# ---- datapath_sequencer ----
$ cat src/rtl/datapath_sequencer_pkg.sv
// Shared types and encodings for the LEGv8 multi-cycle control unit.
// The control word struct is laid out MSB-first exactly as driven on controlWord.
package datapath_sequencer_pkg;

    localparam int unsigned INSTR_W = 32;
    localparam int unsigned CTRL_W  = 31;

    typedef enum logic [2:0] {
        FETCH,
        DECODE,
        EXEC,
        MEM,
        HALT
    } state_t;

    typedef enum logic [3:0] {
        IC_ALU,
        IC_LOAD,
        IC_STORE,
        IC_B,
        IC_CBZ,
        IC_CBNZ,
        IC_BCOND,
        IC_BR,
        IC_ILLEGAL
    } iclass_t;

    // ALU function select
    localparam logic [4:0] FS_AND    = 5'b00000;
    localparam logic [4:0] FS_OR     = 5'b00100;
    localparam logic [4:0] FS_ADD    = 5'b01000;
    localparam logic [4:0] FS_SUB    = 5'b01001;
    localparam logic [4:0] FS_PASS_B = 5'b11100;

    // PC update select
    localparam logic [1:0] PS_HOLD = 2'b00;
    localparam logic [1:0] PS_INC  = 2'b01;
    localparam logic [1:0] PS_LOAD = 2'b10;

    localparam logic [10:0] OP_ADD   = 11'b10001011000;
    localparam logic [10:0] OP_SUB   = 11'b11001011000;
    localparam logic [10:0] OP_AND   = 11'b10001010000;
    localparam logic [10:0] OP_ORR   = 11'b10101010000;
    localparam logic [10:0] OP_ADDS  = 11'b10101011000;
    localparam logic [10:0] OP_SUBS  = 11'b11101011000;
    localparam logic [10:0] OP_LDUR  = 11'b11111000010;
    localparam logic [10:0] OP_STUR  = 11'b11111000000;
    localparam logic [10:0] OP_BR    = 11'b11010110000;
    localparam logic [9:0]  OP_ADDI  = 10'b1001000100;
    localparam logic [9:0]  OP_SUBI  = 10'b1101000100;
    localparam logic [7:0]  OP_CBZ   = 8'b10110100;
    localparam logic [7:0]  OP_CBNZ  = 8'b10110101;
    localparam logic [7:0]  OP_BCOND = 8'b01010100;
    localparam logic [5:0]  OP_B     = 6'b000101;

    localparam logic [3:0] COND_EQ = 4'h0;
    localparam logic [3:0] COND_NE = 4'h1;
    localparam logic [3:0] COND_HS = 4'h2;
    localparam logic [3:0] COND_LO = 4'h3;
    localparam logic [3:0] COND_MI = 4'h4;
    localparam logic [3:0] COND_PL = 4'h5;
    localparam logic [3:0] COND_VS = 4'h6;
    localparam logic [3:0] COND_VC = 4'h7;
    localparam logic [3:0] COND_HI = 4'h8;
    localparam logic [3:0] COND_LS = 4'h9;
    localparam logic [3:0] COND_GE = 4'hA;
    localparam logic [3:0] COND_LT = 4'hB;
    localparam logic [3:0] COND_GT = 4'hC;
    localparam logic [3:0] COND_LE = 4'hD;
    localparam logic [3:0] COND_AL = 4'hE;

    // Bit offsets of each field within controlWord
    localparam int unsigned CW_SL_BIT     = 0;
    localparam int unsigned CW_PCSEL_BIT  = 1;
    localparam int unsigned CW_SELB_BIT   = 2;
    localparam int unsigned CW_EN_PC_BIT  = 3;
    localparam int unsigned CW_EN_B_BIT   = 4;
    localparam int unsigned CW_EN_ALU_BIT = 5;
    localparam int unsigned CW_EN_MEM_BIT = 6;
    localparam int unsigned CW_RAMW_BIT   = 7;
    localparam int unsigned CW_REGW_BIT   = 8;
    localparam int unsigned CW_FS_LSB     = 9;
    localparam int unsigned CW_SB_LSB     = 14;
    localparam int unsigned CW_SA_LSB     = 19;
    localparam int unsigned CW_DA_LSB     = 24;
    localparam int unsigned CW_PS_LSB     = 29;

    typedef struct packed {
        logic [1:0] ps;
        logic [4:0] da;
        logic [4:0] sa;
        logic [4:0] sb;
        logic [4:0] fs;
        logic       reg_w;
        logic       ram_w;
        logic       en_mem;
        logic       en_alu;
        logic       en_b;
        logic       en_pc;
        logic       sel_b;
        logic       pc_sel;
        logic       sl;
    } ctrl_word_t;

    function automatic logic [4:0] alu_fs(input logic [10:0] op);
        logic [4:0] fs;
        case (op)
            OP_AND:          fs = FS_AND;
            OP_ORR:          fs = FS_OR;
            OP_SUB, OP_SUBS: fs = FS_SUB;
            default:         fs = FS_ADD;
        endcase
        return fs;
    endfunction

    // Condition evaluation on registered {V,C,Z,N}; code 4'hF behaves as always
    function automatic logic cond_taken(input logic [3:0] cond, input logic [3:0] vczn);
        logic v, c, z, n, t;
        {v, c, z, n} = vczn;
        case (cond)
            COND_EQ: t = z;
            COND_NE: t = ~z;
            COND_HS: t = c;
            COND_LO: t = ~c;
            COND_MI: t = n;
            COND_PL: t = ~n;
            COND_VS: t = v;
            COND_VC: t = ~v;
            COND_HI: t = c & ~z;
            COND_LS: t = ~(c & ~z);
            COND_GE: t = (n == v);
            COND_LT: t = (n != v);
            COND_GT: t = ~z & (n == v);
            COND_LE: t = z | (n != v);
            COND_AL: t = 1'b1;
            default: t = 1'b1;
        endcase
        return t;
    endfunction

endpackage

$ cat src/rtl/datapath_sequencer_seq_decoder.sv
// Combinational instruction decoder: classifies IR and produces the K constant
// and the EXEC-state control fields before any state-dependent overrides.
module seq_decoder
    import datapath_sequencer_pkg::*;
#(
    parameter int unsigned DATA_W = 64
) (
    input  logic [INSTR_W-1:0] ir,
    input  logic [DATA_W-1:0]  pc,
    output iclass_t            iclass_c,
    output logic [DATA_W-1:0]  k_value_c,
    output ctrl_word_t         base_cw_c
);

    logic [10:0]       op11;
    logic [4:0]        rd;
    logic [4:0]        rn;
    logic [4:0]        rm;
    logic [DATA_W-1:0] imm12_z;
    logic [DATA_W-1:0] imm9_s;
    logic [DATA_W-1:0] br26_target;
    logic [DATA_W-1:0] br19_target;

    assign op11 = ir[31:21];
    assign rd   = ir[4:0];
    assign rn   = ir[9:5];
    assign rm   = ir[20:16];

    assign imm12_z     = DATA_W'(ir[21:10]);
    assign imm9_s      = {{(DATA_W-9){ir[20]}}, ir[20:12]};
    assign br26_target = pc + {{(DATA_W-28){ir[25]}}, ir[25:0], 2'b00};
    assign br19_target = pc + {{(DATA_W-21){ir[23]}}, ir[23:5], 2'b00};

    // Shorter opcode prefixes are matched first so they cannot alias 11-bit R/D opcodes
    always_comb begin
        iclass_c  = IC_ILLEGAL;
        k_value_c = '0;
        base_cw_c = '0;
        if (ir[31:26] == OP_B) begin
            iclass_c         = IC_B;
            k_value_c        = br26_target;
            base_cw_c.pc_sel = 1'b1;
            base_cw_c.ps     = PS_LOAD;
        end else if (ir[31:24] == OP_CBZ || ir[31:24] == OP_CBNZ) begin
            iclass_c         = (ir[31:24] == OP_CBZ) ? IC_CBZ : IC_CBNZ;
            k_value_c        = br19_target;
            base_cw_c.sb     = rd;
            base_cw_c.fs     = FS_PASS_B;
            base_cw_c.pc_sel = 1'b1;
            base_cw_c.ps     = PS_INC;
        end else if (ir[31:24] == OP_BCOND) begin
            iclass_c         = IC_BCOND;
            k_value_c        = br19_target;
            base_cw_c.pc_sel = 1'b1;
            base_cw_c.ps     = PS_INC;
        end else if (ir[31:22] == OP_ADDI || ir[31:22] == OP_SUBI) begin
            iclass_c         = IC_ALU;
            k_value_c        = imm12_z;
            base_cw_c.da     = rd;
            base_cw_c.sa     = rn;
            base_cw_c.fs     = (ir[31:22] == OP_ADDI) ? FS_ADD : FS_SUB;
            base_cw_c.sel_b  = 1'b1;
            base_cw_c.reg_w  = 1'b1;
            base_cw_c.en_alu = 1'b1;
            base_cw_c.ps     = PS_INC;
        end else begin
            case (op11)
                OP_ADD, OP_SUB, OP_AND, OP_ORR, OP_ADDS, OP_SUBS: begin
                    iclass_c         = IC_ALU;
                    base_cw_c.da     = rd;
                    base_cw_c.sa     = rn;
                    base_cw_c.sb     = rm;
                    base_cw_c.fs     = alu_fs(op11);
                    base_cw_c.sl     = (op11 == OP_ADDS) || (op11 == OP_SUBS);
                    base_cw_c.reg_w  = 1'b1;
                    base_cw_c.en_alu = 1'b1;
                    base_cw_c.ps     = PS_INC;
                end
                OP_LDUR: begin
                    iclass_c        = IC_LOAD;
                    k_value_c       = imm9_s;
                    base_cw_c.da    = rd;
                    base_cw_c.sa    = rn;
                    base_cw_c.sel_b = 1'b1;
                    base_cw_c.fs    = FS_ADD;
                    base_cw_c.ps    = PS_HOLD;
                end
                OP_STUR: begin
                    iclass_c        = IC_STORE;
                    k_value_c       = imm9_s;
                    base_cw_c.sa    = rn;
                    base_cw_c.sb    = rd;
                    base_cw_c.sel_b = 1'b1;
                    base_cw_c.fs    = FS_ADD;
                    base_cw_c.ram_w = 1'b1;
                    base_cw_c.ps    = PS_INC;
                end
                OP_BR: begin
                    iclass_c     = IC_BR;
                    base_cw_c.sa = rn;
                    base_cw_c.ps = PS_LOAD;
                end
                default: ;
            endcase
        end
    end

endmodule

$ cat src/rtl/datapath_sequencer.sv
// Multi-cycle LEGv8 sequencer: fetch handshake, decode, then one EXEC cycle
// (plus MEM for loads) driving the datapath control word and K constant.
module datapath_sequencer
    import datapath_sequencer_pkg::*;
#(
    parameter int unsigned DATA_W = 64,
    parameter int unsigned CW_W   = 31,
    parameter int unsigned CNT_W  = 32
) (
    input  logic               clock,
    input  logic               reset,
    output logic               imem_req,
    input  logic               imem_valid,
    input  logic [31:0]        instr,
    input  logic [DATA_W-1:0]  pc,
    input  logic [4:0]         statusOut,
    output logic [CW_W-1:0]    controlWord,
    output logic [DATA_W-1:0]  K,
    output logic               halted,
    output logic [CNT_W-1:0]   retired
);

    state_t            state_q;
    state_t            state_d;
    logic [31:0]       ir_q;
    iclass_t           iclass_c;
    logic [DATA_W-1:0] k_value_c;
    ctrl_word_t        base_cw_c;
    ctrl_word_t        cw_c;
    logic              taken_c;
    logic              fetch_fire_c;
    logic              retire_c;

    seq_decoder #(
        .DATA_W (DATA_W)
    ) u_decoder (
        .ir        (ir_q),
        .pc        (pc),
        .iclass_c  (iclass_c),
        .k_value_c (k_value_c),
        .base_cw_c (base_cw_c)
    );

    assign fetch_fire_c = (state_q == FETCH) && imem_req && imem_valid;
    assign retire_c     = ((state_q == EXEC) && (iclass_c != IC_LOAD)) || (state_q == MEM);

    // Conditional branches resolve on the status present during EXEC
    always_comb begin
        taken_c = 1'b0;
        case (iclass_c)
            IC_CBZ:   taken_c = statusOut[0];
            IC_CBNZ:  taken_c = ~statusOut[0];
            IC_BCOND: taken_c = cond_taken(ir_q[3:0], statusOut[4:1]);
            default:  taken_c = 1'b0;
        endcase
    end

    always_comb begin
        state_d = state_q;
        cw_c    = '0;
        case (state_q)
            FETCH: begin
                if (fetch_fire_c) state_d = DECODE;
            end
            DECODE: begin
                state_d = (iclass_c == IC_ILLEGAL) ? HALT : EXEC;
            end
            EXEC: begin
                cw_c = base_cw_c;
                if (taken_c) cw_c.ps = PS_LOAD;
                state_d = (iclass_c == IC_LOAD) ? MEM : FETCH;
            end
            MEM: begin
                cw_c        = base_cw_c;
                cw_c.en_mem = 1'b1;
                cw_c.reg_w  = 1'b1;
                cw_c.ps     = PS_INC;
                state_d     = FETCH;
            end
            HALT: begin
                state_d = HALT;
            end
            default: begin
                state_d = FETCH;
            end
        endcase
        // X31 reads as zero and is never written
        if (cw_c.da == 5'd31) cw_c.reg_w = 1'b0;
        if (reset) cw_c = '0;
    end

    assign controlWord = CW_W'(cw_c);

    always_ff @(posedge clock) begin
        if (reset) state_q <= FETCH;
        else       state_q <= state_d;
    end

    always_ff @(posedge clock) begin
        if (reset) begin
            ir_q     <= '0;
            K        <= '0;
            halted   <= 1'b0;
            retired  <= '0;
            imem_req <= 1'b1;
        end else begin
            if (fetch_fire_c)       ir_q    <= instr;
            if (state_q == DECODE)  K       <= k_value_c;
            if (state_d == HALT)    halted  <= 1'b1;
            if (retire_c)           retired <= retired + CNT_W'(1);
            imem_req <= (state_d == FETCH);
        end
    end

endmodule

$ cat config.mk
export PLATFORM = sky130hd
export DESIGN_NAME = datapath_sequencer
export DESIGN_NICKNAME = d
export VERILOG_FILES = /design/src/rtl/datapath_sequencer_pkg.sv /design/src/rtl/datapath_sequencer_seq_decoder.sv /design/src/rtl/datapath_sequencer.sv
export SDC_FILE = /design/constraint.sdc
export NUM_CORES = 1
export LEC_CHECK = 0
export ABC_AREA = 1
export CORE_AREA = 2 2 137 273
export DETAILED_ROUTE_END_ITERATION = 12
export DIE_AREA = 0 0 139 275
export GPL_ROUTABILITY_DRIVEN = 0
export GPL_TIMING_DRIVEN = 1
export PLACE_DENSITY = 0.81
export SYNTH_ARGS = -nofsm -noshare
export SYNTH_HDL_FRONTEND = slang
export SYNTH_HIERARCHICAL = 1
export SYNTH_SLANG_ARGS = --single-unit
$ cat constraint.sdc
create_clock -name clock -period 7.2 [get_ports clock]
set_input_delay 0.72 -clock clock [delete_from_list [all_inputs] [get_ports clock]]
set_output_delay 0.72 -clock clock [all_outputs]
set_load 0.01 [all_outputs]
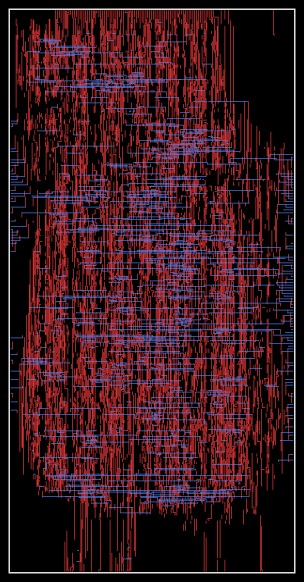
Figure 1: datapath_sequencer, wiring by layer.
Two of the layers only.
metal 3 -> blue  # wire length 7450 µm
metal 2 -> red  # wire length 29.6 mm

==> flow_summary.ini <==
; synthesis and place-and-route metrics
[status]
status = finished, final reports clean

[min_path]
min_path_type = reg2reg
min_to = halted
min_from = halted
hold_path_depth = 2

[power]
power_switching_share_pct = 45.36
p_seq_share_pct = 25.5
p_seq_mw = 0.888
p_per_area_nw_per_um2 = 165.7
p_switching_mw = 1.582

[yosys]
ys_seq_share_pct = 14.91
avgSynthCellArea_um2 = 5.210
synth_top_area_share_pct = 24.00
top_area_cell = nand2_1
edf_count = 0

[clock_tree]
cts_made_buffers = 17
cts-root-buf = clkbuf_16
h-tree-depth = 4
tritoncts = built
cts_hold_buf = 0

[global_routing]
grt_max_degree = 79

[worst_setup_path]
cp_cell_sequence = buf_4 > inv_2 > nand3_1 > nand2_1 > buf_4 > inv_2 > nand2_1 > inv_1 > nor2_1 > inv_1 > nor2_1 > o21ai_0 > nand3_1 > o21ai_0 > clkdlybuf4s50_1
slowest_delay_ns = 0.60

[cells_and_area]
instances_no_fill = 4086
stdcell_area_um2 = 21040

[job]
cap_violations = 0

[placement]
placed_cell_area_um2 = 20430

[sta]
whs_ns = 0.4663
## cells by family after synthesis
kind of cell	after synthesis	share of synthesized area [%]
AOI/OAI and AO/OA	449	13.26
buffers and inverters	630	13.84
DFF	133	14.91
and+or+nand+nor	2053	47.33
adders and majority gates	124	8.771
xor gates and xnor gates	38	1.863
other	1	0.02100
## layout make-up
class,count,area [µm²]
Antenna cell,1,2.502
Multi-Input combinational cell,2668,12740
Clock inverter,15,186.4
Tap cell,454,568.0
Sequential cell,133,2664
Inverter,562,2110
Fill cell,3694,15130
Timing Repair Buffer,236,2345
Clock buffer,17,425.4
## per-layer routing
metal / global-route usage (%) / routed length [µm] / share of wire, % / up-vias
met5: 0 / 0 / 0 / -
met4: 19.54 / 4523 / 6.7 / 0
met3: 5.187 / 7448 / 11 / 265
met2: 53.97 / 29560 / 44 / 1428
met1: 43.22 / 26180 / 39 / 10070
li1: - / - / - / 11138
## flip-flops by register name, summed over array words and instances (netlist names)
signal,cells
ir_q,32
K,64
retired,32
imem_req,1
halted,1
state_q,3

# ---- prco_debug_trace ----
$ cat src/rtl/prco_trace_pkg.sv
// Shared definitions for the prco debug trace receiver: TX state encoding
// and UART frame constants (8 data bits, 1 stop bit, line idles high).
package prco_trace_pkg;

  typedef enum logic [1:0] {
    TX_IDLE  = 2'd0,
    TX_START = 2'd1,
    TX_DATA  = 2'd2,
    TX_STOP  = 2'd3
  } tx_state_t;

  localparam int   DATA_BITS  = 8;
  localparam int   STOP_BITS  = 1;
  localparam logic IDLE_LEVEL = 1'b1;

endpackage

$ cat src/rtl/prco_trace_fifo.sv
// Single-clock FIFO for captured trace bytes. Pushes while full and pops
// while empty are ignored; the read word is registered when a pop occurs.
module prco_trace_fifo #(
  parameter int DEPTH_LOG2 = 4,
  parameter int WIDTH      = 8
) (
  input  logic                  clk,
  input  logic                  rst,
  input  logic                  push,
  input  logic [WIDTH-1:0]      push_data,
  input  logic                  pop,
  output logic [WIDTH-1:0]      pop_data,
  output logic                  full,
  output logic                  empty,
  output logic [DEPTH_LOG2:0]   level
);

  localparam int DEPTH = 1 << DEPTH_LOG2;
  localparam logic [DEPTH_LOG2:0] LEVEL_FULL = (DEPTH_LOG2 + 1)'(DEPTH);

  logic [WIDTH-1:0]      mem [DEPTH];
  logic [DEPTH_LOG2-1:0] wr_ptr_reg;
  logic [DEPTH_LOG2-1:0] rd_ptr_reg;
  logic [DEPTH_LOG2:0]   level_reg;
  logic [WIDTH-1:0]      pop_data_reg;
  logic                  do_push;
  logic                  do_pop;

  assign full     = (level_reg == LEVEL_FULL);
  assign empty    = (level_reg == '0);
  assign level    = level_reg;
  assign pop_data = pop_data_reg;
  assign do_push  = push & ~full;
  assign do_pop   = pop & ~empty;

  // Storage array: written only, no reset so it maps onto RAM
  always_ff @(posedge clk) begin
    if (do_push) mem[wr_ptr_reg] <= push_data;
  end

  // Pointers wrap naturally modulo depth; level tracks occupancy
  always_ff @(posedge clk or posedge rst) begin
    if (rst) begin
      wr_ptr_reg <= '0;
      rd_ptr_reg <= '0;
      level_reg  <= '0;
    end else begin
      if (do_push) wr_ptr_reg <= wr_ptr_reg + 1'b1;
      if (do_pop)  rd_ptr_reg <= rd_ptr_reg + 1'b1;
      case ({do_push, do_pop})
        2'b10:   level_reg <= level_reg + 1'b1;
        2'b01:   level_reg <= level_reg - 1'b1;
        default: level_reg <= level_reg;
      endcase
    end
  end

  // Registered read word, updated only on a successful pop
  always_ff @(posedge clk or posedge rst) begin
    if (rst) pop_data_reg <= '0;
    else if (do_pop) pop_data_reg <= mem[rd_ptr_reg];
  end

endmodule

$ cat src/rtl/prco_debug_trace.sv
// Debug trace receiver: captures q_debug on each rising edge of the core's
// instruction strobe, buffers it and sends it out as 8N1 UART frames.
// Optional overflow flag / drop counter enabled by macro PRCO_TRACE_OVF_EN.
module prco_debug_trace
  import prco_trace_pkg::*;
#(
  parameter int CLKS_PER_BIT    = 434,
  parameter int FIFO_DEPTH_LOG2 = 4
) (
  input  logic                     i_clk,
  input  logic                     i_reset,
  input  logic                     i_en,
  input  logic [7:0]               i_debug,
  input  logic                     i_debug_instr_clk,
  output logic                     q_tx,
  output logic                     q_busy,
  output logic [FIFO_DEPTH_LOG2:0] q_fifo_level,
  output logic                     q_ovf,
  output logic [7:0]               q_drop_cnt
);

  localparam int BAUD_W = (CLKS_PER_BIT > 1) ? $clog2(CLKS_PER_BIT) : 1;
  localparam logic [BAUD_W-1:0] BAUD_MAX = BAUD_W'(CLKS_PER_BIT - 1);
  localparam logic [2:0] LAST_BIT = 3'(DATA_BITS - 1);

  logic              instr_clk_prev_reg;
  logic              capture_req;
  logic              fifo_push;
  logic              fifo_pop;
  logic              fifo_full;
  logic              fifo_empty;
  logic [7:0]        fifo_rd_data;
  tx_state_t         state_reg;
  tx_state_t         state_next;
  logic [BAUD_W-1:0] baud_cnt_reg;
  logic              baud_last;
  logic [2:0]        bit_cnt_reg;
  logic [7:0]        shift_reg;

  // Previous strobe level for rising-edge detection
  always_ff @(posedge i_clk or posedge i_reset) begin
    if (i_reset) instr_clk_prev_reg <= 1'b0;
    else         instr_clk_prev_reg <= i_debug_instr_clk;
  end

  // A write while full is dropped; full is sampled before any same-cycle pop
  assign capture_req = i_en & i_debug_instr_clk & ~instr_clk_prev_reg;
  assign fifo_push   = capture_req & ~fifo_full;
  assign fifo_pop    = (state_reg == TX_IDLE) & ~fifo_empty;
  assign baud_last   = (baud_cnt_reg == BAUD_MAX);

  prco_trace_fifo #(
    .DEPTH_LOG2 (FIFO_DEPTH_LOG2),
    .WIDTH      (8)
  ) u_fifo (
    .clk       (i_clk),
    .rst       (i_reset),
    .push      (fifo_push),
    .push_data (i_debug),
    .pop       (fifo_pop),
    .pop_data  (fifo_rd_data),
    .full      (fifo_full),
    .empty     (fifo_empty),
    .level     (q_fifo_level)
  );

  // TX state register
  always_ff @(posedge i_clk or posedge i_reset) begin
    if (i_reset) state_reg <= TX_IDLE;
    else         state_reg <= state_next;
  end

  // TX next-state logic
  always_comb begin
    state_next = state_reg;
    case (state_reg)
      TX_IDLE:  if (!fifo_empty) state_next = TX_START;
      TX_START: if (baud_last) state_next = TX_DATA;
      TX_DATA:  if (baud_last && bit_cnt_reg == LAST_BIT) state_next = TX_STOP;
      TX_STOP:  if (baud_last) state_next = TX_IDLE;
      default:  state_next = TX_IDLE;
    endcase
  end

  // Baud counter: runs 0..CLKS_PER_BIT-1 while a frame is in flight
  always_ff @(posedge i_clk or posedge i_reset) begin
    if (i_reset)                    baud_cnt_reg <= '0;
    else if (state_reg == TX_IDLE)  baud_cnt_reg <= '0;
    else if (baud_last)             baud_cnt_reg <= '0;
    else                            baud_cnt_reg <= baud_cnt_reg + 1'b1;
  end

  // Bit counter and shift register; popped byte is loaded as the start bit ends
  always_ff @(posedge i_clk or posedge i_reset) begin
    if (i_reset) begin
      bit_cnt_reg <= '0;
      shift_reg   <= '0;
    end else begin
      if (fifo_pop) bit_cnt_reg <= '0;
      else if (state_reg == TX_DATA && baud_last) bit_cnt_reg <= bit_cnt_reg + 1'b1;
      if (state_reg == TX_START && baud_last) shift_reg <= fifo_rd_data;
      else if (state_reg == TX_DATA && baud_last) shift_reg <= {1'b0, shift_reg[7:1]};
    end
  end

  // Line level and busy indication derived from the current state
  always_comb begin
    q_tx   = IDLE_LEVEL;
    q_busy = (state_reg != TX_IDLE) | ~fifo_empty;
    case (state_reg)
      TX_START: q_tx = ~IDLE_LEVEL;
      TX_DATA:  q_tx = shift_reg[0];
      default:  q_tx = IDLE_LEVEL;
    endcase
  end

`ifdef PRCO_TRACE_OVF_EN
  logic       drop;
  logic       ovf_reg;
  logic [7:0] drop_cnt_reg;

  assign drop = capture_req & fifo_full;

  // Sticky overflow flag and saturating drop counter
  always_ff @(posedge i_clk or posedge i_reset) begin
    if (i_reset) begin
      ovf_reg      <= 1'b0;
      drop_cnt_reg <= '0;
    end else if (drop) begin
      ovf_reg <= 1'b1;
      if (drop_cnt_reg != 8'hFF) drop_cnt_reg <= drop_cnt_reg + 1'b1;
    end
  end

  assign q_ovf      = ovf_reg;
  assign q_drop_cnt = drop_cnt_reg;
`else
  assign q_ovf      = 1'b0;
  assign q_drop_cnt = 8'h00;
`endif

endmodule

$ cat config.mk
export PLATFORM = sky130hd
export DESIGN_NAME = prco_debug_trace
export DESIGN_NICKNAME = d
export VERILOG_FILES = /design/src/rtl/prco_trace_pkg.sv /design/src/rtl/prco_trace_fifo.sv /design/src/rtl/prco_debug_trace.sv
export SDC_FILE = /design/constraint.sdc
export NUM_CORES = 1
export LEC_CHECK = 0
export CORE_ASPECT_RATIO = 1.75
export CORE_MARGIN = 2
export CORE_UTILIZATION = 50
export CTS_CLUSTER_DIAMETER = 30
export DETAILED_ROUTE_END_ITERATION = 10
export HOLD_SLACK_MARGIN = 0.15
export PLACE_DENSITY = 0.71
export SYNTH_ARGS = -nofsm -noshare
export SYNTH_HDL_FRONTEND = slang
export SYNTH_SLANG_ARGS = --single-unit
$ cat constraint.sdc
create_clock -name i_clk -period 5.05 [get_ports i_clk]
set_input_delay 0.7575 -clock i_clk [delete_from_list [all_inputs] [get_ports i_clk]]
set_output_delay 0.7575 -clock i_clk [all_outputs]
set_load 0.01 [all_outputs]
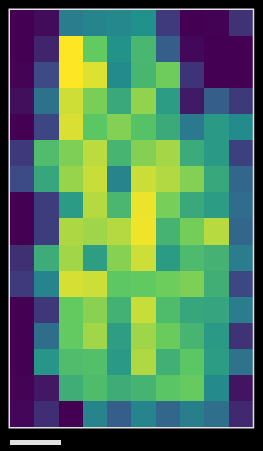
Figure 2: prco_debug_trace, local utilization.
Scale bar: 20 µm. 10 x 16 tiles, from dark purple (low) to yellow (high), 0 to 100% covered.
emptiest ninth of the die = north-east
tiles over 75% full = 28%
densest ninth of the die = centre
nearly empty tiles = 11%
Initial Util: 50.95%
post-layout util: 56.98%
core area: 14300 µm²

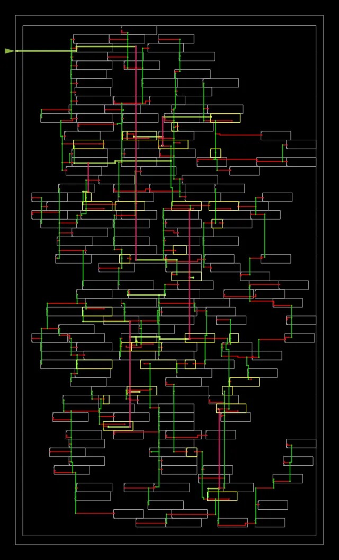
Figure 3: prco_debug_trace, clock wiring as the flow saved it.
Latency at later pin: 0.42 ns
seq_cells: 172
TritonCTS Buffers: 17
Clk power: 1.29 mW

==> flow_summary.ini <==
; synthesis and place-and-route metrics
[placement]
io_buffers = 18
hpwl_um = 9104

[yosys]
ys.flops = 172
simple_gate_area_share_pct = 5.943
yosys-top-cells-count = edfxtp_1 (128), dfrtp_1 (44), mux4_2 (32)

[drt]
firstDrtPassIters = 4
wl_met3_um = 290
m1WireLength_um = 5154

[power]
p_per_area_nw_per_um2 = 537.5
power_frac_clock_pct = 29.5
powerComb_mw = 1.18
p_switching_mw = 1.367

[clock_tree]
h-tree-depth = 4
cts_buffer_depth = 2

[worst_setup_path]
r2r_slack_ns = 1.88
start_kind = input port
slowest_delay_ns = 0.55
cp_cell_sequence = clkdlybuf4s50_1 > nand2_1 > a211oi_2 > inv_1 > ha_1 > xor2_1 > ha_1 > a21oi_1 > or3b_2 > a31oi_1 > xor2_1

[sta]
hold_violations = 0
whs_ns = 0.5059

[cells_and_area]
lay_top_count = edfxtp_1
largest_reg_flops = 128
stdcell_area_um2 = 8147

[global_routing]
grt_max_degree = 45
grt_usage_pct = 19.39
grt_overflow = 0

[floorplanning]
dieArea_um2 = 15590
chipHeight_um = 163.7

[status]
status = finished, final reports clean
==> area by class of cell <==
cell class | count | area [µm²]
flip-flops and latches | 172 | 4946
inverters | 9 | 33.78
well taps | 180 | 225.2
clock inverters | 15 | 158.9
repair buffers | 24 | 225.2
multi-input cells | 235 | 2132
clock buffers | 17 | 425.4
fillers | 1079 | 6150
==> worst reg2reg max path, cell delays in order (launching register included) <==
cell	delay [ns]
dfrtp_1	0.49
or4_4	0.60
o21a_4	0.33
ha_1	0.35
xor2_1	0.19
ha_1	0.23
a21oi_1	0.08
or3b_2	0.44
a31oi_1	0.22
xor2_1	0.17
==> worst max path at each step <==
stage          slack [ns]              start              end
6_report             1.76  i_debug_instr_clk  u_fifo.level[4]
5_1_grt              1.54  i_debug_instr_clk  u_fifo.level[4]
4_1_cts              1.78  i_debug_instr_clk  u_fifo.level[4]
3_5_place_dp         1.31  i_debug_instr_clk  u_fifo.level[4]
3_3_place_gp         1.44  i_debug_instr_clk  u_fifo.level[4]
2_1_floorplan        2.00    u_fifo.level[1]  u_fifo.level[4]

# ---- guess_rx_ctrl ----
`src/rtl/guess_rx_ctrl.sv`:
```
// guess_rx_ctrl: sequences the UART receive path for one guess entry.
// Gates the receiver, classifies received bytes, assembles a WORD_LEN-letter
// guess, hands it to the game through a valid/ack handshake and turns receiver
// errors into a timed err_LED indication.
// Optional build macro GUESS_RX_ECHO_EN adds echo_byte/echo_valid outputs that
// echo accepted letters (uppercase) and effective backspaces (0x08).

module guess_rx_ctrl #(
  parameter int unsigned WORD_LEN = 5,
  parameter int unsigned ERR_HOLD = 1000000
) (
  input  logic                  clk,
  input  logic                  Rst,
  input  logic                  rx_ready,
  input  logic [7:0]            rx_byte,
  input  logic                  rx_err,
  input  logic                  game_rdy,
  input  logic                  word_ack,
  output logic                  rec_ready,
  output logic [8*WORD_LEN-1:0] word,
  output logic                  word_valid,
  output logic [2:0]            letter_cnt,
  output logic                  bad_char,
  output logic                  err_LED
`ifdef GUESS_RX_ECHO_EN
  ,
  output logic [7:0]            echo_byte,
  output logic                  echo_valid
`endif
);

  localparam int unsigned CntW     = (ERR_HOLD > 1) ? $clog2(ERR_HOLD) : 1;
  localparam logic [CntW-1:0] HoldInit = CntW'(ERR_HOLD - 1);
  localparam logic [2:0]      WordLenC = 3'(WORD_LEN);

  typedef enum logic [1:0] {StIdle, StCollect, StSubmit, StError} state_e;

  state_e          state;
  logic [CntW-1:0] err_cnt;

  logic       is_lower;
  logic       is_upper;
  logic       is_letter;
  logic       is_bs;
  logic       is_enter;
  logic [7:0] lc_byte;

  // Byte classification; uppercase letters are folded to lowercase before storage.
  always_comb begin
    is_lower  = (rx_byte >= 8'h61) && (rx_byte <= 8'h7A);
    is_upper  = (rx_byte >= 8'h41) && (rx_byte <= 8'h5A);
    is_letter = is_lower || is_upper;
    is_bs     = (rx_byte == 8'h08) || (rx_byte == 8'h7F);
    is_enter  = (rx_byte == 8'h0D);
    lc_byte   = is_upper ? (rx_byte + 8'h20) : rx_byte;
  end

  // Control FSM with all outputs registered alongside the state.
  always_ff @(posedge clk) begin
    if (Rst) begin
      state      <= StIdle;
      err_cnt    <= '0;
      rec_ready  <= 1'b0;
      word       <= '0;
      word_valid <= 1'b0;
      letter_cnt <= 3'd0;
      bad_char   <= 1'b0;
      err_LED    <= 1'b0;
`ifdef GUESS_RX_ECHO_EN
      echo_byte  <= 8'h00;
      echo_valid <= 1'b0;
`endif
    end else begin
      // Pulse outputs default low every cycle.
      bad_char <= 1'b0;
`ifdef GUESS_RX_ECHO_EN
      echo_valid <= 1'b0;
`endif
      case (state)
        StIdle: begin
          if (game_rdy) begin
            state     <= StCollect;
            rec_ready <= 1'b1;
          end
        end

        StCollect: begin
          if (rx_err) begin
            // Error wins over any byte presented in the same cycle.
            state      <= StError;
            rec_ready  <= 1'b0;
            err_LED    <= 1'b1;
            err_cnt    <= HoldInit;
            word       <= '0;
            letter_cnt <= 3'd0;
          end else if (!game_rdy) begin
            state      <= StIdle;
            rec_ready  <= 1'b0;
            word       <= '0;
            letter_cnt <= 3'd0;
          end else if (rx_ready) begin
            if (is_letter) begin
              if (letter_cnt < WordLenC) begin
                for (int i = 0; i < int'(WORD_LEN); i++) begin
                  if (i == int'(letter_cnt)) word[8*i +: 8] <= lc_byte;
                end
                letter_cnt <= letter_cnt + 3'd1;
`ifdef GUESS_RX_ECHO_EN
                echo_byte  <= lc_byte - 8'h20;
                echo_valid <= 1'b1;
`endif
              end else begin
                bad_char <= 1'b1;
              end
            end else if (is_bs) begin
              // Backspace on an empty guess is silently ignored.
              if (letter_cnt != 3'd0) begin
                for (int i = 0; i < int'(WORD_LEN); i++) begin
                  if (i == int'(letter_cnt) - 1) word[8*i +: 8] <= 8'h00;
                end
                letter_cnt <= letter_cnt - 3'd1;
`ifdef GUESS_RX_ECHO_EN
                echo_byte  <= 8'h08;
                echo_valid <= 1'b1;
`endif
              end
            end else if (is_enter) begin
              if (letter_cnt == WordLenC) begin
                state      <= StSubmit;
                rec_ready  <= 1'b0;
                word_valid <= 1'b1;
              end else begin
                bad_char <= 1'b1;
              end
            end else begin
              bad_char <= 1'b1;
            end
          end
        end

        StSubmit: begin
          // Only word_ack leaves SUBMIT; game_rdy is consulted just to pick the exit.
          if (word_ack) begin
            word_valid <= 1'b0;
            word       <= '0;
            letter_cnt <= 3'd0;
            if (game_rdy) begin
              state     <= StCollect;
              rec_ready <= 1'b1;
            end else begin
              state <= StIdle;
            end
          end
        end

        StError: begin
          // Count is not restarted by further rx_err; err_LED drops on the exit edge.
          if (err_cnt == '0) begin
            state   <= StIdle;
            err_LED <= 1'b0;
          end else begin
            err_cnt <= err_cnt - 1'b1;
          end
        end

        default: begin
          state <= StIdle;
        end
      endcase
    end
  end

endmodule

```
`config.mk`:
```
export PLATFORM = sky130hd
export DESIGN_NAME = guess_rx_ctrl
export DESIGN_NICKNAME = d
export VERILOG_FILES = /design/src/rtl/guess_rx_ctrl.sv
export SDC_FILE = /design/constraint.sdc
export NUM_CORES = 1
export LEC_CHECK = 0
export ABC_AREA = 1
export CAP_MARGIN = 0
export CORE_MARGIN = 1
export CORE_UTILIZATION = 31
export DETAILED_ROUTE_END_ITERATION = 12
export PLACE_DENSITY = 0.55
export SYNTH_ARGS = -nofsm -noshare
export SYNTH_HDL_FRONTEND = slang
export SYNTH_SLANG_ARGS = --single-unit
export TNS_END_PERCENT = 20
```
`constraint.sdc`:
```
create_clock -name clk -period 4.7 [get_ports clk]
set_input_delay 0.94 -clock clk [delete_from_list [all_inputs] [get_ports clk]]
set_output_delay 0.94 -clock clk [all_outputs]
set_load 0.01 [all_outputs]
```
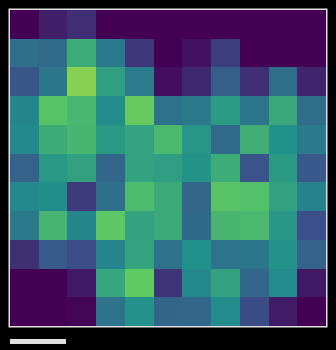
Figure 4: guess_rx_ctrl, local utilization.
Scale bar: 20 µm. 11 x 11 tiles, from dark purple (low) to yellow (high), 0 to 100% covered.
mean over tiles = 37%
densest ninth of the die = centre
fullest tile = 81%
emptiest ninth of the die = north-east
tiles over 75% full = 2.5%

==> flow_summary.ini <==
; synthesis and place-and-route metrics
[floorplanning]
row_count = 40
taps = 147

[cells_and_area]
fill_cells = 1267
nNetsFinal = 659
comb_cells = 440

[global_routing]
grt_usage_pct = 16.64
grtUsageMet3_pct = 3.964
grt_pass1_wl_um = 17000

[sta]
final.setup.worst_slack_ns = 1.121
hold_violations = 0

[clock_tree]
clk_latency_ns = 0.33
cts_made_buffers = 9
post_cts_resized = 0

[status]
status = finished, final reports clean

[drt]
ant_nets = 0

[placement]
hpwl_um = 7306

[power]
p_seq_mw = 0.995

[min_path]
hold_path_depth = 2
cell families after synthesis:
kind of cell	share of synthesized area, %
XOR/XNOR	3.212
buffers and inverters	9.275
flip-flops	36.18
AND-OR/OR-AND	14.49
AND/OR/NAND/NOR	35.53
adder cells (fa/ha/maj)	1.311
cells in the final DEF, fill, tap and decap left out, types with 6 or more instances in the layout:
| cell type | Yosys | final |
|---|---|---|
| a21oi_1 | 59 | 59 |
| clkbuf_16 | 0 | 9 |
| clkdlybuf4s50_1 | 0 | 60 |
| dfxtp_1 | 69 | 69 |
| inv_1 | 45 | 45 |
| inv_2 | 10 | 10 |
| nand2_1 | 137 | 137 |
| nand2_2 | 10 | 10 |
| nand3_1 | 47 | 47 |
| nor2_1 | 107 | 107 |
| nor3_1 | 7 | 7 |
| o21ai_0 | 21 | 21 |
| xnor2_1 | 8 | 8 |
| xor2_1 | 6 | 6 |
sequential cells by signal, indices dropped and copies added (netlist names):
| name | count |
|---|---|
| bad_char | 1 |
| err_cnt | 20 |
| word_valid | 1 |
| state | 2 |
| letter_cnt | 3 |
| err_LED | 1 |
| rec_ready | 1 |
| word | 40 |

# ---- pulse_to_level ----
Figure 5. Wiring by layer (pulse_to_level).
Two of the layers only.
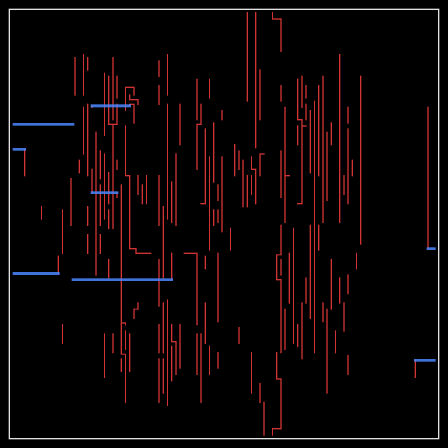
Figure 6. Clock wiring as the flow saved it (pulse_to_level).
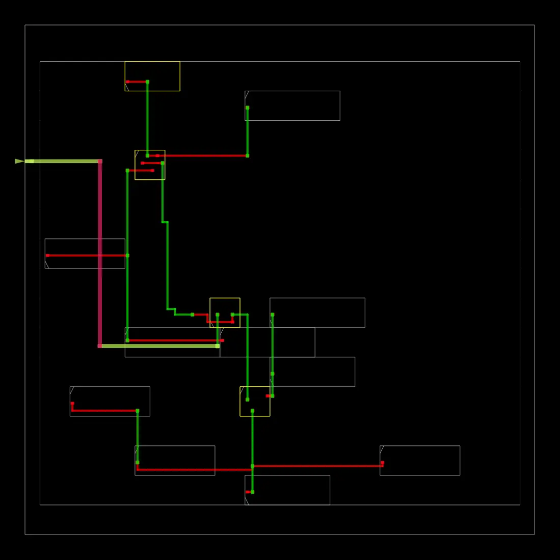
Figure 7. Local utilization (pulse_to_level).
Scale bar: 10 µm. 9 x 9 tiles, from dark purple (low) to yellow (high), 0 to 100% covered.
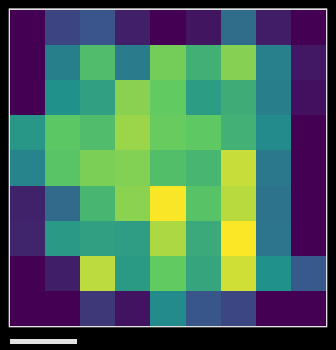
===== config.mk =====
export PLATFORM = sky130hd
export DESIGN_NAME = pulse_to_level
export DESIGN_NICKNAME = d
export VERILOG_FILES = /design/src/rtl/pulse_level_pkg.sv /design/src/rtl/sat_updown_counter.sv /design/src/rtl/pulse_to_level.sv
export SDC_FILE = /design/constraint.sdc
export NUM_CORES = 1
export LEC_CHECK = 0
export ABC_AREA = 1
export CAP_MARGIN = 5
export CELL_PAD_IN_SITES_DETAIL_PLACEMENT = 0
export CELL_PAD_IN_SITES_GLOBAL_PLACEMENT = 1
export CORE_UTILIZATION = 31
export DETAILED_ROUTE_END_ITERATION = 12
export PLACE_DENSITY = 0.81
export SKIP_LAST_GASP = 1
export SLEW_MARGIN = 20
export SYNTH_ARGS = -nofsm -noshare
export SYNTH_HDL_FRONTEND = slang
export SYNTH_HIERARCHICAL = 1
export SYNTH_SLANG_ARGS = --single-unit

===== constraint.sdc =====
create_clock -name clk -period 1.61 [get_ports clk]
set_input_delay 0.322 -clock clk [delete_from_list [all_inputs] [get_ports clk]]
set_output_delay 0.322 -clock clk [all_outputs]
set_load 0.05 [all_outputs]

===== src/rtl/pulse_level_pkg.sv =====
`timescale 1ns/1ps
`default_nettype none
// +------------------------------------------------------------------+
// | pulse_level_pkg                                                  |
// | Shared state encoding and helpers for the pulse-to-level block.  |
// | Revision: 1.0                                                    |
// +------------------------------------------------------------------+
package pulse_level_pkg;

    typedef logic [1:0] state_t;

    localparam state_t c_idle     = 2'b00;
    localparam state_t c_hold     = 2'b01;
    localparam state_t c_wait_ack = 2'b11;
    localparam state_t c_gap      = 2'b10;

    function automatic int pend_max(input int width);
        return (1 << width) - 1;
    endfunction

endpackage
`default_nettype wire


===== src/rtl/sat_updown_counter.sv =====
`timescale 1ns/1ps
`default_nettype none
// +------------------------------------------------------------------+
// | sat_updown_counter                                               |
// | Saturating up/down event counter with a sticky lost-event flag.  |
// | Revision: 1.0                                                    |
// +------------------------------------------------------------------+
module sat_updown_counter
    import pulse_level_pkg::*;
#(
    parameter int WIDTH = 4
) (
    input  logic             clk,
    input  logic             reset,
    input  logic             inc,
    input  logic             dec,
    output logic [WIDTH-1:0] count,
    output logic             lost
);

    localparam logic [WIDTH-1:0] c_max = WIDTH'(pend_max(WIDTH));

    logic [WIDTH-1:0] r_count;
    logic             r_lost;

    // Simultaneous inc and dec cancel, so a same-cycle consume never loses an event.
    always_ff @(posedge clk) begin
        if (!reset) begin
            r_count <= '0;
            r_lost  <= 1'b0;
        end else if (inc && !dec) begin
            if (r_count == c_max) begin
                r_lost <= 1'b1;
            end else begin
                r_count <= r_count + 1'b1;
            end
        end else if (dec && !inc && (r_count != '0)) begin
            r_count <= r_count - 1'b1;
        end
    end

    assign count = r_count;
    assign lost  = r_lost;

endmodule
`default_nettype wire


===== src/rtl/pulse_to_level.sv =====
`timescale 1ns/1ps
`default_nettype none
// +------------------------------------------------------------------+
// | pulse_to_level                                                   |
// | Turns single-cycle event pulses into held, acknowledged requests.|
// | Revision: 1.0                                                    |
// +------------------------------------------------------------------+
module pulse_to_level
    import pulse_level_pkg::*;
#(
    parameter int MIN_HIGH = 4,
    parameter int CNT_W    = 4
) (
    input  logic             clk,
    input  logic             reset,
    input  logic             pulse,
    input  logic             ack,
    output logic             level,
    output logic [CNT_W-1:0] pending,
    output logic             overflow
);

    localparam int                  c_hold_w    = (MIN_HIGH > 1) ? $clog2(MIN_HIGH) : 1;
    localparam logic [c_hold_w-1:0] c_hold_load = c_hold_w'(MIN_HIGH - 1);

    state_t              r_state;
    state_t              w_state_nxt;
    logic [c_hold_w-1:0] r_hold_cnt;
    logic [c_hold_w-1:0] w_hold_cnt_nxt;
    logic                r_level;
    logic                w_consume;
    logic                w_inc;
    logic                w_hold_done;

    assign w_consume = (r_state == c_wait_ack) && ack && ((pending != '0) || pulse);
    assign w_inc     = pulse && (r_state != c_idle);

    // Leaving HOLD on the last count makes WAIT_ACK the MIN_HIGH-th high cycle,
    // so an ack there ends a request of exactly MIN_HIGH cycles.
    assign w_hold_done = (r_hold_cnt <= c_hold_w'(1));

    always_comb begin
        w_state_nxt    = r_state;
        w_hold_cnt_nxt = r_hold_cnt;
        case (r_state)
            c_idle: begin
                if (pulse) begin
                    w_state_nxt    = c_hold;
                    w_hold_cnt_nxt = c_hold_load;
                end
            end
            c_hold: begin
                if (w_hold_done) begin
                    w_state_nxt    = c_wait_ack;
                    w_hold_cnt_nxt = '0;
                end else begin
                    w_hold_cnt_nxt = r_hold_cnt - 1'b1;
                end
            end
            c_wait_ack: begin
                if (ack) begin
                    w_state_nxt = w_consume ? c_gap : c_idle;
                end
            end
            c_gap: begin
                w_state_nxt    = c_hold;
                w_hold_cnt_nxt = c_hold_load;
            end
            default: begin
                w_state_nxt    = c_idle;
                w_hold_cnt_nxt = '0;
            end
        endcase
    end

    always_ff @(posedge clk) begin
        if (!reset) begin
            r_state    <= c_idle;
            r_hold_cnt <= '0;
            r_level    <= 1'b0;
        end else begin
            r_state    <= w_state_nxt;
            r_hold_cnt <= w_hold_cnt_nxt;
            r_level    <= (w_state_nxt == c_hold) || (w_state_nxt == c_wait_ack);
        end
    end

    sat_updown_counter #(
        .WIDTH (CNT_W)
    ) u_pending (
        .clk   (clk),
        .reset (reset),
        .inc   (w_inc),
        .dec   (w_consume),
        .count (pending),
        .lost  (overflow)
    );

    assign level = r_level;

endmodule
`default_nettype wire


==> flow_summary.ini <==
; synthesis and place-and-route metrics
[status]
status = finished, final reports clean

[global_routing]
use_met1_pct = 22.66

[cells_and_area]
diodes = 0
fill_cells = 198
inv_count = 13

[clock_tree]
cts_made_buffers = 3
clk_latency_ns = 0.27

[yosys]
top_cell = nand2_1
yosys_warnings = 6

[worst_setup_path]
end_kind = flop
reg2reg_to = u_pending/count[2]

[placement]
dp_slack_ns = -0.4311
gp_congestion = 0.7943

[power]
pwr-share-comb_pct = 43.3
finalPower_mw = 0.9333

[drt]
drtIter0Drc = 12
Notes on Figure 5 above:
metal 3 -> blue  # wire length 32.9 µm
metal 2 -> red  # wire length 753 µm

Notes on Figure 6 above:
Clk power: 0.233 mW
# clock sinks: 10
seq_cells: 10

Notes on Figure 7 above:
nearly empty tiles = 17%
fullest tile = 100%
mean over tiles = 44%
post-layout util: 55.63%
core area: 1802 µm²
Initial Util: 34.65%

==> cell families (layout without fill, tap and decap cells) <==
logic type	after synthesis	count (layout)	share of synthesized area (%)
buf+inv	13	41	7.816
fa+ha+maj	3	3	7.214
simple gates	65	65	45.09
compound gates	5	5	6.415
xor+xnor	1	1	1.403
flops	10	10	32.06
==> worst max-delay path by stage <==
stage,from,to,slack (ns),cells after the start
floorplan,u_pending/count[3],u_pending/count[3],-0.03,13
global placement,pulse,u_pending/count[2],-0.42,9
detailed placement,ack,u_pending/count[3],-0.43,14
CTS,u_pending/count[3],u_pending/count[3],0.002,13
global route,u_pending/count[1],u_pending/count[3],-0.07,13
finish,u_pending/count[2],u_pending/count[2],0.008,11
==> sequential cells by signal, summed over array words and instances, names as in the netlist <==
name	cells
u_pending/count	4
r_hold_cnt	2
r_state	2
level	1
u_pending/lost	1
==> timing repair <==
action	4_1_cts	5_1_grt
buffers inserted	1	1
pin swaps	4	8
hold buffers	0	0
endpoints found under the setup margin	4	3
resized	8	3
gates cloned	0	0

# ---- l1d_l1i_mem_arb ----
===== config.mk =====
export PLATFORM = sky130hd
export DESIGN_NAME = l1d_l1i_mem_arb
export DESIGN_NICKNAME = d
export VERILOG_FILES = /design/src/rtl/l1d_l1i_mem_arb.sv
export SDC_FILE = /design/constraint.sdc
export NUM_CORES = 1
export LEC_CHECK = 0
export CAP_MARGIN = 20
export CORE_AREA = 3 3 249 251
export CTS_CLUSTER_SIZE = 24
export DETAILED_ROUTE_END_ITERATION = 12
export DIE_AREA = 0 0 252 254
export PLACE_DENSITY = 0.31
export SYNTH_ARGS = -nofsm -noshare
export SYNTH_HDL_FRONTEND = slang
export SYNTH_SLANG_ARGS = --single-unit

===== constraint.sdc =====
create_clock -name clk -period 5.5 [get_ports clk]
set_clock_uncertainty 0.2 [all_clocks]
set_input_delay 1.1 -clock clk [delete_from_list [all_inputs] [get_ports clk]]
set_output_delay 1.1 -clock clk [all_outputs]
set_load 0.02 [all_outputs]

===== src/rtl/l1d_l1i_mem_arb.sv =====
// Arbitrates L1D/L1I misses onto a single L2 request port and sequences L1/L2 flushes.
// Optional L1_ARB_ROUND_ROBIN_EN: alternate tie-break on last grant instead of fixed L1D priority.
module l1d_l1i_mem_arb #(
  parameter int unsigned ADDR_W = 32,
  parameter int unsigned CL_W   = 128
) (
  input  logic              clk,
  input  logic              reset,
  input  logic              l1d_mem_req_valid,
  input  logic [ADDR_W-1:0] l1d_mem_req_addr,
  input  logic [3:0]        l1d_mem_req_opcode,
  input  logic [CL_W-1:0]   l1d_mem_req_store_data,
  input  logic              l1i_mem_req_valid,
  input  logic [ADDR_W-1:0] l1i_mem_req_addr,
  input  logic [3:0]        l1i_mem_req_opcode,
  output logic              l2_req_valid,
  output logic [ADDR_W-1:0] l2_req_addr,
  output logic [3:0]        l2_req_opcode,
  output logic [CL_W-1:0]   l2_req_store_data,
  input  logic              l2_req_ack,
  input  logic              l2_rsp_valid,
  input  logic [CL_W-1:0]   l2_rsp_load_data,
  output logic              l1d_mem_rsp_valid,
  output logic              l1i_mem_rsp_valid,
  output logic [CL_W-1:0]   l1_rsp_load_data,
  input  logic              flush_req_l1d,
  input  logic              flush_req_l1i,
  input  logic              l1d_flush_complete,
  input  logic              l1i_flush_complete,
  input  logic              l2_flush_complete,
  output logic              flush_l2,
  output logic              in_flush_mode
);

  typedef enum logic [1:0] {IDLE, GNT_L1D, GNT_L1I} arb_state_e;
  typedef enum logic [2:0] {F_IDLE, WAIT_BOTH, WAIT_L1I, WAIT_L1D, FLUSH_L2} flush_state_e;

  arb_state_e   arb_q, arb_d;
  flush_state_e flush_q, flush_d;
  logic         pend_d_q, pend_d_d;
  logic         pend_i_q, pend_i_d;
  logic         req_q, req_d;
  logic         flush_l2_q, flush_l2_d;
  logic         in_flush_q, in_flush_d;
  logic         pend_d, pend_i, gnt_i, tie_to_i;
`ifdef L1_ARB_ROUND_ROBIN_EN
  logic         last_gnt_q, last_gnt_d;
`endif

  always_ff @(posedge clk or negedge reset) begin
    if (!reset) begin
      arb_q      <= IDLE;
      flush_q    <= F_IDLE;
      pend_d_q   <= 1'b0;
      pend_i_q   <= 1'b0;
      req_q      <= 1'b0;
      flush_l2_q <= 1'b0;
      in_flush_q <= 1'b0;
`ifdef L1_ARB_ROUND_ROBIN_EN
      last_gnt_q <= 1'b0;
`endif
    end else begin
      arb_q      <= arb_d;
      flush_q    <= flush_d;
      pend_d_q   <= pend_d_d;
      pend_i_q   <= pend_i_d;
      req_q      <= req_d;
      flush_l2_q <= flush_l2_d;
      in_flush_q <= in_flush_d;
`ifdef L1_ARB_ROUND_ROBIN_EN
      last_gnt_q <= last_gnt_d;
`endif
    end
  end

  // Arbiter: sticky pending flags, one outstanding L2 transaction at a time
  always_comb begin
    pend_d            = pend_d_q | l1d_mem_req_valid;
    pend_i            = pend_i_q | l1i_mem_req_valid;
`ifdef L1_ARB_ROUND_ROBIN_EN
    tie_to_i          = ~last_gnt_q;
    last_gnt_d        = last_gnt_q;
`else
    tie_to_i          = 1'b0;
`endif
    gnt_i             = pend_i & (~pend_d | tie_to_i);
    arb_d             = arb_q;
    pend_d_d          = pend_d;
    pend_i_d          = pend_i;
    req_d             = req_q;
    l1d_mem_rsp_valid = 1'b0;
    l1i_mem_rsp_valid = 1'b0;
    case (arb_q)
      IDLE: begin
        if (pend_d || pend_i) begin
          arb_d = gnt_i ? GNT_L1I : GNT_L1D;
          req_d = 1'b1;
        end
      end
      GNT_L1D: begin
        pend_d_d = 1'b0;
`ifdef L1_ARB_ROUND_ROBIN_EN
        last_gnt_d = 1'b0;
`endif
        if (l2_req_ack) req_d = 1'b0;
        if (l2_rsp_valid) begin
          l1d_mem_rsp_valid = 1'b1;
          req_d             = 1'b0;
          arb_d             = IDLE;
        end
      end
      GNT_L1I: begin
        pend_i_d = 1'b0;
`ifdef L1_ARB_ROUND_ROBIN_EN
        last_gnt_d = 1'b1;
`endif
        if (l2_req_ack) req_d = 1'b0;
        if (l2_rsp_valid) begin
          l1i_mem_rsp_valid = 1'b1;
          req_d             = 1'b0;
          arb_d             = IDLE;
        end
      end
      default: arb_d = IDLE;
    endcase
  end

  // Flush sequencer: wait for the requested L1 flushes, then pulse the L2 flush
  always_comb begin
    flush_d = flush_q;
    case (flush_q)
      F_IDLE: begin
        if (flush_req_l1d && flush_req_l1i) flush_d = WAIT_BOTH;
        else if (flush_req_l1i)             flush_d = WAIT_L1I;
        else if (flush_req_l1d)             flush_d = WAIT_L1D;
      end
      WAIT_BOTH: begin
        if (l1d_flush_complete && l1i_flush_complete) flush_d = FLUSH_L2;
        else if (l1d_flush_complete)                  flush_d = WAIT_L1I;
        else if (l1i_flush_complete)                  flush_d = WAIT_L1D;
      end
      WAIT_L1I: if (l1i_flush_complete) flush_d = FLUSH_L2;
      WAIT_L1D: if (l1d_flush_complete) flush_d = FLUSH_L2;
      FLUSH_L2: if (l2_flush_complete)  flush_d = F_IDLE;
      default:  flush_d = F_IDLE;
    endcase
    flush_l2_d = (flush_d == FLUSH_L2) && (flush_q != FLUSH_L2);
    in_flush_d = (flush_d != F_IDLE);
  end

  assign l2_req_valid      = req_q;
  assign l2_req_addr       = (arb_q == GNT_L1I) ? l1i_mem_req_addr : l1d_mem_req_addr;
  assign l2_req_opcode     = (arb_q == GNT_L1I) ? l1i_mem_req_opcode : l1d_mem_req_opcode;
  assign l2_req_store_data = l1d_mem_req_store_data;
  assign l1_rsp_load_data  = l2_rsp_load_data;
  assign flush_l2          = flush_l2_q;
  assign in_flush_mode     = in_flush_q;

endmodule


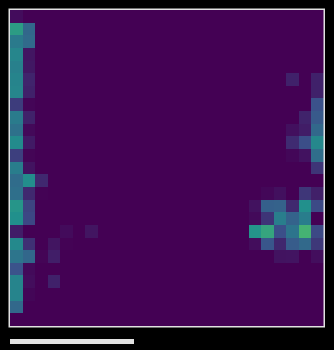
Figure 8: l1d_l1i_mem_arb, local utilization.
Scale bar: 100 µm. 25 x 25 tiles, from dark purple (low) to yellow (high), 0 to 100% covered.
fullest tile = 65%
nearly empty tiles = 85%
mean over tiles = 3.6%

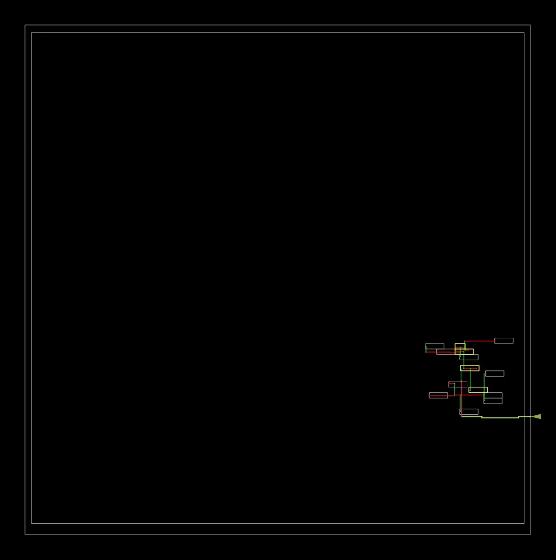
Figure 9: l1d_l1i_mem_arb, clock wiring as the flow saved it.
Latency at later pin: 0.23 ns
Clk power: 0.142 mW
clk_buf instances: 4
TritonCTS Buffers: 3
seq_cells: 10

==> flow_summary.ini <==
; synthesis and place-and-route metrics
[drt]
wl_per_cell_um = 11.00
wl_met2_um = 4148
drtIter0Drc = 25

[sta]
setup_viol = 0
rsz0062_at_grt = no

[yosys]
yosys-top-cells-count = buf_4 (257), mux2_2 (36), dfrtp_1 (10)
simple_gate_area_share_pct = 3.835
synth_cell_types = 27
avgSynthCellArea_um2 = 8.345
ys_sh_xor_pct = 0.3016

[placement]
hpwl_um = 9331
io_buffers = 123

[worst_setup_path]
cp_cell_sequence = inv_1 > ha_2 > buf_4 > mux2_2 > clkdlybuf4s50_1
slowest_delay_ns = 0.68
arrival_ns = 2.74

[clock_tree]
post_cts_resized = 0
clock-sinks = 10

[global_routing]
grt_pass1_wl_um = 13610
antenna_found_initial = 0

[status]
status = finished, final reports clean

[power]
powerComb_mw = 0.584
leakage_nw = 0.9357

[job]
cap_violations = 0
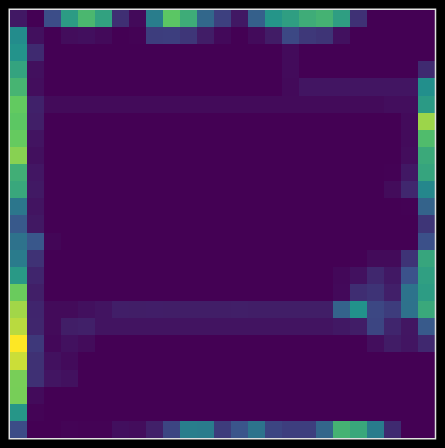
Figure 10: l1d_l1i_mem_arb, routed metal per tile.
25 x 25 tiles, from dark purple (low) to yellow (high), scaled to the fullest tile. Values are wire area over tile area, all layers added.
mean over tiles = 0.036
nearly empty tiles = 65%
emptiest ninth of the die = centre

-- worst paths after layout --
check	from	endpoint	slack [ns]
setup / recovery	arb_q[0]	l2_req_addr[7]	1.46
hold / removal	pend_i_q	pend_i_q	0.33
setup reg to reg	arb_q[0]	arb_q[0]	3.54
hold reg to reg	pend_i_q	pend_i_q	0.33
max in group asynchronous	reset	flush_q[2]	3.77
min in group asynchronous	reset	flush_l2	1.00
-- cell usage in the layout (no fill, tap or decap), types with 2 or more instances in the layout --
cell,count
and2_1,2
inv_1,5
clkbuf_16,3
a21oi_1,2
clkdlybuf4s50_1,123
mux2_2,36
nor2_1,7
nor4b_1,2
ha_1,3
dfrtp_1,10
nor2b_1,4
-- final cells by class --
cell class | instances | area, µm²
clock buffers | 4 | 88.84
diodes | 1 | 2.502
repair buffers | 124 | 1239
multi-input cells | 73 | 693.2
flip-flops and latches | 10 | 250.2
well taps | 782 | 978.4
inverters | 5 | 18.77
fillers | 7157 | 56860
-- flip-flops by register name (all words and copies together), names as in the netlist --
name / count
pend_d_q: 1
flush_l2: 1
flush_q: 3
in_flush_mode: 1
pend_i_q: 1
arb_q: 2
l2_req_valid: 1

# ---- mem_access_initiator ----
Figure 11. Clock wiring as the flow saved it (mem_access_initiator).
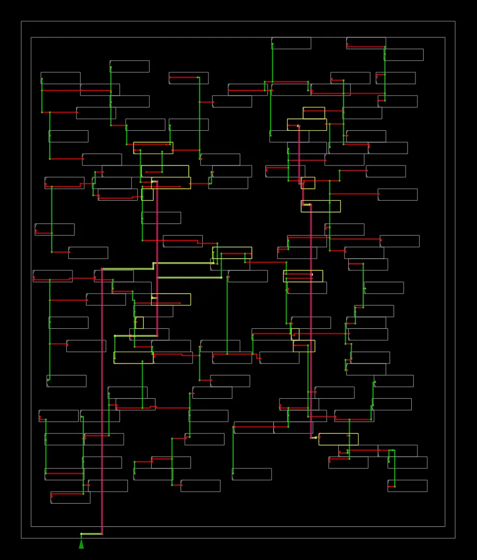
Figure 12. Sequential cells coloured by netlist name (mem_access_initiator).
Scale bar: 20 µm. Other sequential cells in the stronger grey, the rest of the logic in the fainter grey.
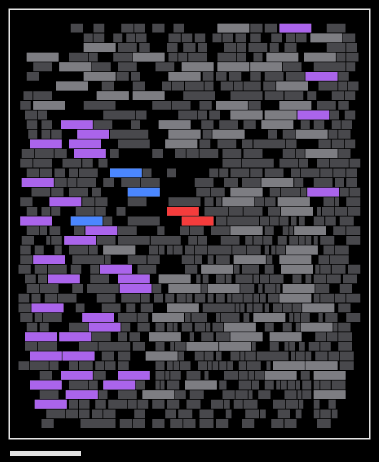
Figure 13. Wiring by layer (mem_access_initiator).
Two of the layers only.
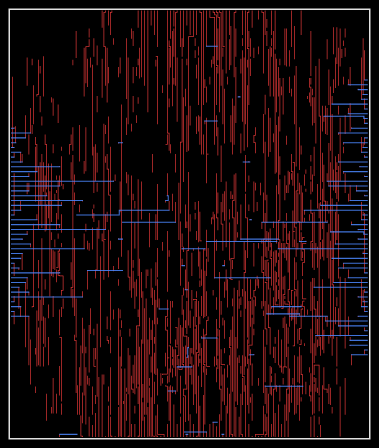
==> config.mk <==
export PLATFORM = sky130hd
export DESIGN_NAME = mem_access_initiator
export DESIGN_NICKNAME = d
export VERILOG_FILES = /design/src/rtl/mem_access_pkg.sv /design/src/rtl/mem_req_checker.sv /design/src/rtl/mem_access_initiator.sv
export SDC_FILE = /design/constraint.sdc
export NUM_CORES = 1
export LEC_CHECK = 0
export CORE_ASPECT_RATIO = 1.2
export CORE_MARGIN = 2
export CORE_UTILIZATION = 43
export CTS_CLUSTER_SIZE = 14
export DETAILED_ROUTE_END_ITERATION = 10
export GPL_TIMING_DRIVEN = 0
export HOLD_SLACK_MARGIN = 0.08
export PLACE_DENSITY = 0.78
export SLEW_MARGIN = 20
export SYNTH_ARGS = -nofsm -noshare
export SYNTH_HDL_FRONTEND = slang
export SYNTH_SLANG_ARGS = --single-unit
==> constraint.sdc <==
create_clock -name clk_i -period 1.7 [get_ports clk_i]
set_input_delay 0.34 -clock clk_i [delete_from_list [all_inputs] [get_ports clk_i]]
set_output_delay 0.34 -clock clk_i [all_outputs]
set_load 0.02 [all_outputs]
==> src/rtl/mem_access_pkg.sv <==
// Shared types for the data-memory load/store initiator: FSM states,
// funct3 access-size encodings and the captured request record.
package mem_access_pkg;

    typedef enum logic [1:0] {
        StIdle,
        StIssue,
        StResp
    } state_e;

    localparam logic [2:0] MASK_B  = 3'b000;
    localparam logic [2:0] MASK_H  = 3'b001;
    localparam logic [2:0] MASK_W  = 3'b010;
    localparam logic [2:0] MASK_BU = 3'b100;
    localparam logic [2:0] MASK_HU = 3'b101;

    typedef struct packed {
        logic        we;
        logic [2:0]  mask;
        logic [31:0] addr;
        logic [31:0] wdata;
    } mem_req_t;

endpackage

==> src/rtl/mem_req_checker.sv <==
// Combinational legality check for a load/store request (mask, direction, range, alignment).
// Alignment checking is compiled in only when MISALIGN_CHECK_EN is defined.
module mem_req_checker
    import mem_access_pkg::*;
#(
    parameter int unsigned MemWords = 1024
) (
    input  logic        we_i,
    input  logic [2:0]  mask_i,
    input  logic [31:0] addr_i,
    output logic        illegal_o
);

    logic mask_bad;
    logic dir_bad;
    logic range_bad;
    logic misaligned;

    always_comb begin
        mask_bad = 1'b1;
        unique case (mask_i)
            MASK_B, MASK_H, MASK_W, MASK_BU, MASK_HU: mask_bad = 1'b0;
            default:                                  mask_bad = 1'b1;
        endcase
    end

    // Unsigned variants only make sense for loads.
    assign dir_bad   = we_i && ((mask_i == MASK_BU) || (mask_i == MASK_HU));
    assign range_bad = {2'b00, addr_i[31:2]} >= MemWords;

`ifdef MISALIGN_CHECK_EN
    assign misaligned = (((mask_i == MASK_H) || (mask_i == MASK_HU)) && addr_i[0])
                      || ((mask_i == MASK_W) && (addr_i[1:0] != 2'b00));
`else
    // Memory ignores the low address bits, so they pass through unchecked.
    logic unused_low_addr;
    assign unused_low_addr = ^addr_i[1:0];
    assign misaligned      = 1'b0;
`endif

    assign illegal_o = mask_bad || dir_bad || range_bad || misaligned;

endmodule

==> src/rtl/mem_access_initiator.sv <==
// Single-outstanding load/store initiator between a core memory stage and the shared data memory.
// Optional alignment checking via MISALIGN_CHECK_EN (see mem_req_checker).
module mem_access_initiator
    import mem_access_pkg::*;
#(
    parameter int unsigned MemWords = 1024
) (
    input  logic        clk_i,
    input  logic        rst_ni,
    input  logic        req_valid_i,
    output logic        req_ready_o,
    input  logic        req_we_i,
    input  logic [2:0]  req_mask_i,
    input  logic [31:0] req_addr_i,
    input  logic [31:0] req_wdata_i,
    output logic        resp_valid_o,
    output logic [31:0] resp_rdata_o,
    output logic        resp_err_o,
    output logic [31:0] mem_addr_o,
    output logic [31:0] mem_wdata_o,
    output logic [2:0]  mem_mask_o,
    output logic        mem_wr_en_o,
    output logic        mem_rd_en_o,
    input  logic [31:0] mem_rdata_i,
    input  logic        mem_ack_i
);

    state_e      state_q, state_d;
    mem_req_t    req_q, req_d;
    logic [31:0] rdata_q, rdata_d;
    logic        err_q, err_d;
    logic        illegal;

    mem_req_checker #(
        .MemWords (MemWords)
    ) u_checker (
        .we_i      (req_we_i),
        .mask_i    (req_mask_i),
        .addr_i    (req_addr_i),
        .illegal_o (illegal)
    );

    always_ff @(posedge clk_i or negedge rst_ni) begin
        if (!rst_ni) begin
            state_q <= StIdle;
            req_q   <= '0;
            rdata_q <= '0;
            err_q   <= 1'b0;
        end else begin
            state_q <= state_d;
            req_q   <= req_d;
            rdata_q <= rdata_d;
            err_q   <= err_d;
        end
    end

    always_comb begin
        state_d = state_q;
        req_d   = req_q;
        rdata_d = rdata_q;
        err_d   = err_q;
        case (state_q)
            StIdle: begin
                if (req_valid_i) begin
                    req_d.we    = req_we_i;
                    req_d.mask  = req_mask_i;
                    req_d.addr  = req_addr_i;
                    req_d.wdata = req_wdata_i;
                    rdata_d     = '0;
                    err_d       = illegal;
                    state_d     = illegal ? StResp : StIssue;
                end
            end
            StIssue: begin
                if (mem_ack_i) begin
                    rdata_d = req_q.we ? '0 : mem_rdata_i;
                    err_d   = 1'b0;
                    state_d = StResp;
                end
            end
            StResp:  state_d = StIdle;
            default: state_d = StIdle;
        endcase
    end

    // Every output is a register or decoded from state, never from req_* or mem_ack.
    assign req_ready_o  = (state_q == StIdle);
    assign resp_valid_o = (state_q == StResp);
    assign resp_rdata_o = resp_valid_o ? rdata_q : '0;
    assign resp_err_o   = resp_valid_o && err_q;

    assign mem_addr_o   = req_q.addr;
    assign mem_wdata_o  = req_q.wdata;
    assign mem_mask_o   = req_q.mask;
    assign mem_wr_en_o  = (state_q == StIssue) && req_q.we;
    assign mem_rd_en_o  = (state_q == StIssue) && !req_q.we;

endmodule
==> flow_summary.ini <==
; synthesis and place-and-route metrics
[global_routing]
use_met1_pct = 25.31
grt_overflow = 0

[cells_and_area]
drive_gt1_share_pct = 40.60
clk_share_pct = 3.742
instances_no_fill = 802
nNonClkBuffers = 332
largestClassByArea = non-clock buffers

[yosys]
yosys_warnings = 0
netlist_area_um2 = 4882

[floorplanning]
die_x_um = 101.3

[min_path]
min_from = rdata_q[29]

[status]
status = finished, violations left
violations = negative setup slack

[worst_setup_path]
path_common_cell = buf_6
path_delay_family = buffers and inverters
reg2reg_to = mem_wdata_o[17]
slowest_delay_ns = 0.38
cp.depth = 6

[drt]
drcViolationCount = 0

[placement]
gp_congestion = 0.8218
dp_cells = 758

[sta]
final.setup.worst_slack_ns = -0.1733
setup_viol = 106

[job]
cap_violations = 0
## Picture notes: Figure 11
# clock sinks: 103
clk_buf instances: 11
Worst Skew: 0.006425 ns
Latency at later pin: 0.34 ns

## Picture notes: Figure 12
mem_addr_o -> purple  # flops 32, where spread over the die
mem_mask_o -> blue  # flops 3
state_q -> red  # flops 2
not coloured = 66
post-layout util: 74.83%
flop share of the area: 31.21%

## Picture notes: Figure 13
metal 3 -> blue  # wire length 807 µm
metal 2 -> red  # wire length 7600 µm
drt total wl: 14430 µm
DR vias: 4056
Routed WL per cell: 17.99 µm
Total GRT Usage: 21.72%

power by group:
part,total [mW],switching [mW],internal (mW),leakage (nW)
Sequential,2.84,0.146,2.69,1.28
Combinational,2.06,0.834,1.23,2.48
Clock,2.13,0.914,1.22,0.152
Total,7.04,1.89,5.14,3.91
metal layers:
layer	vias to the layer above	wire [µm]
met5	-	0
met4	0	374
met3	23	807
met2	148	7597
met1	2015	5645
li1	1870	-
synthesized netlist by cell type (all sizes together):
| library cell | n | area share (%) |
|---|---|---|
| mux2i | 1 | 0.21 |
| buf | 83 | 12 |
| nor4b | 1 | 0.31 |
| and4 | 1 | 0.18 |
| a21oi | 2 | 0.21 |
| and2 | 33 | 4.2 |
| nor2 | 1 | 0.077 |
| mux2 | 68 | 16 |
| nor4 | 4 | 0.51 |
| o21a | 1 | 0.15 |
| o31ai | 32 | 4.9 |
| nand2 | 33 | 2.5 |
| nor3b | 3 | 0.79 |
| dfrtp | 103 | 53 |
| nor2b | 1 | 0.13 |
| nand3b | 1 | 0.15 |
| o21ai | 32 | 3.3 |
| and3b | 1 | 0.18 |
| or4 | 2 | 0.31 |
| clkbuf | 13 | 1.0 |
| a211oi | 1 | 0.15 |
| a21o | 1 | 0.15 |

# ---- output_port ----
File: src/rtl/noc_pkg.sv
// Shared switch definitions: flit field layout and port index type.
package noc_pkg;

    localparam int DATA_W    = 14;
    localparam int PAYLOAD_W = 12;
    localparam int VALID_BIT = 13;
    localparam int LAST_BIT  = 12;

    typedef logic [1:0] port_idx_t;

    // Encode a one-hot 4-bit grant into a port index (0 when empty)
    function automatic port_idx_t oneHotToIdx(input logic [3:0] oneHot);
        port_idx_t idx;
        idx = '0;
        for (int k = 0; k < 4; k++) begin
            if (oneHot[k]) idx = port_idx_t'(k);
        end
        return idx;
    endfunction

endpackage

File: src/rtl/rr_arbiter4.sv
// Four-way round-robin arbiter with packet lock override.
module rr_arbiter4
    import noc_pkg::*;
(
    input  logic [3:0] req,
    input  port_idx_t  rrPtr,
    input  logic       lockValid,
    input  port_idx_t  lockOwner,
    output logic [3:0] grant,
    output logic       grantValid
);

    // While locked only the owner may win; otherwise scan upward from rrPtr
    always_comb begin
        port_idx_t idx;
        grant      = '0;
        grantValid = 1'b0;
        idx        = '0;
        if (lockValid) begin
            if (req[lockOwner]) begin
                grant[lockOwner] = 1'b1;
                grantValid       = 1'b1;
            end
        end else begin
            for (int i = 0; i < 4; i++) begin
                idx = rrPtr + port_idx_t'(i);
                if (!grantValid && req[idx]) begin
                    grant[idx] = 1'b1;
                    grantValid = 1'b1;
                end
            end
        end
    end

endmodule

File: src/rtl/output_port.sv
// Switch output port: arbitrates four inputs, locks for multi-flit packets,
// and registers the winning payload onto the output link.
module output_port
    import noc_pkg::*;
#(
    parameter int dataWidth = DATA_W
) (
    input  logic                 clk,
    input  logic                 reset,
    input  logic [dataWidth-1:0] data1,
    input  logic [dataWidth-1:0] data2,
    input  logic [dataWidth-1:0] data3,
    input  logic [dataWidth-1:0] data4,
    output logic                 portBlock1,
    output logic                 portBlock2,
    output logic                 portBlock3,
    output logic                 portBlock4,
    output logic [dataWidth-3:0] outputData
);

    localparam int payloadW = dataWidth - 2;

    logic [3:0][dataWidth-1:0] flits;
    logic [3:0]                req;
    logic [3:0]                grant;
    logic                      grantValid;
    logic                      winValid;
    port_idx_t                 winIdx;
    logic [payloadW-1:0]       winPayload;
    logic                      winLast;

    logic                      lockValid;
    port_idx_t                 lockOwner;
    port_idx_t                 rrPtr;
    logic [3:0]                blocked;

    assign flits = {data4, data3, data2, data1};

    // Request vector is the valid bit of each flit
    always_comb begin
        req = '0;
        for (int k = 0; k < 4; k++) req[k] = flits[k][dataWidth-1];
    end

    rr_arbiter4 uArb (
        .req        (req),
        .rrPtr      (rrPtr),
        .lockValid  (lockValid),
        .lockOwner  (lockOwner),
        .grant      (grant),
        .grantValid (grantValid)
    );

    // Nothing is accepted while reset is held, so every requester is blocked
    assign winValid = grantValid & ~reset;
    assign winIdx   = oneHotToIdx(grant);

    // One-hot payload/last mux for the granted input
    always_comb begin
        winPayload = '0;
        winLast    = 1'b0;
        for (int k = 0; k < 4; k++) begin
            if (grant[k]) begin
                winPayload = winPayload | flits[k][payloadW-1:0];
                winLast    = winLast | flits[k][dataWidth-2];
            end
        end
    end

    // Back-pressure: valid and not the accepted winner
    assign blocked    = req & ~(grant & {4{winValid}});
    assign portBlock1 = blocked[0];
    assign portBlock2 = blocked[1];
    assign portBlock3 = blocked[2];
    assign portBlock4 = blocked[3];

    // Output register, packet lock and round-robin pointer update
    always_ff @(posedge clk) begin
        if (reset) begin
            outputData <= '0;
            lockValid  <= 1'b0;
            lockOwner  <= '0;
            rrPtr      <= '0;
        end else if (winValid) begin
            outputData <= winPayload;
            if (winLast) begin
                lockValid <= 1'b0;
                rrPtr     <= winIdx + 2'd1;
            end else begin
                lockValid <= 1'b1;
                lockOwner <= winIdx;
            end
        end else begin
            outputData <= '0;
        end
    end

endmodule

File: config.mk
export PLATFORM = sky130hd
export DESIGN_NAME = output_port
export DESIGN_NICKNAME = d
export VERILOG_FILES = /design/src/rtl/noc_pkg.sv /design/src/rtl/rr_arbiter4.sv /design/src/rtl/output_port.sv
export SDC_FILE = /design/constraint.sdc
export NUM_CORES = 1
export LEC_CHECK = 0
export ABC_AREA = 1
export CORE_ASPECT_RATIO = 1.25
export CORE_MARGIN = 4
export CORE_UTILIZATION = 44
export DETAILED_ROUTE_END_ITERATION = 8
export PLACE_DENSITY = 0.92
export SYNTH_ARGS = -nofsm -noshare
export SYNTH_HDL_FRONTEND = slang
export SYNTH_SLANG_ARGS = --single-unit
File: constraint.sdc
create_clock -name clk -period 6.77 [get_ports clk]
set_clock_uncertainty 0.15 [all_clocks]
set_input_delay 1.6925 -clock clk [delete_from_list [all_inputs] [get_ports clk]]
set_output_delay 1.6925 -clock clk [all_outputs]
set_load 0.01 [all_outputs]
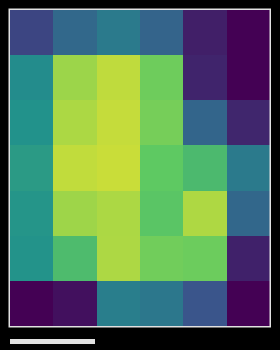
Figure 14: output_port, local utilization.
Scale bar: 20 µm. 6 x 7 tiles, from dark purple (low) to yellow (high), 0 to 100% covered.
mean over tiles = 51%
tiles over 75% full = 33%
emptiest ninth of the die = north-east
fullest tile = 92%
densest ninth of the die = centre
nearly empty tiles = 9.5%

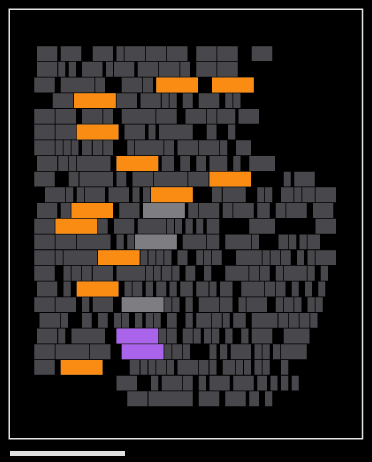
Figure 15: output_port, sequential cells coloured by netlist name.
Scale bar: 20 µm. Other sequential cells in the stronger grey, the rest of the logic in the fainter grey.
lockOwner -> purple  # flops 2
outputData -> orange  # flops 12
not coloured = 3
post-layout util: 71.09%
Storage cell area: 340.3 µm²
sequential power: 0.176 mW

==> flow_summary.ini <==
; synthesis and place-and-route metrics
[status]
status = finished, final reports clean

[yosys]
ys_sh_xor_pct = 0
top_cell = nand2_1

[cells_and_area]
syn_to_final_growth_pct = 51.18

[drt]
wl_met3_um = 507
drcViolationCount = 0
viasPerCell = 5.611
firstDrtPassIters = 4

[worst_setup_path]
path_class = in2out

[global_routing]
top_usage_layer = met2

[sta]
hold_violations = 0
relSlewSlack_pct = 65.53
setup_viol = 0

[min_path]
min_to = lockOwner[1]

[placement]
dp_cells = 333
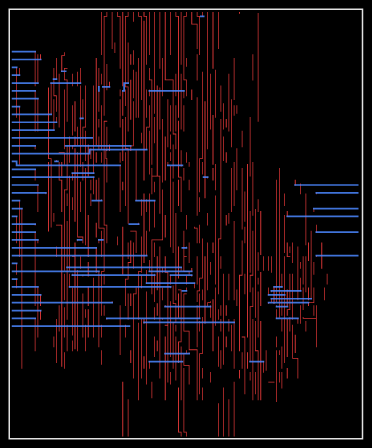
Figure 16: output_port, wiring by layer.
Two of the layers only.
metal 3 -> blue  # wire length 507 µm
metal 2 -> red  # wire length 2720 µm
Total GRT Usage: 23.58%
Routed WL per cell: 15.27 µm
DR vias: 1891
drt total wl: 5146 µm

critical path, cell delays in order:
cell and delay (ns):
clkdlybuf4s50_1 0.50, nand2_1 0.17, nand3_1 0.10, nand2_1 0.15
nand2_4 0.07, nor4_1 0.29, nor2_2 0.11, inv_2 0.35
o21ai_0 0.17, inv_1 0.08, clkdlybuf4s50_1 0.53
final cells by class:
class                           count  area, µm²
Sequential cell                    17      340.3
Clock buffer                        4      45.04
Tap cell                           37      46.29
Fill cell                         275      948.4
Timing Repair Buffer               75      745.7
Inverter                           26      97.59
Multi-Input combinational cell    178       1057
report_power, final:
| part | switching, mW | internal, mW |
|---|---|---|
| Sequential | 0.0316 | 0.145 |
| Clock | 0.0342 | 0.0417 |
| Combinational | 0.601 | 0.336 |
registers in the layout (all words and copies together) (netlist names):
signal,flops
rrPtr,2
lockOwner,2
lockValid,1
outputData,12
cells by family (layout without fill, tap and decap cells):
kind of cell	Yosys count	count (layout)
adder cells (fa/ha/maj)	6	6
AND-OR/OR-AND	22	22
flip-flops	17	17
buffers and inverters	33	105
AND/OR/NAND/NOR	150	150

# ---- dmem_lsu ----
### src/rtl/dmem_lsu.sv
// dmem_lsu: load/store front end splitting 32-bit requests onto four byte-wide memory banks.
// Define DMEM_LSU_MISALIGN_EN to service misaligned accesses instead of rejecting them.
module dmem_lsu #(
    parameter int ADDR_WIDTH = 8
) (
    input  logic                        clk_i,
    input  logic                        rst_i,
    input  logic                        req_valid_i,
    output logic                        req_ready_o,
    input  logic                        req_we_i,
    input  logic [ADDR_WIDTH-1:0]       req_addr_i,
    input  logic [1:0]                  req_size_i,
    input  logic                        req_unsigned_i,
    input  logic [31:0]                 req_wdata_i,
    output logic                        rsp_valid_o,
    output logic                        rsp_err_o,
    output logic [31:0]                 rsp_rdata_o,
    output logic [3:0]                  bank_we_o,
    output logic [3:0]                  bank_re_o,
    output logic [4*(ADDR_WIDTH-2)-1:0] bank_w_addr_o,
    output logic [4*(ADDR_WIDTH-2)-1:0] bank_r_addr_o,
    output logic [31:0]                 bank_din_o,
    input  logic [31:0]                 bank_dout_i
);
    localparam int WW = ADDR_WIDTH - 2;
    logic            ready_q, accept, err_d;
    logic [1:0]      off;
    logic [WW-1:0]   word, word_inc;
    logic [3:0]      base, lanes_d, we_q, re_q;
    logic [7:0]      rot;
    logic [4*WW-1:0] addr_d, addr_q;
    logic [31:0]     din_d, din_q;
    logic            s1_v_q, s1_we_q, s1_err_q, s1_uns_q;
    logic [1:0]      s1_off_q, s1_size_q;
    logic            s2_v_q, s2_we_q, s2_err_q, s2_uns_q;
    logic [1:0]      s2_off_q, s2_size_q;
    logic            rsp_v_q, rsp_err_q;
    logic [31:0]     aligned, ext, rdata_d, rdata_q;

    always_comb begin
        accept   = req_valid_i & ready_q;
        off      = req_addr_i[1:0];
        word     = req_addr_i[ADDR_WIDTH-1:2];
        word_inc = word + WW'(1);
`ifdef DMEM_LSU_MISALIGN_EN
        err_d    = req_size_i == 2'd3;
`else
        err_d    = (req_size_i == 2'd3) | (req_size_i == 2'd1 & off[0]) | (req_size_i == 2'd2 & off != 2'd0);
`endif
        base     = req_size_i == 2'd0 ? 4'b0001 : req_size_i == 2'd1 ? 4'b0011 : 4'b1111;
        rot      = {4'b0000, base} << off;
        lanes_d  = err_d ? 4'b0000 : rot[3:0] | rot[7:4];
        // store byte k lands on lane (o+k) mod 4: rotate the word left by o bytes
        din_d    = off == 2'd0 ? req_wdata_i :
                   off == 2'd1 ? {req_wdata_i[23:0], req_wdata_i[31:24]} :
                   off == 2'd2 ? {req_wdata_i[15:0], req_wdata_i[31:16]} :
                                 {req_wdata_i[7:0], req_wdata_i[31:8]};
        addr_d   = '0;
        for (int i = 0; i < 4; i++)
            addr_d[i*WW +: WW] = (2'(i) < off) ? word_inc : word;
        aligned  = s2_off_q == 2'd0 ? bank_dout_i :
                   s2_off_q == 2'd1 ? {bank_dout_i[7:0], bank_dout_i[31:8]} :
                   s2_off_q == 2'd2 ? {bank_dout_i[15:0], bank_dout_i[31:16]} :
                                      {bank_dout_i[23:0], bank_dout_i[31:24]};
        ext      = s2_size_q == 2'd0 ? {{24{~s2_uns_q & aligned[7]}}, aligned[7:0]} :
                   s2_size_q == 2'd1 ? {{16{~s2_uns_q & aligned[15]}}, aligned[15:0]} : aligned;
        rdata_d  = (s2_v_q & ~s2_we_q & ~s2_err_q) ? ext : 32'd0;
    end

    always_ff @(posedge clk_i or posedge rst_i) begin
        if (rst_i) begin
            ready_q   <= 1'b0;
            we_q      <= '0;
            re_q      <= '0;
            addr_q    <= '0;
            din_q     <= '0;
            s1_v_q    <= 1'b0;
            s1_we_q   <= 1'b0;
            s1_err_q  <= 1'b0;
            s1_uns_q  <= 1'b0;
            s1_off_q  <= '0;
            s1_size_q <= '0;
            s2_v_q    <= 1'b0;
            s2_we_q   <= 1'b0;
            s2_err_q  <= 1'b0;
            s2_uns_q  <= 1'b0;
            s2_off_q  <= '0;
            s2_size_q <= '0;
            rsp_v_q   <= 1'b0;
            rsp_err_q <= 1'b0;
            rdata_q   <= '0;
        end else begin
            ready_q   <= 1'b1;
            we_q      <= {4{accept & req_we_i}} & lanes_d;
            re_q      <= {4{accept & ~req_we_i}} & lanes_d;
            if (accept) begin
                addr_q <= addr_d;
                din_q  <= din_d;
            end
            s1_v_q    <= accept;
            s1_we_q   <= req_we_i;
            s1_err_q  <= err_d;
            s1_uns_q  <= req_unsigned_i;
            s1_off_q  <= off;
            s1_size_q <= req_size_i;
            s2_v_q    <= s1_v_q;
            s2_we_q   <= s1_we_q;
            s2_err_q  <= s1_err_q;
            s2_uns_q  <= s1_uns_q;
            s2_off_q  <= s1_off_q;
            s2_size_q <= s1_size_q;
            rsp_v_q   <= s2_v_q;
            rsp_err_q <= s2_v_q & s2_err_q;
            rdata_q   <= rdata_d;
        end
    end

    assign req_ready_o   = ready_q;
    assign rsp_valid_o   = rsp_v_q;
    assign rsp_err_o     = rsp_err_q;
    assign rsp_rdata_o   = rdata_q;
    assign bank_we_o     = we_q;
    assign bank_re_o     = re_q;
    assign bank_w_addr_o = addr_q;
    assign bank_r_addr_o = addr_q;
    assign bank_din_o    = din_q;
endmodule

### config.mk
export PLATFORM = sky130hd
export DESIGN_NAME = dmem_lsu
export DESIGN_NICKNAME = d
export VERILOG_FILES = /design/src/rtl/dmem_lsu.sv
export SDC_FILE = /design/constraint.sdc
export NUM_CORES = 1
export LEC_CHECK = 0
export CELL_PAD_IN_SITES_DETAIL_PLACEMENT = 0
export CELL_PAD_IN_SITES_GLOBAL_PLACEMENT = 1
export CORE_UTILIZATION = 35
export CTS_CLUSTER_DIAMETER = 50
export CTS_CLUSTER_SIZE = 25
export DETAILED_ROUTE_END_ITERATION = 8
export PLACE_DENSITY = 0.8
export SLEW_MARGIN = 15
export SYNTH_ARGS = -nofsm -noshare
export SYNTH_HDL_FRONTEND = slang
export SYNTH_SLANG_ARGS = --single-unit
### constraint.sdc
create_clock -name clk_i -period 5.2 [get_ports clk_i]
set_input_delay 0.78 -clock clk_i [delete_from_list [all_inputs] [get_ports clk_i]]
set_output_delay 0.78 -clock clk_i [all_outputs]
set_load 0.02 [all_outputs]
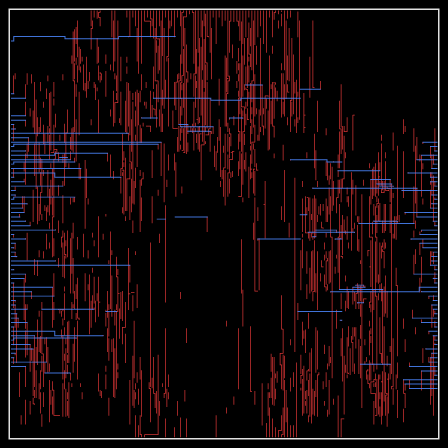
Figure 17: dmem_lsu, wiring by layer.
Two of the layers only.
metal 2 -> red  # wire length 7430 µm
metal 3 -> blue  # wire length 1160 µm
Total GRT Usage: 18.24%
drt total wl: 15390 µm

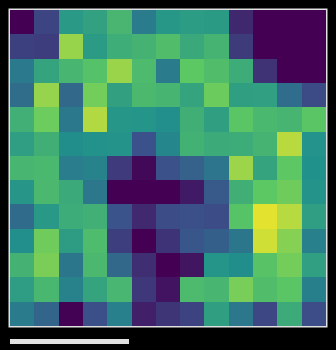
Figure 18: dmem_lsu, local utilization.
Scale bar: 50 µm. 13 x 13 tiles, from dark purple (low) to yellow (high), 0 to 100% covered.
densest ninth of the die = east
fullest tile = 96%
mean over tiles = 47%
tiles over 75% full = 11%
nearly empty tiles = 8.9%
post-layout util: 51.20%
Initial Util: 35.84%
core area: 16580 µm²

==> flow_summary.ini <==
; synthesis and place-and-route metrics
[status]
status = finished, final reports clean

[power]
p_switching_mw = 0.8240
power_frac_clock_pct = 41.0

[cells_and_area]
largestClassByArea = flip-flops and latches
comb_share_pct = 30.96
n_clock_buffer = 19
diodes = 0
nNetsFinal = 770
comb_cells = 331

[global_routing]
grt_overflow = 0

[yosys]
yosys_warnings = 0
ys_seq_share_pct = 48.42

[clock_tree]
clkTransAtPathRegs_ns = 0.05
tritoncts = built
clock-sinks = 115

[sta]
fmax_mhz = 368.1
setup_viol = 0
worstMarginPinSlew_ns = 0.9564

[worst_setup_path]
cp-endpoint = bank_r_addr_o[5]
crit_start = req_valid_i
cp.depth = 6
crit_required_ns = 5.49

[floorplanning]
die_x_um = 132.3
taps = 220

[placement]
dp_slack_ns = 2.039
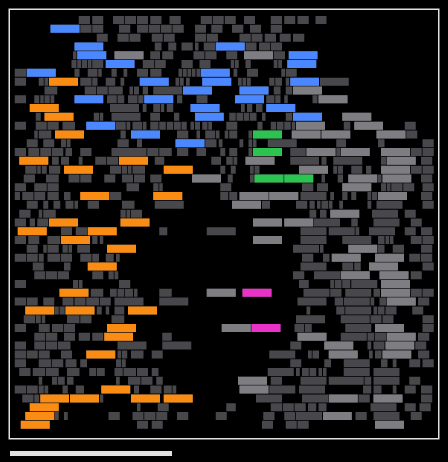
Figure 19: dmem_lsu, sequential cells coloured by netlist name.
Scale bar: 50 µm. Other sequential cells in the stronger grey, the rest of the logic in the fainter grey.
bank_din_o -> orange  # flops 32, where a column on the left
bank_r_addr_o -> blue  # flops 24
s2_off_q -> magenta  # flops 2
bank_we_o -> green  # flops 4
not coloured = 53
Storage cell area: 2878 µm²
flop share of the area: 33.89%
sequential power: 1.03 mW

power by group through the flow:
stage	clock network, mW	logic, mW	registers (mW)
6_report	1.17	0.650	1.03
5_1_grt	1.23	0.697	1.04
4_1_cts	1.19	0.656	1.03
3_5_place_dp	0	0.653	1.04
3_3_place_gp	0	0.647	1.04
2_1_floorplan	0	0.290	1.12
kinds of logic (layout without fill, tap and decap cells):
group	count (synthesis)	count (layout)	synth area share [%]
AND/OR/NAND/NOR	142	142	11.12
flip-flops	115	115	48.42
multiplexers	94	94	23.31
AND-OR/OR-AND	85	85	8.316
buffers and inverters	83	257	7.389
XOR/XNOR	8	8	1.179
adder cells (fa/ha/maj)	1	1	0.2105
other	1	1	0.06310
cells in the final DEF, fill, tap and decap left out, drive strengths merged, types with 2 or more instances in the layout:
cell,n
clkdlybuf4s50,199
dfrtp,115
nand2,77
o21ai,41
mux2i,37
mux4,32
mux2,25
inv,23
clkbuf,19
o22ai,16
nor2,12
nor2b,12
and2,10
a21oi,9
nor3,7
o31ai,7
buf,7
xor2,6
or3,6
nand3,6
a31oi,5
and2b,4
clkinvlp,4
nand4,3
clkinv,3
xnor2,2
o311ai,2
bufinv,2

# ---- ip_v4_hdr_csum_engine ----
Figure 20. Sequential cells coloured by netlist name (ip_v4_hdr_csum_engine).
Scale bar: 50 µm. Other sequential cells in the stronger grey, the rest of the logic in the fainter grey.
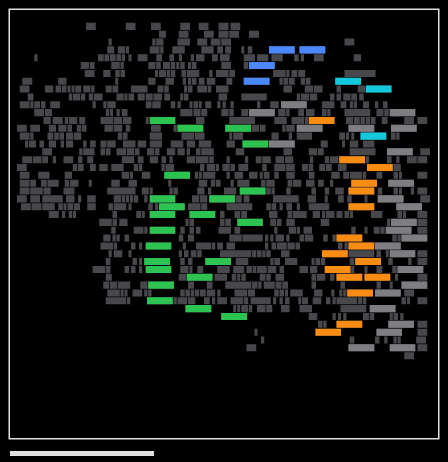
Figure 21. Clock wiring as the flow saved it (ip_v4_hdr_csum_engine).
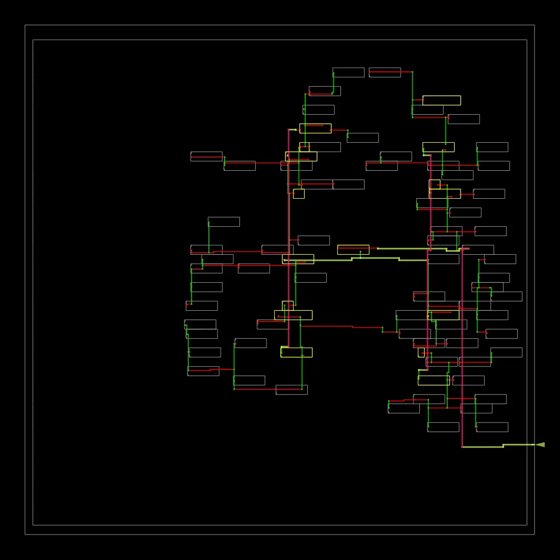
Figure 22. Local utilization (ip_v4_hdr_csum_engine).
Scale bar: 50 µm. 15 x 15 tiles, from dark purple (low) to yellow (high), 0 to 100% covered.
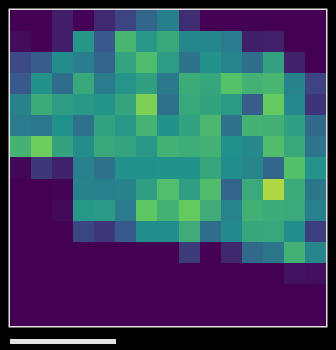
--- src/rtl/ip_hdr_pkg.sv ---
// Shared constants, state/mode types and beat-count helper for the IPv4 header checksum engine.
package ip_hdr_pkg;
    localparam logic [3:0] IPV4_VERSION = 4'd4;
    localparam logic [3:0] IHL_MIN      = 4'd5;
    localparam int         CSUM_HW_IDX  = 5;
    localparam int         ACC_W        = 22;

    typedef enum logic [2:0] {IDLE, FIRST, ACC, ERR, FOLD, DONE} csum_state_t;
    typedef enum logic {GENERATE, VERIFY} csum_mode_t;

    // Bus beats needed to carry an IHL-word header (64-bit bus rounds odd IHL up).
    function automatic logic [4:0] beats_for_ihl(input logic [3:0] ihl, input int data_w);
        logic [4:0] words;
        words = {1'b0, ihl};
        if (data_w == 64) return (words + 5'd1) >> 1;
        return words;
    endfunction
endpackage

--- src/rtl/ones_comp_add.sv ---
// Registered lane adder: sums the unmasked 16-bit lanes of one beat into a wide accumulator.
module ones_comp_add
    import ip_hdr_pkg::*;
#(
    parameter int LANES = 2
) (
    input  logic                clk,
    input  logic                reset,
    input  logic                i_clr,
    input  logic                i_en,
    input  logic [LANES*16-1:0] i_data,
    input  logic [LANES-1:0]    i_mask,
    output logic [ACC_W-1:0]    o_acc
);
    logic [ACC_W-1:0] r_acc;
    logic [ACC_W-1:0] w_beat_sum;

    // Lane 0 is the most significant halfword of the beat (big-endian bus).
    always_comb begin
        w_beat_sum = '0;
        for (int l = 0; l < LANES; l++) begin
            if (!i_mask[l])
                w_beat_sum = w_beat_sum + ACC_W'(i_data[LANES*16-1-16*l -: 16]);
        end
    end

    always_ff @(posedge clk or posedge reset) begin
        if (reset)
            r_acc <= '0;
        else if (i_clr)
            r_acc <= '0;
        else if (i_en)
            r_acc <= r_acc + w_beat_sum;
    end

    assign o_acc = r_acc;
endmodule

--- src/rtl/ip_v4_hdr_csum_engine.sv ---
// IPv4 header checksum engine: generates or verifies the one's-complement header checksum
// over a streamed header of IHL 5..15 on a 32- or 64-bit bus.
module ip_v4_hdr_csum_engine
    import ip_hdr_pkg::*;
#(
    parameter int DATA_W = 32
) (
    input  logic              clk,
    input  logic              reset,
    input  logic              start,
    input  logic              mode,
    input  logic [DATA_W-1:0] d_in,
    input  logic              d_in_vld,
    output logic [15:0]       crc,
    output logic              crc_vld,
    output logic              crc_ok,
    output logic              hdr_err,
    output logic              busy
);
    localparam int LANES = DATA_W / 16;

    if (DATA_W != 32 && DATA_W != 64) begin : g_bad_width
        $error("ip_v4_hdr_csum_engine: DATA_W must be 32 or 64");
    end

    csum_state_t      r_state;
    csum_state_t      w_state_nxt;
    csum_mode_t       r_mode;
    logic [3:0]       r_ihl;
    logic [3:0]       r_cnt;
    logic [15:0]      r_fold16_p1;
    logic [15:0]      r_crc;
    logic             r_crc_vld;
    logic             r_crc_ok;
    logic             r_hdr_err;
    logic [ACC_W-1:0] w_acc_p0;
    logic [LANES-1:0] w_mask;
    logic             w_hdr_bad;
    logic             w_last;
    logic             w_acc_en;
    logic [4:0]       w_beats_total;
    logic [15:0]      w_crc_new;

    // Second fold cannot carry again: the first fold's sum is at most 0x1003E.
    function automatic logic [15:0] fold16(input logic [ACC_W-1:0] a);
        logic [16:0] s1;
        logic [15:0] s2;
        s1 = {1'b0, a[15:0]} + 17'(a[ACC_W-1:16]);
        s2 = s1[15:0] + {15'b0, s1[16]};
        return s2;
    endfunction

    assign w_hdr_bad     = (d_in[DATA_W-1 -: 4] != IPV4_VERSION) || (d_in[DATA_W-5 -: 4] < IHL_MIN);
    assign w_beats_total = beats_for_ihl(r_ihl, DATA_W);
    assign w_last        = (r_state == ACC) && ({1'b0, r_cnt} == w_beats_total - 5'd1);
    assign w_acc_en      = d_in_vld && !start &&
                           (((r_state == FIRST) && !w_hdr_bad) || (r_state == ACC));

    always_comb begin
        w_mask = '0;
        for (int l = 0; l < LANES; l++) begin
            if (r_mode == GENERATE && (int'(r_cnt) * LANES + l) == CSUM_HW_IDX)
                w_mask[l] = 1'b1;
            if (DATA_W == 64 && r_ihl[0] && w_last && l >= 2)
                w_mask[l] = 1'b1;
        end
    end

    ones_comp_add #(
        .LANES (LANES)
    ) u_acc (
        .clk    (clk),
        .reset  (reset),
        .i_clr  (start),
        .i_en   (w_acc_en),
        .i_data (d_in),
        .i_mask (w_mask),
        .o_acc  (w_acc_p0)
    );

    // start has priority in every state: it aborts any header in flight.
    always_comb begin
        w_state_nxt = r_state;
        if (start) begin
            w_state_nxt = FIRST;
        end else begin
            case (r_state)
                IDLE:    w_state_nxt = IDLE;
                FIRST:   if (d_in_vld) w_state_nxt = w_hdr_bad ? ERR : ACC;
                ACC:     if (d_in_vld && w_last) w_state_nxt = FOLD;
                ERR:     w_state_nxt = IDLE;
                FOLD:    w_state_nxt = DONE;
                DONE:    w_state_nxt = IDLE;
                default: w_state_nxt = IDLE;
            endcase
        end
    end

    always_ff @(posedge clk or posedge reset) begin
        if (reset) begin
            r_state <= IDLE;
            r_mode  <= GENERATE;
            r_ihl   <= '0;
            r_cnt   <= '0;
        end else begin
            r_state <= w_state_nxt;
            if (start) begin
                r_mode <= csum_mode_t'(mode);
                r_cnt  <= '0;
            end else if (w_acc_en) begin
                r_cnt <= r_cnt + 4'd1;
                if (r_state == FIRST)
                    r_ihl <= d_in[DATA_W-5 -: 4];
            end
        end
    end

    assign w_crc_new = ~r_fold16_p1;

    // p1: folded sum; result registers load one cycle later from DONE or ERR.
    always_ff @(posedge clk or posedge reset) begin
        if (reset) begin
            r_fold16_p1 <= '0;
            r_crc       <= '0;
            r_crc_vld   <= 1'b0;
            r_crc_ok    <= 1'b0;
            r_hdr_err   <= 1'b0;
        end else begin
            r_crc_vld <= 1'b0;
            if (r_state == FOLD)
                r_fold16_p1 <= fold16(w_acc_p0);
            if (!start && r_state == ERR) begin
                r_crc_vld <= 1'b1;
                r_hdr_err <= 1'b1;
                r_crc_ok  <= 1'b0;
                r_crc     <= '0;
            end else if (!start && r_state == DONE) begin
                r_crc_vld <= 1'b1;
                r_hdr_err <= 1'b0;
                r_crc     <= w_crc_new;
                r_crc_ok  <= (r_mode == GENERATE) || (w_crc_new == 16'h0000);
            end
        end
    end

    assign crc     = r_crc;
    assign crc_vld = r_crc_vld;
    assign crc_ok  = r_crc_ok;
    assign hdr_err = r_hdr_err;
    assign busy    = (r_state != IDLE);
endmodule

--- config.mk ---
export PLATFORM = sky130hd
export DESIGN_NAME = ip_v4_hdr_csum_engine
export DESIGN_NICKNAME = d
export VERILOG_FILES = /design/src/rtl/ip_hdr_pkg.sv /design/src/rtl/ones_comp_add.sv /design/src/rtl/ip_v4_hdr_csum_engine.sv
export SDC_FILE = /design/constraint.sdc
export NUM_CORES = 1
export LEC_CHECK = 0
export CAP_MARGIN = 30
export CORE_MARGIN = 2
export CORE_UTILIZATION = 29
export DETAILED_ROUTE_END_ITERATION = 12
export GPL_ROUTABILITY_DRIVEN = 0
export PLACE_DENSITY = 0.58
export SKIP_LAST_GASP = 1
export SYNTH_ARGS = -nofsm -noshare
export SYNTH_HDL_FRONTEND = slang
export SYNTH_HIERARCHICAL = 1
export SYNTH_SLANG_ARGS = --single-unit
--- constraint.sdc ---
create_clock -name clk -period 8.8 [get_ports clk]
set_input_delay 1.32 -clock clk [delete_from_list [all_inputs] [get_ports clk]]
set_output_delay 1.32 -clock clk [all_outputs]
set_load 0.005 [all_outputs]
==> flow_summary.ini <==
; synthesis and place-and-route metrics
[floorplanning]
io_pins = 57
fp_util_pct = 29.72

[clock_tree]
cts_setup_buffers = 0

[global_routing]
grt_pass1_vias = 4968
grt_pass1_wl_um = 24260
top_usage_layer = met2

[min_path]
min_from = crc[11]

[placement]
dp_cells = 1047

[drt]
ant_nets = 0
m1WireLength_um = 7325

[power]
max-vdd-ir-drop_v = 0.00009689
p_switching_mw = 0.2574
p_int_mw = 0.6640

[status]
status = finished, final reports clean

[yosys]
ys_area_um2 = 6053

[worst_setup_path]
crit_start = d_in[16]

[cells_and_area]
nNetsFinal = 867

[job]
tool_warnings = 30
About Figure 20:
u_acc/o_acc -> green  # flops 22, where centre
r_fold16_p1 -> orange  # flops 16, where east
r_state -> cyan  # flops 3
r_ihl -> blue  # flops 4, where north
not coloured = 24

About Figure 21:
Latency at later pin: 0.34 ns
seq_cells: 69

About Figure 22:
nearly empty tiles = 33%
densest ninth of the die = centre
mean over tiles = 31%
tiles over 75% full = 2.2%

stage by stage:
step / area, µm² / hold WS (ns)
after floorplan: 6072 / 0.4608
after global placement: 6872 / 0.4629
after detailed placement: 6899 / 0.4691
after CTS: 7223 / 0.4826
after global routing: 7223 / 0.5005
final: 7223 / 0.4739
final timing paths:
kind	end	depth (start not counted)	slack (ns)
max in group asynchronous	u_acc/o_acc[16]	2	6.73
worst max-delay path	u_acc/o_acc[21]	23	2.54
worst min-delay path	crc[11]	2	0.47
worst min register to register	crc[11]	2	0.47
min in group asynchronous	r_fold16_p1[2]	2	1.28
worst max register to register	u_acc/o_acc[21]	17	4.62
layout make-up:
cell class | instances | area (µm²) | area share, %
Clock buffer | 9 | 225.2 | 3.118
Timing Repair Buffer | 61 | 610.6 | 8.453
Inverter | 34 | 127.6 | 1.767
Multi-Input combinational cell | 613 | 4096 | 56.71
Sequential cell | 69 | 1727 | 23.90
Clock inverter | 7 | 98.84 | 1.368
Tap cell | 270 | 337.8 | 4.677
flip-flops by register name (all words and copies together), names as in the netlist:
name / cells
u_acc/o_acc: 22
crc: 16
r_fold16_p1: 16
r_cnt: 4
r_ihl: 4
r_state: 3
crc_ok: 1
crc_vld: 1
hdr_err: 1
r_mode: 1

# ---- instr_loader_flat ----
Figure 23. Clock wiring as the flow saved it (instr_loader_flat).
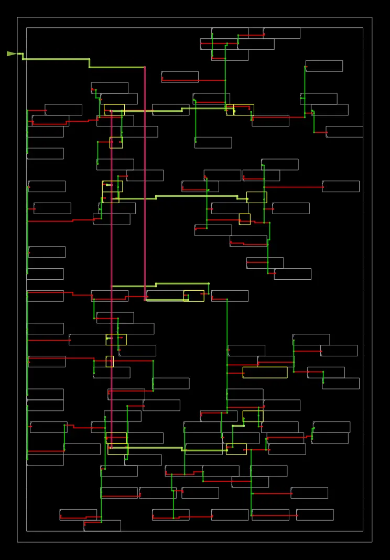
Figure 24. Local utilization (instr_loader_flat).
Scale bar: 20 µm. 9 x 13 tiles, from dark purple (low) to yellow (high), 0 to 100% covered.
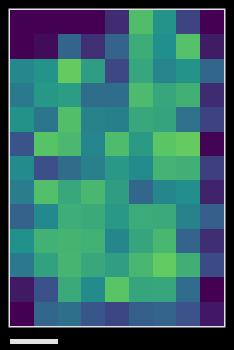
Figure 25. Routed metal per tile (instr_loader_flat).
18 x 26 tiles, from dark purple (low) to yellow (high), scaled to the fullest tile. Values are wire area over tile area, all layers added.
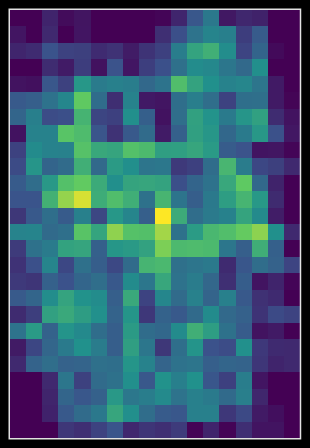
--- src/rtl/instr_loader_if.sv ---
// rtl/instr_loader_if.sv - byte stream, memory write port and status bundle for instr_loader
interface instr_loader_if;
    logic        start;
    logic [7:0]  byte_in;
    logic        byte_valid;
    logic        byte_ready;
    logic        mem_write_en;
    logic [15:0] mem_addr;
    logic [15:0] mem_instr_in;
    logic        busy;
    logic        done;
    logic        error;
    logic [1:0]  err_code;

    modport master (
        output start, byte_in, byte_valid,
        input  byte_ready, mem_write_en, mem_addr, mem_instr_in, busy, done, error, err_code
    );

    modport slave (
        input  start, byte_in, byte_valid,
        output byte_ready, mem_write_en, mem_addr, mem_instr_in, busy, done, error, err_code
    );
endinterface

--- src/rtl/instr_loader.sv ---
// rtl/instr_loader.sv - assembles a length-prefixed byte stream into 16-bit instr_memory writes
// Optional trailing XOR checksum byte enabled by defining CHECKSUM_EN.
module instr_loader #(
    parameter int MEM_DEPTH   = 181,
    parameter int TIMEOUT_CYC = 65535
) (
    input  logic          clk,
    input  logic          rst,
    instr_loader_if.slave bus
);
    typedef enum logic [2:0] {
        S_IDLE, S_LEN_HI, S_LEN_LO, S_DATA_HI, S_DATA_LO, S_CHK, S_DONE, S_ERR
    } state_t;

    state_t      r_state;
    logic        r_byte_ready;
    logic        r_write_en;
    logic        r_busy;
    logic        r_done;
    logic        r_error;
    logic [1:0]  r_err_code;
    logic [15:0] r_addr;
    logic [15:0] r_instr;
    logic [15:0] r_len;
    logic [15:0] r_widx;
    logic [15:0] r_tmo;
    logic [7:0]  r_hi;
`ifdef CHECKSUM_EN
    logic [7:0]  r_csum;
`endif

    logic        w_accept;
    logic [15:0] w_len;

    assign w_accept = bus.byte_valid & r_byte_ready;
    assign w_len    = {r_len[15:8], bus.byte_in};

    always_ff @(posedge clk or posedge rst) begin
        if (rst) begin
            r_state      <= S_IDLE;
            r_byte_ready <= 1'b0;
            r_write_en   <= 1'b0;
            r_busy       <= 1'b0;
            r_done       <= 1'b0;
            r_error      <= 1'b0;
            r_err_code   <= 2'b00;
            r_addr       <= '0;
            r_instr      <= '0;
            r_len        <= '0;
            r_widx       <= '0;
            r_tmo        <= '0;
            r_hi         <= '0;
`ifdef CHECKSUM_EN
            r_csum       <= '0;
`endif
        end else begin
            r_write_en <= 1'b0;
            case (r_state)
                S_IDLE, S_DONE, S_ERR: begin
                    if (bus.start) begin
                        r_state      <= S_LEN_HI;
                        r_byte_ready <= 1'b1;
                        r_busy       <= 1'b1;
                        r_done       <= 1'b0;
                        r_error      <= 1'b0;
                        r_err_code   <= 2'b00;
                        r_tmo        <= '0;
                    end
                end
                default: begin
                    if (w_accept) begin
                        r_tmo <= '0;
`ifdef CHECKSUM_EN
                        r_csum <= r_csum ^ bus.byte_in;
`endif
                        case (r_state)
                            S_LEN_HI: begin
                                r_len[15:8] <= bus.byte_in;
`ifdef CHECKSUM_EN
                                r_csum      <= bus.byte_in;
`endif
                                r_state     <= S_LEN_LO;
                            end
                            S_LEN_LO: begin
                                r_len  <= w_len;
                                r_widx <= '0;
                                if (w_len == 16'd0) begin
`ifdef CHECKSUM_EN
                                    r_state      <= S_CHK;
`else
                                    r_state      <= S_DONE;
                                    r_byte_ready <= 1'b0;
                                    r_busy       <= 1'b0;
                                    r_done       <= 1'b1;
`endif
                                end else if (w_len > 16'(MEM_DEPTH)) begin
                                    r_state      <= S_ERR;
                                    r_byte_ready <= 1'b0;
                                    r_busy       <= 1'b0;
                                    r_error      <= 1'b1;
                                    r_err_code   <= 2'b01;
                                end else begin
                                    r_state <= S_DATA_HI;
                                end
                            end
                            S_DATA_HI: begin
                                r_hi    <= bus.byte_in;
                                r_state <= S_DATA_LO;
                            end
                            S_DATA_LO: begin
                                r_write_en <= 1'b1;
                                r_addr     <= r_widx;
                                r_instr    <= {r_hi, bus.byte_in};
                                r_widx     <= r_widx + 16'd1;
                                if (r_widx == r_len - 16'd1) begin
`ifdef CHECKSUM_EN
                                    r_state      <= S_CHK;
`else
                                    r_state      <= S_DONE;
                                    r_byte_ready <= 1'b0;
                                    r_busy       <= 1'b0;
                                    r_done       <= 1'b1;
`endif
                                end else begin
                                    r_state <= S_DATA_HI;
                                end
                            end
`ifdef CHECKSUM_EN
                            S_CHK: begin
                                r_byte_ready <= 1'b0;
                                r_busy       <= 1'b0;
                                if (bus.byte_in == r_csum) begin
                                    r_state <= S_DONE;
                                    r_done  <= 1'b1;
                                end else begin
                                    r_state    <= S_ERR;
                                    r_error    <= 1'b1;
                                    r_err_code <= 2'b10;
                                end
                            end
`endif
                            default: ;
                        endcase
                    end else if (r_tmo == 16'(TIMEOUT_CYC - 1)) begin
                        // This idle cycle is the TIMEOUT_CYC-th since the last accepted byte
                        r_state      <= S_ERR;
                        r_byte_ready <= 1'b0;
                        r_busy       <= 1'b0;
                        r_error      <= 1'b1;
                        r_err_code   <= 2'b11;
                    end else begin
                        r_tmo <= r_tmo + 16'd1;
                    end
                end
            endcase
        end
    end

    assign bus.byte_ready   = r_byte_ready;
    assign bus.mem_write_en = r_write_en;
    assign bus.mem_addr     = r_addr;
    assign bus.mem_instr_in = r_instr;
    assign bus.busy         = r_busy;
    assign bus.done         = r_done;
    assign bus.error        = r_error;
    assign bus.err_code     = r_err_code;
endmodule

--- src/flat_wrapper.sv ---
// flat-port wrapper written by rule: the top's interface ports become plain ports
module instr_loader_flat 
#(
    parameter int MEM_DEPTH   = 181,
    parameter int TIMEOUT_CYC = 65535
)
  (clk, rst, bus_start, bus_byte_in, bus_byte_valid, bus_byte_ready, bus_mem_write_en, bus_mem_addr, bus_mem_instr_in, bus_busy, bus_done, bus_error, bus_err_code);
  instr_loader_if bus_i ();
  input  logic clk;
  input  logic rst;
  input wire logic [$bits(bus_i.start)-1:0] bus_start;
  input wire logic [$bits(bus_i.byte_in)-1:0] bus_byte_in;
  input wire logic [$bits(bus_i.byte_valid)-1:0] bus_byte_valid;
  output wire logic [$bits(bus_i.byte_ready)-1:0] bus_byte_ready;
  output wire logic [$bits(bus_i.mem_write_en)-1:0] bus_mem_write_en;
  output wire logic [$bits(bus_i.mem_addr)-1:0] bus_mem_addr;
  output wire logic [$bits(bus_i.mem_instr_in)-1:0] bus_mem_instr_in;
  output wire logic [$bits(bus_i.busy)-1:0] bus_busy;
  output wire logic [$bits(bus_i.done)-1:0] bus_done;
  output wire logic [$bits(bus_i.error)-1:0] bus_error;
  output wire logic [$bits(bus_i.err_code)-1:0] bus_err_code;
  assign bus_i.start = bus_start;
  assign bus_i.byte_in = bus_byte_in;
  assign bus_i.byte_valid = bus_byte_valid;
  assign bus_byte_ready = bus_i.byte_ready;
  assign bus_mem_write_en = bus_i.mem_write_en;
  assign bus_mem_addr = bus_i.mem_addr;
  assign bus_mem_instr_in = bus_i.mem_instr_in;
  assign bus_busy = bus_i.busy;
  assign bus_done = bus_i.done;
  assign bus_error = bus_i.error;
  assign bus_err_code = bus_i.err_code;
  instr_loader #(.MEM_DEPTH(MEM_DEPTH), .TIMEOUT_CYC(TIMEOUT_CYC)) u_core (.clk(clk), .rst(rst), .bus(bus_i));
endmodule
--- config.mk ---
export PLATFORM = sky130hd
export DESIGN_NAME = instr_loader_flat
export DESIGN_NICKNAME = d
export VERILOG_FILES = /design/src/rtl/instr_loader_if.sv /design/src/rtl/instr_loader.sv /design/src/flat_wrapper.sv
export SDC_FILE = /design/constraint.sdc
export NUM_CORES = 1
export LEC_CHECK = 0
export CORE_ASPECT_RATIO = 1.5
export CORE_MARGIN = 2
export CORE_UTILIZATION = 45
export CTS_BUF_LIST = sky130_fd_sc_hd__clkbuf_4 sky130_fd_sc_hd__clkbuf_8
export CTS_CLUSTER_SIZE = 28
export DETAILED_ROUTE_END_ITERATION = 16
export DONT_BUFFER_PORTS = 1
export PLACE_DENSITY_LB_ADDON = 0.08
export SLEW_MARGIN = 10
export SYNTH_ARGS = -nofsm -noshare
export SYNTH_HDL_FRONTEND = slang
export SYNTH_SLANG_ARGS = --single-unit
--- constraint.sdc ---
create_clock -name clk -period 4.4 [get_ports clk]
set_clock_uncertainty 0.1 [all_clocks]
set_input_delay 0.66 -clock clk [delete_from_list [all_inputs] [get_ports clk]]
set_output_delay 0.66 -clock clk [all_outputs]
set_load 0.005 [all_outputs]
==> flow_summary.ini <==
; synthesis and place-and-route metrics
[sta]
final.setup.worst_slack_ns = 1.550
whs_ns = 0.2407

[worst_setup_path]
r2r_slack_ns = 1.55
r2r-start = u_core.r_state[1]
cp-endpoint = u_core.r_widx[6]
critPathBufInv = 2
crit_start = u_core.r_state[1]

[floorplanning]
fp_util_pct = 45.77

[cells_and_area]
clk_share_pct = 4.009
syn_to_final_growth_pct = 6.759
fill_cells = 992
comb_share_pct = 44.24
nNetsFinal = 505
stdcell_area_um2 = 5119
comb_cells = 369

[yosys]
ys_sh_mux_pct = 5.819
top_area_cell = dfrtp_1
synth_cell_types = 56
netlist_instances = 497
synth_top_area_share_pct = 50.10

[clock_tree]
clkTransAtPathRegs_ns = 0.09

[power]
finalPower_mw = 2.798

[global_routing]
grt_pass1_vias = 3478

[drt]
firstDrtPassIters = 4

[status]
status = finished, final reports clean

[placement]
dp_cells = 622
Notes on Figure 23 above:
seq_cells: 96
Clk power: 0.601 mW

Notes on Figure 24 above:
fullest tile = 76%
emptiest ninth of the die = north-west
mean over tiles = 43%
nearly empty tiles = 7.7%
tiles over 75% full = 2.6%

Notes on Figure 25 above:
nearly empty tiles = 11%
densest ninth of the die = centre
mean over tiles = 0.15
tiles over half the peak = 21%
DR vias: 3464
drt total wl: 11000 µm
Total GRT Usage: 20.83%

==> routing by layer <==
| metal | track usage [%] | vias up | wire (µm) | share of wire, % |
|---|---|---|---|---|
| li1 | - | 1685 | - | - |
| met1 | 26.72 | 1718 | 4825 | 44 |
| met2 | 34.72 | 51 | 5658 | 51 |
| met3 | 4.585 | 10 | 352 | 3.2 |
| met4 | 7.130 | 0 | 163 | 1.5 |
| met5 | 0 | - | 0 | 0 |
==> logic make-up after synthesis <==
logic type,Yosys count
and+or+nand+nor,230
DFF,96
AOI/OAI and AO/OA,64
xor gates and xnor gates,46
buffers and inverters,32
muxes,25
adders and majority gates,4
==> registers in the layout (all words and copies together), names as in the netlist <==
name and count:
u_core.bus.mem_addr 16, u_core.bus.mem_instr_in 16, u_core.r_len 16, u_core.r_tmo 16
u_core.r_widx 16, u_core.r_hi 8, u_core.r_state 3, u_core.bus.err_code 2
u_core.bus.byte_ready 1, u_core.bus.done 1, u_core.bus.mem_write_en 1
==> power breakdown <==
part           internal [mW]  total [mW]  switching [mW]
clock                  0.281       0.601           0.320
sequential              1.10        1.37           0.270
combinational          0.389       0.823           0.434

# ---- booth_accum_ctrl ----
Figure 26. Clock wiring as the flow saved it (booth_accum_ctrl).
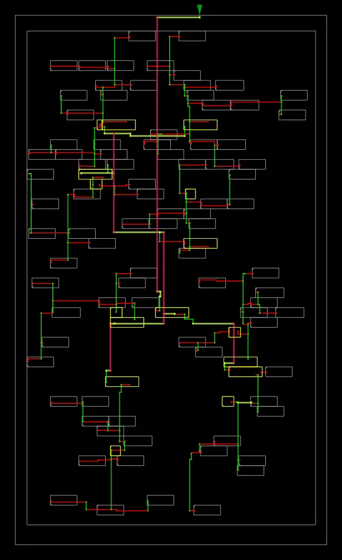
Figure 27. Sequential cells coloured by netlist name (booth_accum_ctrl).
Scale bar: 20 µm. Other sequential cells in the stronger grey, the rest of the logic in the fainter grey.
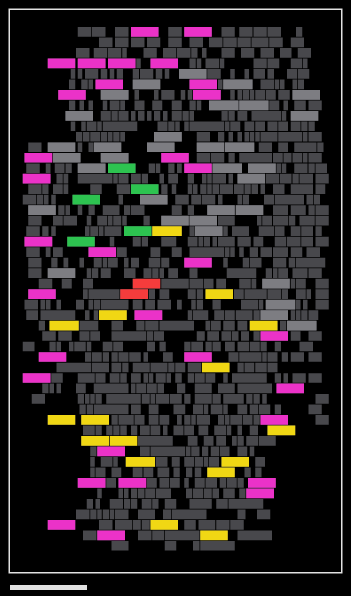
==> src/rtl/booth_accum_ctrl.sv <==
// Radix-2 Booth multiply sequencer that drives an external Booth-table mux.
// Ports: clk, rst (sync, active-high), start/ready handshake, signed
// multiplicand/multiplier, booth_sel/seg0/seg1 to the mux, addend from the
// mux, registered signed product and a one-cycle done pulse.
module booth_accum_ctrl #(
    parameter int WIDTH = 16
) (
    input  logic                 clk,
    input  logic                 rst,
    input  logic                 start,
    input  logic [WIDTH-1:0]     multiplicand,
    input  logic [WIDTH-1:0]     multiplier,
    output logic                 ready,
    output logic [1:0]           booth_sel,
    output logic [WIDTH-1:0]     seg0,
    output logic [WIDTH-1:0]     seg1,
    input  logic [WIDTH-1:0]     addend,
    output logic [2*WIDTH-1:0]   product,
    output logic                 done
);

    localparam int CW = $clog2(WIDTH) + 1;

    typedef enum logic [1:0] {
        IDLE = 2'd0,
        RUN  = 2'd1,
        DONE = 2'd2
    } state_e;

    state_e               state_q, state_d;
    logic [WIDTH-1:0]     m_q, m_d;
    logic [WIDTH:0]       a_q, a_d;
    logic [WIDTH-1:0]     qr_q, qr_d;
    logic                 q1_q, q1_d;
    logic [CW-1:0]        cnt_q, cnt_d;
    logic [2*WIDTH-1:0]   prod_q, prod_d;

    logic                 ext;
    logic [WIDTH:0]       sum;
    logic [2*WIDTH+1:0]   shifted;

    // The mux only sees WIDTH bits; -M cannot represent +2^(WIDTH-1),
    // so the sign-extension bit is rebuilt here from M itself.
    always_comb begin
        state_d   = state_q;
        m_d       = m_q;
        a_d       = a_q;
        qr_d      = qr_q;
        q1_d      = q1_q;
        cnt_d     = cnt_q;
        prod_d    = prod_q;
        ready     = 1'b0;
        done      = 1'b0;
        booth_sel = 2'b00;
        ext       = 1'b0;
        sum       = a_q;
        shifted   = '0;
        case (state_q)
            IDLE: begin
                ready = 1'b1;
                if (start) begin
                    m_d     = multiplicand;
                    a_d     = '0;
                    qr_d    = multiplier;
                    q1_d    = 1'b0;
                    cnt_d   = CW'(WIDTH);
                    state_d = RUN;
                end
            end
            RUN: begin
                booth_sel = {qr_q[0], q1_q};
                case (booth_sel)
                    2'b01:   ext = m_q[WIDTH-1];
                    2'b10:   ext = (m_q != '0) ? ~m_q[WIDTH-1] : 1'b0;
                    default: ext = 1'b0;
                endcase
                sum     = a_q + {ext, addend};
                // Arithmetic shift of {sum,Q,Q_1}: Q_1 falls off the end.
                shifted = {sum[WIDTH], sum, qr_q};
                a_d     = shifted[2*WIDTH+1:WIDTH+1];
                qr_d    = shifted[WIDTH:1];
                q1_d    = shifted[0];
                cnt_d   = cnt_q - CW'(1);
                if (cnt_q == CW'(1)) begin
                    prod_d  = {a_d[WIDTH-1:0], qr_d};
                    state_d = DONE;
                end
            end
            DONE: begin
                done    = 1'b1;
                state_d = IDLE;
            end
            default: state_d = IDLE;
        endcase
    end

    always_ff @(posedge clk) begin
        if (rst) begin
            state_q <= IDLE;
            m_q     <= '0;
            a_q     <= '0;
            qr_q    <= '0;
            q1_q    <= 1'b0;
            cnt_q   <= '0;
            prod_q  <= '0;
        end else begin
            state_q <= state_d;
            m_q     <= m_d;
            a_q     <= a_d;
            qr_q    <= qr_d;
            q1_q    <= q1_d;
            cnt_q   <= cnt_d;
            prod_q  <= prod_d;
        end
    end

    assign seg0    = m_q;
    assign seg1    = -m_q;
    assign product = prod_q;

endmodule

==> config.mk <==
export PLATFORM = sky130hd
export DESIGN_NAME = booth_accum_ctrl
export DESIGN_NICKNAME = d
export VERILOG_FILES = /design/src/rtl/booth_accum_ctrl.sv
export SDC_FILE = /design/constraint.sdc
export NUM_CORES = 1
export LEC_CHECK = 0
export CAP_MARGIN = 5
export CORE_ASPECT_RATIO = 1.75
export CORE_MARGIN = 3
export CORE_UTILIZATION = 40
export CTS_CLUSTER_DIAMETER = 80
export CTS_CLUSTER_SIZE = 20
export DETAILED_ROUTE_END_ITERATION = 16
export MAX_ROUTING_LAYER = met4
export PLACE_DENSITY = 0.71
export SLEW_MARGIN = 20
export SYNTH_ARGS = -nofsm -noshare
export SYNTH_HDL_FRONTEND = slang
export SYNTH_SLANG_ARGS = --single-unit
==> constraint.sdc <==
create_clock -name clk -period 2.1 [get_ports clk]
set_input_delay 0.42 -clock clk [delete_from_list [all_inputs] [get_ports clk]]
set_output_delay 0.42 -clock clk [all_outputs]
set_load 0.01 [all_outputs]
==> flow_summary.ini <==
; synthesis and place-and-route metrics
[status]
status = finished, violations left
violations = negative setup slack

[worst_setup_path]
end_kind = output pin
cp_cell_sequence = or4_4 > or4_4 > nor2_4 > xnor2_1 > buf_2
r2r_cells = 6
crit_required_ns = 1.68
reg2reg_to = product[31]
cpMaxStageDelayCell = or4_4

[floorplanning]
chipHeight_um = 145.8
fp_util_pct = 41.25

[yosys]
yosys-top-cells-count = nand2_1 (119), dfxtp_1 (88), a21oi_1 (75)
ys_sh_xor_pct = 3.924
ys_sh_aoi_pct = 20.85

[drt]
vias = 4851

[sta]
setup_viol = 8
final.setup.worst_slack_ns = -0.3287
whs_ns = 0.4556

[clock_tree]
cts-root-buf = clkbuf_16

[power]
p_int_mw = 3.272
p_seq_mw = 1.84

[cells_and_area]
diodes = 0
syn_to_final_growth_pct = 56.98

[global_routing]
grt_max_degree = 47
Notes on Figure 26 above:
Latency at later pin: 0.34 ns
clk_buf instances: 10
TritonCTS Buffers: 9
Clk power: 1.51 mW

Notes on Figure 27 above:
product -> magenta  # flops 32, where spread over the die
a_q -> yellow  # flops 16
cnt_q -> green  # flops 5
state_q -> red  # flops 2
not coloured = 33

-- how the worst min path moves through the flow --
stage	to	startpoint	cells past startpoint
after floorplan	cnt_q[4]	cnt_q[4]	1
after global placement	product[18]	product[18]	2
after detailed placement	product[0]	product[0]	2
after CTS	product[0]	product[0]	2
after global routing	product[4]	product[4]	2
final	product[1]	product[1]	2
-- final cells by class --
class / count / area, µm² / share of cell area, %
Sequential cell: 88 / 1774 / 25.32
Inverter: 13 / 48.80 / 0.6963
Multi-Input combinational cell: 433 / 2898 / 41.35
Clock inverter: 6 / 50.05 / 0.7142
Tap cell: 130 / 162.7 / 2.321
Clock buffer: 10 / 229.0 / 3.267
Timing Repair Buffer: 210 / 1846 / 26.33
-- layer usage --
metal | track usage (%) | vias up | share of wire [%]
li1 | - | 2389 | -
met1 | 24.74 | 2275 | 39
met2 | 41.89 | 149 | 54
met3 | 3.059 | 38 | 3.8
met4 | 11.09 | 0 | 3.7
met5 | - | - | 0
-- what timing repair did --
action | CTS | global route
hold buffers | 0 | 0
pin swaps | 28 | 10
resized | 98 | 35
buffers inserted | 8 | 2
gates cloned | 0 | 0
setup endpoints to repair | 36 | 33

# ---- load_store_unit ----
Figure 28. Sequential cells coloured by netlist name (load_store_unit).
Scale bar: 50 µm. Other sequential cells in the stronger grey, the rest of the logic in the fainter grey.
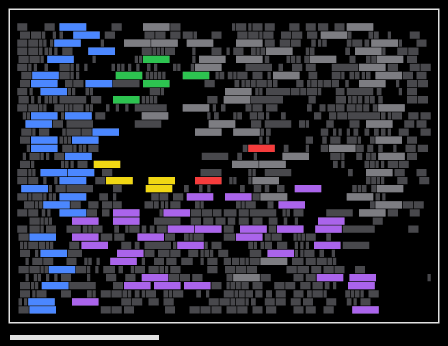
==> src/rtl/load_store_unit.sv <==
// load_store_unit: memory-stage LSU, one word-aligned bus access per request.
// `define LSU_MISALIGN_TRAP_EN to reject misaligned accesses instead of aligning them.
module load_store_unit (
  input  logic        clk,
  input  logic        rst,
  input  logic        req_valid,
  output logic        req_ready,
  input  logic        mem_read,
  input  logic        mem_write,
  input  logic [2:0]  funct3,
  input  logic [31:0] addr,
  input  logic [31:0] store_data,
  input  logic [4:0]  rd_idx,
  output logic        stall,
  output logic        wb_valid,
  output logic [4:0]  wb_rd,
  output logic [31:0] wb_data,
  output logic        st_done,
  output logic        misaligned,
  output logic        bus_req,
  output logic        bus_we,
  output logic [31:0] bus_addr,
  output logic [31:0] bus_wdata,
  output logic [3:0]  bus_be,
  input  logic        bus_ack,
  input  logic [31:0] bus_rdata
);

  typedef enum logic [1:0] {
    IDLE = 2'd0,
    BUS  = 2'd1,
    RESP = 2'd2
  } state_t;

  state_t state;
  state_t state_nx;

  logic        idle;
  logic        accept;
  logic        issue;
  logic        is_byte;
  logic        is_half;
  logic [1:0]  off;
  logic [3:0]  be_nx;
  logic [31:0] wdata_nx;

  logic        we_q;
  logic        byte_q;
  logic        half_q;
  logic        uns_q;
  logic [1:0]  off_q;
  logic [4:0]  rd_q;
  logic [29:0] addr_q;
  logic [3:0]  be_q;
  logic [31:0] wdata_q;
  logic [31:0] wb_data_q;
  logic [4:0]  wb_rd_q;

  logic [31:0] rsh;
  logic [31:0] ld_ext;

  assign idle   = (state == IDLE);
  assign accept = req_valid & idle & (mem_read ^ mem_write);

  // Access size: LBU/LHU codes only exist for loads
  always_comb begin
    is_byte = 1'b0;
    is_half = 1'b0;
    unique case (1'b1)
      (funct3 == 3'b000),
      (mem_read && funct3 == 3'b100): is_byte = 1'b1;
      (funct3 == 3'b001),
      (mem_read && funct3 == 3'b101): is_half = 1'b1;
      default: ;
    endcase
  end

`ifdef LSU_MISALIGN_TRAP_EN
  logic mis_req;
  logic mis_q;

  assign mis_req = (is_half & addr[0]) |
                   (~is_byte & ~is_half & (addr[1:0] != 2'b00));
  assign issue   = accept & ~mis_req;

  // One-cycle reject pulse after a misaligned request is consumed
  always_ff @(posedge clk or posedge rst) begin
    if (rst) mis_q <= 1'b0;
    else     mis_q <= accept & mis_req;
  end

  assign misaligned = mis_q;
`else
  assign issue      = accept;
  assign misaligned = 1'b0;
`endif

  // Lane offset with low bits forced aligned, plus lane enables and data
  always_comb begin
    off      = 2'b00;
    be_nx    = 4'b1111;
    wdata_nx = store_data;
    unique case (1'b1)
      is_byte: begin
        off      = addr[1:0];
        wdata_nx = {4{store_data[7:0]}};
      end
      is_half: begin
        off      = {addr[1], 1'b0};
        wdata_nx = {2{store_data[15:0]}};
      end
      default: ;
    endcase
    if (mem_write) begin
      unique case (1'b1)
        is_byte: be_nx = 4'b0001 << off;
        is_half: be_nx = 4'b0011 << off;
        default: be_nx = 4'b1111;
      endcase
    end
  end

  // State register
  always_ff @(posedge clk or posedge rst) begin
    if (rst) state <= IDLE;
    else     state <= state_nx;
  end

  // Next-state logic
  always_comb begin
    state_nx = state;
    unique case (state)
      IDLE:    if (issue) state_nx = BUS;
      BUS:     if (bus_ack) state_nx = RESP;
      RESP:    state_nx = IDLE;
      default: state_nx = IDLE;
    endcase
  end

  // Handshake and pulse outputs decoded from state
  always_comb begin
    req_ready = 1'b0;
    stall     = 1'b0;
    bus_req   = 1'b0;
    wb_valid  = 1'b0;
    st_done   = 1'b0;
    unique case (state)
      IDLE: begin
        req_ready = 1'b1;
        stall     = accept;
      end
      BUS: begin
        bus_req = 1'b1;
        stall   = 1'b1;
      end
      RESP: begin
        wb_valid = ~we_q;
        st_done  = we_q;
      end
      default: ;
    endcase
  end

  // Request latch; bus outputs are driven from here so they stay stable
  always_ff @(posedge clk or posedge rst) begin
    if (rst) begin
      we_q    <= 1'b0;
      byte_q  <= 1'b0;
      half_q  <= 1'b0;
      uns_q   <= 1'b0;
      off_q   <= 2'b00;
      rd_q    <= 5'd0;
      addr_q  <= 30'd0;
      be_q    <= 4'b0000;
      wdata_q <= 32'd0;
    end else if (issue) begin
      we_q    <= mem_write;
      byte_q  <= is_byte;
      half_q  <= is_half;
      uns_q   <= funct3[2];
      off_q   <= off;
      rd_q    <= rd_idx;
      addr_q  <= addr[31:2];
      be_q    <= be_nx;
      wdata_q <= wdata_nx;
    end
  end

  // Lane extraction and sign/zero extension of read data
  always_comb begin
    rsh    = bus_rdata >> {off_q, 3'b000};
    ld_ext = bus_rdata;
    unique case (1'b1)
      byte_q:  ld_ext = {{24{~uns_q & rsh[7]}}, rsh[7:0]};
      half_q:  ld_ext = {{16{~uns_q & rsh[15]}}, rsh[15:0]};
      default: ld_ext = bus_rdata;
    endcase
  end

  // Writeback data holds until the next load completes
  always_ff @(posedge clk or posedge rst) begin
    if (rst) begin
      wb_data_q <= 32'd0;
      wb_rd_q   <= 5'd0;
    end else if (state == BUS && bus_ack && !we_q) begin
      wb_data_q <= ld_ext;
      wb_rd_q   <= rd_q;
    end
  end

  assign bus_we    = we_q;
  assign bus_addr  = {addr_q, 2'b00};
  assign bus_be    = be_q;
  assign bus_wdata = wdata_q;
  assign wb_data   = wb_data_q;
  assign wb_rd     = wb_rd_q;

endmodule
==> config.mk <==
export PLATFORM = sky130hd
export DESIGN_NAME = load_store_unit
export DESIGN_NICKNAME = d
export VERILOG_FILES = /design/src/rtl/load_store_unit.sv
export SDC_FILE = /design/constraint.sdc
export NUM_CORES = 1
export LEC_CHECK = 0
export CORE_AREA = 2 2 142 103
export DETAILED_ROUTE_END_ITERATION = 8
export DIE_AREA = 0 0 144 105
export PLACE_DENSITY_LB_ADDON = 0.3
export SYNTH_ARGS = -nofsm -noshare
export SYNTH_HDL_FRONTEND = slang
export SYNTH_SLANG_ARGS = --single-unit
==> constraint.sdc <==
create_clock -name clk -period 3.8 [get_ports clk]
set_input_delay 0.57 -clock clk [delete_from_list [all_inputs] [get_ports clk]]
set_output_delay 0.57 -clock clk [all_outputs]
set_load 0.01 [all_outputs]
==> flow_summary.ini <==
; synthesis and place-and-route metrics
[yosys]
ys_sh_aoi_pct = 9.879
ys_sh_xor_pct = 0.1666
ys_area_um2 = 5256
edf_count = 0
synth.area.top_cells = dfrtp_1 (55%), nand2_1 (15%), mux2i_1 (6.1%), o21ai_0 (4.0%), nand3_1 (3.3%)
avgSynthCellArea_um2 = 9.189
logic_family = simple AND/OR/NAND/NOR gates

[global_routing]
grtUsageMet3_pct = 9.762
antenna_found_initial = 2

[drt]
drt_wl_total_um = 16460
drtIter0Drc = 348
wl_per_cell_um = 16.71
ant_nets = 0

[floorplanning]
fp_util_pct = 38.51
dieArea_um2 = 15120
io_pins = 222
row_count = 36

[min_path]
min_from = rd_q[1]

[sta]
whs_ns = 0.4664
fmax_mhz = 345.2
worstMarginPinSlew_ns = 0.8925

[cells_and_area]
syn_to_final_growth_pct = 56.25
nNetsFinal = 892

[power]
p_switching_mw = 1.726
p_seq_mw = 1.98

[placement]
hpwl_um = 11690

[clock_tree]
cts_hold_buf = 0
cts_buffer_depth = 2

[status]
status = finished, final reports clean
Notes on Figure 28 above:
rd_q -> green  # flops 5
addr_q -> blue  # flops 30, where a column on the left
bus_wdata -> purple  # flops 32
off_q -> red  # flops 2
bus_be -> yellow  # flops 4
not coloured = 43

## critical path, stage by stage
cell             delay, ns
clkdlybuf4s50_1       0.48
nor3b_1               0.46
nand2_2               0.09
a21oi_1               0.17
clkdlybuf4s50_1       0.56
## area by class of cell
| class | instances | area, µm² |
|---|---|---|
| multi-input cells | 415 | 2162 |
| repair buffers | 227 | 2262 |
| inverters | 5 | 21.27 |
| fillers | 1148 | 5435 |
| well taps | 190 | 237.7 |
| clock buffers | 22 | 474.2 |
| clock inverters | 10 | 152.6 |
| flip-flops and latches | 116 | 2903 |
## sequential cells by signal, indices dropped and copies added, names as in the netlist, 2 cells and up
name	cells
state	2
bus_be	4
off_q	2
addr_q	30
wb_rd	5
rd_q	5
wb_data	32
bus_wdata	32
## per-layer routing
layer / share of wire (%) / wire, µm
met4: 1.5 / 246
met5: 0.14 / 23
met3: 9.4 / 1547
met2: 47 / 7699
met1: 42 / 6938
## final timing paths
check / to / slack (ns) / cells past startpoint
max: stall / 0.90 / 5
min: wb_rd[1] / 0.47 / 2
max reg2reg: addr_q[18] / 1.49 / 5
min reg2reg: wb_rd[1] / 0.47 / 2
max in group asynchronous: addr_q[25] / 2.39 / 3
min in group asynchronous: addr_q[3] / 0.62 / 2

# ---- pipe_skip_adder ----
$ cat config.mk
export PLATFORM = sky130hd
export DESIGN_NAME = pipe_skip_adder
export DESIGN_NICKNAME = d
export VERILOG_FILES = /design/src/rtl/pipe_adder_pkg.sv /design/src/rtl/skip_group.sv /design/src/rtl/pipe_skip_adder.sv
export SDC_FILE = /design/constraint.sdc
export NUM_CORES = 1
export LEC_CHECK = 0
export CORE_MARGIN = 3
export CORE_UTILIZATION = 25
export DETAILED_ROUTE_END_ITERATION = 8
export GPL_ROUTABILITY_DRIVEN = 0
export PLACE_DENSITY = 0.5
export SLEW_MARGIN = 20
export SYNTH_ARGS = -nofsm -noshare
export SYNTH_HDL_FRONTEND = slang
export SYNTH_SLANG_ARGS = --single-unit
$ cat constraint.sdc
create_clock -name clk -period 4.94 [get_ports clk]
set_input_delay 0.988 -clock clk [delete_from_list [all_inputs] [get_ports clk]]
set_output_delay 0.988 -clock clk [all_outputs]
set_load 0.01 [all_outputs]
$ cat src/rtl/pipe_adder_pkg.sv
// Shared constants, digit type and BCD helpers for the pipelined carry-skip adder.
package pipe_adder_pkg;

  localparam int unsigned DIG_W = 4;

  typedef logic [DIG_W-1:0] digit_t;

  // Nines-complement of one BCD digit (decimal counterpart of bit inversion).
  function automatic digit_t nines_comp(input digit_t d);
    return digit_t'(4'd9 - d);
  endfunction

  // Decimal adjust of a raw 5-bit digit sum: returns {carry, digit}.
  function automatic logic [DIG_W:0] dec_correct(input logic [DIG_W:0] raw5);
    logic [DIG_W:0] t;
    t = raw5;
    if (raw5 > 5'd9) begin
      t         = raw5 + 5'd6;
      t[DIG_W]  = 1'b1;
    end
    return t;
  endfunction

endpackage

$ cat src/rtl/skip_group.sv
// One 4-bit carry-skip digit group; binary, or BCD when PIPE_SKIP_ADDER_DEC_EN
// is defined and dec=1.
module skip_group
  import pipe_adder_pkg::*;
(
  input  digit_t a,
  input  digit_t b,
  input  logic   cin,
`ifdef PIPE_SKIP_ADDER_DEC_EN
  input  logic   dec,
`endif
  output digit_t sum,
  output logic   cout,
  output logic   prop
);

  logic [DIG_W:0] w_raw;
  logic           w_rip_c;
  digit_t         w_dig;

  assign w_raw = {1'b0, a} + {1'b0, b} + {{DIG_W{1'b0}}, cin};

`ifdef PIPE_SKIP_ADDER_DEC_EN
  logic [DIG_W:0] w_pair;
  logic [DIG_W:0] w_corr;

  assign w_pair = {1'b0, a} + {1'b0, b};
  assign w_corr = dec_correct(w_raw);

  // Select binary or decimal digit result and propagate condition.
  always_comb begin
    prop    = &(a ^ b);
    w_rip_c = w_raw[DIG_W];
    w_dig   = w_raw[DIG_W-1:0];
    if (dec) begin
      prop    = (w_pair == 5'd9);
      w_rip_c = w_corr[DIG_W];
      w_dig   = w_corr[DIG_W-1:0];
    end
  end
`else
  assign prop    = &(a ^ b);
  assign w_rip_c = w_raw[DIG_W];
  assign w_dig   = w_raw[DIG_W-1:0];
`endif

  // When every bit propagates the incoming carry bypasses the ripple path.
  assign cout = prop ? cin : w_rip_c;
  assign sum  = w_dig;

endmodule

$ cat src/rtl/pipe_skip_adder.sv
// Pipelined carry-skip adder/subtractor, STG digit groups per stage,
// LAT = NDIG/STG register stages, valid/ready on both sides.
// Optional BCD mode: define PIPE_SKIP_ADDER_DEC_EN (adds input dec).
module pipe_skip_adder
  import pipe_adder_pkg::*;
#(
  parameter int unsigned NDIG = 4,
  parameter int unsigned STG  = 2
) (
  input  logic                    clk,
  input  logic                    rst_n,
  input  logic                    in_valid,
  output logic                    in_ready,
  input  logic [DIG_W*NDIG-1:0]   a,
  input  logic [DIG_W*NDIG-1:0]   b,
  input  logic                    cin,
  input  logic                    op_sub,
`ifdef PIPE_SKIP_ADDER_DEC_EN
  input  logic                    dec,
`endif
  output logic                    out_valid,
  input  logic                    out_ready,
  output logic [DIG_W*NDIG-1:0]   sum,
  output logic                    cout
);

  localparam int unsigned W   = DIG_W * NDIG;
  localparam int unsigned LAT = NDIG / STG;

  // Stage registers: operands ride along so later stages see their digits,
  // finished lower sum digits ride along so the output word is aligned.
  logic         r_vld [LAT];
  logic [W-1:0] r_a   [LAT];
  logic [W-1:0] r_b   [LAT];
  logic [W-1:0] r_s   [LAT];
  logic         r_c   [LAT];

  // Stage inputs and combinational stage results.
  logic         w_vld_in [LAT];
  logic [W-1:0] w_a_in   [LAT];
  logic [W-1:0] w_b_in   [LAT];
  logic [W-1:0] w_s_in   [LAT];
  logic         w_c_in   [LAT];
  logic [W-1:0] w_s_nxt  [LAT];
  logic         w_c_nxt  [LAT];

  logic         w_adv;
  logic [W-1:0] w_b_cap;

`ifdef PIPE_SKIP_ADDER_DEC_EN
  logic         r_dec    [LAT];
  logic         w_dec_in [LAT];
`endif

  assign w_adv     = !out_valid || out_ready;
  assign in_ready  = w_adv;
  assign out_valid = r_vld[LAT-1];
  assign sum       = r_s[LAT-1];
  assign cout      = r_c[LAT-1];

  // Condition operand B at capture: bit inversion (binary) or per-digit
  // nines-complement (decimal) for subtraction.
  always_comb begin
    w_b_cap = b;
    if (op_sub) begin
`ifdef PIPE_SKIP_ADDER_DEC_EN
      if (dec) begin
        for (int unsigned i = 0; i < NDIG; i++) begin
          w_b_cap[i*DIG_W +: DIG_W] = nines_comp(b[i*DIG_W +: DIG_W]);
        end
      end else begin
        w_b_cap = ~b;
      end
`else
      w_b_cap = ~b;
`endif
    end
  end

  genvar k, j;
  for (k = 0; k < LAT; k++) begin : g_stg
    logic [STG:0]   w_cc;
    logic [STG-1:0] w_prop;

    if (k == 0) begin : g_first
      assign w_vld_in[k] = in_valid;
      assign w_a_in[k]   = a;
      assign w_b_in[k]   = w_b_cap;
      assign w_s_in[k]   = '0;
      assign w_c_in[k]   = cin;
`ifdef PIPE_SKIP_ADDER_DEC_EN
      assign w_dec_in[k] = dec;
`endif
    end else begin : g_next
      assign w_vld_in[k] = r_vld[k-1];
      assign w_a_in[k]   = r_a[k-1];
      assign w_b_in[k]   = r_b[k-1];
      assign w_s_in[k]   = r_s[k-1];
      assign w_c_in[k]   = r_c[k-1];
`ifdef PIPE_SKIP_ADDER_DEC_EN
      assign w_dec_in[k] = r_dec[k-1];
`endif
    end

    assign w_cc[0] = w_c_in[k];

    for (j = 0; j < NDIG; j++) begin : g_dig
      if (j / STG == k) begin : g_act
        skip_group u_grp (
          .a    (w_a_in[k][j*DIG_W +: DIG_W]),
          .b    (w_b_in[k][j*DIG_W +: DIG_W]),
          .cin  (w_cc[j%STG]),
`ifdef PIPE_SKIP_ADDER_DEC_EN
          .dec  (w_dec_in[k]),
`endif
          .sum  (w_s_nxt[k][j*DIG_W +: DIG_W]),
          .cout (w_cc[j%STG+1]),
          .prop (w_prop[j%STG])
        );
      end else begin : g_pass
        assign w_s_nxt[k][j*DIG_W +: DIG_W] = w_s_in[k][j*DIG_W +: DIG_W];
      end
    end

    // Stage-level skip: a fully propagating stage forwards its carry-in.
    assign w_c_nxt[k] = (&w_prop) ? w_c_in[k] : w_cc[STG];
  end

  // Shift the whole pipe on advance; data registers load only with valid beats.
  always_ff @(posedge clk or negedge rst_n) begin
    if (!rst_n) begin
      for (int unsigned i = 0; i < LAT; i++) begin
        r_vld[i] <= 1'b0;
        r_a[i]   <= '0;
        r_b[i]   <= '0;
        r_s[i]   <= '0;
        r_c[i]   <= 1'b0;
`ifdef PIPE_SKIP_ADDER_DEC_EN
        r_dec[i] <= 1'b0;
`endif
      end
    end else if (w_adv) begin
      for (int unsigned i = 0; i < LAT; i++) begin
        r_vld[i] <= w_vld_in[i];
        if (w_vld_in[i]) begin
          r_a[i]   <= w_a_in[i];
          r_b[i]   <= w_b_in[i];
          r_s[i]   <= w_s_nxt[i];
          r_c[i]   <= w_c_nxt[i];
`ifdef PIPE_SKIP_ADDER_DEC_EN
          r_dec[i] <= w_dec_in[i];
`endif
        end
      end
    end
  end

endmodule

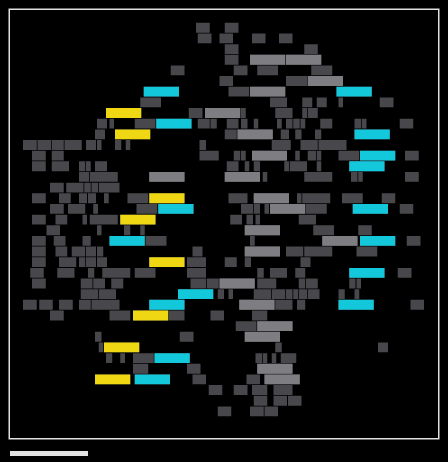
Figure 29: pipe_skip_adder, sequential cells coloured by netlist name.
Scale bar: 20 µm. Other sequential cells in the stronger grey, the rest of the logic in the fainter grey.
sum -> cyan  # flops 16
r_s -> yellow  # flops 8
not coloured = 20
post-layout util: 31.87%
sequential power: 0.552 mW
Storage cell area: 1101 µm²
flop share of the area: 33.46%

==> flow_summary.ini <==
; synthesis and place-and-route metrics
[status]
status = finished, final reports clean

[drt]
highest_layer = met4
wl_met3_um = 225
ant_nets = 0

[worst_setup_path]
crit_fanout = 2
r2r_cells = 14
path_common_cell = fa_1

[job]
tool_warnings = 30

[cells_and_area]
nNonClkBuffers = 57
layout_top_cells = clkdlybuf4s50_1 (55), dfrtp_1 (44), o21ai_0 (21), nand2_1 (20), mux2_4 (18)
fill_cells = 1065
drive_gt1_share_pct = 14.55
lay_top_count = clkdlybuf4s50_1
n_clock_buffer = 6

[clock_tree]
cts_hold_buf = 0
clk_latency_ns = 0.29
clock-sinks = 44

[placement]
placed_cell_area_um2 = 3196

[global_routing]
grt_pass1_vias = 1666
grtUsageMet2_pct = 15.18

[sta]
relSlewSlack_pct = 62.77
timing.final.crit_period_ns = 3.998
finalCritPeriodShare_pct = 80.93
hold_violations = 0

[power]
finalPower_mw = 1.358

[yosys]
ys_seq_share_pct = 41.31
yosys-top-cells-count = dfrtp_1 (44), o21ai_0 (21), nand2_1 (20)
[cells by family (layout without fill, tap and decap cells)]
family / count (synthesis) / after routing / share of synthesized area (%)
AND-OR/OR-AND: 41 / 41 / 9.295
XOR/XNOR: 22 / 22 / 7.230
adder cells (fa/ha/maj): 24 / 24 / 13.52
buffers and inverters: 35 / 76 / 9.155
flip-flops: 44 / 44 / 41.31
multiplexers: 22 / 22 / 11.83
AND/OR/NAND/NOR: 39 / 39 / 7.652
[worst min path at each step]
stage,from,to,slack [ns],cells after the start
floorplan,r_s[18],r_s[18],0.45,2
global placement,r_s[18],r_s[18],0.46,2
detailed placement,r_s[18],r_s[18],0.47,2
CTS,r_s[18],r_s[18],0.49,2
global route,sum[0],sum[0],0.53,1
finish,sum[14],sum[14],0.48,2
[registers in the layout, indices dropped and copies added (netlist names)]
register,cells
cout,1
g_stg.w_cc,1
out_valid,1
r_a,8
r_b,8
r_s,8
r_vld,1
sum,16
[through the flow]
step | hold slack, ns | worst slack (ns)
2_1_floorplan | 0.4460 | 1.057
5_1_grt | 0.5251 | 0.6227
6_report | 0.4825 | 0.9419
3_5_place_dp | 0.4718 | 0.5679
4_1_cts | 0.4922 | 0.8737
3_3_place_gp | 0.4617 | 0.6567

# ---- serial_subtractor ----
Figure 30. Wiring by layer (serial_subtractor).
Two of the layers only.
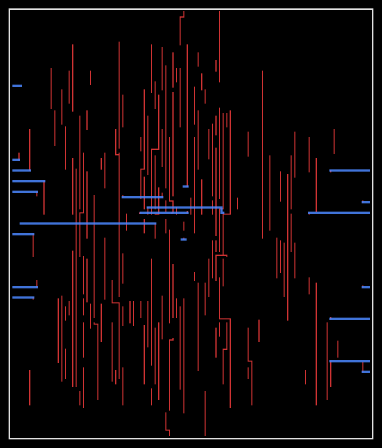
Figure 31. Local utilization (serial_subtractor).
Scale bar: 10 µm. 9 x 11 tiles, from dark purple (low) to yellow (high), 0 to 100% covered.
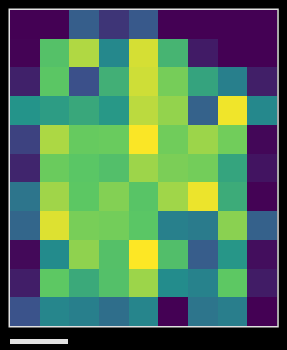
### config.mk
export PLATFORM = sky130hd
export DESIGN_NAME = serial_subtractor
export DESIGN_NICKNAME = d
export VERILOG_FILES = /design/src/rtl/serial_pkg.sv /design/src/rtl/full_subtractor.sv /design/src/rtl/serial_subtractor.sv
export SDC_FILE = /design/constraint.sdc
export NUM_CORES = 1
export LEC_CHECK = 0
export CORE_ASPECT_RATIO = 1.2
export CORE_MARGIN = 2
export CORE_UTILIZATION = 51
export DETAILED_ROUTE_END_ITERATION = 8
export PLACE_DENSITY = 0.78
export RECOVER_POWER = 100
export SLEW_MARGIN = 40
export SYNTH_ARGS = -nofsm -noshare
export SYNTH_HDL_FRONTEND = slang
export SYNTH_SLANG_ARGS = --single-unit
### constraint.sdc
create_clock -name clock -period 1.44 [get_ports clock]
set_input_delay 0.288 -clock clock [delete_from_list [all_inputs] [get_ports clock]]
set_output_delay 0.288 -clock clock [all_outputs]
set_load 0.01 [all_outputs]
### src/rtl/serial_pkg.sv
// Shared definitions for the bit-serial subtractor.
//   state_t       : FSM encoding (IDLE, RUN, DONE)
//   DEFAULT_WIDTH : default operand/result width
package serial_pkg;

  typedef enum logic [1:0] {
    IDLE = 2'd0,
    RUN  = 2'd1,
    DONE = 2'd2
  } state_t;

  localparam int DEFAULT_WIDTH = 4;

endpackage

### src/rtl/full_subtractor.sv
// Single-bit full subtractor cell: d = a - b - bin (one bit), bout = borrow.
// Ports:
//   a    : minuend bit
//   b    : subtrahend bit
//   bin  : borrow-in
//   d    : difference bit
//   bout : borrow-out
module full_subtractor (
  input  logic a,
  input  logic b,
  input  logic bin,
  output logic d,
  output logic bout
);

  assign d    = a ^ b ^ bin;
  // Borrow when b exceeds a outright, or when they are equal and a borrow comes in.
  assign bout = (~a & b) | (~(a ^ b) & bin);

endmodule

### src/rtl/serial_subtractor.sv
// Bit-serial WIDTH-bit subtractor, diff = a - b - bin, LSB first, one bit per clock.
// Ports:
//   clock  : system clock, rising edge active
//   resetn : asynchronous active-low reset
//   start  : request pulse, sampled only in IDLE
//   a, b   : minuend / subtrahend, sampled on the accepting edge
//   bin    : borrow-in, sampled on the accepting edge
//   busy   : high while an operation is running
//   done   : one-cycle pulse when diff/bout are updated
//   diff   : registered result, held until the next completion
//   bout   : registered borrow-out (1 = a < b + bin, unsigned)
module serial_subtractor
  import serial_pkg::*;
#(
  parameter int WIDTH = DEFAULT_WIDTH
) (
  input  logic             clock,
  input  logic             resetn,
  input  logic             start,
  input  logic [WIDTH-1:0] a,
  input  logic [WIDTH-1:0] b,
  input  logic             bin,
  output logic             busy,
  output logic             done,
  output logic [WIDTH-1:0] diff,
  output logic             bout
);

  localparam int CW = (WIDTH > 1) ? $clog2(WIDTH) : 1;
  localparam logic [CW-1:0] LAST_CNT = CW'(WIDTH - 1);

  state_t             state_r;
  state_t             state_nxt_s;
  logic [WIDTH-1:0]   a_sr_r;
  logic [WIDTH-1:0]   b_sr_r;
  // Only WIDTH-1 bits are stored; the final bit goes straight into diff.
  logic [WIDTH-2:0]   res_sr_r;
  logic [WIDTH-1:0]   res_shift_s;
  logic               brw_r;
  logic [CW-1:0]      cnt_r;
  logic               d_s;
  logic               brw_nxt_s;
  logic               last_s;

  full_subtractor u_cell (
    .a    (a_sr_r[0]),
    .b    (b_sr_r[0]),
    .bin  (brw_r),
    .d    (d_s),
    .bout (brw_nxt_s)
  );

  assign last_s      = (cnt_r == LAST_CNT);
  assign res_shift_s = {d_s, res_sr_r};

  // Next-state logic.
  always_comb begin
    state_nxt_s = state_r;
    case (state_r)
      IDLE: begin
        if (start) begin
          state_nxt_s = RUN;
        end else begin
          state_nxt_s = IDLE;
        end
      end
      RUN: begin
        if (last_s) begin
          state_nxt_s = DONE;
        end else begin
          state_nxt_s = RUN;
        end
      end
      DONE:    state_nxt_s = IDLE;
      default: state_nxt_s = IDLE;
    endcase
  end

  // State register.
  always_ff @(posedge clock or negedge resetn) begin
    if (!resetn) begin
      state_r <= IDLE;
    end else begin
      state_r <= state_nxt_s;
    end
  end

  // Registered status flags, derived from the state being entered.
  always_ff @(posedge clock or negedge resetn) begin
    if (!resetn) begin
      busy <= 1'b0;
      done <= 1'b0;
    end else begin
      busy <= (state_nxt_s == RUN);
      done <= (state_nxt_s == DONE);
    end
  end

  // Operand shifters, borrow flop, bit counter and result capture.
  always_ff @(posedge clock or negedge resetn) begin
    if (!resetn) begin
      a_sr_r   <= {WIDTH{1'b0}};
      b_sr_r   <= {WIDTH{1'b0}};
      res_sr_r <= {(WIDTH-1){1'b0}};
      brw_r    <= 1'b0;
      cnt_r    <= {CW{1'b0}};
      diff     <= {WIDTH{1'b0}};
      bout     <= 1'b0;
    end else begin
      case (state_r)
        IDLE: begin
          if (start) begin
            a_sr_r   <= a;
            b_sr_r   <= b;
            brw_r    <= bin;
            cnt_r    <= {CW{1'b0}};
            res_sr_r <= {(WIDTH-1){1'b0}};
          end
        end
        RUN: begin
          a_sr_r   <= {1'b0, a_sr_r[WIDTH-1:1]};
          b_sr_r   <= {1'b0, b_sr_r[WIDTH-1:1]};
          brw_r    <= brw_nxt_s;
          res_sr_r <= res_shift_s[WIDTH-1:1];
          cnt_r    <= cnt_r + {{(CW-1){1'b0}}, 1'b1};
          if (last_s) begin
            diff <= res_shift_s;
            bout <= brw_nxt_s;
          end
        end
        default: begin
          brw_r <= brw_r;
        end
      endcase
    end
  end

endmodule

==> flow_summary.ini <==
; synthesis and place-and-route metrics
[yosys]
avgSynthCellArea_um2 = 14.15
top_area_cell = dfrtp_1
yosys-stat-cells = 78
ys_sh_xor_pct = 0

[global_routing]
grtUsageMet2_pct = 29.17

[floorplanning]
row_count = 18
chipHeight_um = 54.96

[clock_tree]
cts_hold_buf = 0
post_cts_resized = 7

[cells_and_area]
inv_count = 10
mi_logic_area_um2 = 439.2

[sta]
finalCritPeriodShare_pct = 92.29

[worst_setup_path]
end_kind = flop

[job]
tool_warnings = 26

[drt]
viasPerCell = 5.439
drtIter0Drc = 37
drt_wl_total_um = 1862

[placement]
gp_congestion = 0.7348

[status]
status = finished, final reports clean
About Figure 30:
metal 2 -> red  # wire length 953 µm
metal 3 -> blue  # wire length 82.3 µm
DR vias: 718
Routed WL per cell: 14.11 µm

About Figure 31:
densest ninth of the die = centre
fullest tile = 100%
nearly empty tiles = 13%
emptiest ninth of the die = north-east
post-layout util: 64.41%
Initial Util: 53.85%
core area: 2049 µm²

[synth_stat cells, types with 2 or more instances]
master / count
dfrtp_1: 23
o21ba_2: 2
a211oi_2: 5
mux2_4: 4
buf_4: 2
nor2_1: 2
buf_6: 2
inv_1: 10
nor3b_2: 5
a222oi_1: 2
a22o_1: 6
nor4b_1: 5
nor2b_1: 2
[critical path: cells and delay by family]
kind                   cells  cell delay, ns
multiplexers               1            0.24
AND-OR/OR-AND              1            0.40
buffers and inverters      1            0.65
[state kept, by name (all words and copies together), names as in the netlist]
signal    cells
brw_r         1
cnt_r         2
state_r       2
diff          4
res_sr_r      3
a_sr_r        4
b_sr_r        4
done          1
busy          1
bout          1
[stage by stage]
stage | instances | setup TNS, ns | hold slack, ns
CTS | 132 | 0 | 0.3269
global route | 132 | 0 | 0.5154
finish | 132 | 0 | 0.4900
global placement | 128 | -0.7763 | 0.4893
detailed placement | 128 | -1.405 | 0.4954
floorplan | 78 | 0 | -0.007591
[power breakdown]
part | internal [mW] | switching [mW] | total, mW
Clock | 0.108 | 0.180 | 0.288
Combinational | 0.626 | 0.534 | 1.16
Sequential | 0.932 | 0.210 | 1.14

# ---- riscv_data_router ----
Figure 32. Local utilization (riscv_data_router).
Scale bar: 20 µm. 11 x 11 tiles, from dark purple (low) to yellow (high), 0 to 100% covered.
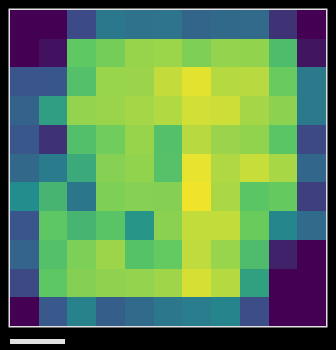
`src/rtl/riscv_data_router_pkg.sv`:
```
// Shared definitions for the core data-port router.
//  - peripheral address map (TX character port, timer, peripheral window)
//  - FSM state encoding
//  - access-route encoding and the address decoder used in the IDLE decode cycle
package riscv_data_router_pkg;

  localparam logic [31:0] ADDR_TX     = 32'h4000_0004;
  localparam logic [31:0] ADDR_TIMER  = 32'h4000_0008;
  // Upper 24 bits of the 256-byte peripheral window 0x400000xx.
  localparam logic [23:0] PERIPH_BASE = 24'h40_0000;

  typedef enum logic [2:0] {
    ST_IDLE,
    ST_BUS,
    ST_PERIPH,
    ST_PERIPH_TX,
    ST_FAULT
  } state_t;

  typedef enum logic [1:0] {
    RT_BUS,
    RT_TX,
    RT_TIMER,
    RT_FAULT
  } route_t;

  // Exact peripheral matches take priority over the window check, so any
  // unmapped 0x400000xx address faults instead of falling through to RAM.
  function automatic route_t decode_route(input logic [31:0] addr,
                                          input logic        rd,
                                          input logic        wr,
                                          input logic [31:0] ram_lo,
                                          input logic [31:0] ram_hi);
    route_t r;
    if (rd && wr)                         r = RT_FAULT;
    else if (addr == ADDR_TX)             r = RT_TX;
    else if (addr == ADDR_TIMER)          r = RT_TIMER;
    else if (addr[31:8] == PERIPH_BASE)   r = RT_FAULT;
    else if (addr >= ram_lo && addr < ram_hi) r = RT_BUS;
    else                                  r = RT_FAULT;
    return r;
  endfunction

endpackage

```
`src/rtl/riscv_data_router_periph_timer.sv`:
```
// Free-running timer: a divider counts 0..TIMER_DIV and the 32-bit value
// advances once per full divider period (wrapping at 2^32).
// Ports:
//  clock, reset      clock and synchronous active-high reset
//  load, load_value  load the timer and restart the divider (beats a same-cycle tick)
//  value             current timer value
module riscv_data_router_periph_timer #(
  parameter int TIMER_DIV = 100
) (
  input  logic        clock,
  input  logic        reset,
  input  logic        load,
  input  logic [31:0] load_value,
  output logic [31:0] value
);

  localparam int DW = (TIMER_DIV < 1) ? 1 : $clog2(TIMER_DIV + 1);

  logic [DW-1:0] divider;

  always_ff @(posedge clock) begin
    if (reset) begin
      divider <= '0;
      value   <= '0;
    end else if (load) begin
      divider <= '0;
      value   <= load_value;
    end else if (divider == DW'(TIMER_DIV)) begin
      divider <= '0;
      value   <= value + 32'd1;
    end else begin
      divider <= divider + DW'(1);
    end
  end

endmodule

```
`src/rtl/riscv_data_router.sv`:
```
// Core data-port router. Decodes each core access and sends it to the cache
// bus (RAM), the TX character port or the timer, returning a one-cycle
// core_ready pulse. Illegal accesses park the router in a sticky FAULT state.
// Ports:
//  clock, reset                 clock and synchronous active-high reset
//  core_*                       core data port (request held until core_ready)
//  bus_read/bus_write           strobes to RiscVBus; bus_rdata/bus_ready back
//  tx_data/tx_valid/tx_ready    debug character sink
//  fault/fault_address          sticky fault flag and first faulting address
module riscv_data_router
  import riscv_data_router_pkg::*;
#(
  parameter int MEM_BYTES   = 65536,
  parameter int GUARD_BYTES = 256,
  parameter int TIMER_DIV   = 100
) (
  input  logic        clock,
  input  logic        reset,
  input  logic [31:0] core_address,
  input  logic [1:0]  core_width,
  input  logic [31:0] core_wdata,
  input  logic        core_read,
  input  logic        core_write,
  output logic [31:0] core_rdata,
  output logic        core_ready,
  output logic        bus_read,
  output logic        bus_write,
  input  logic [31:0] bus_rdata,
  input  logic        bus_ready,
  output logic [7:0]  tx_data,
  output logic        tx_valid,
  input  logic        tx_ready,
  output logic        fault,
  output logic [31:0] fault_address
);

  state_t      state, state_next;
  route_t      route;
  logic        req;
  logic        is_write_q;
  logic [31:0] rdata_q;
  logic [31:0] fault_address_q;
  logic [31:0] timer_value;
  logic        timer_load;

  // Width only matters downstream on the bus, which is wired outside this block.
  logic unused_width;
  assign unused_width = ^core_width;

  assign req   = core_read | core_write;
  assign route = decode_route(core_address, core_read, core_write,
                              32'(GUARD_BYTES), 32'(MEM_BYTES));

  assign timer_load = (state == ST_IDLE) && core_write && (route == RT_TIMER);

  riscv_data_router_periph_timer #(.TIMER_DIV(TIMER_DIV)) u_timer (
    .clock      (clock),
    .reset      (reset),
    .load       (timer_load),
    .load_value (core_wdata),
    .value      (timer_value)
  );

  // State register plus the values captured in the decode cycle.
  always_ff @(posedge clock) begin
    if (reset) begin
      state           <= ST_IDLE;
      is_write_q      <= 1'b0;
      rdata_q         <= '0;
      fault_address_q <= '0;
    end else begin
      state <= state_next;
      if (state == ST_IDLE && req) begin
        is_write_q <= core_write;
        case (route)
          RT_TX:    rdata_q         <= {31'b0, tx_ready};
          RT_TIMER: rdata_q         <= timer_value;
          RT_FAULT: fault_address_q <= core_address;
          default:  ;
        endcase
      end
    end
  end

  // Next state. A RAM access that completes in its decode cycle never enters BUS.
  always_comb begin
    state_next = state;
    case (state)
      ST_IDLE: begin
        if (req) begin
          case (route)
            RT_BUS:   if (!bus_ready) state_next = ST_BUS;
            RT_TX:    state_next = core_write ? ST_PERIPH_TX : ST_PERIPH;
            RT_TIMER: state_next = ST_PERIPH;
            default:  state_next = ST_FAULT;
          endcase
        end
      end
      ST_BUS:       if (bus_ready) state_next = ST_IDLE;
      ST_PERIPH:    state_next = ST_IDLE;
      ST_PERIPH_TX: if (tx_ready) state_next = ST_PERIPH;
      ST_FAULT:     state_next = ST_FAULT;
      default:      state_next = ST_IDLE;
    endcase
  end

  // Outputs. Everything is forced quiet while reset is high so an aborted
  // access produces no strobe in the reset cycle.
  always_comb begin
    core_ready    = 1'b0;
    core_rdata    = rdata_q;
    bus_read      = 1'b0;
    bus_write     = 1'b0;
    tx_valid      = 1'b0;
    tx_data       = 8'h00;
    fault         = 1'b0;
    fault_address = fault_address_q;
    if (!reset) begin
      case (state)
        ST_IDLE: begin
          if (req && route == RT_BUS) begin
            bus_read   = core_read;
            bus_write  = core_write;
            core_ready = bus_ready;
            core_rdata = bus_rdata;
          end
        end
        ST_BUS: begin
          bus_read   = !is_write_q;
          bus_write  = is_write_q;
          core_ready = bus_ready;
          core_rdata = bus_rdata;
        end
        ST_PERIPH:    core_ready = 1'b1;
        ST_PERIPH_TX: begin
          tx_valid = tx_ready;
          tx_data  = tx_ready ? core_wdata[7:0] : 8'h00;
        end
        ST_FAULT:     fault = 1'b1;
        default:      ;
      endcase
    end
  end

endmodule

```
`config.mk`:
```
export PLATFORM = sky130hd
export DESIGN_NAME = riscv_data_router
export DESIGN_NICKNAME = d
export VERILOG_FILES = /design/src/rtl/riscv_data_router_pkg.sv /design/src/rtl/riscv_data_router_periph_timer.sv /design/src/rtl/riscv_data_router.sv
export SDC_FILE = /design/constraint.sdc
export NUM_CORES = 1
export LEC_CHECK = 0
export CORE_MARGIN = 5
export CORE_UTILIZATION = 50
export DETAILED_ROUTE_END_ITERATION = 8
export PLACE_DENSITY = 0.92
export SETUP_SLACK_MARGIN = 0.05
export SYNTH_ARGS = -nofsm -noshare
export SYNTH_HDL_FRONTEND = slang
export SYNTH_SLANG_ARGS = --single-unit
```
`constraint.sdc`:
```
create_clock -name clock -period 4.45 [get_ports clock]
set_input_delay 0.6675 -clock clock [delete_from_list [all_inputs] [get_ports clock]]
set_output_delay 0.6675 -clock clock [all_outputs]
set_load 0.1 [all_outputs]
```
==> flow_summary.ini <==
; synthesis and place-and-route metrics
[yosys]
top_cell = dfxtp_1
ys_area_um2 = 5493
yosys-top-cells-count = dfxtp_1 (107), nand2b_1 (66), nor2_1 (53)
synthArstFlopShare_pct = 0

[power]
power_frac_clock_pct = 27.9
maxPowerGroup = registers

[clock_tree]
cts_setup_buffers = 0

[worst_setup_path]
path_class = in2out
reg2reg_to = u_timer.value[30]
cpMaxStageDelayCell = or4_1
path_delay_family = buffers and inverters

[cells_and_area]
inv_count = 9
n_clock_buffer = 9

[min_path]
hold_path_depth = 2

[sta]
finClkSkew_ns = 0.01810
setup_viol = 0

[job]
tool_warnings = 31

[status]
status = finished, final reports clean

[global_routing]
use_met1_pct = 29.19
grtUsageMet3_pct = 4.316
About Figure 32:
nearly empty tiles = 8.3%
mean over tiles = 58%
emptiest ninth of the die = south-east
densest ninth of the die = centre
tiles over 75% full = 44%

## registers in the layout, summed over array words and instances, names as in the netlist
register,cells
is_write_q,1
u_timer.value,32
u_timer.divider,7
rdata_q,32
state,3
fault_address,32
## cell usage in the layout, fill, tap and decap left out, types with 5 or more instances in the layout
master	synthesis	final
or3_1	9	9
mux2i_1	37	37
o31ai_1	5	5
buf_4	0	21
nand4_1	11	11
xor2_1	13	13
inv_1	9	9
dfxtp_1	107	107
nor3_1	17	16
xnor2_1	16	16
clkbuf_8	0	9
o21ai_0	9	9
nor4_1	10	10
a211oi_1	12	11
and2_1	10	10
nand2b_1	66	66
nand2_1	27	27
and3_1	6	6
nand3_1	12	12
buf_12	0	33
a21oi_1	7	7
a211oi_2	20	21
clkdlybuf4s50_1	0	133
a22o_1	32	32
mux2_2	29	29
nor2_1	53	52
## per-stage QoR
step	hold WS (ns)	instances	power, mW
2_1_floorplan	0.4256	591	1.365
3_3_place_gp	0.4349	878	1.573
3_5_place_dp	0.4550	878	1.585
4_1_cts	0.4762	894	2.176
5_1_grt	0.4996	894	2.240
6_report	0.4779	894	2.168

# ---- fc_layer_sched ----
Figure 33. Local utilization (fc_layer_sched).
Scale bar: 50 µm. 16 x 19 tiles, from dark purple (low) to yellow (high), 0 to 100% covered.
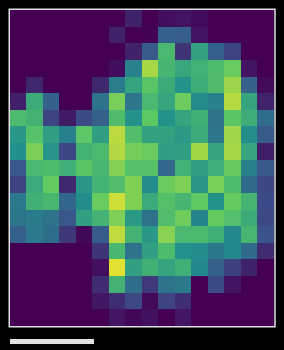
Figure 34. Clock wiring as the flow saved it (fc_layer_sched).
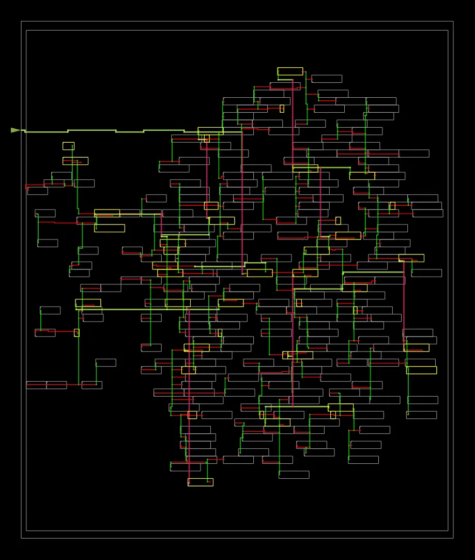
### config.mk
export PLATFORM = sky130hd
export DESIGN_NAME = fc_layer_sched
export DESIGN_NICKNAME = d
export VERILOG_FILES = /design/src/rtl/fc_layer_sched.sv
export SDC_FILE = /design/constraint.sdc
export NUM_CORES = 1
export LEC_CHECK = 0
export ABC_CLOCK_PERIOD_IN_PS = 4500
export CORE_ASPECT_RATIO = 1.2
export CORE_MARGIN = 1.5
export CORE_UTILIZATION = 31
export DETAILED_ROUTE_END_ITERATION = 16
export SLEW_MARGIN = 20
export SYNTH_ARGS = -nofsm -noshare
export SYNTH_HDL_FRONTEND = slang
export SYNTH_SLANG_ARGS = --single-unit
### constraint.sdc
create_clock -name clk -period 4.5 [get_ports clk]
set_input_delay 1.125 -clock clk [delete_from_list [all_inputs] [get_ports clk]]
set_output_delay 1.125 -clock clk [all_outputs]
set_load 0.01 [all_outputs]
### src/rtl/fc_layer_sched.sv
// fc_layer_sched: walks OUT_NUM neurons through one shared pipelined fc engine, credit-limits
// issue against a small result FIFO and streams {idx,data} downstream. Macro: FC_SCHED_RELU_EN.
module fc_layer_sched #(
  parameter int OUT_NUM    = 84,
  parameter int OUT_WIDTH  = 16,
  parameter int ENG_LAT    = 10,
  parameter int FIFO_DEPTH = 8
) (
  input  logic                       clk,
  input  logic                       rst,
  input  logic                       start,
  output logic                       busy,
  output logic                       done,
  output logic [$clog2(OUT_NUM)-1:0] rom_addr,
  output logic                       rom_en,
  output logic                       eng_go,
  input  logic                       eng_valid,
  input  logic [OUT_WIDTH-1:0]       eng_out,
  output logic                       m_valid,
  input  logic                       m_ready,
  output logic [OUT_WIDTH-1:0]       m_data,
  output logic [$clog2(OUT_NUM)-1:0] m_idx,
  output logic                       m_last
);
  localparam int AW = $clog2(OUT_NUM);
  localparam int CW = $clog2(FIFO_DEPTH + 1);
  localparam int PW = $clog2(FIFO_DEPTH);
  localparam logic [AW-1:0] LAST_IDX = AW'(OUT_NUM - 1);
  localparam logic [CW-1:0] DEPTH_C  = CW'(FIFO_DEPTH);

  typedef enum logic [1:0] {IDLE, ISSUE, DRAIN} state_t;

  state_t                    state, state_nxt;
  logic [AW-1:0]             issue_idx, res_idx;
  logic [CW-1:0]             in_flight, fifo_count;
  logic [CW:0]               outstanding;
  logic [PW-1:0]             wr_ptr, rd_ptr;
  logic [AW+OUT_WIDTH-1:0]   fifo_mem [FIFO_DEPTH];
  logic [AW+OUT_WIDTH-1:0]   rd_word;
  logic [OUT_WIDTH-1:0]      push_data;
  logic                      push, pop;

  // The rom_en of last cycle is already committed to the engine, so it holds a credit too.
  assign outstanding = {1'b0, in_flight} + {1'b0, fifo_count} + (CW+1)'(eng_go);

  // Stale results after a mid-operation reset arrive with nothing in flight and are dropped.
  assign push = eng_valid && (in_flight != '0);
  assign pop  = m_valid && m_ready;

`ifdef FC_SCHED_RELU_EN
  assign push_data = eng_out[OUT_WIDTH-1] ? '0 : eng_out;
`else
  assign push_data = eng_out;
`endif

  assign rd_word  = fifo_mem[rd_ptr];
  assign m_valid  = (fifo_count != '0);
  assign m_data   = m_valid ? rd_word[OUT_WIDTH-1:0] : '0;
  assign m_idx    = m_valid ? rd_word[AW+OUT_WIDTH-1:OUT_WIDTH] : '0;
  assign m_last   = m_valid && (rd_word[AW+OUT_WIDTH-1:OUT_WIDTH] == LAST_IDX);
  assign busy     = (state != IDLE);
  assign rom_addr = issue_idx;

  always_comb begin
    state_nxt = state;
    rom_en    = 1'b0;
    done      = 1'b0;
    unique case (state)
      IDLE:  if (start) state_nxt = ISSUE;
      ISSUE: begin
        if (outstanding < {1'b0, DEPTH_C}) begin
          rom_en = 1'b1;
          if (issue_idx == LAST_IDX) state_nxt = DRAIN;
        end
      end
      DRAIN: begin
        if (pop && m_last) begin
          done      = 1'b1;
          state_nxt = start ? ISSUE : IDLE;
        end
      end
      default: state_nxt = IDLE;
    endcase
  end

  always_ff @(posedge clk) begin
    if (rst) begin
      state      <= IDLE;
      eng_go     <= 1'b0;
      issue_idx  <= '0;
      res_idx    <= '0;
      in_flight  <= '0;
      fifo_count <= '0;
      wr_ptr     <= '0;
      rd_ptr     <= '0;
    end else begin
      state  <= state_nxt;
      eng_go <= rom_en;
      if (rom_en) issue_idx <= (issue_idx == LAST_IDX) ? '0 : issue_idx + AW'(1);
      if (push)   res_idx   <= (res_idx == LAST_IDX) ? '0 : res_idx + AW'(1);
      unique case ({eng_go, push})
        2'b10:   in_flight <= in_flight + CW'(1);
        2'b01:   in_flight <= in_flight - CW'(1);
        default: ;
      endcase
      unique case ({push, pop})
        2'b10:   fifo_count <= fifo_count + CW'(1);
        2'b01:   fifo_count <= fifo_count - CW'(1);
        default: ;
      endcase
      if (push) wr_ptr <= wr_ptr + PW'(1);
      if (pop)  rd_ptr <= rd_ptr + PW'(1);
    end
  end

  always_ff @(posedge clk) begin
    if (push) fifo_mem[wr_ptr] <= {res_idx, push_data};
  end

  always_ff @(posedge clk) begin
    if (!rst) begin
      assert (!(push && !pop && fifo_count == DEPTH_C));
      assert (fifo_count <= DEPTH_C);
      assert (int'(in_flight) <= ENG_LAT);
    end
  end
endmodule

==> flow_summary.ini <==
; synthesis and place-and-route metrics
[status]
status = finished, final reports clean

[clock_tree]
tritoncts = built
h-tree-depth = 1

[yosys]
synth_top_area_share_pct = 62.32
ys_seq_share_pct = 70.00
synth.area.top_cells = edfxtp_1 (62%), mux4_2 (11%), dfxtp_1 (7.7%), mux2i_1 (2.7%), nor2_1 (2.6%)
adder_share_pct = 2.427
ys_sh_xor_pct = 1.976
yosys-stat-cells = 513
ys_sh_aoi_pct = 3.232
ys_sh_mux_pct = 14.23

[cells_and_area]
nNetsFinal = 628
clk_share_pct = 7.414
stdcell_area_um2 = 10750
layout_top_cells = edfxtp_1 (184), nor2_1 (56), clkdlybuf4s50_1 (56), mux4_2 (43), dfxtp_1 (31)
fill_cells = 2600

[global_routing]
grt_usage_pct = 12.58

[sta]
finalCritPeriodShare_pct = 94.11

[placement]
placed_cell_area_um2 = 9948
gp_congestion = 0.7948

[drt]
viasPerCell = 4.794

[worst_setup_path]
start_kind = flop

[floorplanning]
fp_util_pct = 31.67
die_x_um = 157.4
## Picture notes: Figure 33
nearly empty tiles = 29%
mean over tiles = 35%
emptiest ninth of the die = north-west
fullest tile = 95%

## Picture notes: Figure 34
clk_buf instances: 31
Worst Skew: 0.006931 ns
# clock sinks: 218
Clk power: 1.94 mW

-- stage by stage --
step | util, % | hold slack [ns] | power [mW]
2_1_floorplan | - | 0.4541 | 3.386
3_3_place_gp | 35.53 | 0.4746 | 3.921
3_5_place_dp | 35.53 | 0.4873 | 3.968
4_1_cts | 38.38 | 0.4954 | 5.913
5_1_grt | 38.39 | 0.5100 | 6.118
6_report | 38.39 | 0.4970 | 5.837
-- per-layer routing --
| layer | wire (µm) | global-route usage [%] | up-vias |
|---|---|---|---|
| met3 | 810 | 2.691 | 35 |
| met4 | 464 | 3.882 | 0 |
| li1 | - | - | 2151 |
| met1 | 7585 | 15.65 | 2428 |
| met2 | 9290 | 21.77 | 118 |
| met5 | 0 | 0 | - |
-- report_power, final --
part | internal [mW] | switching, mW | total [mW]
registers | 2.34 | 0.125 | 2.47
logic | 0.710 | 0.716 | 1.43
clock network | 1.18 | 0.764 | 1.94
-- worst max-delay path, cell delays in order (launching register included) --
cell             delay, ns
dfxtp_4               0.54
mux4_2                0.55
mux2i_1               0.19
and4bb_1              0.23
nand4_2               0.21
nor4b_2               0.31
clkdlybuf4s50_1       0.58

# ---- regfile_arbiter_flat ----
Figure 35. Sequential cells coloured by netlist name (regfile_arbiter_flat).
Scale bar: 50 µm. Other sequential cells in the stronger grey, the rest of the logic in the fainter grey.
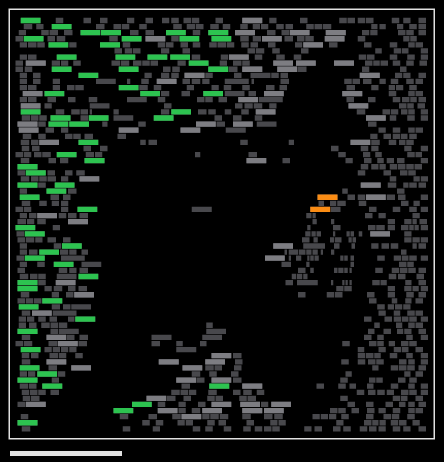
<file path="src/rtl/regfile_arbiter_if.sv">
// Bundles the read requester, both write-back requesters and the register-file
// port of regfile_arbiter; slave is the arbiter side, master the environment side.
interface regfile_arbiter_if;
    logic        rd_valid;
    logic [3:0]  rd_a;
    logic [3:0]  rd_b;
    logic        rd_ready;
    logic        rd_rvalid;
    logic [63:0] rd_data_a;
    logic [63:0] rd_data_b;

    logic        wr0_valid;
    logic [3:0]  wr0_dst;
    logic [63:0] wr0_data;
    logic        wr0_ready;

    logic        wr1_valid;
    logic [3:0]  wr1_dst;
    logic [63:0] wr1_data;
    logic        wr1_ready;

    logic [7:0]  rf_sel;
    logic        rf_load;
    logic [63:0] rf_d;
    logic [63:0] rf_a;
    logic [63:0] rf_b;

    modport slave (
        input  rd_valid, rd_a, rd_b,
        output rd_ready, rd_rvalid, rd_data_a, rd_data_b,
        input  wr0_valid, wr0_dst, wr0_data,
        output wr0_ready,
        input  wr1_valid, wr1_dst, wr1_data,
        output wr1_ready,
        output rf_sel, rf_load, rf_d,
        input  rf_a, rf_b
    );

    modport master (
        output rd_valid, rd_a, rd_b,
        input  rd_ready, rd_rvalid, rd_data_a, rd_data_b,
        output wr0_valid, wr0_dst, wr0_data,
        input  wr0_ready,
        output wr1_valid, wr1_dst, wr1_data,
        input  wr1_ready,
        input  rf_sel, rf_load, rf_d,
        output rf_a, rf_b
    );
endinterface

</file>
<file path="src/rtl/regfile_arbiter.sv">
// Round-robin arbiter sharing one register-file port between a reader and two
// write-back sources. Define RF_BYPASS_EN to allow a combined write+read grant.
module regfile_arbiter (
    input logic              clk,
    input logic              rst_n,
    regfile_arbiter_if.slave bus
);

    typedef enum logic [1:0] {
        PTR_RD  = 2'd0,
        PTR_WR0 = 2'd1,
        PTR_WR1 = 2'd2
    } ptr_t;

    ptr_t        last_q;
    logic [1:0]  starve_q;
    logic        gnt_rd;
    logic        gnt_wr0;
    logic        gnt_wr1;
    logic        wr_gnt;
    logic        rd_take;
    logic [3:0]  wr_dst;
    logic [63:0] wr_data;
    logic        rvalid_q;
    logic [63:0] data_a_q;
    logic [63:0] data_b_q;

    // A starved read overrides the rotation; otherwise search starts after last winner.
    always_comb begin
        gnt_rd  = 1'b0;
        gnt_wr0 = 1'b0;
        gnt_wr1 = 1'b0;
        if (rst_n) begin
            if (bus.rd_valid && (starve_q == 2'd3)) begin
                gnt_rd = 1'b1;
            end else begin
                case (last_q)
                    PTR_WR0: begin
                        if (bus.wr1_valid)      gnt_wr1 = 1'b1;
                        else if (bus.rd_valid)  gnt_rd  = 1'b1;
                        else if (bus.wr0_valid) gnt_wr0 = 1'b1;
                    end
                    PTR_WR1: begin
                        if (bus.rd_valid)       gnt_rd  = 1'b1;
                        else if (bus.wr0_valid) gnt_wr0 = 1'b1;
                        else if (bus.wr1_valid) gnt_wr1 = 1'b1;
                    end
                    default: begin
                        if (bus.wr0_valid)      gnt_wr0 = 1'b1;
                        else if (bus.wr1_valid) gnt_wr1 = 1'b1;
                        else if (bus.rd_valid)  gnt_rd  = 1'b1;
                    end
                endcase
            end
        end
    end

    assign wr_gnt  = gnt_wr0 | gnt_wr1;
    assign wr_dst  = gnt_wr1 ? bus.wr1_dst  : bus.wr0_dst;
    assign wr_data = gnt_wr1 ? bus.wr1_data : bus.wr0_data;

`ifdef RF_BYPASS_EN
    logic bypass;
    assign bypass  = wr_gnt && bus.rd_valid && (bus.rd_b == wr_dst);
    assign rd_take = gnt_rd | bypass;
`else
    assign rd_take = gnt_rd;
`endif

    assign bus.rd_ready  = rd_take;
    assign bus.wr0_ready = gnt_wr0;
    assign bus.wr1_ready = gnt_wr1;

    always_comb begin
        bus.rf_sel  = 8'h00;
        bus.rf_load = 1'b0;
        bus.rf_d    = 64'h0;
        if (wr_gnt) begin
            bus.rf_sel  = {4'h0, wr_dst};
            bus.rf_load = 1'b1;
            bus.rf_d    = wr_data;
`ifdef RF_BYPASS_EN
            if (bypass) bus.rf_sel[7:4] = bus.rd_a;
`endif
        end else if (gnt_rd) begin
            bus.rf_sel = {bus.rd_a, bus.rd_b};
        end
    end

    // Port b and the write target share rf_sel[3:0], so a forwarded read takes the write data.
    always_ff @(posedge clk or negedge rst_n) begin
        if (!rst_n) begin
            last_q   <= PTR_RD;
            starve_q <= 2'd0;
            rvalid_q <= 1'b0;
            data_a_q <= 64'h0;
            data_b_q <= 64'h0;
        end else begin
            if (gnt_wr0)      last_q <= PTR_WR0;
            else if (gnt_wr1) last_q <= PTR_WR1;
            else if (gnt_rd)  last_q <= PTR_RD;

            if (!bus.rd_valid || rd_take) starve_q <= 2'd0;
            else                          starve_q <= starve_q + 2'd1;

            rvalid_q <= rd_take;
            if (rd_take) begin
`ifdef RF_BYPASS_EN
                if (bypass) begin
                    data_b_q <= wr_data;
                    data_a_q <= (bus.rd_a == wr_dst) ? wr_data : bus.rf_a;
                end else begin
                    data_a_q <= bus.rf_a;
                    data_b_q <= bus.rf_b;
                end
`else
                data_a_q <= bus.rf_a;
                data_b_q <= bus.rf_b;
`endif
            end
        end
    end

    assign bus.rd_rvalid = rvalid_q;
    assign bus.rd_data_a = data_a_q;
    assign bus.rd_data_b = data_b_q;

endmodule
</file>
<file path="src/flat_wrapper.sv">
// flat-port wrapper written by rule: the top's interface ports become plain ports
module regfile_arbiter_flat 
  (clk, rst_n, bus_rd_valid, bus_rd_a, bus_rd_b, bus_rd_ready, bus_rd_rvalid, bus_rd_data_a, bus_rd_data_b, bus_wr0_valid, bus_wr0_dst, bus_wr0_data, bus_wr0_ready, bus_wr1_valid, bus_wr1_dst, bus_wr1_data, bus_wr1_ready, bus_rf_sel, bus_rf_load, bus_rf_d, bus_rf_a, bus_rf_b);
  regfile_arbiter_if bus_i ();
  input logic clk;
  input logic rst_n;
  input wire logic [$bits(bus_i.rd_valid)-1:0] bus_rd_valid;
  input wire logic [$bits(bus_i.rd_a)-1:0] bus_rd_a;
  input wire logic [$bits(bus_i.rd_b)-1:0] bus_rd_b;
  output wire logic [$bits(bus_i.rd_ready)-1:0] bus_rd_ready;
  output wire logic [$bits(bus_i.rd_rvalid)-1:0] bus_rd_rvalid;
  output wire logic [$bits(bus_i.rd_data_a)-1:0] bus_rd_data_a;
  output wire logic [$bits(bus_i.rd_data_b)-1:0] bus_rd_data_b;
  input wire logic [$bits(bus_i.wr0_valid)-1:0] bus_wr0_valid;
  input wire logic [$bits(bus_i.wr0_dst)-1:0] bus_wr0_dst;
  input wire logic [$bits(bus_i.wr0_data)-1:0] bus_wr0_data;
  output wire logic [$bits(bus_i.wr0_ready)-1:0] bus_wr0_ready;
  input wire logic [$bits(bus_i.wr1_valid)-1:0] bus_wr1_valid;
  input wire logic [$bits(bus_i.wr1_dst)-1:0] bus_wr1_dst;
  input wire logic [$bits(bus_i.wr1_data)-1:0] bus_wr1_data;
  output wire logic [$bits(bus_i.wr1_ready)-1:0] bus_wr1_ready;
  output wire logic [$bits(bus_i.rf_sel)-1:0] bus_rf_sel;
  output wire logic [$bits(bus_i.rf_load)-1:0] bus_rf_load;
  output wire logic [$bits(bus_i.rf_d)-1:0] bus_rf_d;
  input wire logic [$bits(bus_i.rf_a)-1:0] bus_rf_a;
  input wire logic [$bits(bus_i.rf_b)-1:0] bus_rf_b;
  assign bus_i.rd_valid = bus_rd_valid;
  assign bus_i.rd_a = bus_rd_a;
  assign bus_i.rd_b = bus_rd_b;
  assign bus_rd_ready = bus_i.rd_ready;
  assign bus_rd_rvalid = bus_i.rd_rvalid;
  assign bus_rd_data_a = bus_i.rd_data_a;
  assign bus_rd_data_b = bus_i.rd_data_b;
  assign bus_i.wr0_valid = bus_wr0_valid;
  assign bus_i.wr0_dst = bus_wr0_dst;
  assign bus_i.wr0_data = bus_wr0_data;
  assign bus_wr0_ready = bus_i.wr0_ready;
  assign bus_i.wr1_valid = bus_wr1_valid;
  assign bus_i.wr1_dst = bus_wr1_dst;
  assign bus_i.wr1_data = bus_wr1_data;
  assign bus_wr1_ready = bus_i.wr1_ready;
  assign bus_rf_sel = bus_i.rf_sel;
  assign bus_rf_load = bus_i.rf_load;
  assign bus_rf_d = bus_i.rf_d;
  assign bus_i.rf_a = bus_rf_a;
  assign bus_i.rf_b = bus_rf_b;
  regfile_arbiter u_core (.clk(clk), .rst_n(rst_n), .bus(bus_i));
endmodule
</file>
<file path="config.mk">
export PLATFORM = sky130hd
export DESIGN_NAME = regfile_arbiter_flat
export DESIGN_NICKNAME = d
export VERILOG_FILES = /design/src/rtl/regfile_arbiter_if.sv /design/src/rtl/regfile_arbiter.sv /design/src/flat_wrapper.sv
export SDC_FILE = /design/constraint.sdc
export NUM_CORES = 1
export LEC_CHECK = 0
export CELL_PAD_IN_SITES_DETAIL_PLACEMENT = 0
export CELL_PAD_IN_SITES_GLOBAL_PLACEMENT = 2
export CORE_AREA = 2 2 187 189
export CTS_CLUSTER_DIAMETER = 40
export DETAILED_ROUTE_END_ITERATION = 10
export DIE_AREA = 0 0 189 191
export PLACE_DENSITY = 0.77
export SETUP_SLACK_MARGIN = 0.1
export SYNTH_ARGS = -nofsm -noshare
export SYNTH_HDL_FRONTEND = slang
export SYNTH_SLANG_ARGS = --single-unit
</file>
<file path="constraint.sdc">
create_clock -name clk -period 8.1 [get_ports clk]
set_clock_uncertainty 0.15 [all_clocks]
set_input_delay 2.025 -clock clk [delete_from_list [all_inputs] [get_ports clk]]
set_output_delay 2.025 -clock clk [all_outputs]
set_load 0.01 [all_outputs]
</file>
==> flow_summary.ini <==
; synthesis and place-and-route metrics
[status]
status = finished, final reports clean

[yosys]
logic_family = multiplexers
yosys-top-cells-count = dfrtp_1 (133), mux2_2 (88), a22o_1 (64)
ys_sh_xor_pct = 0

[drt]
ant_nets = 0
vias = 5551

[global_routing]
grtUsageMet2_pct = 28.19
use_met1_pct = 13.96

[job]
cap_violations = 0

[worst_setup_path]
crit_required_ns = 5.93
start_kind = input port
path_common_cell = clkdlybuf4s50_1
reg2reg_to = u_core.bus.rd_data_b[12]

[placement]
dp_slack_ns = 0.9450

[floorplanning]
chipHeight_um = 191
Notes on Figure 35 above:
u_core.starve_q -> orange  # flops 2
u_core.bus.rd_data_a -> green  # flops 64
Storage cell area: 3328 µm²
flop share of the area: 28.07%

-- through the flow --
stage | cell area, µm² | utilization, % | power, mW | hold WS (ns) | cells
2_1_floorplan | 5952 | - | 1.995 | 0.2656 | 415
3_3_place_gp | 11210 | 32.85 | 3.145 | 0.2879 | 1331
3_5_place_dp | 11210 | 32.85 | 3.159 | 0.2835 | 1331
4_1_cts | 11840 | 34.69 | 4.037 | 0.2966 | 1363
5_1_grt | 11860 | 34.75 | 4.208 | 0.3271 | 1371
6_report | 11860 | 34.75 | 3.972 | 0.2928 | 1371
-- area by class of cell --
cell class	count	area [µm²]	share of cell area [%]
timing repair buffer	490	4883	41.19
sequential	133	3328	28.07
multi-input combinational	249	2411	20.34
tap	455	569.3	4.802
clock buffer	19	432.9	3.651
clock inverter	13	196.4	1.657
antenna	8	20.02	0.1688
inverter	4	15.01	0.1266
-- power breakdown --
| group | switching [mW] | internal [mW] | leakage (nW) |
|---|---|---|---|
| combinational | 0.759 | 1.20 | 2.78 |
| sequential | 0.167 | 1.00 | 1.59 |
| clock | 0.324 | 0.522 | 0.304 |

# ---- register_file ----
Figure 36. Clock wiring as the flow saved it (register_file).
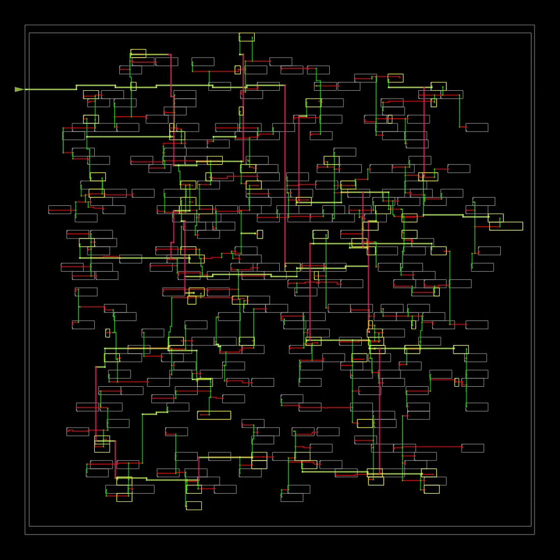
Figure 37. Wiring by layer (register_file).
Two of the layers only.
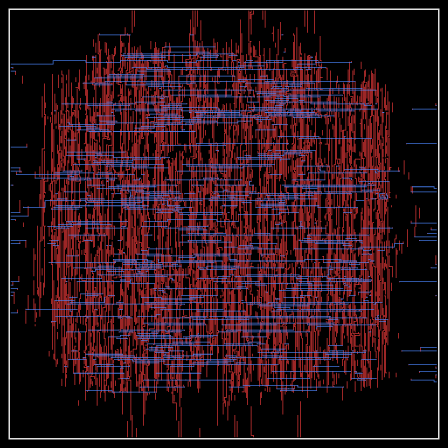
Figure 38. Local utilization (register_file).
Scale bar: 50 µm. 17 x 17 tiles, from dark purple (low) to yellow (high), 0 to 100% covered.
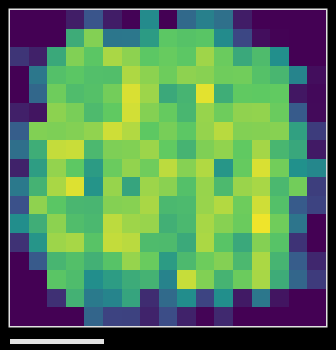
File: src/rtl/regfile_pkg.sv
// Shared sizing constants for the register file.
// Defines DATA_W, ADDR_W and NUM_REGS.
package regfile_pkg;

   localparam int DATA_W   = 16;
   localparam int ADDR_W   = 4;
   localparam int NUM_REGS = 2 ** ADDR_W;

endpackage

File: src/rtl/regfile_read_port.sv
// Combinational read port: selects one register by address.
// Ports: regs (flattened register array), addr (index), data (selected value).
import regfile_pkg::*;

module regfile_read_port #(
   parameter int DATA_W = regfile_pkg::DATA_W,
   parameter int ADDR_W = regfile_pkg::ADDR_W
) (
   input  logic [(2**ADDR_W)-1:0][DATA_W-1:0] regs,
   input  logic [ADDR_W-1:0]                  addr,
   output logic [DATA_W-1:0]                  data
);

   // Every ADDR_W-bit address maps to a register, so no range check.
   assign data = regs[addr];

endmodule

File: src/rtl/register_file.sv
// Two-read, one-write register file with synchronous active-high reset.
// Ports: clk, rst, Rs/Rt (read addrs), Rd/RW/wr (write), Rout1/Rout2 (reads).
import regfile_pkg::*;

module register_file #(
   parameter int DATA_W = regfile_pkg::DATA_W,
   parameter int ADDR_W = regfile_pkg::ADDR_W
) (
   input  logic              clk,
   input  logic              rst,
   input  logic [ADDR_W-1:0] Rs,
   input  logic [ADDR_W-1:0] Rt,
   input  logic [ADDR_W-1:0] Rd,
   input  logic [DATA_W-1:0] RW,
   input  logic              wr,
   output logic [DATA_W-1:0] Rout1,
   output logic [DATA_W-1:0] Rout2
);

   localparam int NREGS = 2 ** ADDR_W;

   logic [NREGS-1:0][DATA_W-1:0] regs;

   // Reset wins over a concurrent write; address 0 is an ordinary register.
   always_ff @(posedge clk) begin
      if (rst) begin
         regs <= '0;
      end else if (wr) begin
         regs[Rd] <= RW;
      end
   end

   // Reads see stored state only: a same-address write shows after the edge.
   regfile_read_port #(
      .DATA_W (DATA_W),
      .ADDR_W (ADDR_W)
   ) u_read1 (
      .regs (regs),
      .addr (Rs),
      .data (Rout1)
   );

   regfile_read_port #(
      .DATA_W (DATA_W),
      .ADDR_W (ADDR_W)
   ) u_read2 (
      .regs (regs),
      .addr (Rt),
      .data (Rout2)
   );

endmodule

File: config.mk
export PLATFORM = sky130hd
export DESIGN_NAME = register_file
export DESIGN_NICKNAME = d
export VERILOG_FILES = /design/src/rtl/regfile_pkg.sv /design/src/rtl/regfile_read_port.sv /design/src/rtl/register_file.sv
export SDC_FILE = /design/constraint.sdc
export NUM_CORES = 1
export LEC_CHECK = 0
export CAP_MARGIN = 20
export CORE_UTILIZATION = 50
export CTS_BUF_LIST = sky130_fd_sc_hd__clkbuf_8
export DETAILED_ROUTE_END_ITERATION = 8
export PLACE_DENSITY = 0.77
export REMOVE_ABC_BUFFERS = 1
export SLEW_MARGIN = 20
export SYNTH_ARGS = -nofsm -noshare
export SYNTH_HDL_FRONTEND = slang
export SYNTH_SLANG_ARGS = --single-unit
File: constraint.sdc
create_clock -name clk -period 4 [get_ports clk]
set_input_delay 1 -clock clk [delete_from_list [all_inputs] [get_ports clk]]
set_output_delay 1 -clock clk [all_outputs]
set_load 0.05 [all_outputs]
==> flow_summary.ini <==
; synthesis and place-and-route metrics
[worst_setup_path]
cp_cell_sequence = buf_4 > buf_12 > mux4_1 > a22oi_1 > nand2_1 > buf_12
start_kind = input port
crit_required_ns = 3.00
slowest_delay_ns = 0.56
r2r_cells = 2

[status]
status = finished, final reports clean

[cells_and_area]
drive_gt1_share_pct = 18.99
layout_top_cells = nand3_1 (258), a21oi_1 (256), dfxtp_1 (256), o21ai_0 (247), mux4_2 (99)
syn_to_final_growth_pct = 14.55

[job]
tool_warnings = 27

[drt]
firstDrtPassIters = 6
vias = 13249

[sta]
setup_viol = 0
rsz0062_at_grt = no
finalCritPeriodShare_pct = 90.64

[yosys]
top_cell = nand3_1
logic_family = AND-OR/OR-AND gates

[power]
finalPower_mw = 5.934
p_per_area_nw_per_um2 = 373.6

[clock_tree]
cts_made_buffers = 44

[floorplanning]
dieArea_um2 = 28410
## Picture notes: Figure 36
seq_cells: 256
clk_buf instances: 59
Worst Skew: 0 ns
Clk power: 2.63 mW
# clock sinks: 256

## Picture notes: Figure 37
metal 2 -> red  # wire length 21.1 mm
metal 3 -> blue  # wire length 6730 µm
Total GRT Usage: 32.88%
drt total wl: 47180 µm

## Picture notes: Figure 38
tiles over 75% full = 36%
nearly empty tiles = 13%
densest ninth of the die = centre
mean over tiles = 54%
fullest tile = 98%
post-layout util: 58.62%
Initial Util: 51.17%
core area: 27100 µm²

-- final timing paths --
kind | start | slack (ns) | to
hold reg to reg | regs[83] | 0.49 | regs[83]
setup / recovery | Rt[0] | 0.37 | Rout2[0]
hold / removal | regs[83] | 0.49 | regs[83]
setup reg to reg | regs[197] | 3.26 | regs[197]
-- report_power, final --
part	internal (mW)	switching [mW]	total, mW
Clock	1.51	1.12	2.63
Combinational	0.220	0.478	0.698
Sequential	2.58	0.0231	2.61
Total	4.31	1.62	5.93
-- routing by layer --
layer	vias to the layer above	GRT usage, %	routed length [µm]
met5	-	0	0
met4	0	19.53	2591
met3	228	8.394	6734
met2	1119	50.21	21110
met1	6353	42.26	16740
li1	5549	-	-
-- worst min-delay path: cells and delay by family, from the launching register on --
family | cells | cell delay, ns
flip-flops | 1 | 0.31
AND-OR/OR-AND | 2 | 0.13
-- cell type report --
| class | instances | area (µm²) |
|---|---|---|
| fill | 2222 | 11210 |
| multi-input combinational | 1024 | 7715 |
| sequential | 256 | 5125 |
| timing repair buffer | 121 | 1600 |
| clock buffer | 59 | 812.0 |
| tap | 372 | 465.4 |
| clock inverter | 20 | 168.9 |

# ---- debug_hart_ctrl_flat ----
$ cat config.mk
export PLATFORM = sky130hd
export DESIGN_NAME = debug_hart_ctrl_flat
export DESIGN_NICKNAME = d
export VERILOG_FILES = /design/src/rtl/debug_hart_ctrl_pkg.sv /design/src/rtl/debug_hart_ctrl_if.sv /design/src/rtl/debug_hart_ctrl_rst_stretch.sv /design/src/rtl/debug_hart_ctrl.sv /design/src/flat_wrapper.sv
export SDC_FILE = /design/constraint.sdc
export NUM_CORES = 1
export LEC_CHECK = 0
export ABC_AREA = 1
export CAP_MARGIN = 40
export CORE_ASPECT_RATIO = 2
export CORE_MARGIN = 1.5
export CORE_UTILIZATION = 45
export CTS_BUF_LIST = sky130_fd_sc_hd__clkbuf_8
export CTS_CLUSTER_DIAMETER = 60
export DETAILED_ROUTE_END_ITERATION = 10
export PLACE_DENSITY = 0.69
export SYNTH_ARGS = -nofsm -noshare
export SYNTH_HDL_FRONTEND = slang
export SYNTH_HIERARCHICAL = 1
export SYNTH_SLANG_ARGS = --single-unit
export TNS_END_PERCENT = 30
$ cat constraint.sdc
create_clock -name CLK -period 2.08 [get_ports CLK]
set_input_delay 0.312 -clock CLK [delete_from_list [all_inputs] [get_ports CLK]]
set_output_delay 0.312 -clock CLK [all_outputs]
set_load 0.005 [all_outputs]
$ cat src/rtl/debug_hart_ctrl_pkg.sv
// Shared types for the hart-side debug run-control sequencer.
package debug_hart_ctrl_pkg;

  typedef enum logic [2:0] {
    S_RESET    = 3'd0,
    S_RUN      = 3'd1,
    S_HALTING  = 3'd2,
    S_HALTED   = 3'd3,
    S_RESUMING = 3'd4,
    S_STEP     = 3'd5
  } dbg_state_e;

  localparam logic [2:0] CAUSE_EBREAK  = 3'd1;
  localparam logic [2:0] CAUSE_HALTREQ = 3'd3;
  localparam logic [2:0] CAUSE_STEP    = 3'd4;

endpackage

$ cat src/rtl/debug_hart_ctrl_if.sv
// DM/core-facing signal bundle of the run-control sequencer.
interface debug_hart_ctrl_if;
  logic       I_HALTREQ;
  logic       I_RESUMEREQ;
  logic       I_HARTRESET;
  logic       I_NDMRESET;
  logic       I_STEP;
  logic       I_CORE_IDLE;
  logic       I_CORE_EBREAK;
  logic       I_CORE_RETIRE;
  logic       O_HALTED;
  logic       O_RUNNING;
  logic       O_RESUMEACK;
  logic       O_CORE_STALL;
  logic       O_DBG_MODE;
  logic       O_DPC_WE;
  logic [2:0] O_CAUSE;
  logic       O_CORE_RESUME;
  logic       O_CORE_RST_N;
  logic       O_SYS_RST_N;

  modport master (
    output I_HALTREQ, I_RESUMEREQ, I_HARTRESET, I_NDMRESET, I_STEP,
           I_CORE_IDLE, I_CORE_EBREAK, I_CORE_RETIRE,
    input  O_HALTED, O_RUNNING, O_RESUMEACK, O_CORE_STALL, O_DBG_MODE,
           O_DPC_WE, O_CAUSE, O_CORE_RESUME, O_CORE_RST_N, O_SYS_RST_N
  );

  modport slave (
    input  I_HALTREQ, I_RESUMEREQ, I_HARTRESET, I_NDMRESET, I_STEP,
           I_CORE_IDLE, I_CORE_EBREAK, I_CORE_RETIRE,
    output O_HALTED, O_RUNNING, O_RESUMEACK, O_CORE_STALL, O_DBG_MODE,
           O_DPC_WE, O_CAUSE, O_CORE_RESUME, O_CORE_RST_N, O_SYS_RST_N
  );
endinterface

$ cat src/rtl/debug_hart_ctrl_rst_stretch.sv
// Reset stretcher: holds off exit until RST_CYCLES quiet cycles follow the last request.
module debug_hart_ctrl_rst_stretch #(
  parameter int unsigned RST_CYCLES = 16,
  parameter int unsigned RCW        = 5
) (
  input  logic clk_i,
  input  logic rst_ni,
  input  logic req_i,
  input  logic active_i,
  output logic done_o
);

  logic [RCW-1:0] cnt_q;

  always_ff @(posedge clk_i or negedge rst_ni) begin
    if (!rst_ni) begin
      cnt_q <= RCW'(RST_CYCLES);
    end else if (req_i) begin
      cnt_q <= RCW'(RST_CYCLES);
    end else if (active_i && (cnt_q != '0)) begin
      cnt_q <= cnt_q - RCW'(1);
    end
  end

  assign done_o = active_i && !req_i && (cnt_q == '0);

endmodule

$ cat src/rtl/debug_hart_ctrl.sv
// Hart-side run-control sequencer: maps DM halt/resume/reset requests onto core
// stall, debug-mode entry/exit, DPC capture and reset pulses.
module debug_hart_ctrl
  import debug_hart_ctrl_pkg::*;
#(
  parameter int unsigned RST_CYCLES = 16,
  parameter int unsigned RCW        = 5
) (
  input  logic               CLK,
  input  logic               RST_N,
  debug_hart_ctrl_if.slave   bus
);

  dbg_state_e state_q;
  logic       sys_rst_q, resume_prev_q;
  logic [2:0] cause_pend_q, cause_q;
  logic       halted_q, running_q, resumeack_q, stall_q, dbg_mode_q;
  logic       dpc_we_q, core_resume_q, core_rst_n_q, sys_rst_n_q;
  logic       rst_req, rst_done, resume_edge;

  assign rst_req     = bus.I_HARTRESET | bus.I_NDMRESET;
  assign resume_edge = bus.I_RESUMEREQ & ~resume_prev_q;

  debug_hart_ctrl_rst_stretch #(
    .RST_CYCLES (RST_CYCLES),
    .RCW        (RCW)
  ) u_rst_stretch (
    .clk_i    (CLK),
    .rst_ni   (RST_N),
    .req_i    (rst_req),
    .active_i (state_q == S_RESET),
    .done_o   (rst_done)
  );

  always_ff @(posedge CLK or negedge RST_N) begin
    if (!RST_N) begin
      state_q       <= S_RESET;
      sys_rst_q     <= 1'b1;
      resume_prev_q <= 1'b0;
      cause_pend_q  <= '0;
      cause_q       <= '0;
      halted_q      <= 1'b0;
      running_q     <= 1'b0;
      resumeack_q   <= 1'b0;
      stall_q       <= 1'b1;
      dbg_mode_q    <= 1'b0;
      dpc_we_q      <= 1'b0;
      core_resume_q <= 1'b0;
      core_rst_n_q  <= 1'b0;
      sys_rst_n_q   <= 1'b0;
    end else begin
      resume_prev_q <= bus.I_RESUMEREQ;
      dpc_we_q      <= 1'b0;
      core_resume_q <= 1'b0;
      if (rst_req) begin
        state_q      <= S_RESET;
        sys_rst_q    <= sys_rst_q | bus.I_NDMRESET;
        resumeack_q  <= 1'b0;
        halted_q     <= 1'b0;
        running_q    <= 1'b0;
        stall_q      <= 1'b1;
        dbg_mode_q   <= 1'b0;
        core_rst_n_q <= 1'b0;
        sys_rst_n_q  <= ~(sys_rst_q | bus.I_NDMRESET);
      end else begin
        unique case (state_q)
          S_RESET: begin
            if (rst_done) begin
              state_q      <= S_RUN;
              sys_rst_q    <= 1'b0;
              core_rst_n_q <= 1'b1;
              sys_rst_n_q  <= 1'b1;
              running_q    <= 1'b1;
              stall_q      <= 1'b0;
            end
          end
          // Step mode ignores HALTREQ; only ebreak or a retire ends the step.
          S_RUN, S_STEP: begin
            if (bus.I_CORE_EBREAK || ((state_q == S_STEP) ? bus.I_CORE_RETIRE : bus.I_HALTREQ)) begin
              state_q      <= S_HALTING;
              running_q    <= 1'b0;
              stall_q      <= 1'b1;
              cause_pend_q <= bus.I_CORE_EBREAK ? CAUSE_EBREAK :
                              (state_q == S_STEP) ? CAUSE_STEP : CAUSE_HALTREQ;
            end
          end
          S_HALTING: begin
            if (bus.I_CORE_IDLE) begin
              state_q    <= S_HALTED;
              halted_q   <= 1'b1;
              dbg_mode_q <= 1'b1;
              dpc_we_q   <= 1'b1;
              cause_q    <= cause_pend_q;
            end
          end
          S_HALTED: begin
            if (resume_edge && !bus.I_HALTREQ) begin
              state_q       <= S_RESUMING;
              halted_q      <= 1'b0;
              core_resume_q <= 1'b1;
              resumeack_q   <= 1'b0;
            end
          end
          S_RESUMING: begin
            state_q     <= bus.I_STEP ? S_STEP : S_RUN;
            resumeack_q <= 1'b1;
            dbg_mode_q  <= 1'b0;
            stall_q     <= 1'b0;
            running_q   <= 1'b1;
          end
          default: state_q <= S_RESET;
        endcase
      end
    end
  end

  assign bus.O_HALTED      = halted_q;
  assign bus.O_RUNNING     = running_q;
  assign bus.O_RESUMEACK   = resumeack_q;
  assign bus.O_CORE_STALL  = stall_q;
  assign bus.O_DBG_MODE    = dbg_mode_q;
  assign bus.O_DPC_WE      = dpc_we_q;
  assign bus.O_CAUSE       = cause_q;
  assign bus.O_CORE_RESUME = core_resume_q;
  assign bus.O_CORE_RST_N  = core_rst_n_q;
  assign bus.O_SYS_RST_N   = sys_rst_n_q;

endmodule

$ cat src/flat_wrapper.sv
// flat-port wrapper written by rule: the top's interface ports become plain ports
module debug_hart_ctrl_flat import debug_hart_ctrl_pkg::*;
#(
  parameter int unsigned RST_CYCLES = 16,
  parameter int unsigned RCW        = 5
)
  (CLK, RST_N, bus_I_HALTREQ, bus_I_RESUMEREQ, bus_I_HARTRESET, bus_I_NDMRESET, bus_I_STEP, bus_I_CORE_IDLE, bus_I_CORE_EBREAK, bus_I_CORE_RETIRE, bus_O_HALTED, bus_O_RUNNING, bus_O_RESUMEACK, bus_O_CORE_STALL, bus_O_DBG_MODE, bus_O_DPC_WE, bus_O_CAUSE, bus_O_CORE_RESUME, bus_O_CORE_RST_N, bus_O_SYS_RST_N);
  debug_hart_ctrl_if bus_i ();
  input  logic CLK;
  input  logic RST_N;
  input wire logic [$bits(bus_i.I_HALTREQ)-1:0] bus_I_HALTREQ;
  input wire logic [$bits(bus_i.I_RESUMEREQ)-1:0] bus_I_RESUMEREQ;
  input wire logic [$bits(bus_i.I_HARTRESET)-1:0] bus_I_HARTRESET;
  input wire logic [$bits(bus_i.I_NDMRESET)-1:0] bus_I_NDMRESET;
  input wire logic [$bits(bus_i.I_STEP)-1:0] bus_I_STEP;
  input wire logic [$bits(bus_i.I_CORE_IDLE)-1:0] bus_I_CORE_IDLE;
  input wire logic [$bits(bus_i.I_CORE_EBREAK)-1:0] bus_I_CORE_EBREAK;
  input wire logic [$bits(bus_i.I_CORE_RETIRE)-1:0] bus_I_CORE_RETIRE;
  output wire logic [$bits(bus_i.O_HALTED)-1:0] bus_O_HALTED;
  output wire logic [$bits(bus_i.O_RUNNING)-1:0] bus_O_RUNNING;
  output wire logic [$bits(bus_i.O_RESUMEACK)-1:0] bus_O_RESUMEACK;
  output wire logic [$bits(bus_i.O_CORE_STALL)-1:0] bus_O_CORE_STALL;
  output wire logic [$bits(bus_i.O_DBG_MODE)-1:0] bus_O_DBG_MODE;
  output wire logic [$bits(bus_i.O_DPC_WE)-1:0] bus_O_DPC_WE;
  output wire logic [$bits(bus_i.O_CAUSE)-1:0] bus_O_CAUSE;
  output wire logic [$bits(bus_i.O_CORE_RESUME)-1:0] bus_O_CORE_RESUME;
  output wire logic [$bits(bus_i.O_CORE_RST_N)-1:0] bus_O_CORE_RST_N;
  output wire logic [$bits(bus_i.O_SYS_RST_N)-1:0] bus_O_SYS_RST_N;
  assign bus_i.I_HALTREQ = bus_I_HALTREQ;
  assign bus_i.I_RESUMEREQ = bus_I_RESUMEREQ;
  assign bus_i.I_HARTRESET = bus_I_HARTRESET;
  assign bus_i.I_NDMRESET = bus_I_NDMRESET;
  assign bus_i.I_STEP = bus_I_STEP;
  assign bus_i.I_CORE_IDLE = bus_I_CORE_IDLE;
  assign bus_i.I_CORE_EBREAK = bus_I_CORE_EBREAK;
  assign bus_i.I_CORE_RETIRE = bus_I_CORE_RETIRE;
  assign bus_O_HALTED = bus_i.O_HALTED;
  assign bus_O_RUNNING = bus_i.O_RUNNING;
  assign bus_O_RESUMEACK = bus_i.O_RESUMEACK;
  assign bus_O_CORE_STALL = bus_i.O_CORE_STALL;
  assign bus_O_DBG_MODE = bus_i.O_DBG_MODE;
  assign bus_O_DPC_WE = bus_i.O_DPC_WE;
  assign bus_O_CAUSE = bus_i.O_CAUSE;
  assign bus_O_CORE_RESUME = bus_i.O_CORE_RESUME;
  assign bus_O_CORE_RST_N = bus_i.O_CORE_RST_N;
  assign bus_O_SYS_RST_N = bus_i.O_SYS_RST_N;
  debug_hart_ctrl #(.RST_CYCLES(RST_CYCLES), .RCW(RCW)) u_core (.CLK(CLK), .RST_N(RST_N), .bus(bus_i));
endmodule
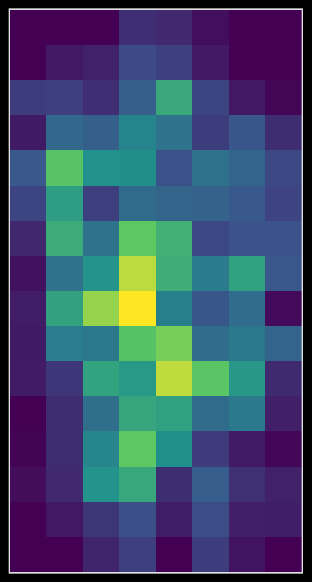
Figure 39: debug_hart_ctrl_flat, routed metal per tile.
8 x 16 tiles, from dark purple (low) to yellow (high), scaled to the fullest tile. Values are wire area over tile area, all layers added.
mean over tiles = 0.13
nearly empty tiles = 13%
densest ninth of the die = centre
Routed WL per cell: 12.76 µm
DR vias: 1107
drt total wl: 2770 µm
Total GRT Usage: 20.31%

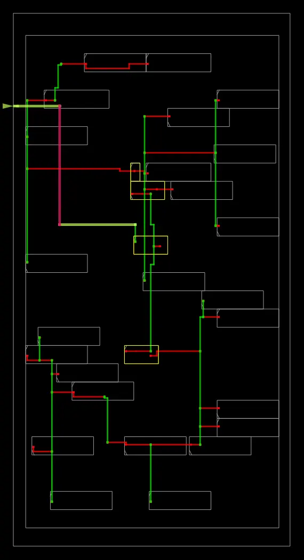
Figure 40: debug_hart_ctrl_flat, clock wiring as the flow saved it.
seq_cells: 25
clk_buf instances: 3
TritonCTS Buffers: 3
Latency at later pin: 0.26 ns
Worst Skew: 0.003733 ns

==> flow_summary.ini <==
; synthesis and place-and-route metrics
[placement]
placed_cell_area_um2 = 1577
gp_congestion = 0.8833
dp_cells = 213

[yosys]
ff_type = dfrtp_1
logic_family = simple AND/OR/NAND/NOR gates
synth_top_area_share_pct = 41.86

[global_routing]
grtUsageMet3_pct = 3.900
use_met1_pct = 23.18

[status]
status = finished, final reports clean

[worst_setup_path]
r2r-start = u_core/state_q[1]

[drt]
m1WireLength_um = 1063
wl_met2_um = 1573

[clock_tree]
tritoncts = built
cts-root-buf = clkbuf_8

[cells_and_area]
diodes = 0
final_core_util_pct = 58.54

[sta]
relSlewSlack_pct = 67.53
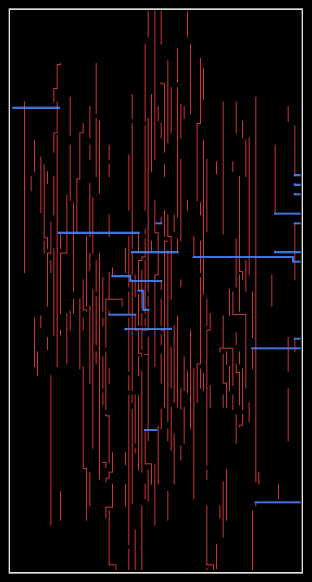
Figure 41: debug_hart_ctrl_flat, wiring by layer.
Two of the layers only.
metal 2 -> red  # wire length 1570 µm
metal 3 -> blue  # wire length 87.1 µm

power breakdown:
group | total, mW | leakage [nW] | internal, mW | switching, mW
Sequential | 0.565 | 0.326 | 0.534 | 0.0307
Combinational | 0.214 | 0.466 | 0.0975 | 0.116
Clock | 0.277 | 0.0269 | 0.132 | 0.145
Total | 1.06 | 0.820 | 0.763 | 0.292
layout by cell type (no fill, tap or decap):
cell / synthesis / final
nand2_1: 47 / 47
dfrtp_1: 22 / 22
clkdlybuf4s50_1: 0 / 21
inv_1: 15 / 16
nor2_1: 16 / 16
nand3_1: 16 / 16
buf_4: 1 / 6
o21ai_1: 5 / 5
inv_2: 4 / 4
o21ai_0: 4 / 4
clkbuf_8: 0 / 3
nand2_2: 3 / 3
nor2_2: 3 / 3
a21oi_1: 3 / 3
dfstp_2: 3 / 3
nand4_1: 2 / 2
a21oi_2: 1 / 1
nor3_4: 1 / 1
nand3_2: 1 / 1
nor2_4: 1 / 1
nand4_4: 1 / 1
a211oi_1: 1 / 1
and2_0: 1 / 1
nor3_2: 1 / 1
nor3_1: 1 / 1
nand3b_4: 1 / 1
nand2_4: 1 / 1
a41oi_1: 1 / 1
xor2_1: 1 / 1
ha_1: 1 / 1

# ---- serial_demixer ----
Figure 42. Local utilization (serial_demixer).
Scale bar: 20 µm. 6 x 6 tiles, from dark purple (low) to yellow (high), 0 to 100% covered.
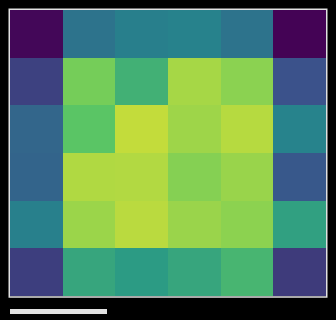
Figure 43. Routed metal per tile (serial_demixer).
13 x 12 tiles, from dark purple (low) to yellow (high), scaled to the fullest tile. Values are wire area over tile area, all layers added.
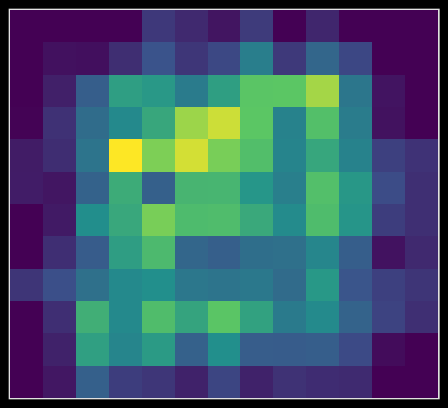
Figure 44. Clock wiring as the flow saved it (serial_demixer).
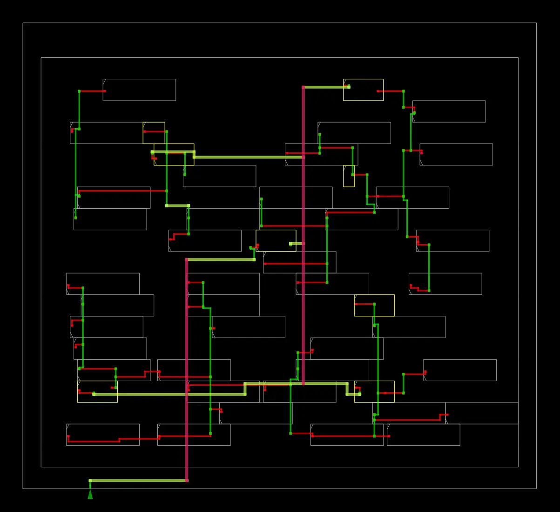
<file path="src/rtl/demixer_pkg.sv">
// demixer_pkg: shared types and constants for the bit-serial demixer.
//   state_t        - control FSM encoding (IDLE, SHIFT, DONE)
//   DEFAULT_WIDTH  - default operand/result width
//   cnt_width(w)   - bit-counter width for a w-bit operand
package demixer_pkg;

    typedef enum logic [1:0] {
        IDLE,
        SHIFT,
        DONE
    } state_t;

    localparam int unsigned DEFAULT_WIDTH = 8;

    // $clog2 of the operand width; the counter runs 0..w-1.
    function automatic int unsigned cnt_width(input int unsigned w);
        return (w < 2) ? 1 : $clog2(w);
    endfunction

endpackage

</file>
<file path="src/rtl/full_subtractor.sv">
// full_subtractor: 1-bit combinational subtractor cell computing m - r - b_in.
//   m     - minuend bit
//   r     - subtrahend bit
//   b_in  - incoming borrow
//   d     - difference bit
//   b_out - outgoing borrow
module full_subtractor (
    input  logic m,
    input  logic r,
    input  logic b_in,
    output logic d,
    output logic b_out
);

    assign d     = m ^ r ^ b_in;
    assign b_out = (~m & r) | (~m & b_in) | (r & b_in);

endmodule

</file>
<file path="src/rtl/serial_demixer.sv">
// serial_demixer: recovers diff_out = mix_in - ref_in (mod 2^WIDTH) one bit per
// clock, LSB first, through a single full_subtractor cell.
//   clock, reset_n       - rising-edge clock, asynchronous active-low reset
//   in_valid / in_ready  - operand handshake (in_ready registered)
//   mix_in, ref_in       - minuend / subtrahend words
//   out_valid / out_ready- result handshake
//   diff_out, borrow_out - result word and final borrow (mix_in < ref_in)
module serial_demixer
    import demixer_pkg::*;
#(
    parameter int unsigned WIDTH = DEFAULT_WIDTH
) (
    input  logic             clock,
    input  logic             reset_n,
    input  logic             in_valid,
    output logic             in_ready,
    input  logic [WIDTH-1:0] mix_in,
    input  logic [WIDTH-1:0] ref_in,
    output logic             out_valid,
    input  logic             out_ready,
    output logic [WIDTH-1:0] diff_out,
    output logic             borrow_out
);

    localparam int unsigned      CNT_W    = cnt_width(WIDTH);
    localparam logic [CNT_W-1:0] LAST_BIT = CNT_W'(WIDTH - 1);

    state_t           state, next_state;
    logic [WIDTH-1:0] mix_sr, ref_sr, res_sr;
    logic [WIDTH-1:0] res_next;
    logic             borrow;
    logic [CNT_W-1:0] cnt;
    logic             d_bit, b_next;
    logic             accept;

    full_subtractor u_cell (
        .m     (mix_sr[0]),
        .r     (ref_sr[0]),
        .b_in  (borrow),
        .d     (d_bit),
        .b_out (b_next)
    );

    assign accept   = (state == IDLE) && in_valid && in_ready;
    assign res_next = {d_bit, res_sr[WIDTH-1:1]};

    always_ff @(posedge clock or negedge reset_n) begin
        if (!reset_n) begin
            state <= IDLE;
        end else begin
            state <= next_state;
        end
    end

    always_comb begin
        next_state = state;
        case (state)
            IDLE:    if (accept) next_state = SHIFT;
            SHIFT:   if (cnt == LAST_BIT) next_state = DONE;
            DONE:    if (out_valid && out_ready) next_state = IDLE;
            default: next_state = IDLE;
        endcase
    end

    always_ff @(posedge clock or negedge reset_n) begin
        if (!reset_n) begin
            mix_sr     <= '0;
            ref_sr     <= '0;
            res_sr     <= '0;
            borrow     <= 1'b0;
            cnt        <= '0;
            diff_out   <= '0;
            borrow_out <= 1'b0;
            in_ready   <= 1'b0;
            out_valid  <= 1'b0;
        end else begin
            // Handshake flags follow the state being entered, so they are
            // registered yet line up with the FSM.
            in_ready  <= (next_state == IDLE);
            out_valid <= (next_state == DONE);
            case (state)
                IDLE: begin
                    if (accept) begin
                        mix_sr <= mix_in;
                        ref_sr <= ref_in;
                        borrow <= 1'b0;
                        cnt    <= '0;
                    end
                end
                SHIFT: begin
                    mix_sr <= mix_sr >> 1;
                    ref_sr <= ref_sr >> 1;
                    res_sr <= res_next;
                    borrow <= b_next;
                    cnt    <= cnt + CNT_W'(1);
                    // Outputs update only on the edge entering DONE, using
                    // the final bit still in flight.
                    if (cnt == LAST_BIT) begin
                        diff_out   <= res_next;
                        borrow_out <= b_next;
                    end
                end
                default: ;
            endcase
        end
    end

endmodule
</file>
<file path="config.mk">
export PLATFORM = sky130hd
export DESIGN_NAME = serial_demixer
export DESIGN_NICKNAME = d
export VERILOG_FILES = /design/src/rtl/demixer_pkg.sv /design/src/rtl/full_subtractor.sv /design/src/rtl/serial_demixer.sv
export SDC_FILE = /design/constraint.sdc
export NUM_CORES = 1
export LEC_CHECK = 0
export ABC_AREA = 1
export CAP_MARGIN = 10
export CORE_ASPECT_RATIO = 0.9
export CORE_MARGIN = 2
export CORE_UTILIZATION = 56
export DETAILED_ROUTE_END_ITERATION = 8
export HOLD_SLACK_MARGIN = 0.06
export PLACE_DENSITY = 0.89
export SKIP_LAST_GASP = 1
export SYNTH_ARGS = -nofsm -noshare
export SYNTH_HDL_FRONTEND = slang
export SYNTH_SLANG_ARGS = --single-unit
</file>
<file path="constraint.sdc">
create_clock -name clock -period 3.55 [get_ports clock]
set_clock_uncertainty 0.2 [all_clocks]
set_input_delay 0.355 -clock clock [delete_from_list [all_inputs] [get_ports clock]]
set_output_delay 0.355 -clock clock [all_outputs]
set_load 0.05 [all_outputs]
</file>
==> flow_summary.ini <==
; synthesis and place-and-route metrics
[status]
status = finished, final reports clean

[worst_setup_path]
arrival_ns = 2.16
end_kind = flop
path_common_cell = nor2_1

[power]
finalPower_mw = 2.077
max-vdd-ir-drop_v = 0.0005019
p_seq_share_pct = 37.8
powerClk_mw = 0.316

[clock_tree]
clkTransAtPathRegs_ns = 0.07
tritoncts = built
cts_made_buffers = 5

[placement]
io_buffers = 30
dp_slack_ns = 1.490

[floorplanning]
row_count = 19
fp_util_pct = 59.94
dieArea_um2 = 3812

[drt]
viasPerCell = 5.257
ant_nets = 0
drtIter0Drc = 166

[cells_and_area]
stdcell_area_um2 = 2228

[min_path]
hold_path_depth = 2

[yosys]
synth_top_area_share_pct = 53.62
top_cell = nand2_1
synth.area.top_cells = dfrtp_1 (54%), nand2_1 (17%), nand3_1 (10%), o21ai_2 (3.8%), o21ai_0 (2.1%)

[global_routing]
antenna_found_initial = 0
grt_pass1_vias = 1450

[sta]
fmax_mhz = 468.8
## Picture notes: Figure 42
mean over tiles = 57%
tiles over 75% full = 39%
densest ninth of the die = centre
fullest tile = 91%

## Picture notes: Figure 43
fullest tile = 0.48
tiles over half the peak = 26%
mean over tiles = 0.15
densest ninth of the die = centre
drt total wl: 3616 µm
Routed WL per cell: 12.73 µm

## Picture notes: Figure 44
seq_cells: 40
clk_buf instances: 7
# clock sinks: 40

-- kinds of logic (layout without fill, tap and decap cells) --
| kind of cell | Yosys count | after routing | share of synthesized area (%) |
|---|---|---|---|
| buffers and inverters | 24 | 51 | 7.239 |
| adders and majority gates | 3 | 3 | 2.413 |
| DFF | 40 | 40 | 53.62 |
| and+or+nand+nor | 131 | 131 | 30.36 |
| AOI/OAI and AO/OA | 17 | 17 | 6.368 |
-- registers in the layout, indices dropped and copies added (netlist names) --
signal,cells
ref_sr,8
diff_out,8
cnt,3
borrow_out,1
mix_sr,8
in_ready,1
res_sr,7
out_valid,1
state,2
borrow,1
-- path summary, 6_finish.rpt --
kind,to,slack [ns],start
max in group asynchronous,res_sr[6],2.13,reset_n
worst max-delay path,in_ready,1.42,state[0]
worst min-delay path,diff_out[6],0.28,diff_out[6]
min in group asynchronous,diff_out[2],0.49,reset_n
worst min register to register,diff_out[6],0.28,diff_out[6]
worst max register to register,in_ready,1.42,state[0]
-- layout make-up --
class                           count  share of cell area [%]
Sequential cell                    40                   44.92
Inverter                           12                   2.021
Clock buffer                        7                   3.874
Multi-Input combinational cell    151                   32.79
Clock inverter                      1                  0.3369
Timing Repair Buffer               31                   13.70
Tap cell                           42                   2.358

# ---- pong_match_ctrl ----
[src/rtl/pong_match_ctrl.sv]
// Match-level controller for pong: sequences IDLE/SERVE/PLAY/POINT/OVER,
// keeps saturating per-player scores, and picks serve direction and winner.
module pong_match_ctrl #(
  parameter int unsigned NUM_PLAYERS  = 2,
  parameter int unsigned SCORE_W      = 4,
  parameter int unsigned WIN_SCORE    = 11,
  parameter int unsigned SERVE_FRAMES = 60,
  parameter int unsigned POINT_FRAMES = 120
) (
  input  logic                              clk,
  input  logic                              RESET,
  input  logic                              frame_tick,
  input  logic                              start,
  input  logic [NUM_PLAYERS-1:0]            point_in,
  output logic                              ball_run,
  output logic                              ball_recenter,
  output logic [$clog2(NUM_PLAYERS)-1:0]    serve_to,
  output logic [NUM_PLAYERS*SCORE_W-1:0]    scores,
  output logic [2:0]                        state,
  output logic [$clog2(NUM_PLAYERS)-1:0]    winner,
  output logic                              winner_valid
);

  localparam int unsigned PIDX_W = $clog2(NUM_PLAYERS);
  localparam int unsigned MAX_FR = (SERVE_FRAMES > POINT_FRAMES) ? SERVE_FRAMES : POINT_FRAMES;
  localparam int unsigned CNT_W  = $clog2(MAX_FR + 1);
  localparam int unsigned SC_W   = NUM_PLAYERS * SCORE_W;

  localparam logic [SCORE_W-1:0] SCORE_MAX  = '1;
  localparam logic [SCORE_W-1:0] SCORE_WIN  = SCORE_W'(WIN_SCORE);
  localparam logic [CNT_W-1:0]   SERVE_LAST = CNT_W'(SERVE_FRAMES - 1);
  localparam logic [CNT_W-1:0]   POINT_LAST = CNT_W'(POINT_FRAMES - 1);
  localparam logic [PIDX_W-1:0]  LAST_IDX   = PIDX_W'(NUM_PLAYERS - 1);

  typedef enum logic [2:0] {
    ST_IDLE  = 3'd0,
    ST_SERVE = 3'd1,
    ST_PLAY  = 3'd2,
    ST_POINT = 3'd3,
    ST_OVER  = 3'd4
  } state_t;

  state_t              r_state;
  state_t              w_state_nxt;
  logic [SC_W-1:0]     r_scores,     w_scores_nxt;
  logic [PIDX_W-1:0]   r_serve_to,   w_serve_nxt;
  logic [PIDX_W-1:0]   r_winner,     w_winner_nxt;
  logic [CNT_W-1:0]    r_cnt,        w_cnt_nxt;
  logic                r_ball_run,   w_ball_run_nxt;
  logic                r_recenter,   w_recenter_nxt;
  logic                r_win_valid,  w_win_valid_nxt;

  logic                w_point;
  logic [PIDX_W-1:0]   w_k;
  logic [SCORE_W-1:0]  w_k_old;
  logic [SCORE_W-1:0]  w_k_score;
  logic [PIDX_W-1:0]   w_serve_k;
  logic                w_win;

  // Point decode: lowest set index wins simultaneous pulses.
  always_comb begin
    w_k     = '0;
    w_k_old = '0;
    for (int i = int'(NUM_PLAYERS) - 1; i >= 0; i--) begin
      if (point_in[i]) begin
        w_k     = PIDX_W'(i);
        w_k_old = r_scores[i*SCORE_W +: SCORE_W];
      end
    end
    w_point   = |point_in;
    w_k_score = (w_k_old == SCORE_MAX) ? w_k_old : w_k_old + SCORE_W'(1);
    w_serve_k = (w_k == LAST_IDX) ? '0 : w_k + PIDX_W'(1);
    w_win     = (w_k_score == SCORE_WIN);
  end

  // State register and all registered outputs.
  always_ff @(posedge clk or negedge RESET) begin
    if (!RESET) begin
      r_state     <= ST_IDLE;
      r_scores    <= '0;
      r_serve_to  <= '0;
      r_winner    <= '0;
      r_cnt       <= '0;
      r_ball_run  <= 1'b0;
      r_recenter  <= 1'b0;
      r_win_valid <= 1'b0;
    end else begin
      r_state     <= w_state_nxt;
      r_scores    <= w_scores_nxt;
      r_serve_to  <= w_serve_nxt;
      r_winner    <= w_winner_nxt;
      r_cnt       <= w_cnt_nxt;
      r_ball_run  <= w_ball_run_nxt;
      r_recenter  <= w_recenter_nxt;
      r_win_valid <= w_win_valid_nxt;
    end
  end

  // Next-state logic; unused encodings fall back to IDLE.
  always_comb begin
    w_state_nxt = r_state;
    case (r_state)
      ST_IDLE, ST_OVER: if (start) w_state_nxt = ST_SERVE;
      ST_SERVE: if (frame_tick && (r_cnt == SERVE_LAST)) w_state_nxt = ST_PLAY;
      ST_PLAY:  if (w_point) w_state_nxt = w_win ? ST_OVER : ST_POINT;
      ST_POINT: if (frame_tick && (r_cnt == POINT_LAST)) w_state_nxt = ST_SERVE;
      default:  w_state_nxt = ST_IDLE;
    endcase
  end

  // Datapath and output next values, derived from the current and next state.
  always_comb begin
    w_scores_nxt = r_scores;
    w_serve_nxt  = r_serve_to;
    w_winner_nxt = r_winner;
    w_cnt_nxt    = r_cnt;
    case (r_state)
      ST_IDLE, ST_OVER: begin
        if (start) begin
          w_scores_nxt = '0;
          w_serve_nxt  = '0;
          w_cnt_nxt    = '0;
        end
      end
      ST_SERVE: begin
        if (frame_tick) w_cnt_nxt = (r_cnt == SERVE_LAST) ? '0 : r_cnt + CNT_W'(1);
      end
      ST_PLAY: begin
        if (w_point) begin
          for (int i = 0; i < int'(NUM_PLAYERS); i++) begin
            if (PIDX_W'(i) == w_k) w_scores_nxt[i*SCORE_W +: SCORE_W] = w_k_score;
          end
          w_serve_nxt = w_serve_k;
          w_cnt_nxt   = '0;
          if (w_win) w_winner_nxt = w_k;
        end
      end
      ST_POINT: begin
        if (frame_tick) w_cnt_nxt = (r_cnt == POINT_LAST) ? '0 : r_cnt + CNT_W'(1);
      end
      default: w_cnt_nxt = '0;
    endcase
    w_ball_run_nxt  = (w_state_nxt == ST_PLAY);
    w_recenter_nxt  = (w_state_nxt == ST_SERVE) && (r_state != ST_SERVE);
    w_win_valid_nxt = (w_state_nxt == ST_OVER);
  end

  assign state         = r_state;
  assign scores        = r_scores;
  assign serve_to      = r_serve_to;
  assign winner        = r_winner;
  assign ball_run      = r_ball_run;
  assign ball_recenter = r_recenter;
  assign winner_valid  = r_win_valid;

endmodule
[config.mk]
export PLATFORM = sky130hd
export DESIGN_NAME = pong_match_ctrl
export DESIGN_NICKNAME = d
export VERILOG_FILES = /design/src/rtl/pong_match_ctrl.sv
export SDC_FILE = /design/constraint.sdc
export NUM_CORES = 1
export LEC_CHECK = 0
export CORE_MARGIN = 2
export CORE_UTILIZATION = 50
export CTS_CLUSTER_SIZE = 28
export DETAILED_ROUTE_END_ITERATION = 12
export HOLD_SLACK_MARGIN = 0.06
export PLACE_DENSITY = 0.73
export SYNTH_ARGS = -nofsm -noshare
export SYNTH_HDL_FRONTEND = slang
export SYNTH_SLANG_ARGS = --single-unit
[constraint.sdc]
create_clock -name clk -period 1.85 [get_ports clk]
set_input_delay 0.37 -clock clk [delete_from_list [all_inputs] [get_ports clk]]
set_output_delay 0.37 -clock clk [all_outputs]
set_load 0.03 [all_outputs]
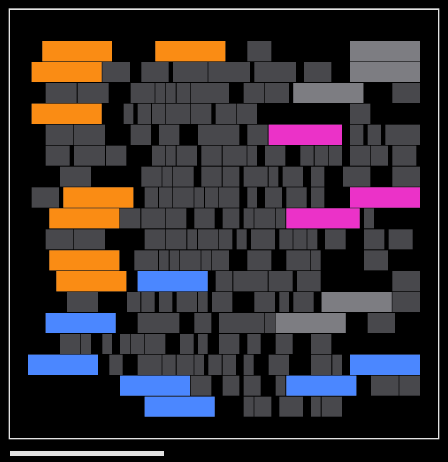
Figure 45: pong_match_ctrl, sequential cells coloured by netlist name.
Scale bar: 20 µm. Other sequential cells in the stronger grey, the rest of the logic in the fainter grey.
scores -> orange  # flops 8
r_cnt -> blue  # flops 7
state -> magenta  # flops 3

==> flow_summary.ini <==
; synthesis and place-and-route metrics
[cells_and_area]
syn_to_final_growth_pct = 32.71
inv_count = 5
layout_top_cells = buf_4 (24), nand2_1 (22), dfrtp_1 (21), clkdlybuf4s50_1 (12), a21oi_1 (9)
largestClassByArea = multi-input combinational cells

[clock_tree]
cts_buffer_depth = 2
clk_latency_ns = 0.32
tritoncts = built

[yosys]
avgSynthCellArea_um2 = 9.336
simple_gate_area_share_pct = 21.56

[drt]
wl_met3_um = 186
highest_layer = met4

[sta]
relSlewSlack_pct = 70.11

[placement]
io_buffers = 21

[status]
status = finished, final reports clean

[worst_setup_path]
cpMaxStageDelayCell = clkdlybuf4s50_1

[floorplanning]
core_um2 = 2500
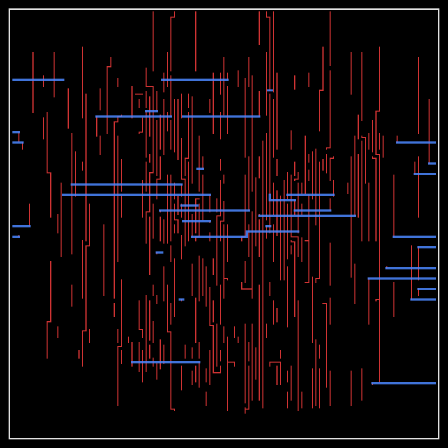
Figure 46: pong_match_ctrl, wiring by layer.
Two of the layers only.
metal 2 -> red  # wire length 1530 µm
metal 3 -> blue  # wire length 187 µm
Routed WL per cell: 15.42 µm
DR vias: 1272
Total GRT Usage: 22.98%
drt total wl: 3316 µm

==> state kept, by name (all words and copies together), names as in the netlist <==
signal and cells:
ball_recenter 1, ball_run 1, r_cnt 7, scores 8
serve_to 1, state 3, winner 1, winner_valid 1
==> kinds of logic (layout without fill, tap and decap cells) <==
logic type,count (synthesis),in the layout
AOI/OAI and AO/OA,45,45
adders and majority gates,1,1
and+or+nand+nor,54,54
DFF,23,23
muxes,8,8
buffers and inverters,12,54
==> report_power, final <==
part	internal (mW)	switching [mW]	total, mW
logic	0.380	0.459	0.839
registers	0.617	0.142	0.759
clock network	0.0845	0.152	0.236
==> metrics by stage <==
step           hold WS (ns)  util (%)  setup TNS (ns)  instances
6_report             0.3878     70.87               0        215
2_1_floorplan       0.07441         -               0        143
3_5_place_dp         0.4988     68.67          -6.139        210
4_1_cts              0.3918     69.72               0        214
5_1_grt              0.4292     70.87               0        215
3_3_place_gp         0.4923     68.67          -4.954        210
==> what timing repair did <==
| action | CTS | global route |
|---|---|---|
| setup buffers | 0 | 1 |
| endpoints found under the setup margin | 10 | 8 |
| gates resized | 9 | 7 |

# ---- traffic_phase_controller ----
Figure 47. Local utilization (traffic_phase_controller).
Scale bar: 10 µm. 10 x 10 tiles, from dark purple (low) to yellow (high), 0 to 100% covered.
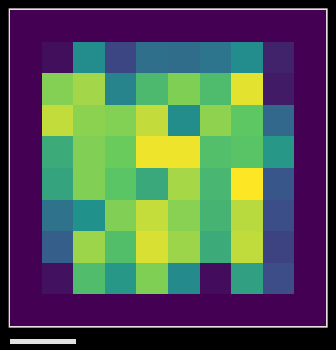
<file path="src/rtl/traffic_pkg.sv">
// Shared definitions for the traffic phase controller: per-approach light
// codes and the sequencer state encoding.
package traffic_pkg;

    localparam logic [1:0] LT_RED    = 2'b00;
    localparam logic [1:0] LT_GREEN  = 2'b01;
    localparam logic [1:0] LT_YELLOW = 2'b10;
    localparam logic [1:0] LT_DARK   = 2'b11;

    typedef enum logic [1:0] {
        ST_ALLRED = 2'd0,
        ST_GREEN  = 2'd1,
        ST_YELLOW = 2'd2,
        ST_FLASH  = 2'd3
    } state_t;

endpackage

</file>
<file path="src/rtl/tick_prescaler.sv">
// Free-running divider: tick is high for one clk every DIV cycles, in the
// cycle where the count sits at DIV-1. Count restarts at 0 on reset.
module tick_prescaler #(
    parameter int DIV = 4
) (
    input  logic clk,
    input  logic reset_n,
    output logic tick
);

    localparam int CW = $clog2(DIV);

    logic [CW-1:0] count_reg;

    // Count 0..DIV-1 and wrap.
    always_ff @(posedge clk) begin
        if (!reset_n) begin
            count_reg <= '0;
        end else if (count_reg == CW'(DIV - 1)) begin
            count_reg <= '0;
        end else begin
            count_reg <= count_reg + 1'b1;
        end
    end

    assign tick = (count_reg == CW'(DIV - 1));

endmodule

</file>
<file path="src/rtl/traffic_phase_controller.sv">
// N-approach round-robin traffic-light sequencer with per-approach request
// latches and request-driven early end of green after the minimum green time.
// Optional macro FLASH_MODE_EN adds the flash input and a flashing-yellow state.
module traffic_phase_controller
    import traffic_pkg::*;
#(
    parameter int NUM_PHASES      = 2,
    parameter int TICK_DIV        = 4,
    parameter int GREEN_TICKS     = 8,
    parameter int MIN_GREEN_TICKS = 3,
    parameter int YELLOW_TICKS    = 2,
    parameter int ALLRED_TICKS    = 1
) (
    input  logic                          clk,
    input  logic                          reset_n,
    input  logic [NUM_PHASES-1:0]         btn,
`ifdef FLASH_MODE_EN
    input  logic                          flash,
`endif
    output logic [2*NUM_PHASES-1:0]       lights,
    output logic [$clog2(NUM_PHASES)-1:0] phase_idx,
    output logic                          tick
);

    localparam int PW        = $clog2(NUM_PHASES);
    localparam int MAX_GY    = (GREEN_TICKS > YELLOW_TICKS) ? GREEN_TICKS : YELLOW_TICKS;
    localparam int MAX_TICKS = (MAX_GY > ALLRED_TICKS) ? MAX_GY : ALLRED_TICKS;
    localparam int TW        = $clog2(MAX_TICKS) + 1;

    state_t                state_reg;
    logic [PW-1:0]         phase_reg;
    logic [TW-1:0]         timer_reg;
    logic [NUM_PHASES-1:0] req_reg;
    logic [NUM_PHASES-1:0] req_next;
    logic                  first_reg;   // next green must be phase 0
    logic [PW-1:0]         next_phase;
    logic [PW-1:0]         cand_idx;
    logic                  found;
    logic [PW-1:0]         green_target;
    logic [NUM_PHASES-1:0] phase_onehot;
    logic                  other_req;
    logic                  enter_green;
    logic                  go_flash;
    logic [1:0]            idle_code;

    tick_prescaler #(.DIV(TICK_DIV)) u_prescaler (
        .clk     (clk),
        .reset_n (reset_n),
        .tick    (tick)
    );

    assign phase_onehot = NUM_PHASES'(1) << phase_reg;
    assign other_req    = |(req_reg & ~phase_onehot);
    assign green_target = first_reg ? '0 : next_phase;
    assign phase_idx    = phase_reg;

`ifdef FLASH_MODE_EN
    logic dark_reg;
    assign go_flash  = tick & flash;
    assign idle_code = (state_reg == ST_FLASH) ? (dark_reg ? LT_DARK : LT_YELLOW) : LT_RED;
`else
    assign go_flash  = 1'b0;
    assign idle_code = LT_RED;
`endif

    assign enter_green = tick && !go_flash && (state_reg == ST_ALLRED)
                         && (timer_reg == TW'(ALLRED_TICKS - 1));

    // Round-robin pick: first pending request after the current phase.
    always_comb begin
        next_phase = PW'((int'(phase_reg) + 1) % NUM_PHASES);
        cand_idx   = '0;
        found      = 1'b0;
        for (int k = 1; k < NUM_PHASES; k++) begin
            cand_idx = PW'((int'(phase_reg) + k) % NUM_PHASES);
            if (!found && req_reg[cand_idx]) begin
                next_phase = cand_idx;
                found      = 1'b1;
            end
        end
    end

    // Request latch update; the clear on green entry beats a simultaneous press.
    always_comb begin
        req_next = req_reg | (btn & ~((state_reg == ST_GREEN) ? phase_onehot : '0));
        if (enter_green) begin
            req_next = req_next & ~(NUM_PHASES'(1) << green_target);
        end
`ifdef FLASH_MODE_EN
        if (go_flash || state_reg == ST_FLASH) begin
            req_next = '0;
        end
`endif
    end

    // Phase sequencer: advances only on tick edges, timer cleared on each state change.
    always_ff @(posedge clk) begin
        if (!reset_n) begin
            state_reg <= ST_ALLRED;
            phase_reg <= '0;
            timer_reg <= '0;
            req_reg   <= '0;
            first_reg <= 1'b1;
`ifdef FLASH_MODE_EN
            dark_reg  <= 1'b0;
`endif
        end else begin
            req_reg <= req_next;
            if (tick) begin
                if (go_flash) begin
`ifdef FLASH_MODE_EN
                    if (state_reg != ST_FLASH) begin
                        state_reg <= ST_FLASH;
                        dark_reg  <= 1'b0;
                    end else begin
                        dark_reg  <= ~dark_reg;
                    end
`endif
                    timer_reg <= '0;
                    first_reg <= 1'b1;
                end else begin
                    case (state_reg)
                        ST_ALLRED: begin
                            if (timer_reg == TW'(ALLRED_TICKS - 1)) begin
                                state_reg <= ST_GREEN;
                                phase_reg <= green_target;
                                timer_reg <= '0;
                                first_reg <= 1'b0;
                            end else begin
                                timer_reg <= timer_reg + 1'b1;
                            end
                        end
                        ST_GREEN: begin
                            if (timer_reg == TW'(GREEN_TICKS - 1) ||
                                (timer_reg >= TW'(MIN_GREEN_TICKS - 1) && other_req)) begin
                                state_reg <= ST_YELLOW;
                                timer_reg <= '0;
                            end else begin
                                timer_reg <= timer_reg + 1'b1;
                            end
                        end
                        ST_YELLOW: begin
                            if (timer_reg == TW'(YELLOW_TICKS - 1)) begin
                                state_reg <= ST_ALLRED;
                                timer_reg <= '0;
                            end else begin
                                timer_reg <= timer_reg + 1'b1;
                            end
                        end
                        default: begin
                            // Leaving flash: full all-red, then phase 0.
                            state_reg <= ST_ALLRED;
                            timer_reg <= '0;
                            first_reg <= 1'b1;
                        end
                    endcase
                end
            end
        end
    end

    // Per-approach light decode from registered state.
    for (genvar gi = 0; gi < NUM_PHASES; gi++) begin : g_lights
        assign lights[2*gi +: 2] =
            (state_reg == ST_GREEN  && phase_reg == PW'(gi)) ? LT_GREEN  :
            (state_reg == ST_YELLOW && phase_reg == PW'(gi)) ? LT_YELLOW :
            idle_code;
    end

endmodule

</file>
<file path="config.mk">
export PLATFORM = sky130hd
export DESIGN_NAME = traffic_phase_controller
export DESIGN_NICKNAME = d
export VERILOG_FILES = /design/src/rtl/traffic_pkg.sv /design/src/rtl/tick_prescaler.sv /design/src/rtl/traffic_phase_controller.sv
export SDC_FILE = /design/constraint.sdc
export NUM_CORES = 1
export LEC_CHECK = 0
export CAP_MARGIN = 20
export CORE_MARGIN = 5
export CORE_UTILIZATION = 54
export CTS_CLUSTER_DIAMETER = 150
export DETAILED_ROUTE_END_ITERATION = 8
export MAX_ROUTING_LAYER = met4
export PLACE_DENSITY = 0.78
export SLEW_MARGIN = 25
export SYNTH_ARGS = -nofsm -noshare
export SYNTH_HDL_FRONTEND = slang
export SYNTH_SLANG_ARGS = --single-unit
</file>
<file path="constraint.sdc">
create_clock -name clk -period 5.3 [get_ports clk]
set_clock_uncertainty 0.05 [all_clocks]
set_input_delay 1.06 -clock clk [delete_from_list [all_inputs] [get_ports clk]]
set_output_delay 1.06 -clock clk [all_outputs]
set_load 0.05 [all_outputs]
</file>
==> flow_summary.ini <==
; synthesis and place-and-route metrics
[status]
status = finished, final reports clean

[global_routing]
grt_pass1_wl_um = 2870
grt_usage_pct = 18.88

[power]
powerComb_mw = 0.0347
power_frac_clock_pct = 34.5
p_switching_mw = 0.05422
pwr-share-comb_pct = 17.0

[cells_and_area]
mi_logic_area_um2 = 498.0
largest_reg_flops = 4
fill_cells = 121

[sta]
hold_violations = 0
fmax_mhz = 315.4
tns_ns = 0

[drt]
drtIter0Drc = 24

[placement]
io_buffers = 9

[floorplanning]
chipHeight_um = 48.12
About Figure 47:
fullest tile = 100%
nearly empty tiles = 36%
tiles over 75% full = 25%
mean over tiles = 39%
densest ninth of the die = centre

==> final cells by class <==
type | instances | area share, %
multi-input cells | 65 | 53.86
flip-flops and latches | 12 | 25.98
repair buffers | 9 | 9.743
inverters | 11 | 4.465
clock buffers | 4 | 3.924
well taps | 15 | 2.030
==> per-stage QoR <==
stage / total power [mW] / cell area, µm² / cells / utilization, % / setup slack (ns)
2_1_floorplan: 0.1246 / 784.5 / 89 / - / 2.168
3_3_place_gp: 0.1348 / 888.4 / 112 / 66.60 / 2.475
3_5_place_dp: 0.1361 / 888.4 / 112 / 66.60 / 2.412
4_1_cts: 0.2071 / 924.6 / 116 / 69.32 / 2.114
5_1_grt: 0.2164 / 924.6 / 116 / 69.32 / 1.999
6_report: 0.2046 / 924.6 / 116 / 69.32 / 2.129
==> kinds of logic after synthesis <==
kind of cell               count (synthesis)  synth area share (%)
adders and majority gates                 10                 15.95
buffers and inverters                     12                 5.901
DFF                                       12                 30.62
AOI/OAI and AO/OA                         23                 25.04
and+or+nand+nor                           31                 21.21
muxes                                      1                 1.276

# ---- uart_bus_slave ----
Figure 48. Wiring by layer (uart_bus_slave).
Two of the layers only.
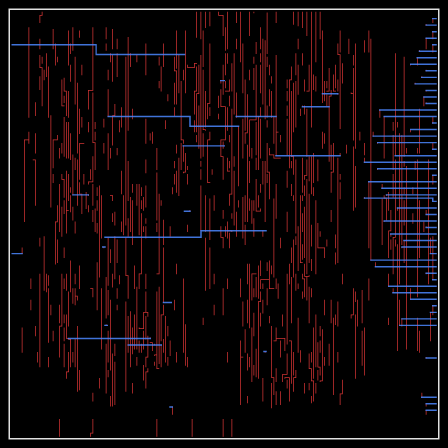
Figure 49. Local utilization (uart_bus_slave).
Scale bar: 20 µm. 9 x 9 tiles, from dark purple (low) to yellow (high), 0 to 100% covered.
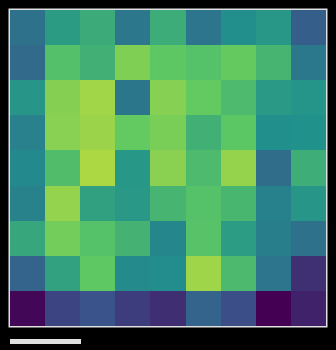
Figure 50. Clock wiring as the flow saved it (uart_bus_slave).
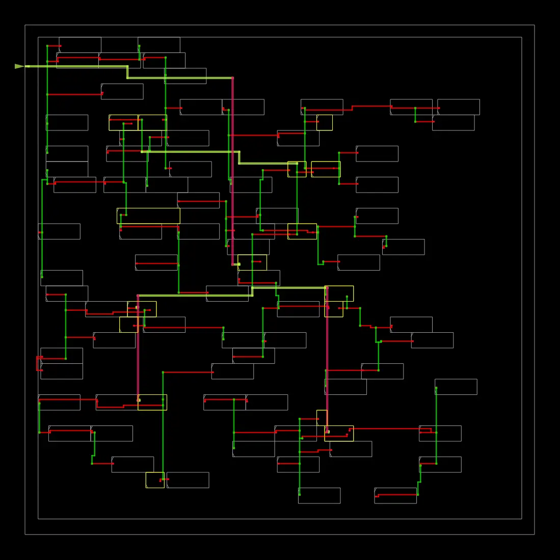
==> src/rtl/uart_pkg.sv <==
// Shared definitions for the memory-mapped UART: register offsets, CON bit
// positions and the TX/RX state encodings.
package uart_pkg;

    localparam logic [31:0] OFS_TXD = 32'd0;
    localparam logic [31:0] OFS_RXD = 32'd4;
    localparam logic [31:0] OFS_CON = 32'd8;

    localparam int CON_TX_IRQ_EN  = 0;
    localparam int CON_RX_IRQ_EN  = 1;
    localparam int CON_TX_DONE    = 2;
    localparam int CON_RX_READY   = 3;
    localparam int CON_TX_BUSY    = 4;
    localparam int CON_FRAME_ERR  = 5;
    localparam int CON_OVERRUN    = 6;

    typedef enum logic [1:0] {TX_IDLE, TX_START, TX_DATA, TX_STOP} tx_state_t;
    typedef enum logic [1:0] {RX_IDLE, RX_START, RX_DATA, RX_STOP} rx_state_t;

endpackage

==> src/rtl/uart_baud_counter.sv <==
// Bit-period timer: counts 0..CLKS_PER_BIT-1 while enabled and flags the
// half-bit and full-bit points of the current period.
module uart_baud_counter #(
    parameter int CLKS_PER_BIT = 10417
) (
    input  logic clk,
    input  logic reset,
    input  logic enable,
    input  logic clear,
    output logic half_tick,
    output logic full_tick
);
    localparam int W = $clog2(CLKS_PER_BIT);
    localparam logic [W-1:0] LAST = W'(CLKS_PER_BIT - 1);
    localparam logic [W-1:0] HALF = W'(CLKS_PER_BIT / 2 - 1);

    logic [W-1:0] cnt;

    always_ff @(posedge clk) begin
        if (reset || clear) begin
            cnt <= '0;
        end else if (enable) begin
            cnt <= (cnt == LAST) ? '0 : cnt + W'(1);
        end
    end

    assign half_tick = enable && (cnt == HALF);
    assign full_tick = enable && (cnt == LAST);

endmodule

==> src/rtl/uart_bus_slave.sv <==
// 8N1 UART target on the CPU data bus: TXD/RXD/CON registers, combinational
// read data, clear-on-read status flags and a level interrupt.
//
//   state    | meaning
//   TX_IDLE  | line high, waiting for a TXD write
//   TX_START | driving the start bit (0)
//   TX_DATA  | driving data bits LSB first
//   TX_STOP  | driving the stop bit (1), sets tx_done at the end
//   RX_IDLE  | waiting for a synchronized falling edge
//   RX_START | confirming the start bit at mid-bit
//   RX_DATA  | sampling 8 data bits at mid-bit
//   RX_STOP  | sampling the stop bit, then back to idle
module uart_bus_slave
    import uart_pkg::*;
#(
    parameter int          CLKS_PER_BIT = 10417,
    parameter logic [31:0] BASE_ADDR    = 32'h40000018
) (
    input  logic        clk,
    input  logic        reset,
    input  logic        MemRead,
    input  logic        MemWrite,
    input  logic [31:0] Address,
    input  logic [31:0] Write_data,
    output logic [31:0] Read_data,
    input  logic        uart_rx,
    output logic        uart_tx,
    output logic        irqout
);
    tx_state_t   tx_state;
    rx_state_t   rx_state;
    logic [7:0]  tx_byte, rx_shift, rx_data;
    logic [2:0]  tx_bit_idx, rx_bit_idx;
    logic        tx_full, rx_half, rx_full, unused_tx_half;
    logic        rx_meta, rx_sync, rx_prev;
    logic        tx_done, rx_ready, frame_err, overrun, tx_irq_en, rx_irq_en;
    logic        unused_wdata;

    logic sel_txd, sel_rxd, sel_con, wr_txd, wr_con, rd_rxd, rd_con;
    logic tx_busy, tx_done_set, rx_stop_tick, rx_ok, rx_bad;

    assign sel_txd = (Address == BASE_ADDR + OFS_TXD);
    assign sel_rxd = (Address == BASE_ADDR + OFS_RXD);
    assign sel_con = (Address == BASE_ADDR + OFS_CON);
    assign wr_txd  = MemWrite && sel_txd;
    assign wr_con  = MemWrite && sel_con;
    assign rd_rxd  = MemRead && sel_rxd;
    assign rd_con  = MemRead && sel_con;
    assign unused_wdata = ^Write_data[31:8];

    assign tx_busy      = (tx_state != TX_IDLE);
    assign tx_done_set  = (tx_state == TX_STOP) && tx_full;
    assign rx_stop_tick = (rx_state == RX_STOP) && rx_full;
    assign rx_ok        = rx_stop_tick && rx_sync;
    assign rx_bad       = rx_stop_tick && !rx_sync;

    uart_baud_counter #(.CLKS_PER_BIT(CLKS_PER_BIT)) u_tx_baud (
        .clk(clk), .reset(reset),
        .enable(tx_state != TX_IDLE), .clear(tx_state == TX_IDLE),
        .half_tick(unused_tx_half), .full_tick(tx_full)
    );

    // Restarting at the start-bit midpoint makes every later full tick land mid-bit.
    uart_baud_counter #(.CLKS_PER_BIT(CLKS_PER_BIT)) u_rx_baud (
        .clk(clk), .reset(reset),
        .enable(rx_state != RX_IDLE),
        .clear((rx_state == RX_IDLE) || ((rx_state == RX_START) && rx_half)),
        .half_tick(rx_half), .full_tick(rx_full)
    );

    always_ff @(posedge clk) begin
        if (reset) begin
            tx_state   <= TX_IDLE;
            uart_tx    <= 1'b1;
            tx_byte    <= '0;
            tx_bit_idx <= '0;
        end else begin
            case (tx_state)
                TX_IDLE: if (wr_txd) begin
                    tx_byte  <= Write_data[7:0];
                    uart_tx  <= 1'b0;
                    tx_state <= TX_START;
                end
                TX_START: if (tx_full) begin
                    uart_tx    <= tx_byte[0];
                    tx_bit_idx <= '0;
                    tx_state   <= TX_DATA;
                end
                TX_DATA: if (tx_full) begin
                    if (tx_bit_idx == 3'd7) begin
                        uart_tx  <= 1'b1;
                        tx_state <= TX_STOP;
                    end else begin
                        uart_tx    <= tx_byte[tx_bit_idx + 3'd1];
                        tx_bit_idx <= tx_bit_idx + 3'd1;
                    end
                end
                TX_STOP: if (tx_full) tx_state <= TX_IDLE;
                default: tx_state <= TX_IDLE;
            endcase
        end
    end

    always_ff @(posedge clk) begin
        if (reset) begin
            rx_meta    <= 1'b1;
            rx_sync    <= 1'b1;
            rx_prev    <= 1'b1;
            rx_state   <= RX_IDLE;
            rx_shift   <= '0;
            rx_bit_idx <= '0;
        end else begin
            rx_meta <= uart_rx;
            rx_sync <= rx_meta;
            rx_prev <= rx_sync;
            case (rx_state)
                RX_IDLE: if (rx_prev && !rx_sync) rx_state <= RX_START;
                RX_START: if (rx_half) begin
                    rx_bit_idx <= '0;
                    rx_state   <= rx_sync ? RX_IDLE : RX_DATA;
                end
                RX_DATA: if (rx_full) begin
                    rx_shift <= {rx_sync, rx_shift[7:1]};
                    if (rx_bit_idx == 3'd7) rx_state <= RX_STOP;
                    else rx_bit_idx <= rx_bit_idx + 3'd1;
                end
                RX_STOP: if (rx_full) rx_state <= RX_IDLE;
                default: rx_state <= RX_IDLE;
            endcase
        end
    end

    // Set conditions are tested first so a flag raised during its own clear survives.
    always_ff @(posedge clk) begin
        if (reset) begin
            tx_done   <= 1'b0;
            rx_ready  <= 1'b0;
            frame_err <= 1'b0;
            overrun   <= 1'b0;
            rx_data   <= '0;
            tx_irq_en <= 1'b0;
            rx_irq_en <= 1'b0;
            irqout    <= 1'b0;
        end else begin
            if (wr_con) {rx_irq_en, tx_irq_en} <= Write_data[1:0];
            if (tx_done_set) tx_done <= 1'b1;
            else if (rd_con) tx_done <= 1'b0;
            if (rx_ok) rx_data <= rx_shift;
            if (rx_ok) rx_ready <= 1'b1;
            else if (rd_rxd) rx_ready <= 1'b0;
            if (rx_ok && rx_ready && !rd_rxd) overrun <= 1'b1;
            else if (rd_con) overrun <= 1'b0;
            if (rx_bad) frame_err <= 1'b1;
            else if (rd_con) frame_err <= 1'b0;
            irqout <= (tx_irq_en && tx_done) || (rx_irq_en && rx_ready);
        end
    end

    always_comb begin
        Read_data = '0;
        if (MemRead) begin
            if (sel_txd)      Read_data = {24'b0, tx_byte};
            else if (sel_rxd) Read_data = {24'b0, rx_data};
            else if (sel_con) Read_data = {25'b0, overrun, frame_err, tx_busy,
                                           rx_ready, tx_done, rx_irq_en, tx_irq_en};
        end
    end

endmodule

==> config.mk <==
export PLATFORM = sky130hd
export DESIGN_NAME = uart_bus_slave
export DESIGN_NICKNAME = d
export VERILOG_FILES = /design/src/rtl/uart_pkg.sv /design/src/rtl/uart_baud_counter.sv /design/src/rtl/uart_bus_slave.sv
export SDC_FILE = /design/constraint.sdc
export NUM_CORES = 1
export LEC_CHECK = 0
export CORE_MARGIN = 2
export CORE_UTILIZATION = 52
export CTS_CLUSTER_DIAMETER = 30
export DETAILED_ROUTE_END_ITERATION = 8
export MAX_ROUTING_LAYER = met4
export PLACE_DENSITY_LB_ADDON = 0.12
export SETUP_SLACK_MARGIN = 0.2
export SYNTH_ARGS = -nofsm -noshare
export SYNTH_HDL_FRONTEND = slang
export SYNTH_SLANG_ARGS = --single-unit
==> constraint.sdc <==
create_clock -name clk -period 5.2 [get_ports clk]
set_input_delay 1.04 -clock clk [delete_from_list [all_inputs] [get_ports clk]]
set_output_delay 1.04 -clock clk [all_outputs]
set_load 0.03 [all_outputs]
==> flow_summary.ini <==
; synthesis and place-and-route metrics
[status]
status = finished, final reports clean

[yosys]
ys_sh_xor_pct = 4.876
ys_sh_mux_pct = 8.027
top_area_cell = dfxtp_1

[power]
p_seq_mw = 0.563
power_frac_clock_pct = 41.5
p_int_mw = 0.8237

[floorplanning]
chipHeight_um = 89.18
core_um2 = 7137

[cells_and_area]
instances_no_fill = 595

[worst_setup_path]
end_kind = output pin
critPathBufInv = 2

[clock_tree]
clkTransAtPathRegs_ns = 0.07
cts-root-buf = clkbuf_8
cts_buffer_depth = 2

[global_routing]
grt_pass1_wl_um = 12210
Notes on Figure 48 above:
metal 3 -> blue  # wire length 477 µm
metal 2 -> red  # wire length 3620 µm

Notes on Figure 49 above:
fullest tile = 87%
emptiest ninth of the die = south-east
tiles over 75% full = 20%
nearly empty tiles = 2.5%

Notes on Figure 50 above:
clk_buf instances: 9
TritonCTS Buffers: 9
# clock sinks: 73
Latency at later pin: 0.35 ns

## worst min path at each step
stage | slack [ns] | endpoint | cells past startpoint
2_1_floorplan | 0.39 | rx_sync | 1
3_3_place_gp | 0.39 | rx_sync | 1
3_5_place_dp | 0.40 | rx_sync | 1
4_1_cts | 0.42 | rx_sync | 1
5_1_grt | 0.43 | rx_sync | 1
6_report | 0.42 | rx_sync | 1
## layer usage
layer	up-vias	track usage (%)	wire length [µm]
met4	0	9.091	111
li1	1589	-	-
met2	80	30.57	3624
met1	1438	27.13	3690
met3	11	3.601	477
met5	-	-	0
## area by class of cell
type	instances	area, µm²	area share (%)
multi-input combinational	337	2097	46.61
sequential	73	1461	32.48
timing repair buffer	58	570.5	12.68
clock buffer	9	123.9	2.753
tap	99	123.9	2.753
clock inverter	7	77.57	1.724
inverter	12	45.04	1.001
## registers in the layout (all words and copies together), names as in the netlist, 2 cells and up, named ones only
| signal | cells |
|---|---|
| tx_bit_idx | 3 |
| rx_bit_idx | 3 |
| tx_byte | 8 |
| tx_state | 2 |
| u_rx_baud.cnt | 14 |
| rx_data | 8 |
| u_tx_baud.cnt | 14 |
| rx_shift | 8 |

# ---- pixel_mask_unit ----
Figure 51. Clock wiring as the flow saved it (pixel_mask_unit).
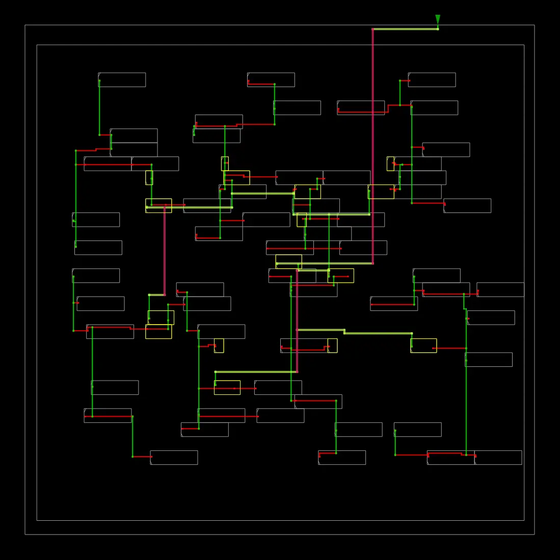
Figure 52. Routed metal per tile (pixel_mask_unit).
20 x 20 tiles, from dark purple (low) to yellow (high), scaled to the fullest tile. Values are wire area over tile area, all layers added.
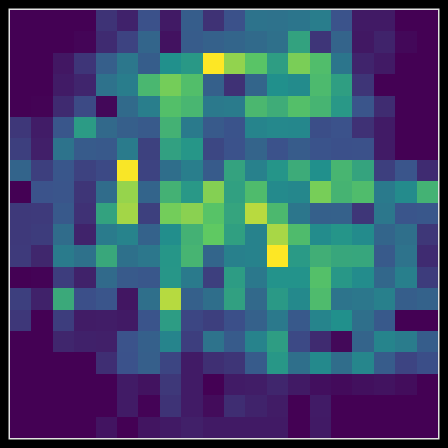
## config.mk

```make
export PLATFORM = sky130hd
export DESIGN_NAME = pixel_mask_unit
export DESIGN_NICKNAME = d
export VERILOG_FILES = /design/src/rtl/pixel_mask_unit.sv
export SDC_FILE = /design/constraint.sdc
export NUM_CORES = 1
export LEC_CHECK = 0
export CAP_MARGIN = 10
export CORE_MARGIN = 2
export CORE_UTILIZATION = 35
export DETAILED_ROUTE_END_ITERATION = 16
export GPL_TIMING_DRIVEN = 0
export PLACE_DENSITY = 0.61
export REMOVE_ABC_BUFFERS = 1
export SETUP_SLACK_MARGIN = 0.1
export SLEW_MARGIN = 10
export SYNTH_ARGS = -nofsm -noshare
export SYNTH_HDL_FRONTEND = slang
export SYNTH_SLANG_ARGS = --single-unit
```

## constraint.sdc

```tcl
create_clock -name clk_mask -period 2.6 [get_ports clk_mask]
set_clock_uncertainty 0.15 [all_clocks]
set_input_delay 0.39 -clock clk_mask [delete_from_list [all_inputs] [get_ports clk_mask]]
set_output_delay 0.39 -clock clk_mask [all_outputs]
set_load 0.02 [all_outputs]
```

## src/rtl/pixel_mask_unit.sv

```systemverilog
// rtl/pixel_mask_unit.sv - streaming window/threshold pixel mask stage; optional MASK_STATS_EN adds kept_cnt
module pixel_mask_unit #(
    parameter int PIX_W = 8,
    parameter int IMG_W = 64,
    parameter int IMG_H = 64,
    parameter logic [PIX_W-1:0] MASK_VALUE = '0,
    localparam int XW = $clog2(IMG_W),
    localparam int YW = $clog2(IMG_H),
    localparam int KW = $clog2(IMG_W*IMG_H+1)
) (
    input  logic             clk_mask,
    input  logic             rst_n,
    input  logic             start,
    input  logic [XW-1:0]    win_x0,
    input  logic [XW-1:0]    win_x1,
    input  logic [YW-1:0]    win_y0,
    input  logic [YW-1:0]    win_y1,
    input  logic [PIX_W-1:0] thresh,
    input  logic             in_valid,
    input  logic [PIX_W-1:0] in_pix,
    output logic             in_ready,
    output logic             out_valid,
    output logic [PIX_W-1:0] out_pix,
    output logic             out_eol,
    output logic             out_eof,
    input  logic             out_ready,
    output logic             busy,
`ifdef MASK_STATS_EN
    output logic [KW-1:0]    kept_cnt,
`endif
    output logic             done
);

    localparam logic [1:0] ST_IDLE  = 2'd0;
    localparam logic [1:0] ST_RUN   = 2'd1;
    localparam logic [1:0] ST_DRAIN = 2'd2;

    localparam logic [XW-1:0] X_LAST = XW'(IMG_W - 1);
    localparam logic [YW-1:0] Y_LAST = YW'(IMG_H - 1);

    logic [1:0]       state;
    logic [XW-1:0]    x;
    logic [YW-1:0]    y;
    logic [XW-1:0]    cfg_x0;
    logic [XW-1:0]    cfg_x1;
    logic [YW-1:0]    cfg_y0;
    logic [YW-1:0]    cfg_y1;
    logic [PIX_W-1:0] cfg_thr;

    logic in_acc;
    logic out_acc;
    logic start_acc;
    logic at_eol;
    logic at_eof;
    logic keep;

    assign busy      = (state != ST_IDLE);
    assign in_ready  = (state == ST_RUN) && (!out_valid || out_ready);
    assign in_acc    = in_valid && in_ready;
    assign out_acc   = out_valid && out_ready;
    assign start_acc = start && (state == ST_IDLE);
    assign at_eol    = (x == X_LAST);
    assign at_eof    = at_eol && (y == Y_LAST);
    // An inverted window (x0>x1 or y0>y1) can never satisfy both bounds, so it masks everything.
    assign keep      = (x >= cfg_x0) && (x <= cfg_x1) &&
                       (y >= cfg_y0) && (y <= cfg_y1) &&
                       (in_pix >= cfg_thr);

    // Frame sequencing: arm on start, drain after the last input pixel, idle once the eof beat leaves.
    always_ff @(posedge clk_mask or negedge rst_n) begin
        if (!rst_n) begin
            state <= ST_IDLE;
        end else begin
            case (state)
                ST_IDLE:  if (start)              state <= ST_RUN;
                ST_RUN:   if (in_acc && at_eof)   state <= ST_DRAIN;
                ST_DRAIN: if (out_acc && out_eof) state <= ST_IDLE;
                default:                          state <= ST_IDLE;
            endcase
        end
    end

    // Window and threshold are captured only when a start is accepted, frozen for the whole frame.
    always_ff @(posedge clk_mask or negedge rst_n) begin
        if (!rst_n) begin
            cfg_x0  <= '0;
            cfg_x1  <= '0;
            cfg_y0  <= '0;
            cfg_y1  <= '0;
            cfg_thr <= '0;
        end else if (start_acc) begin
            cfg_x0  <= win_x0;
            cfg_x1  <= win_x1;
            cfg_y0  <= win_y0;
            cfg_y1  <= win_y1;
            cfg_thr <= thresh;
        end
    end

    // Raster position of the next input pixel; advances only on an accepted pixel.
    always_ff @(posedge clk_mask or negedge rst_n) begin
        if (!rst_n) begin
            x <= '0;
            y <= '0;
        end else if (start_acc) begin
            x <= '0;
            y <= '0;
        end else if (in_acc) begin
            if (at_eol) begin
                x <= '0;
                y <= at_eof ? '0 : y + 1'b1;
            end else begin
                x <= x + 1'b1;
            end
        end
    end

    // Single output register: loads on input accept, empties on output accept, otherwise holds.
    always_ff @(posedge clk_mask or negedge rst_n) begin
        if (!rst_n) begin
            out_valid <= 1'b0;
            out_pix   <= '0;
            out_eol   <= 1'b0;
            out_eof   <= 1'b0;
        end else if (in_acc) begin
            out_valid <= 1'b1;
            out_pix   <= keep ? in_pix : MASK_VALUE;
            out_eol   <= at_eol;
            out_eof   <= at_eof;
        end else if (out_acc) begin
            out_valid <= 1'b0;
        end
    end

    // Done pulses the cycle after the eof beat is taken by the consumer.
    always_ff @(posedge clk_mask or negedge rst_n) begin
        if (!rst_n) begin
            done <= 1'b0;
        end else begin
            done <= (state == ST_DRAIN) && out_acc && out_eof;
        end
    end

`ifdef MASK_STATS_EN
    // Count of pixels that passed the mask in the current (or last completed) frame.
    always_ff @(posedge clk_mask or negedge rst_n) begin
        if (!rst_n) begin
            kept_cnt <= '0;
        end else if (start_acc) begin
            kept_cnt <= '0;
        end else if (in_acc && keep) begin
            kept_cnt <= kept_cnt + KW'(1);
        end
    end
`endif

endmodule

```

==> flow_summary.ini <==
; synthesis and place-and-route metrics
[cells_and_area]
largestClassByArea = multi-input combinational cells
buffer_area_share_pct = 15.15
inv_count = 43
instances_no_fill = 500
nNetsFinal = 466

[status]
status = finished, final reports clean

[yosys]
logic_family = simple AND/OR/NAND/NOR gates
adder_share_pct = 13.45
ys_area_um2 = 3163
synthArstFlopShare_pct = 100.0
ys_sh_aoi_pct = 14.52

[placement]
gp_congestion = 0.7487

[worst_setup_path]
start_kind = input port
path_delay_family = buffers and inverters

[sta]
relSlewSlack_pct = 51.07
worstMarginPinSlew_ns = 0.7339
setup_viol = 0

[clock_tree]
cts_setup_buffers = 0

[floorplanning]
fp_util_pct = 36.09
taps = 108
io_pins = 59

[drt]
wl_per_cell_um = 12.70

[job]
tool_warnings = 25
cap_violations = 0

[power]
p_per_area_nw_per_um2 = 551.7
## Picture notes: Figure 51
TritonCTS Buffers: 9
seq_cells: 58
clk_buf instances: 13
Latency at later pin: 0.33 ns
# clock sinks: 58

## Picture notes: Figure 52
tiles over half the peak = 19%
mean over tiles = 0.10
emptiest ninth of the die = south-west
fullest tile = 0.35
nearly empty tiles = 18%
densest ninth of the die = centre

Yosys cell counts, types with 3 or more instances:
master     n  area (µm²)
nand4_1    5       31.28
o31ai_1    8       60.06
nand2b_1   6       37.54
nand2_1   49       183.9
dfrtp_1   58        1451
nand3_1    9       45.04
clkbuf_1   3       11.26
nor2_1     9       33.78
a211oi_1   4       30.03
inv_1     43       161.4
buf_2      4       20.02
o21ai_0   34       170.2
a21oi_1   10       50.05
xor2_1     3       26.28
a31oi_1    3       18.77
nor3_1     6       30.03
mux2_2     5       56.30
a21o_1     4       30.03
ha_1      34       425.4
xnor2_1    3       26.28
where the power goes:
part           switching, mW  internal (mW)
Sequential            0.0866          0.980
Clock                  0.333          0.368
Combinational          0.219          0.228
Total                  0.638           1.58
worst paths after layout:
kind	startpoint	end	slack, ns	cells after the start
min reg2reg	state[0]	done	0.32	1
max	out_ready	in_ready	0.19	4
min	state[0]	done	0.32	1
max reg2reg	y[0]	out_pix[0]	0.38	7
min in group asynchronous	rst_n	out_pix[5]	0.50	2
max in group asynchronous	rst_n	cfg_thr[4]	1.30	2
timing repair:
| action | CTS | global route |
|---|---|---|
| gates resized | 0 | 0 |
| hold endpoints to repair | 46 | 0 |
| hold buffers | 1 | 0 |


==> gallery <==
Sequential cells coloured by netlist name.
image #1
Scale bar: 20 µm. Other sequential cells in the stronger grey, the rest of the logic in the fainter grey.
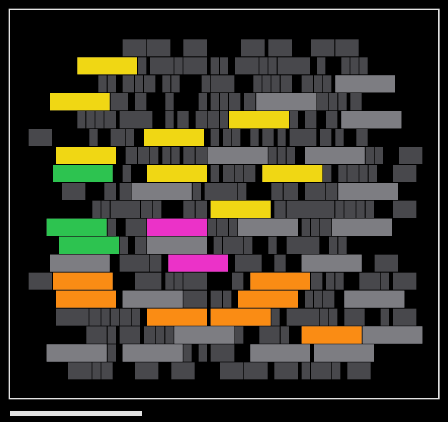
image #2
Scale bar: 50 µm. Other sequential cells in the stronger grey, the rest of the logic in the fainter grey.
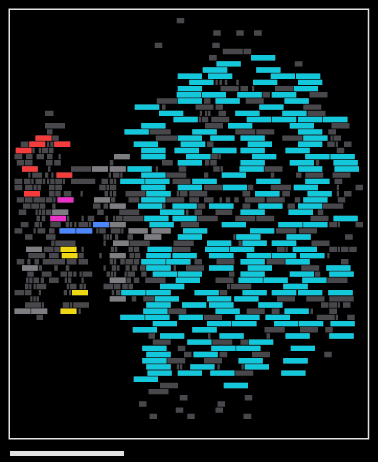
image #3
Scale bar: 20 µm. Other sequential cells in the stronger grey, the rest of the logic in the fainter grey.
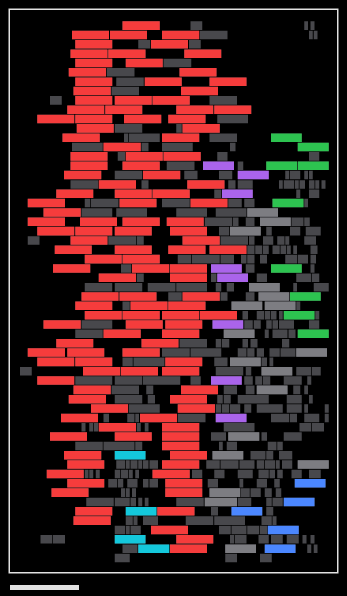
image #4
Scale bar: 20 µm. Other sequential cells in the stronger grey, the rest of the logic in the fainter grey.
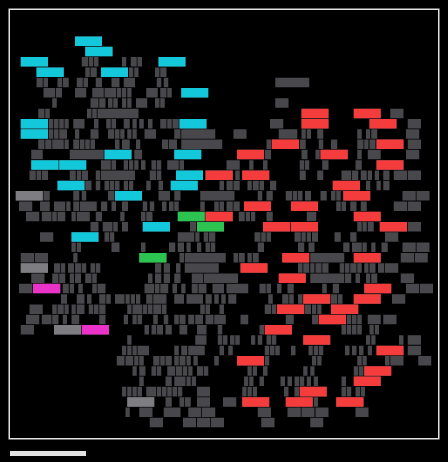
image #5
Scale bar: 20 µm. Other sequential cells in the stronger grey, the rest of the logic in the fainter grey.
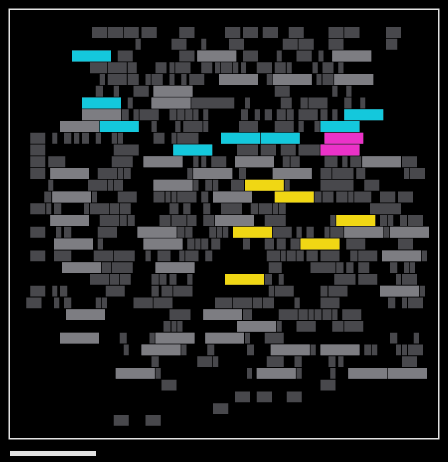
image #6
Scale bar: 20 µm. Other sequential cells in the stronger grey, the rest of the logic in the fainter grey.
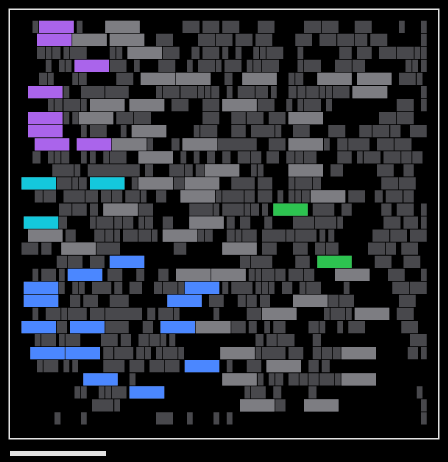
Image #5 is pixel_mask_unit.
Image #4 is guess_rx_ctrl.
Image #1 is serial_demixer.
Image #2 is fc_layer_sched.
Image #6 is uart_bus_slave.
Image #3 is prco_debug_trace.
- largest die: image #2


## Gallery

Routed metal per tile.
(a)
14 x 28 tiles, from dark purple (low) to yellow (high), scaled to the fullest tile. Values are wire area over tile area, all layers added.
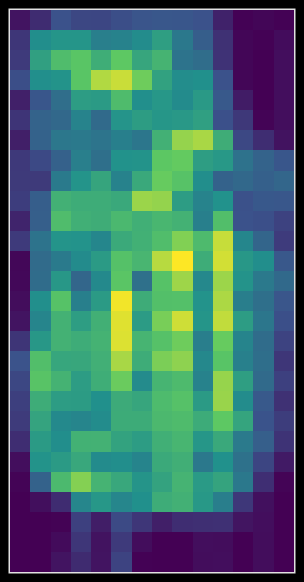
(b)
23 x 23 tiles, from dark purple (low) to yellow (high), scaled to the fullest tile. Values are wire area over tile area, all layers added.
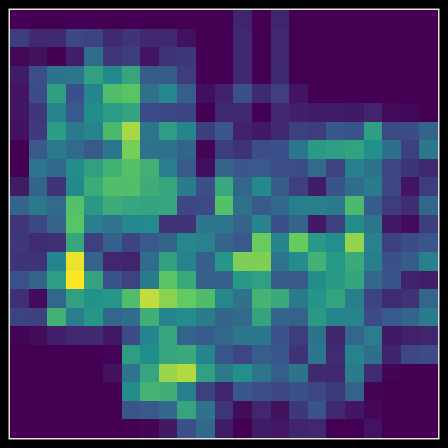
(c)
9 x 9 tiles, from dark purple (low) to yellow (high), scaled to the fullest tile. Values are wire area over tile area, all layers added.
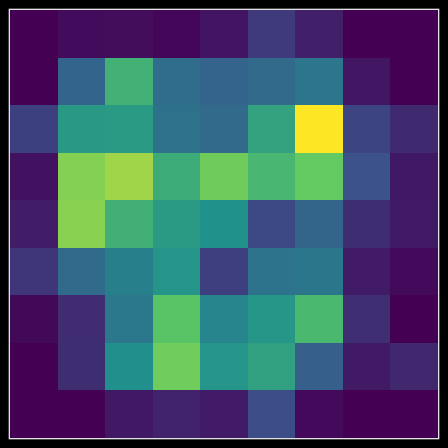
(d)
34 x 34 tiles, from dark purple (low) to yellow (high), scaled to the fullest tile. Values are wire area over tile area, all layers added.
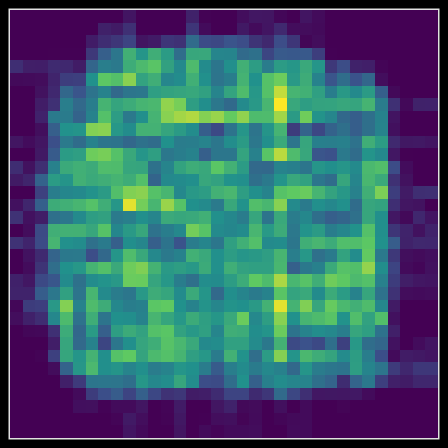
(e)
9 x 11 tiles, from dark purple (low) to yellow (high), scaled to the fullest tile. Values are wire area over tile area, all layers added.
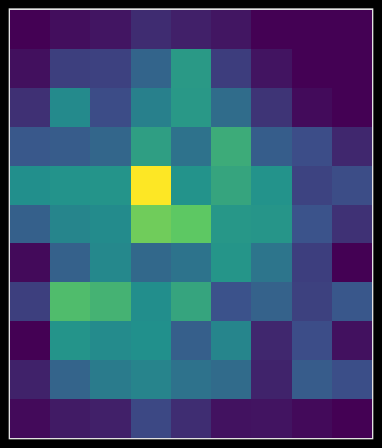
(f)
22 x 22 tiles, from dark purple (low) to yellow (high), scaled to the fullest tile. Values are wire area over tile area, all layers added.
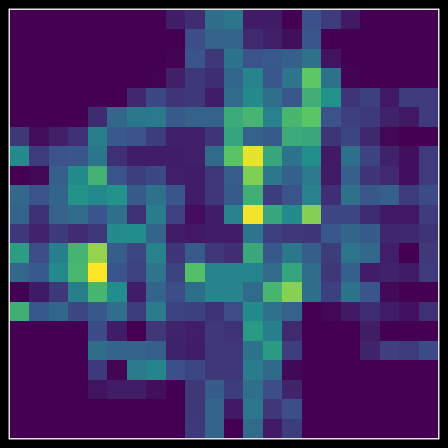
pipe_skip_adder: (f)
datapath_sequencer: (a)
pulse_to_level: (c)
guess_rx_ctrl: (b)
serial_subtractor: (e)
register_file: (d)

Key to (b):
fullest tile = 0.49
tiles over half the peak = 16%
mean over tiles = 0.13
emptiest ninth of the die = north-east
nearly empty tiles = 22%

Power is estimated from default activity; no workload was simulated.
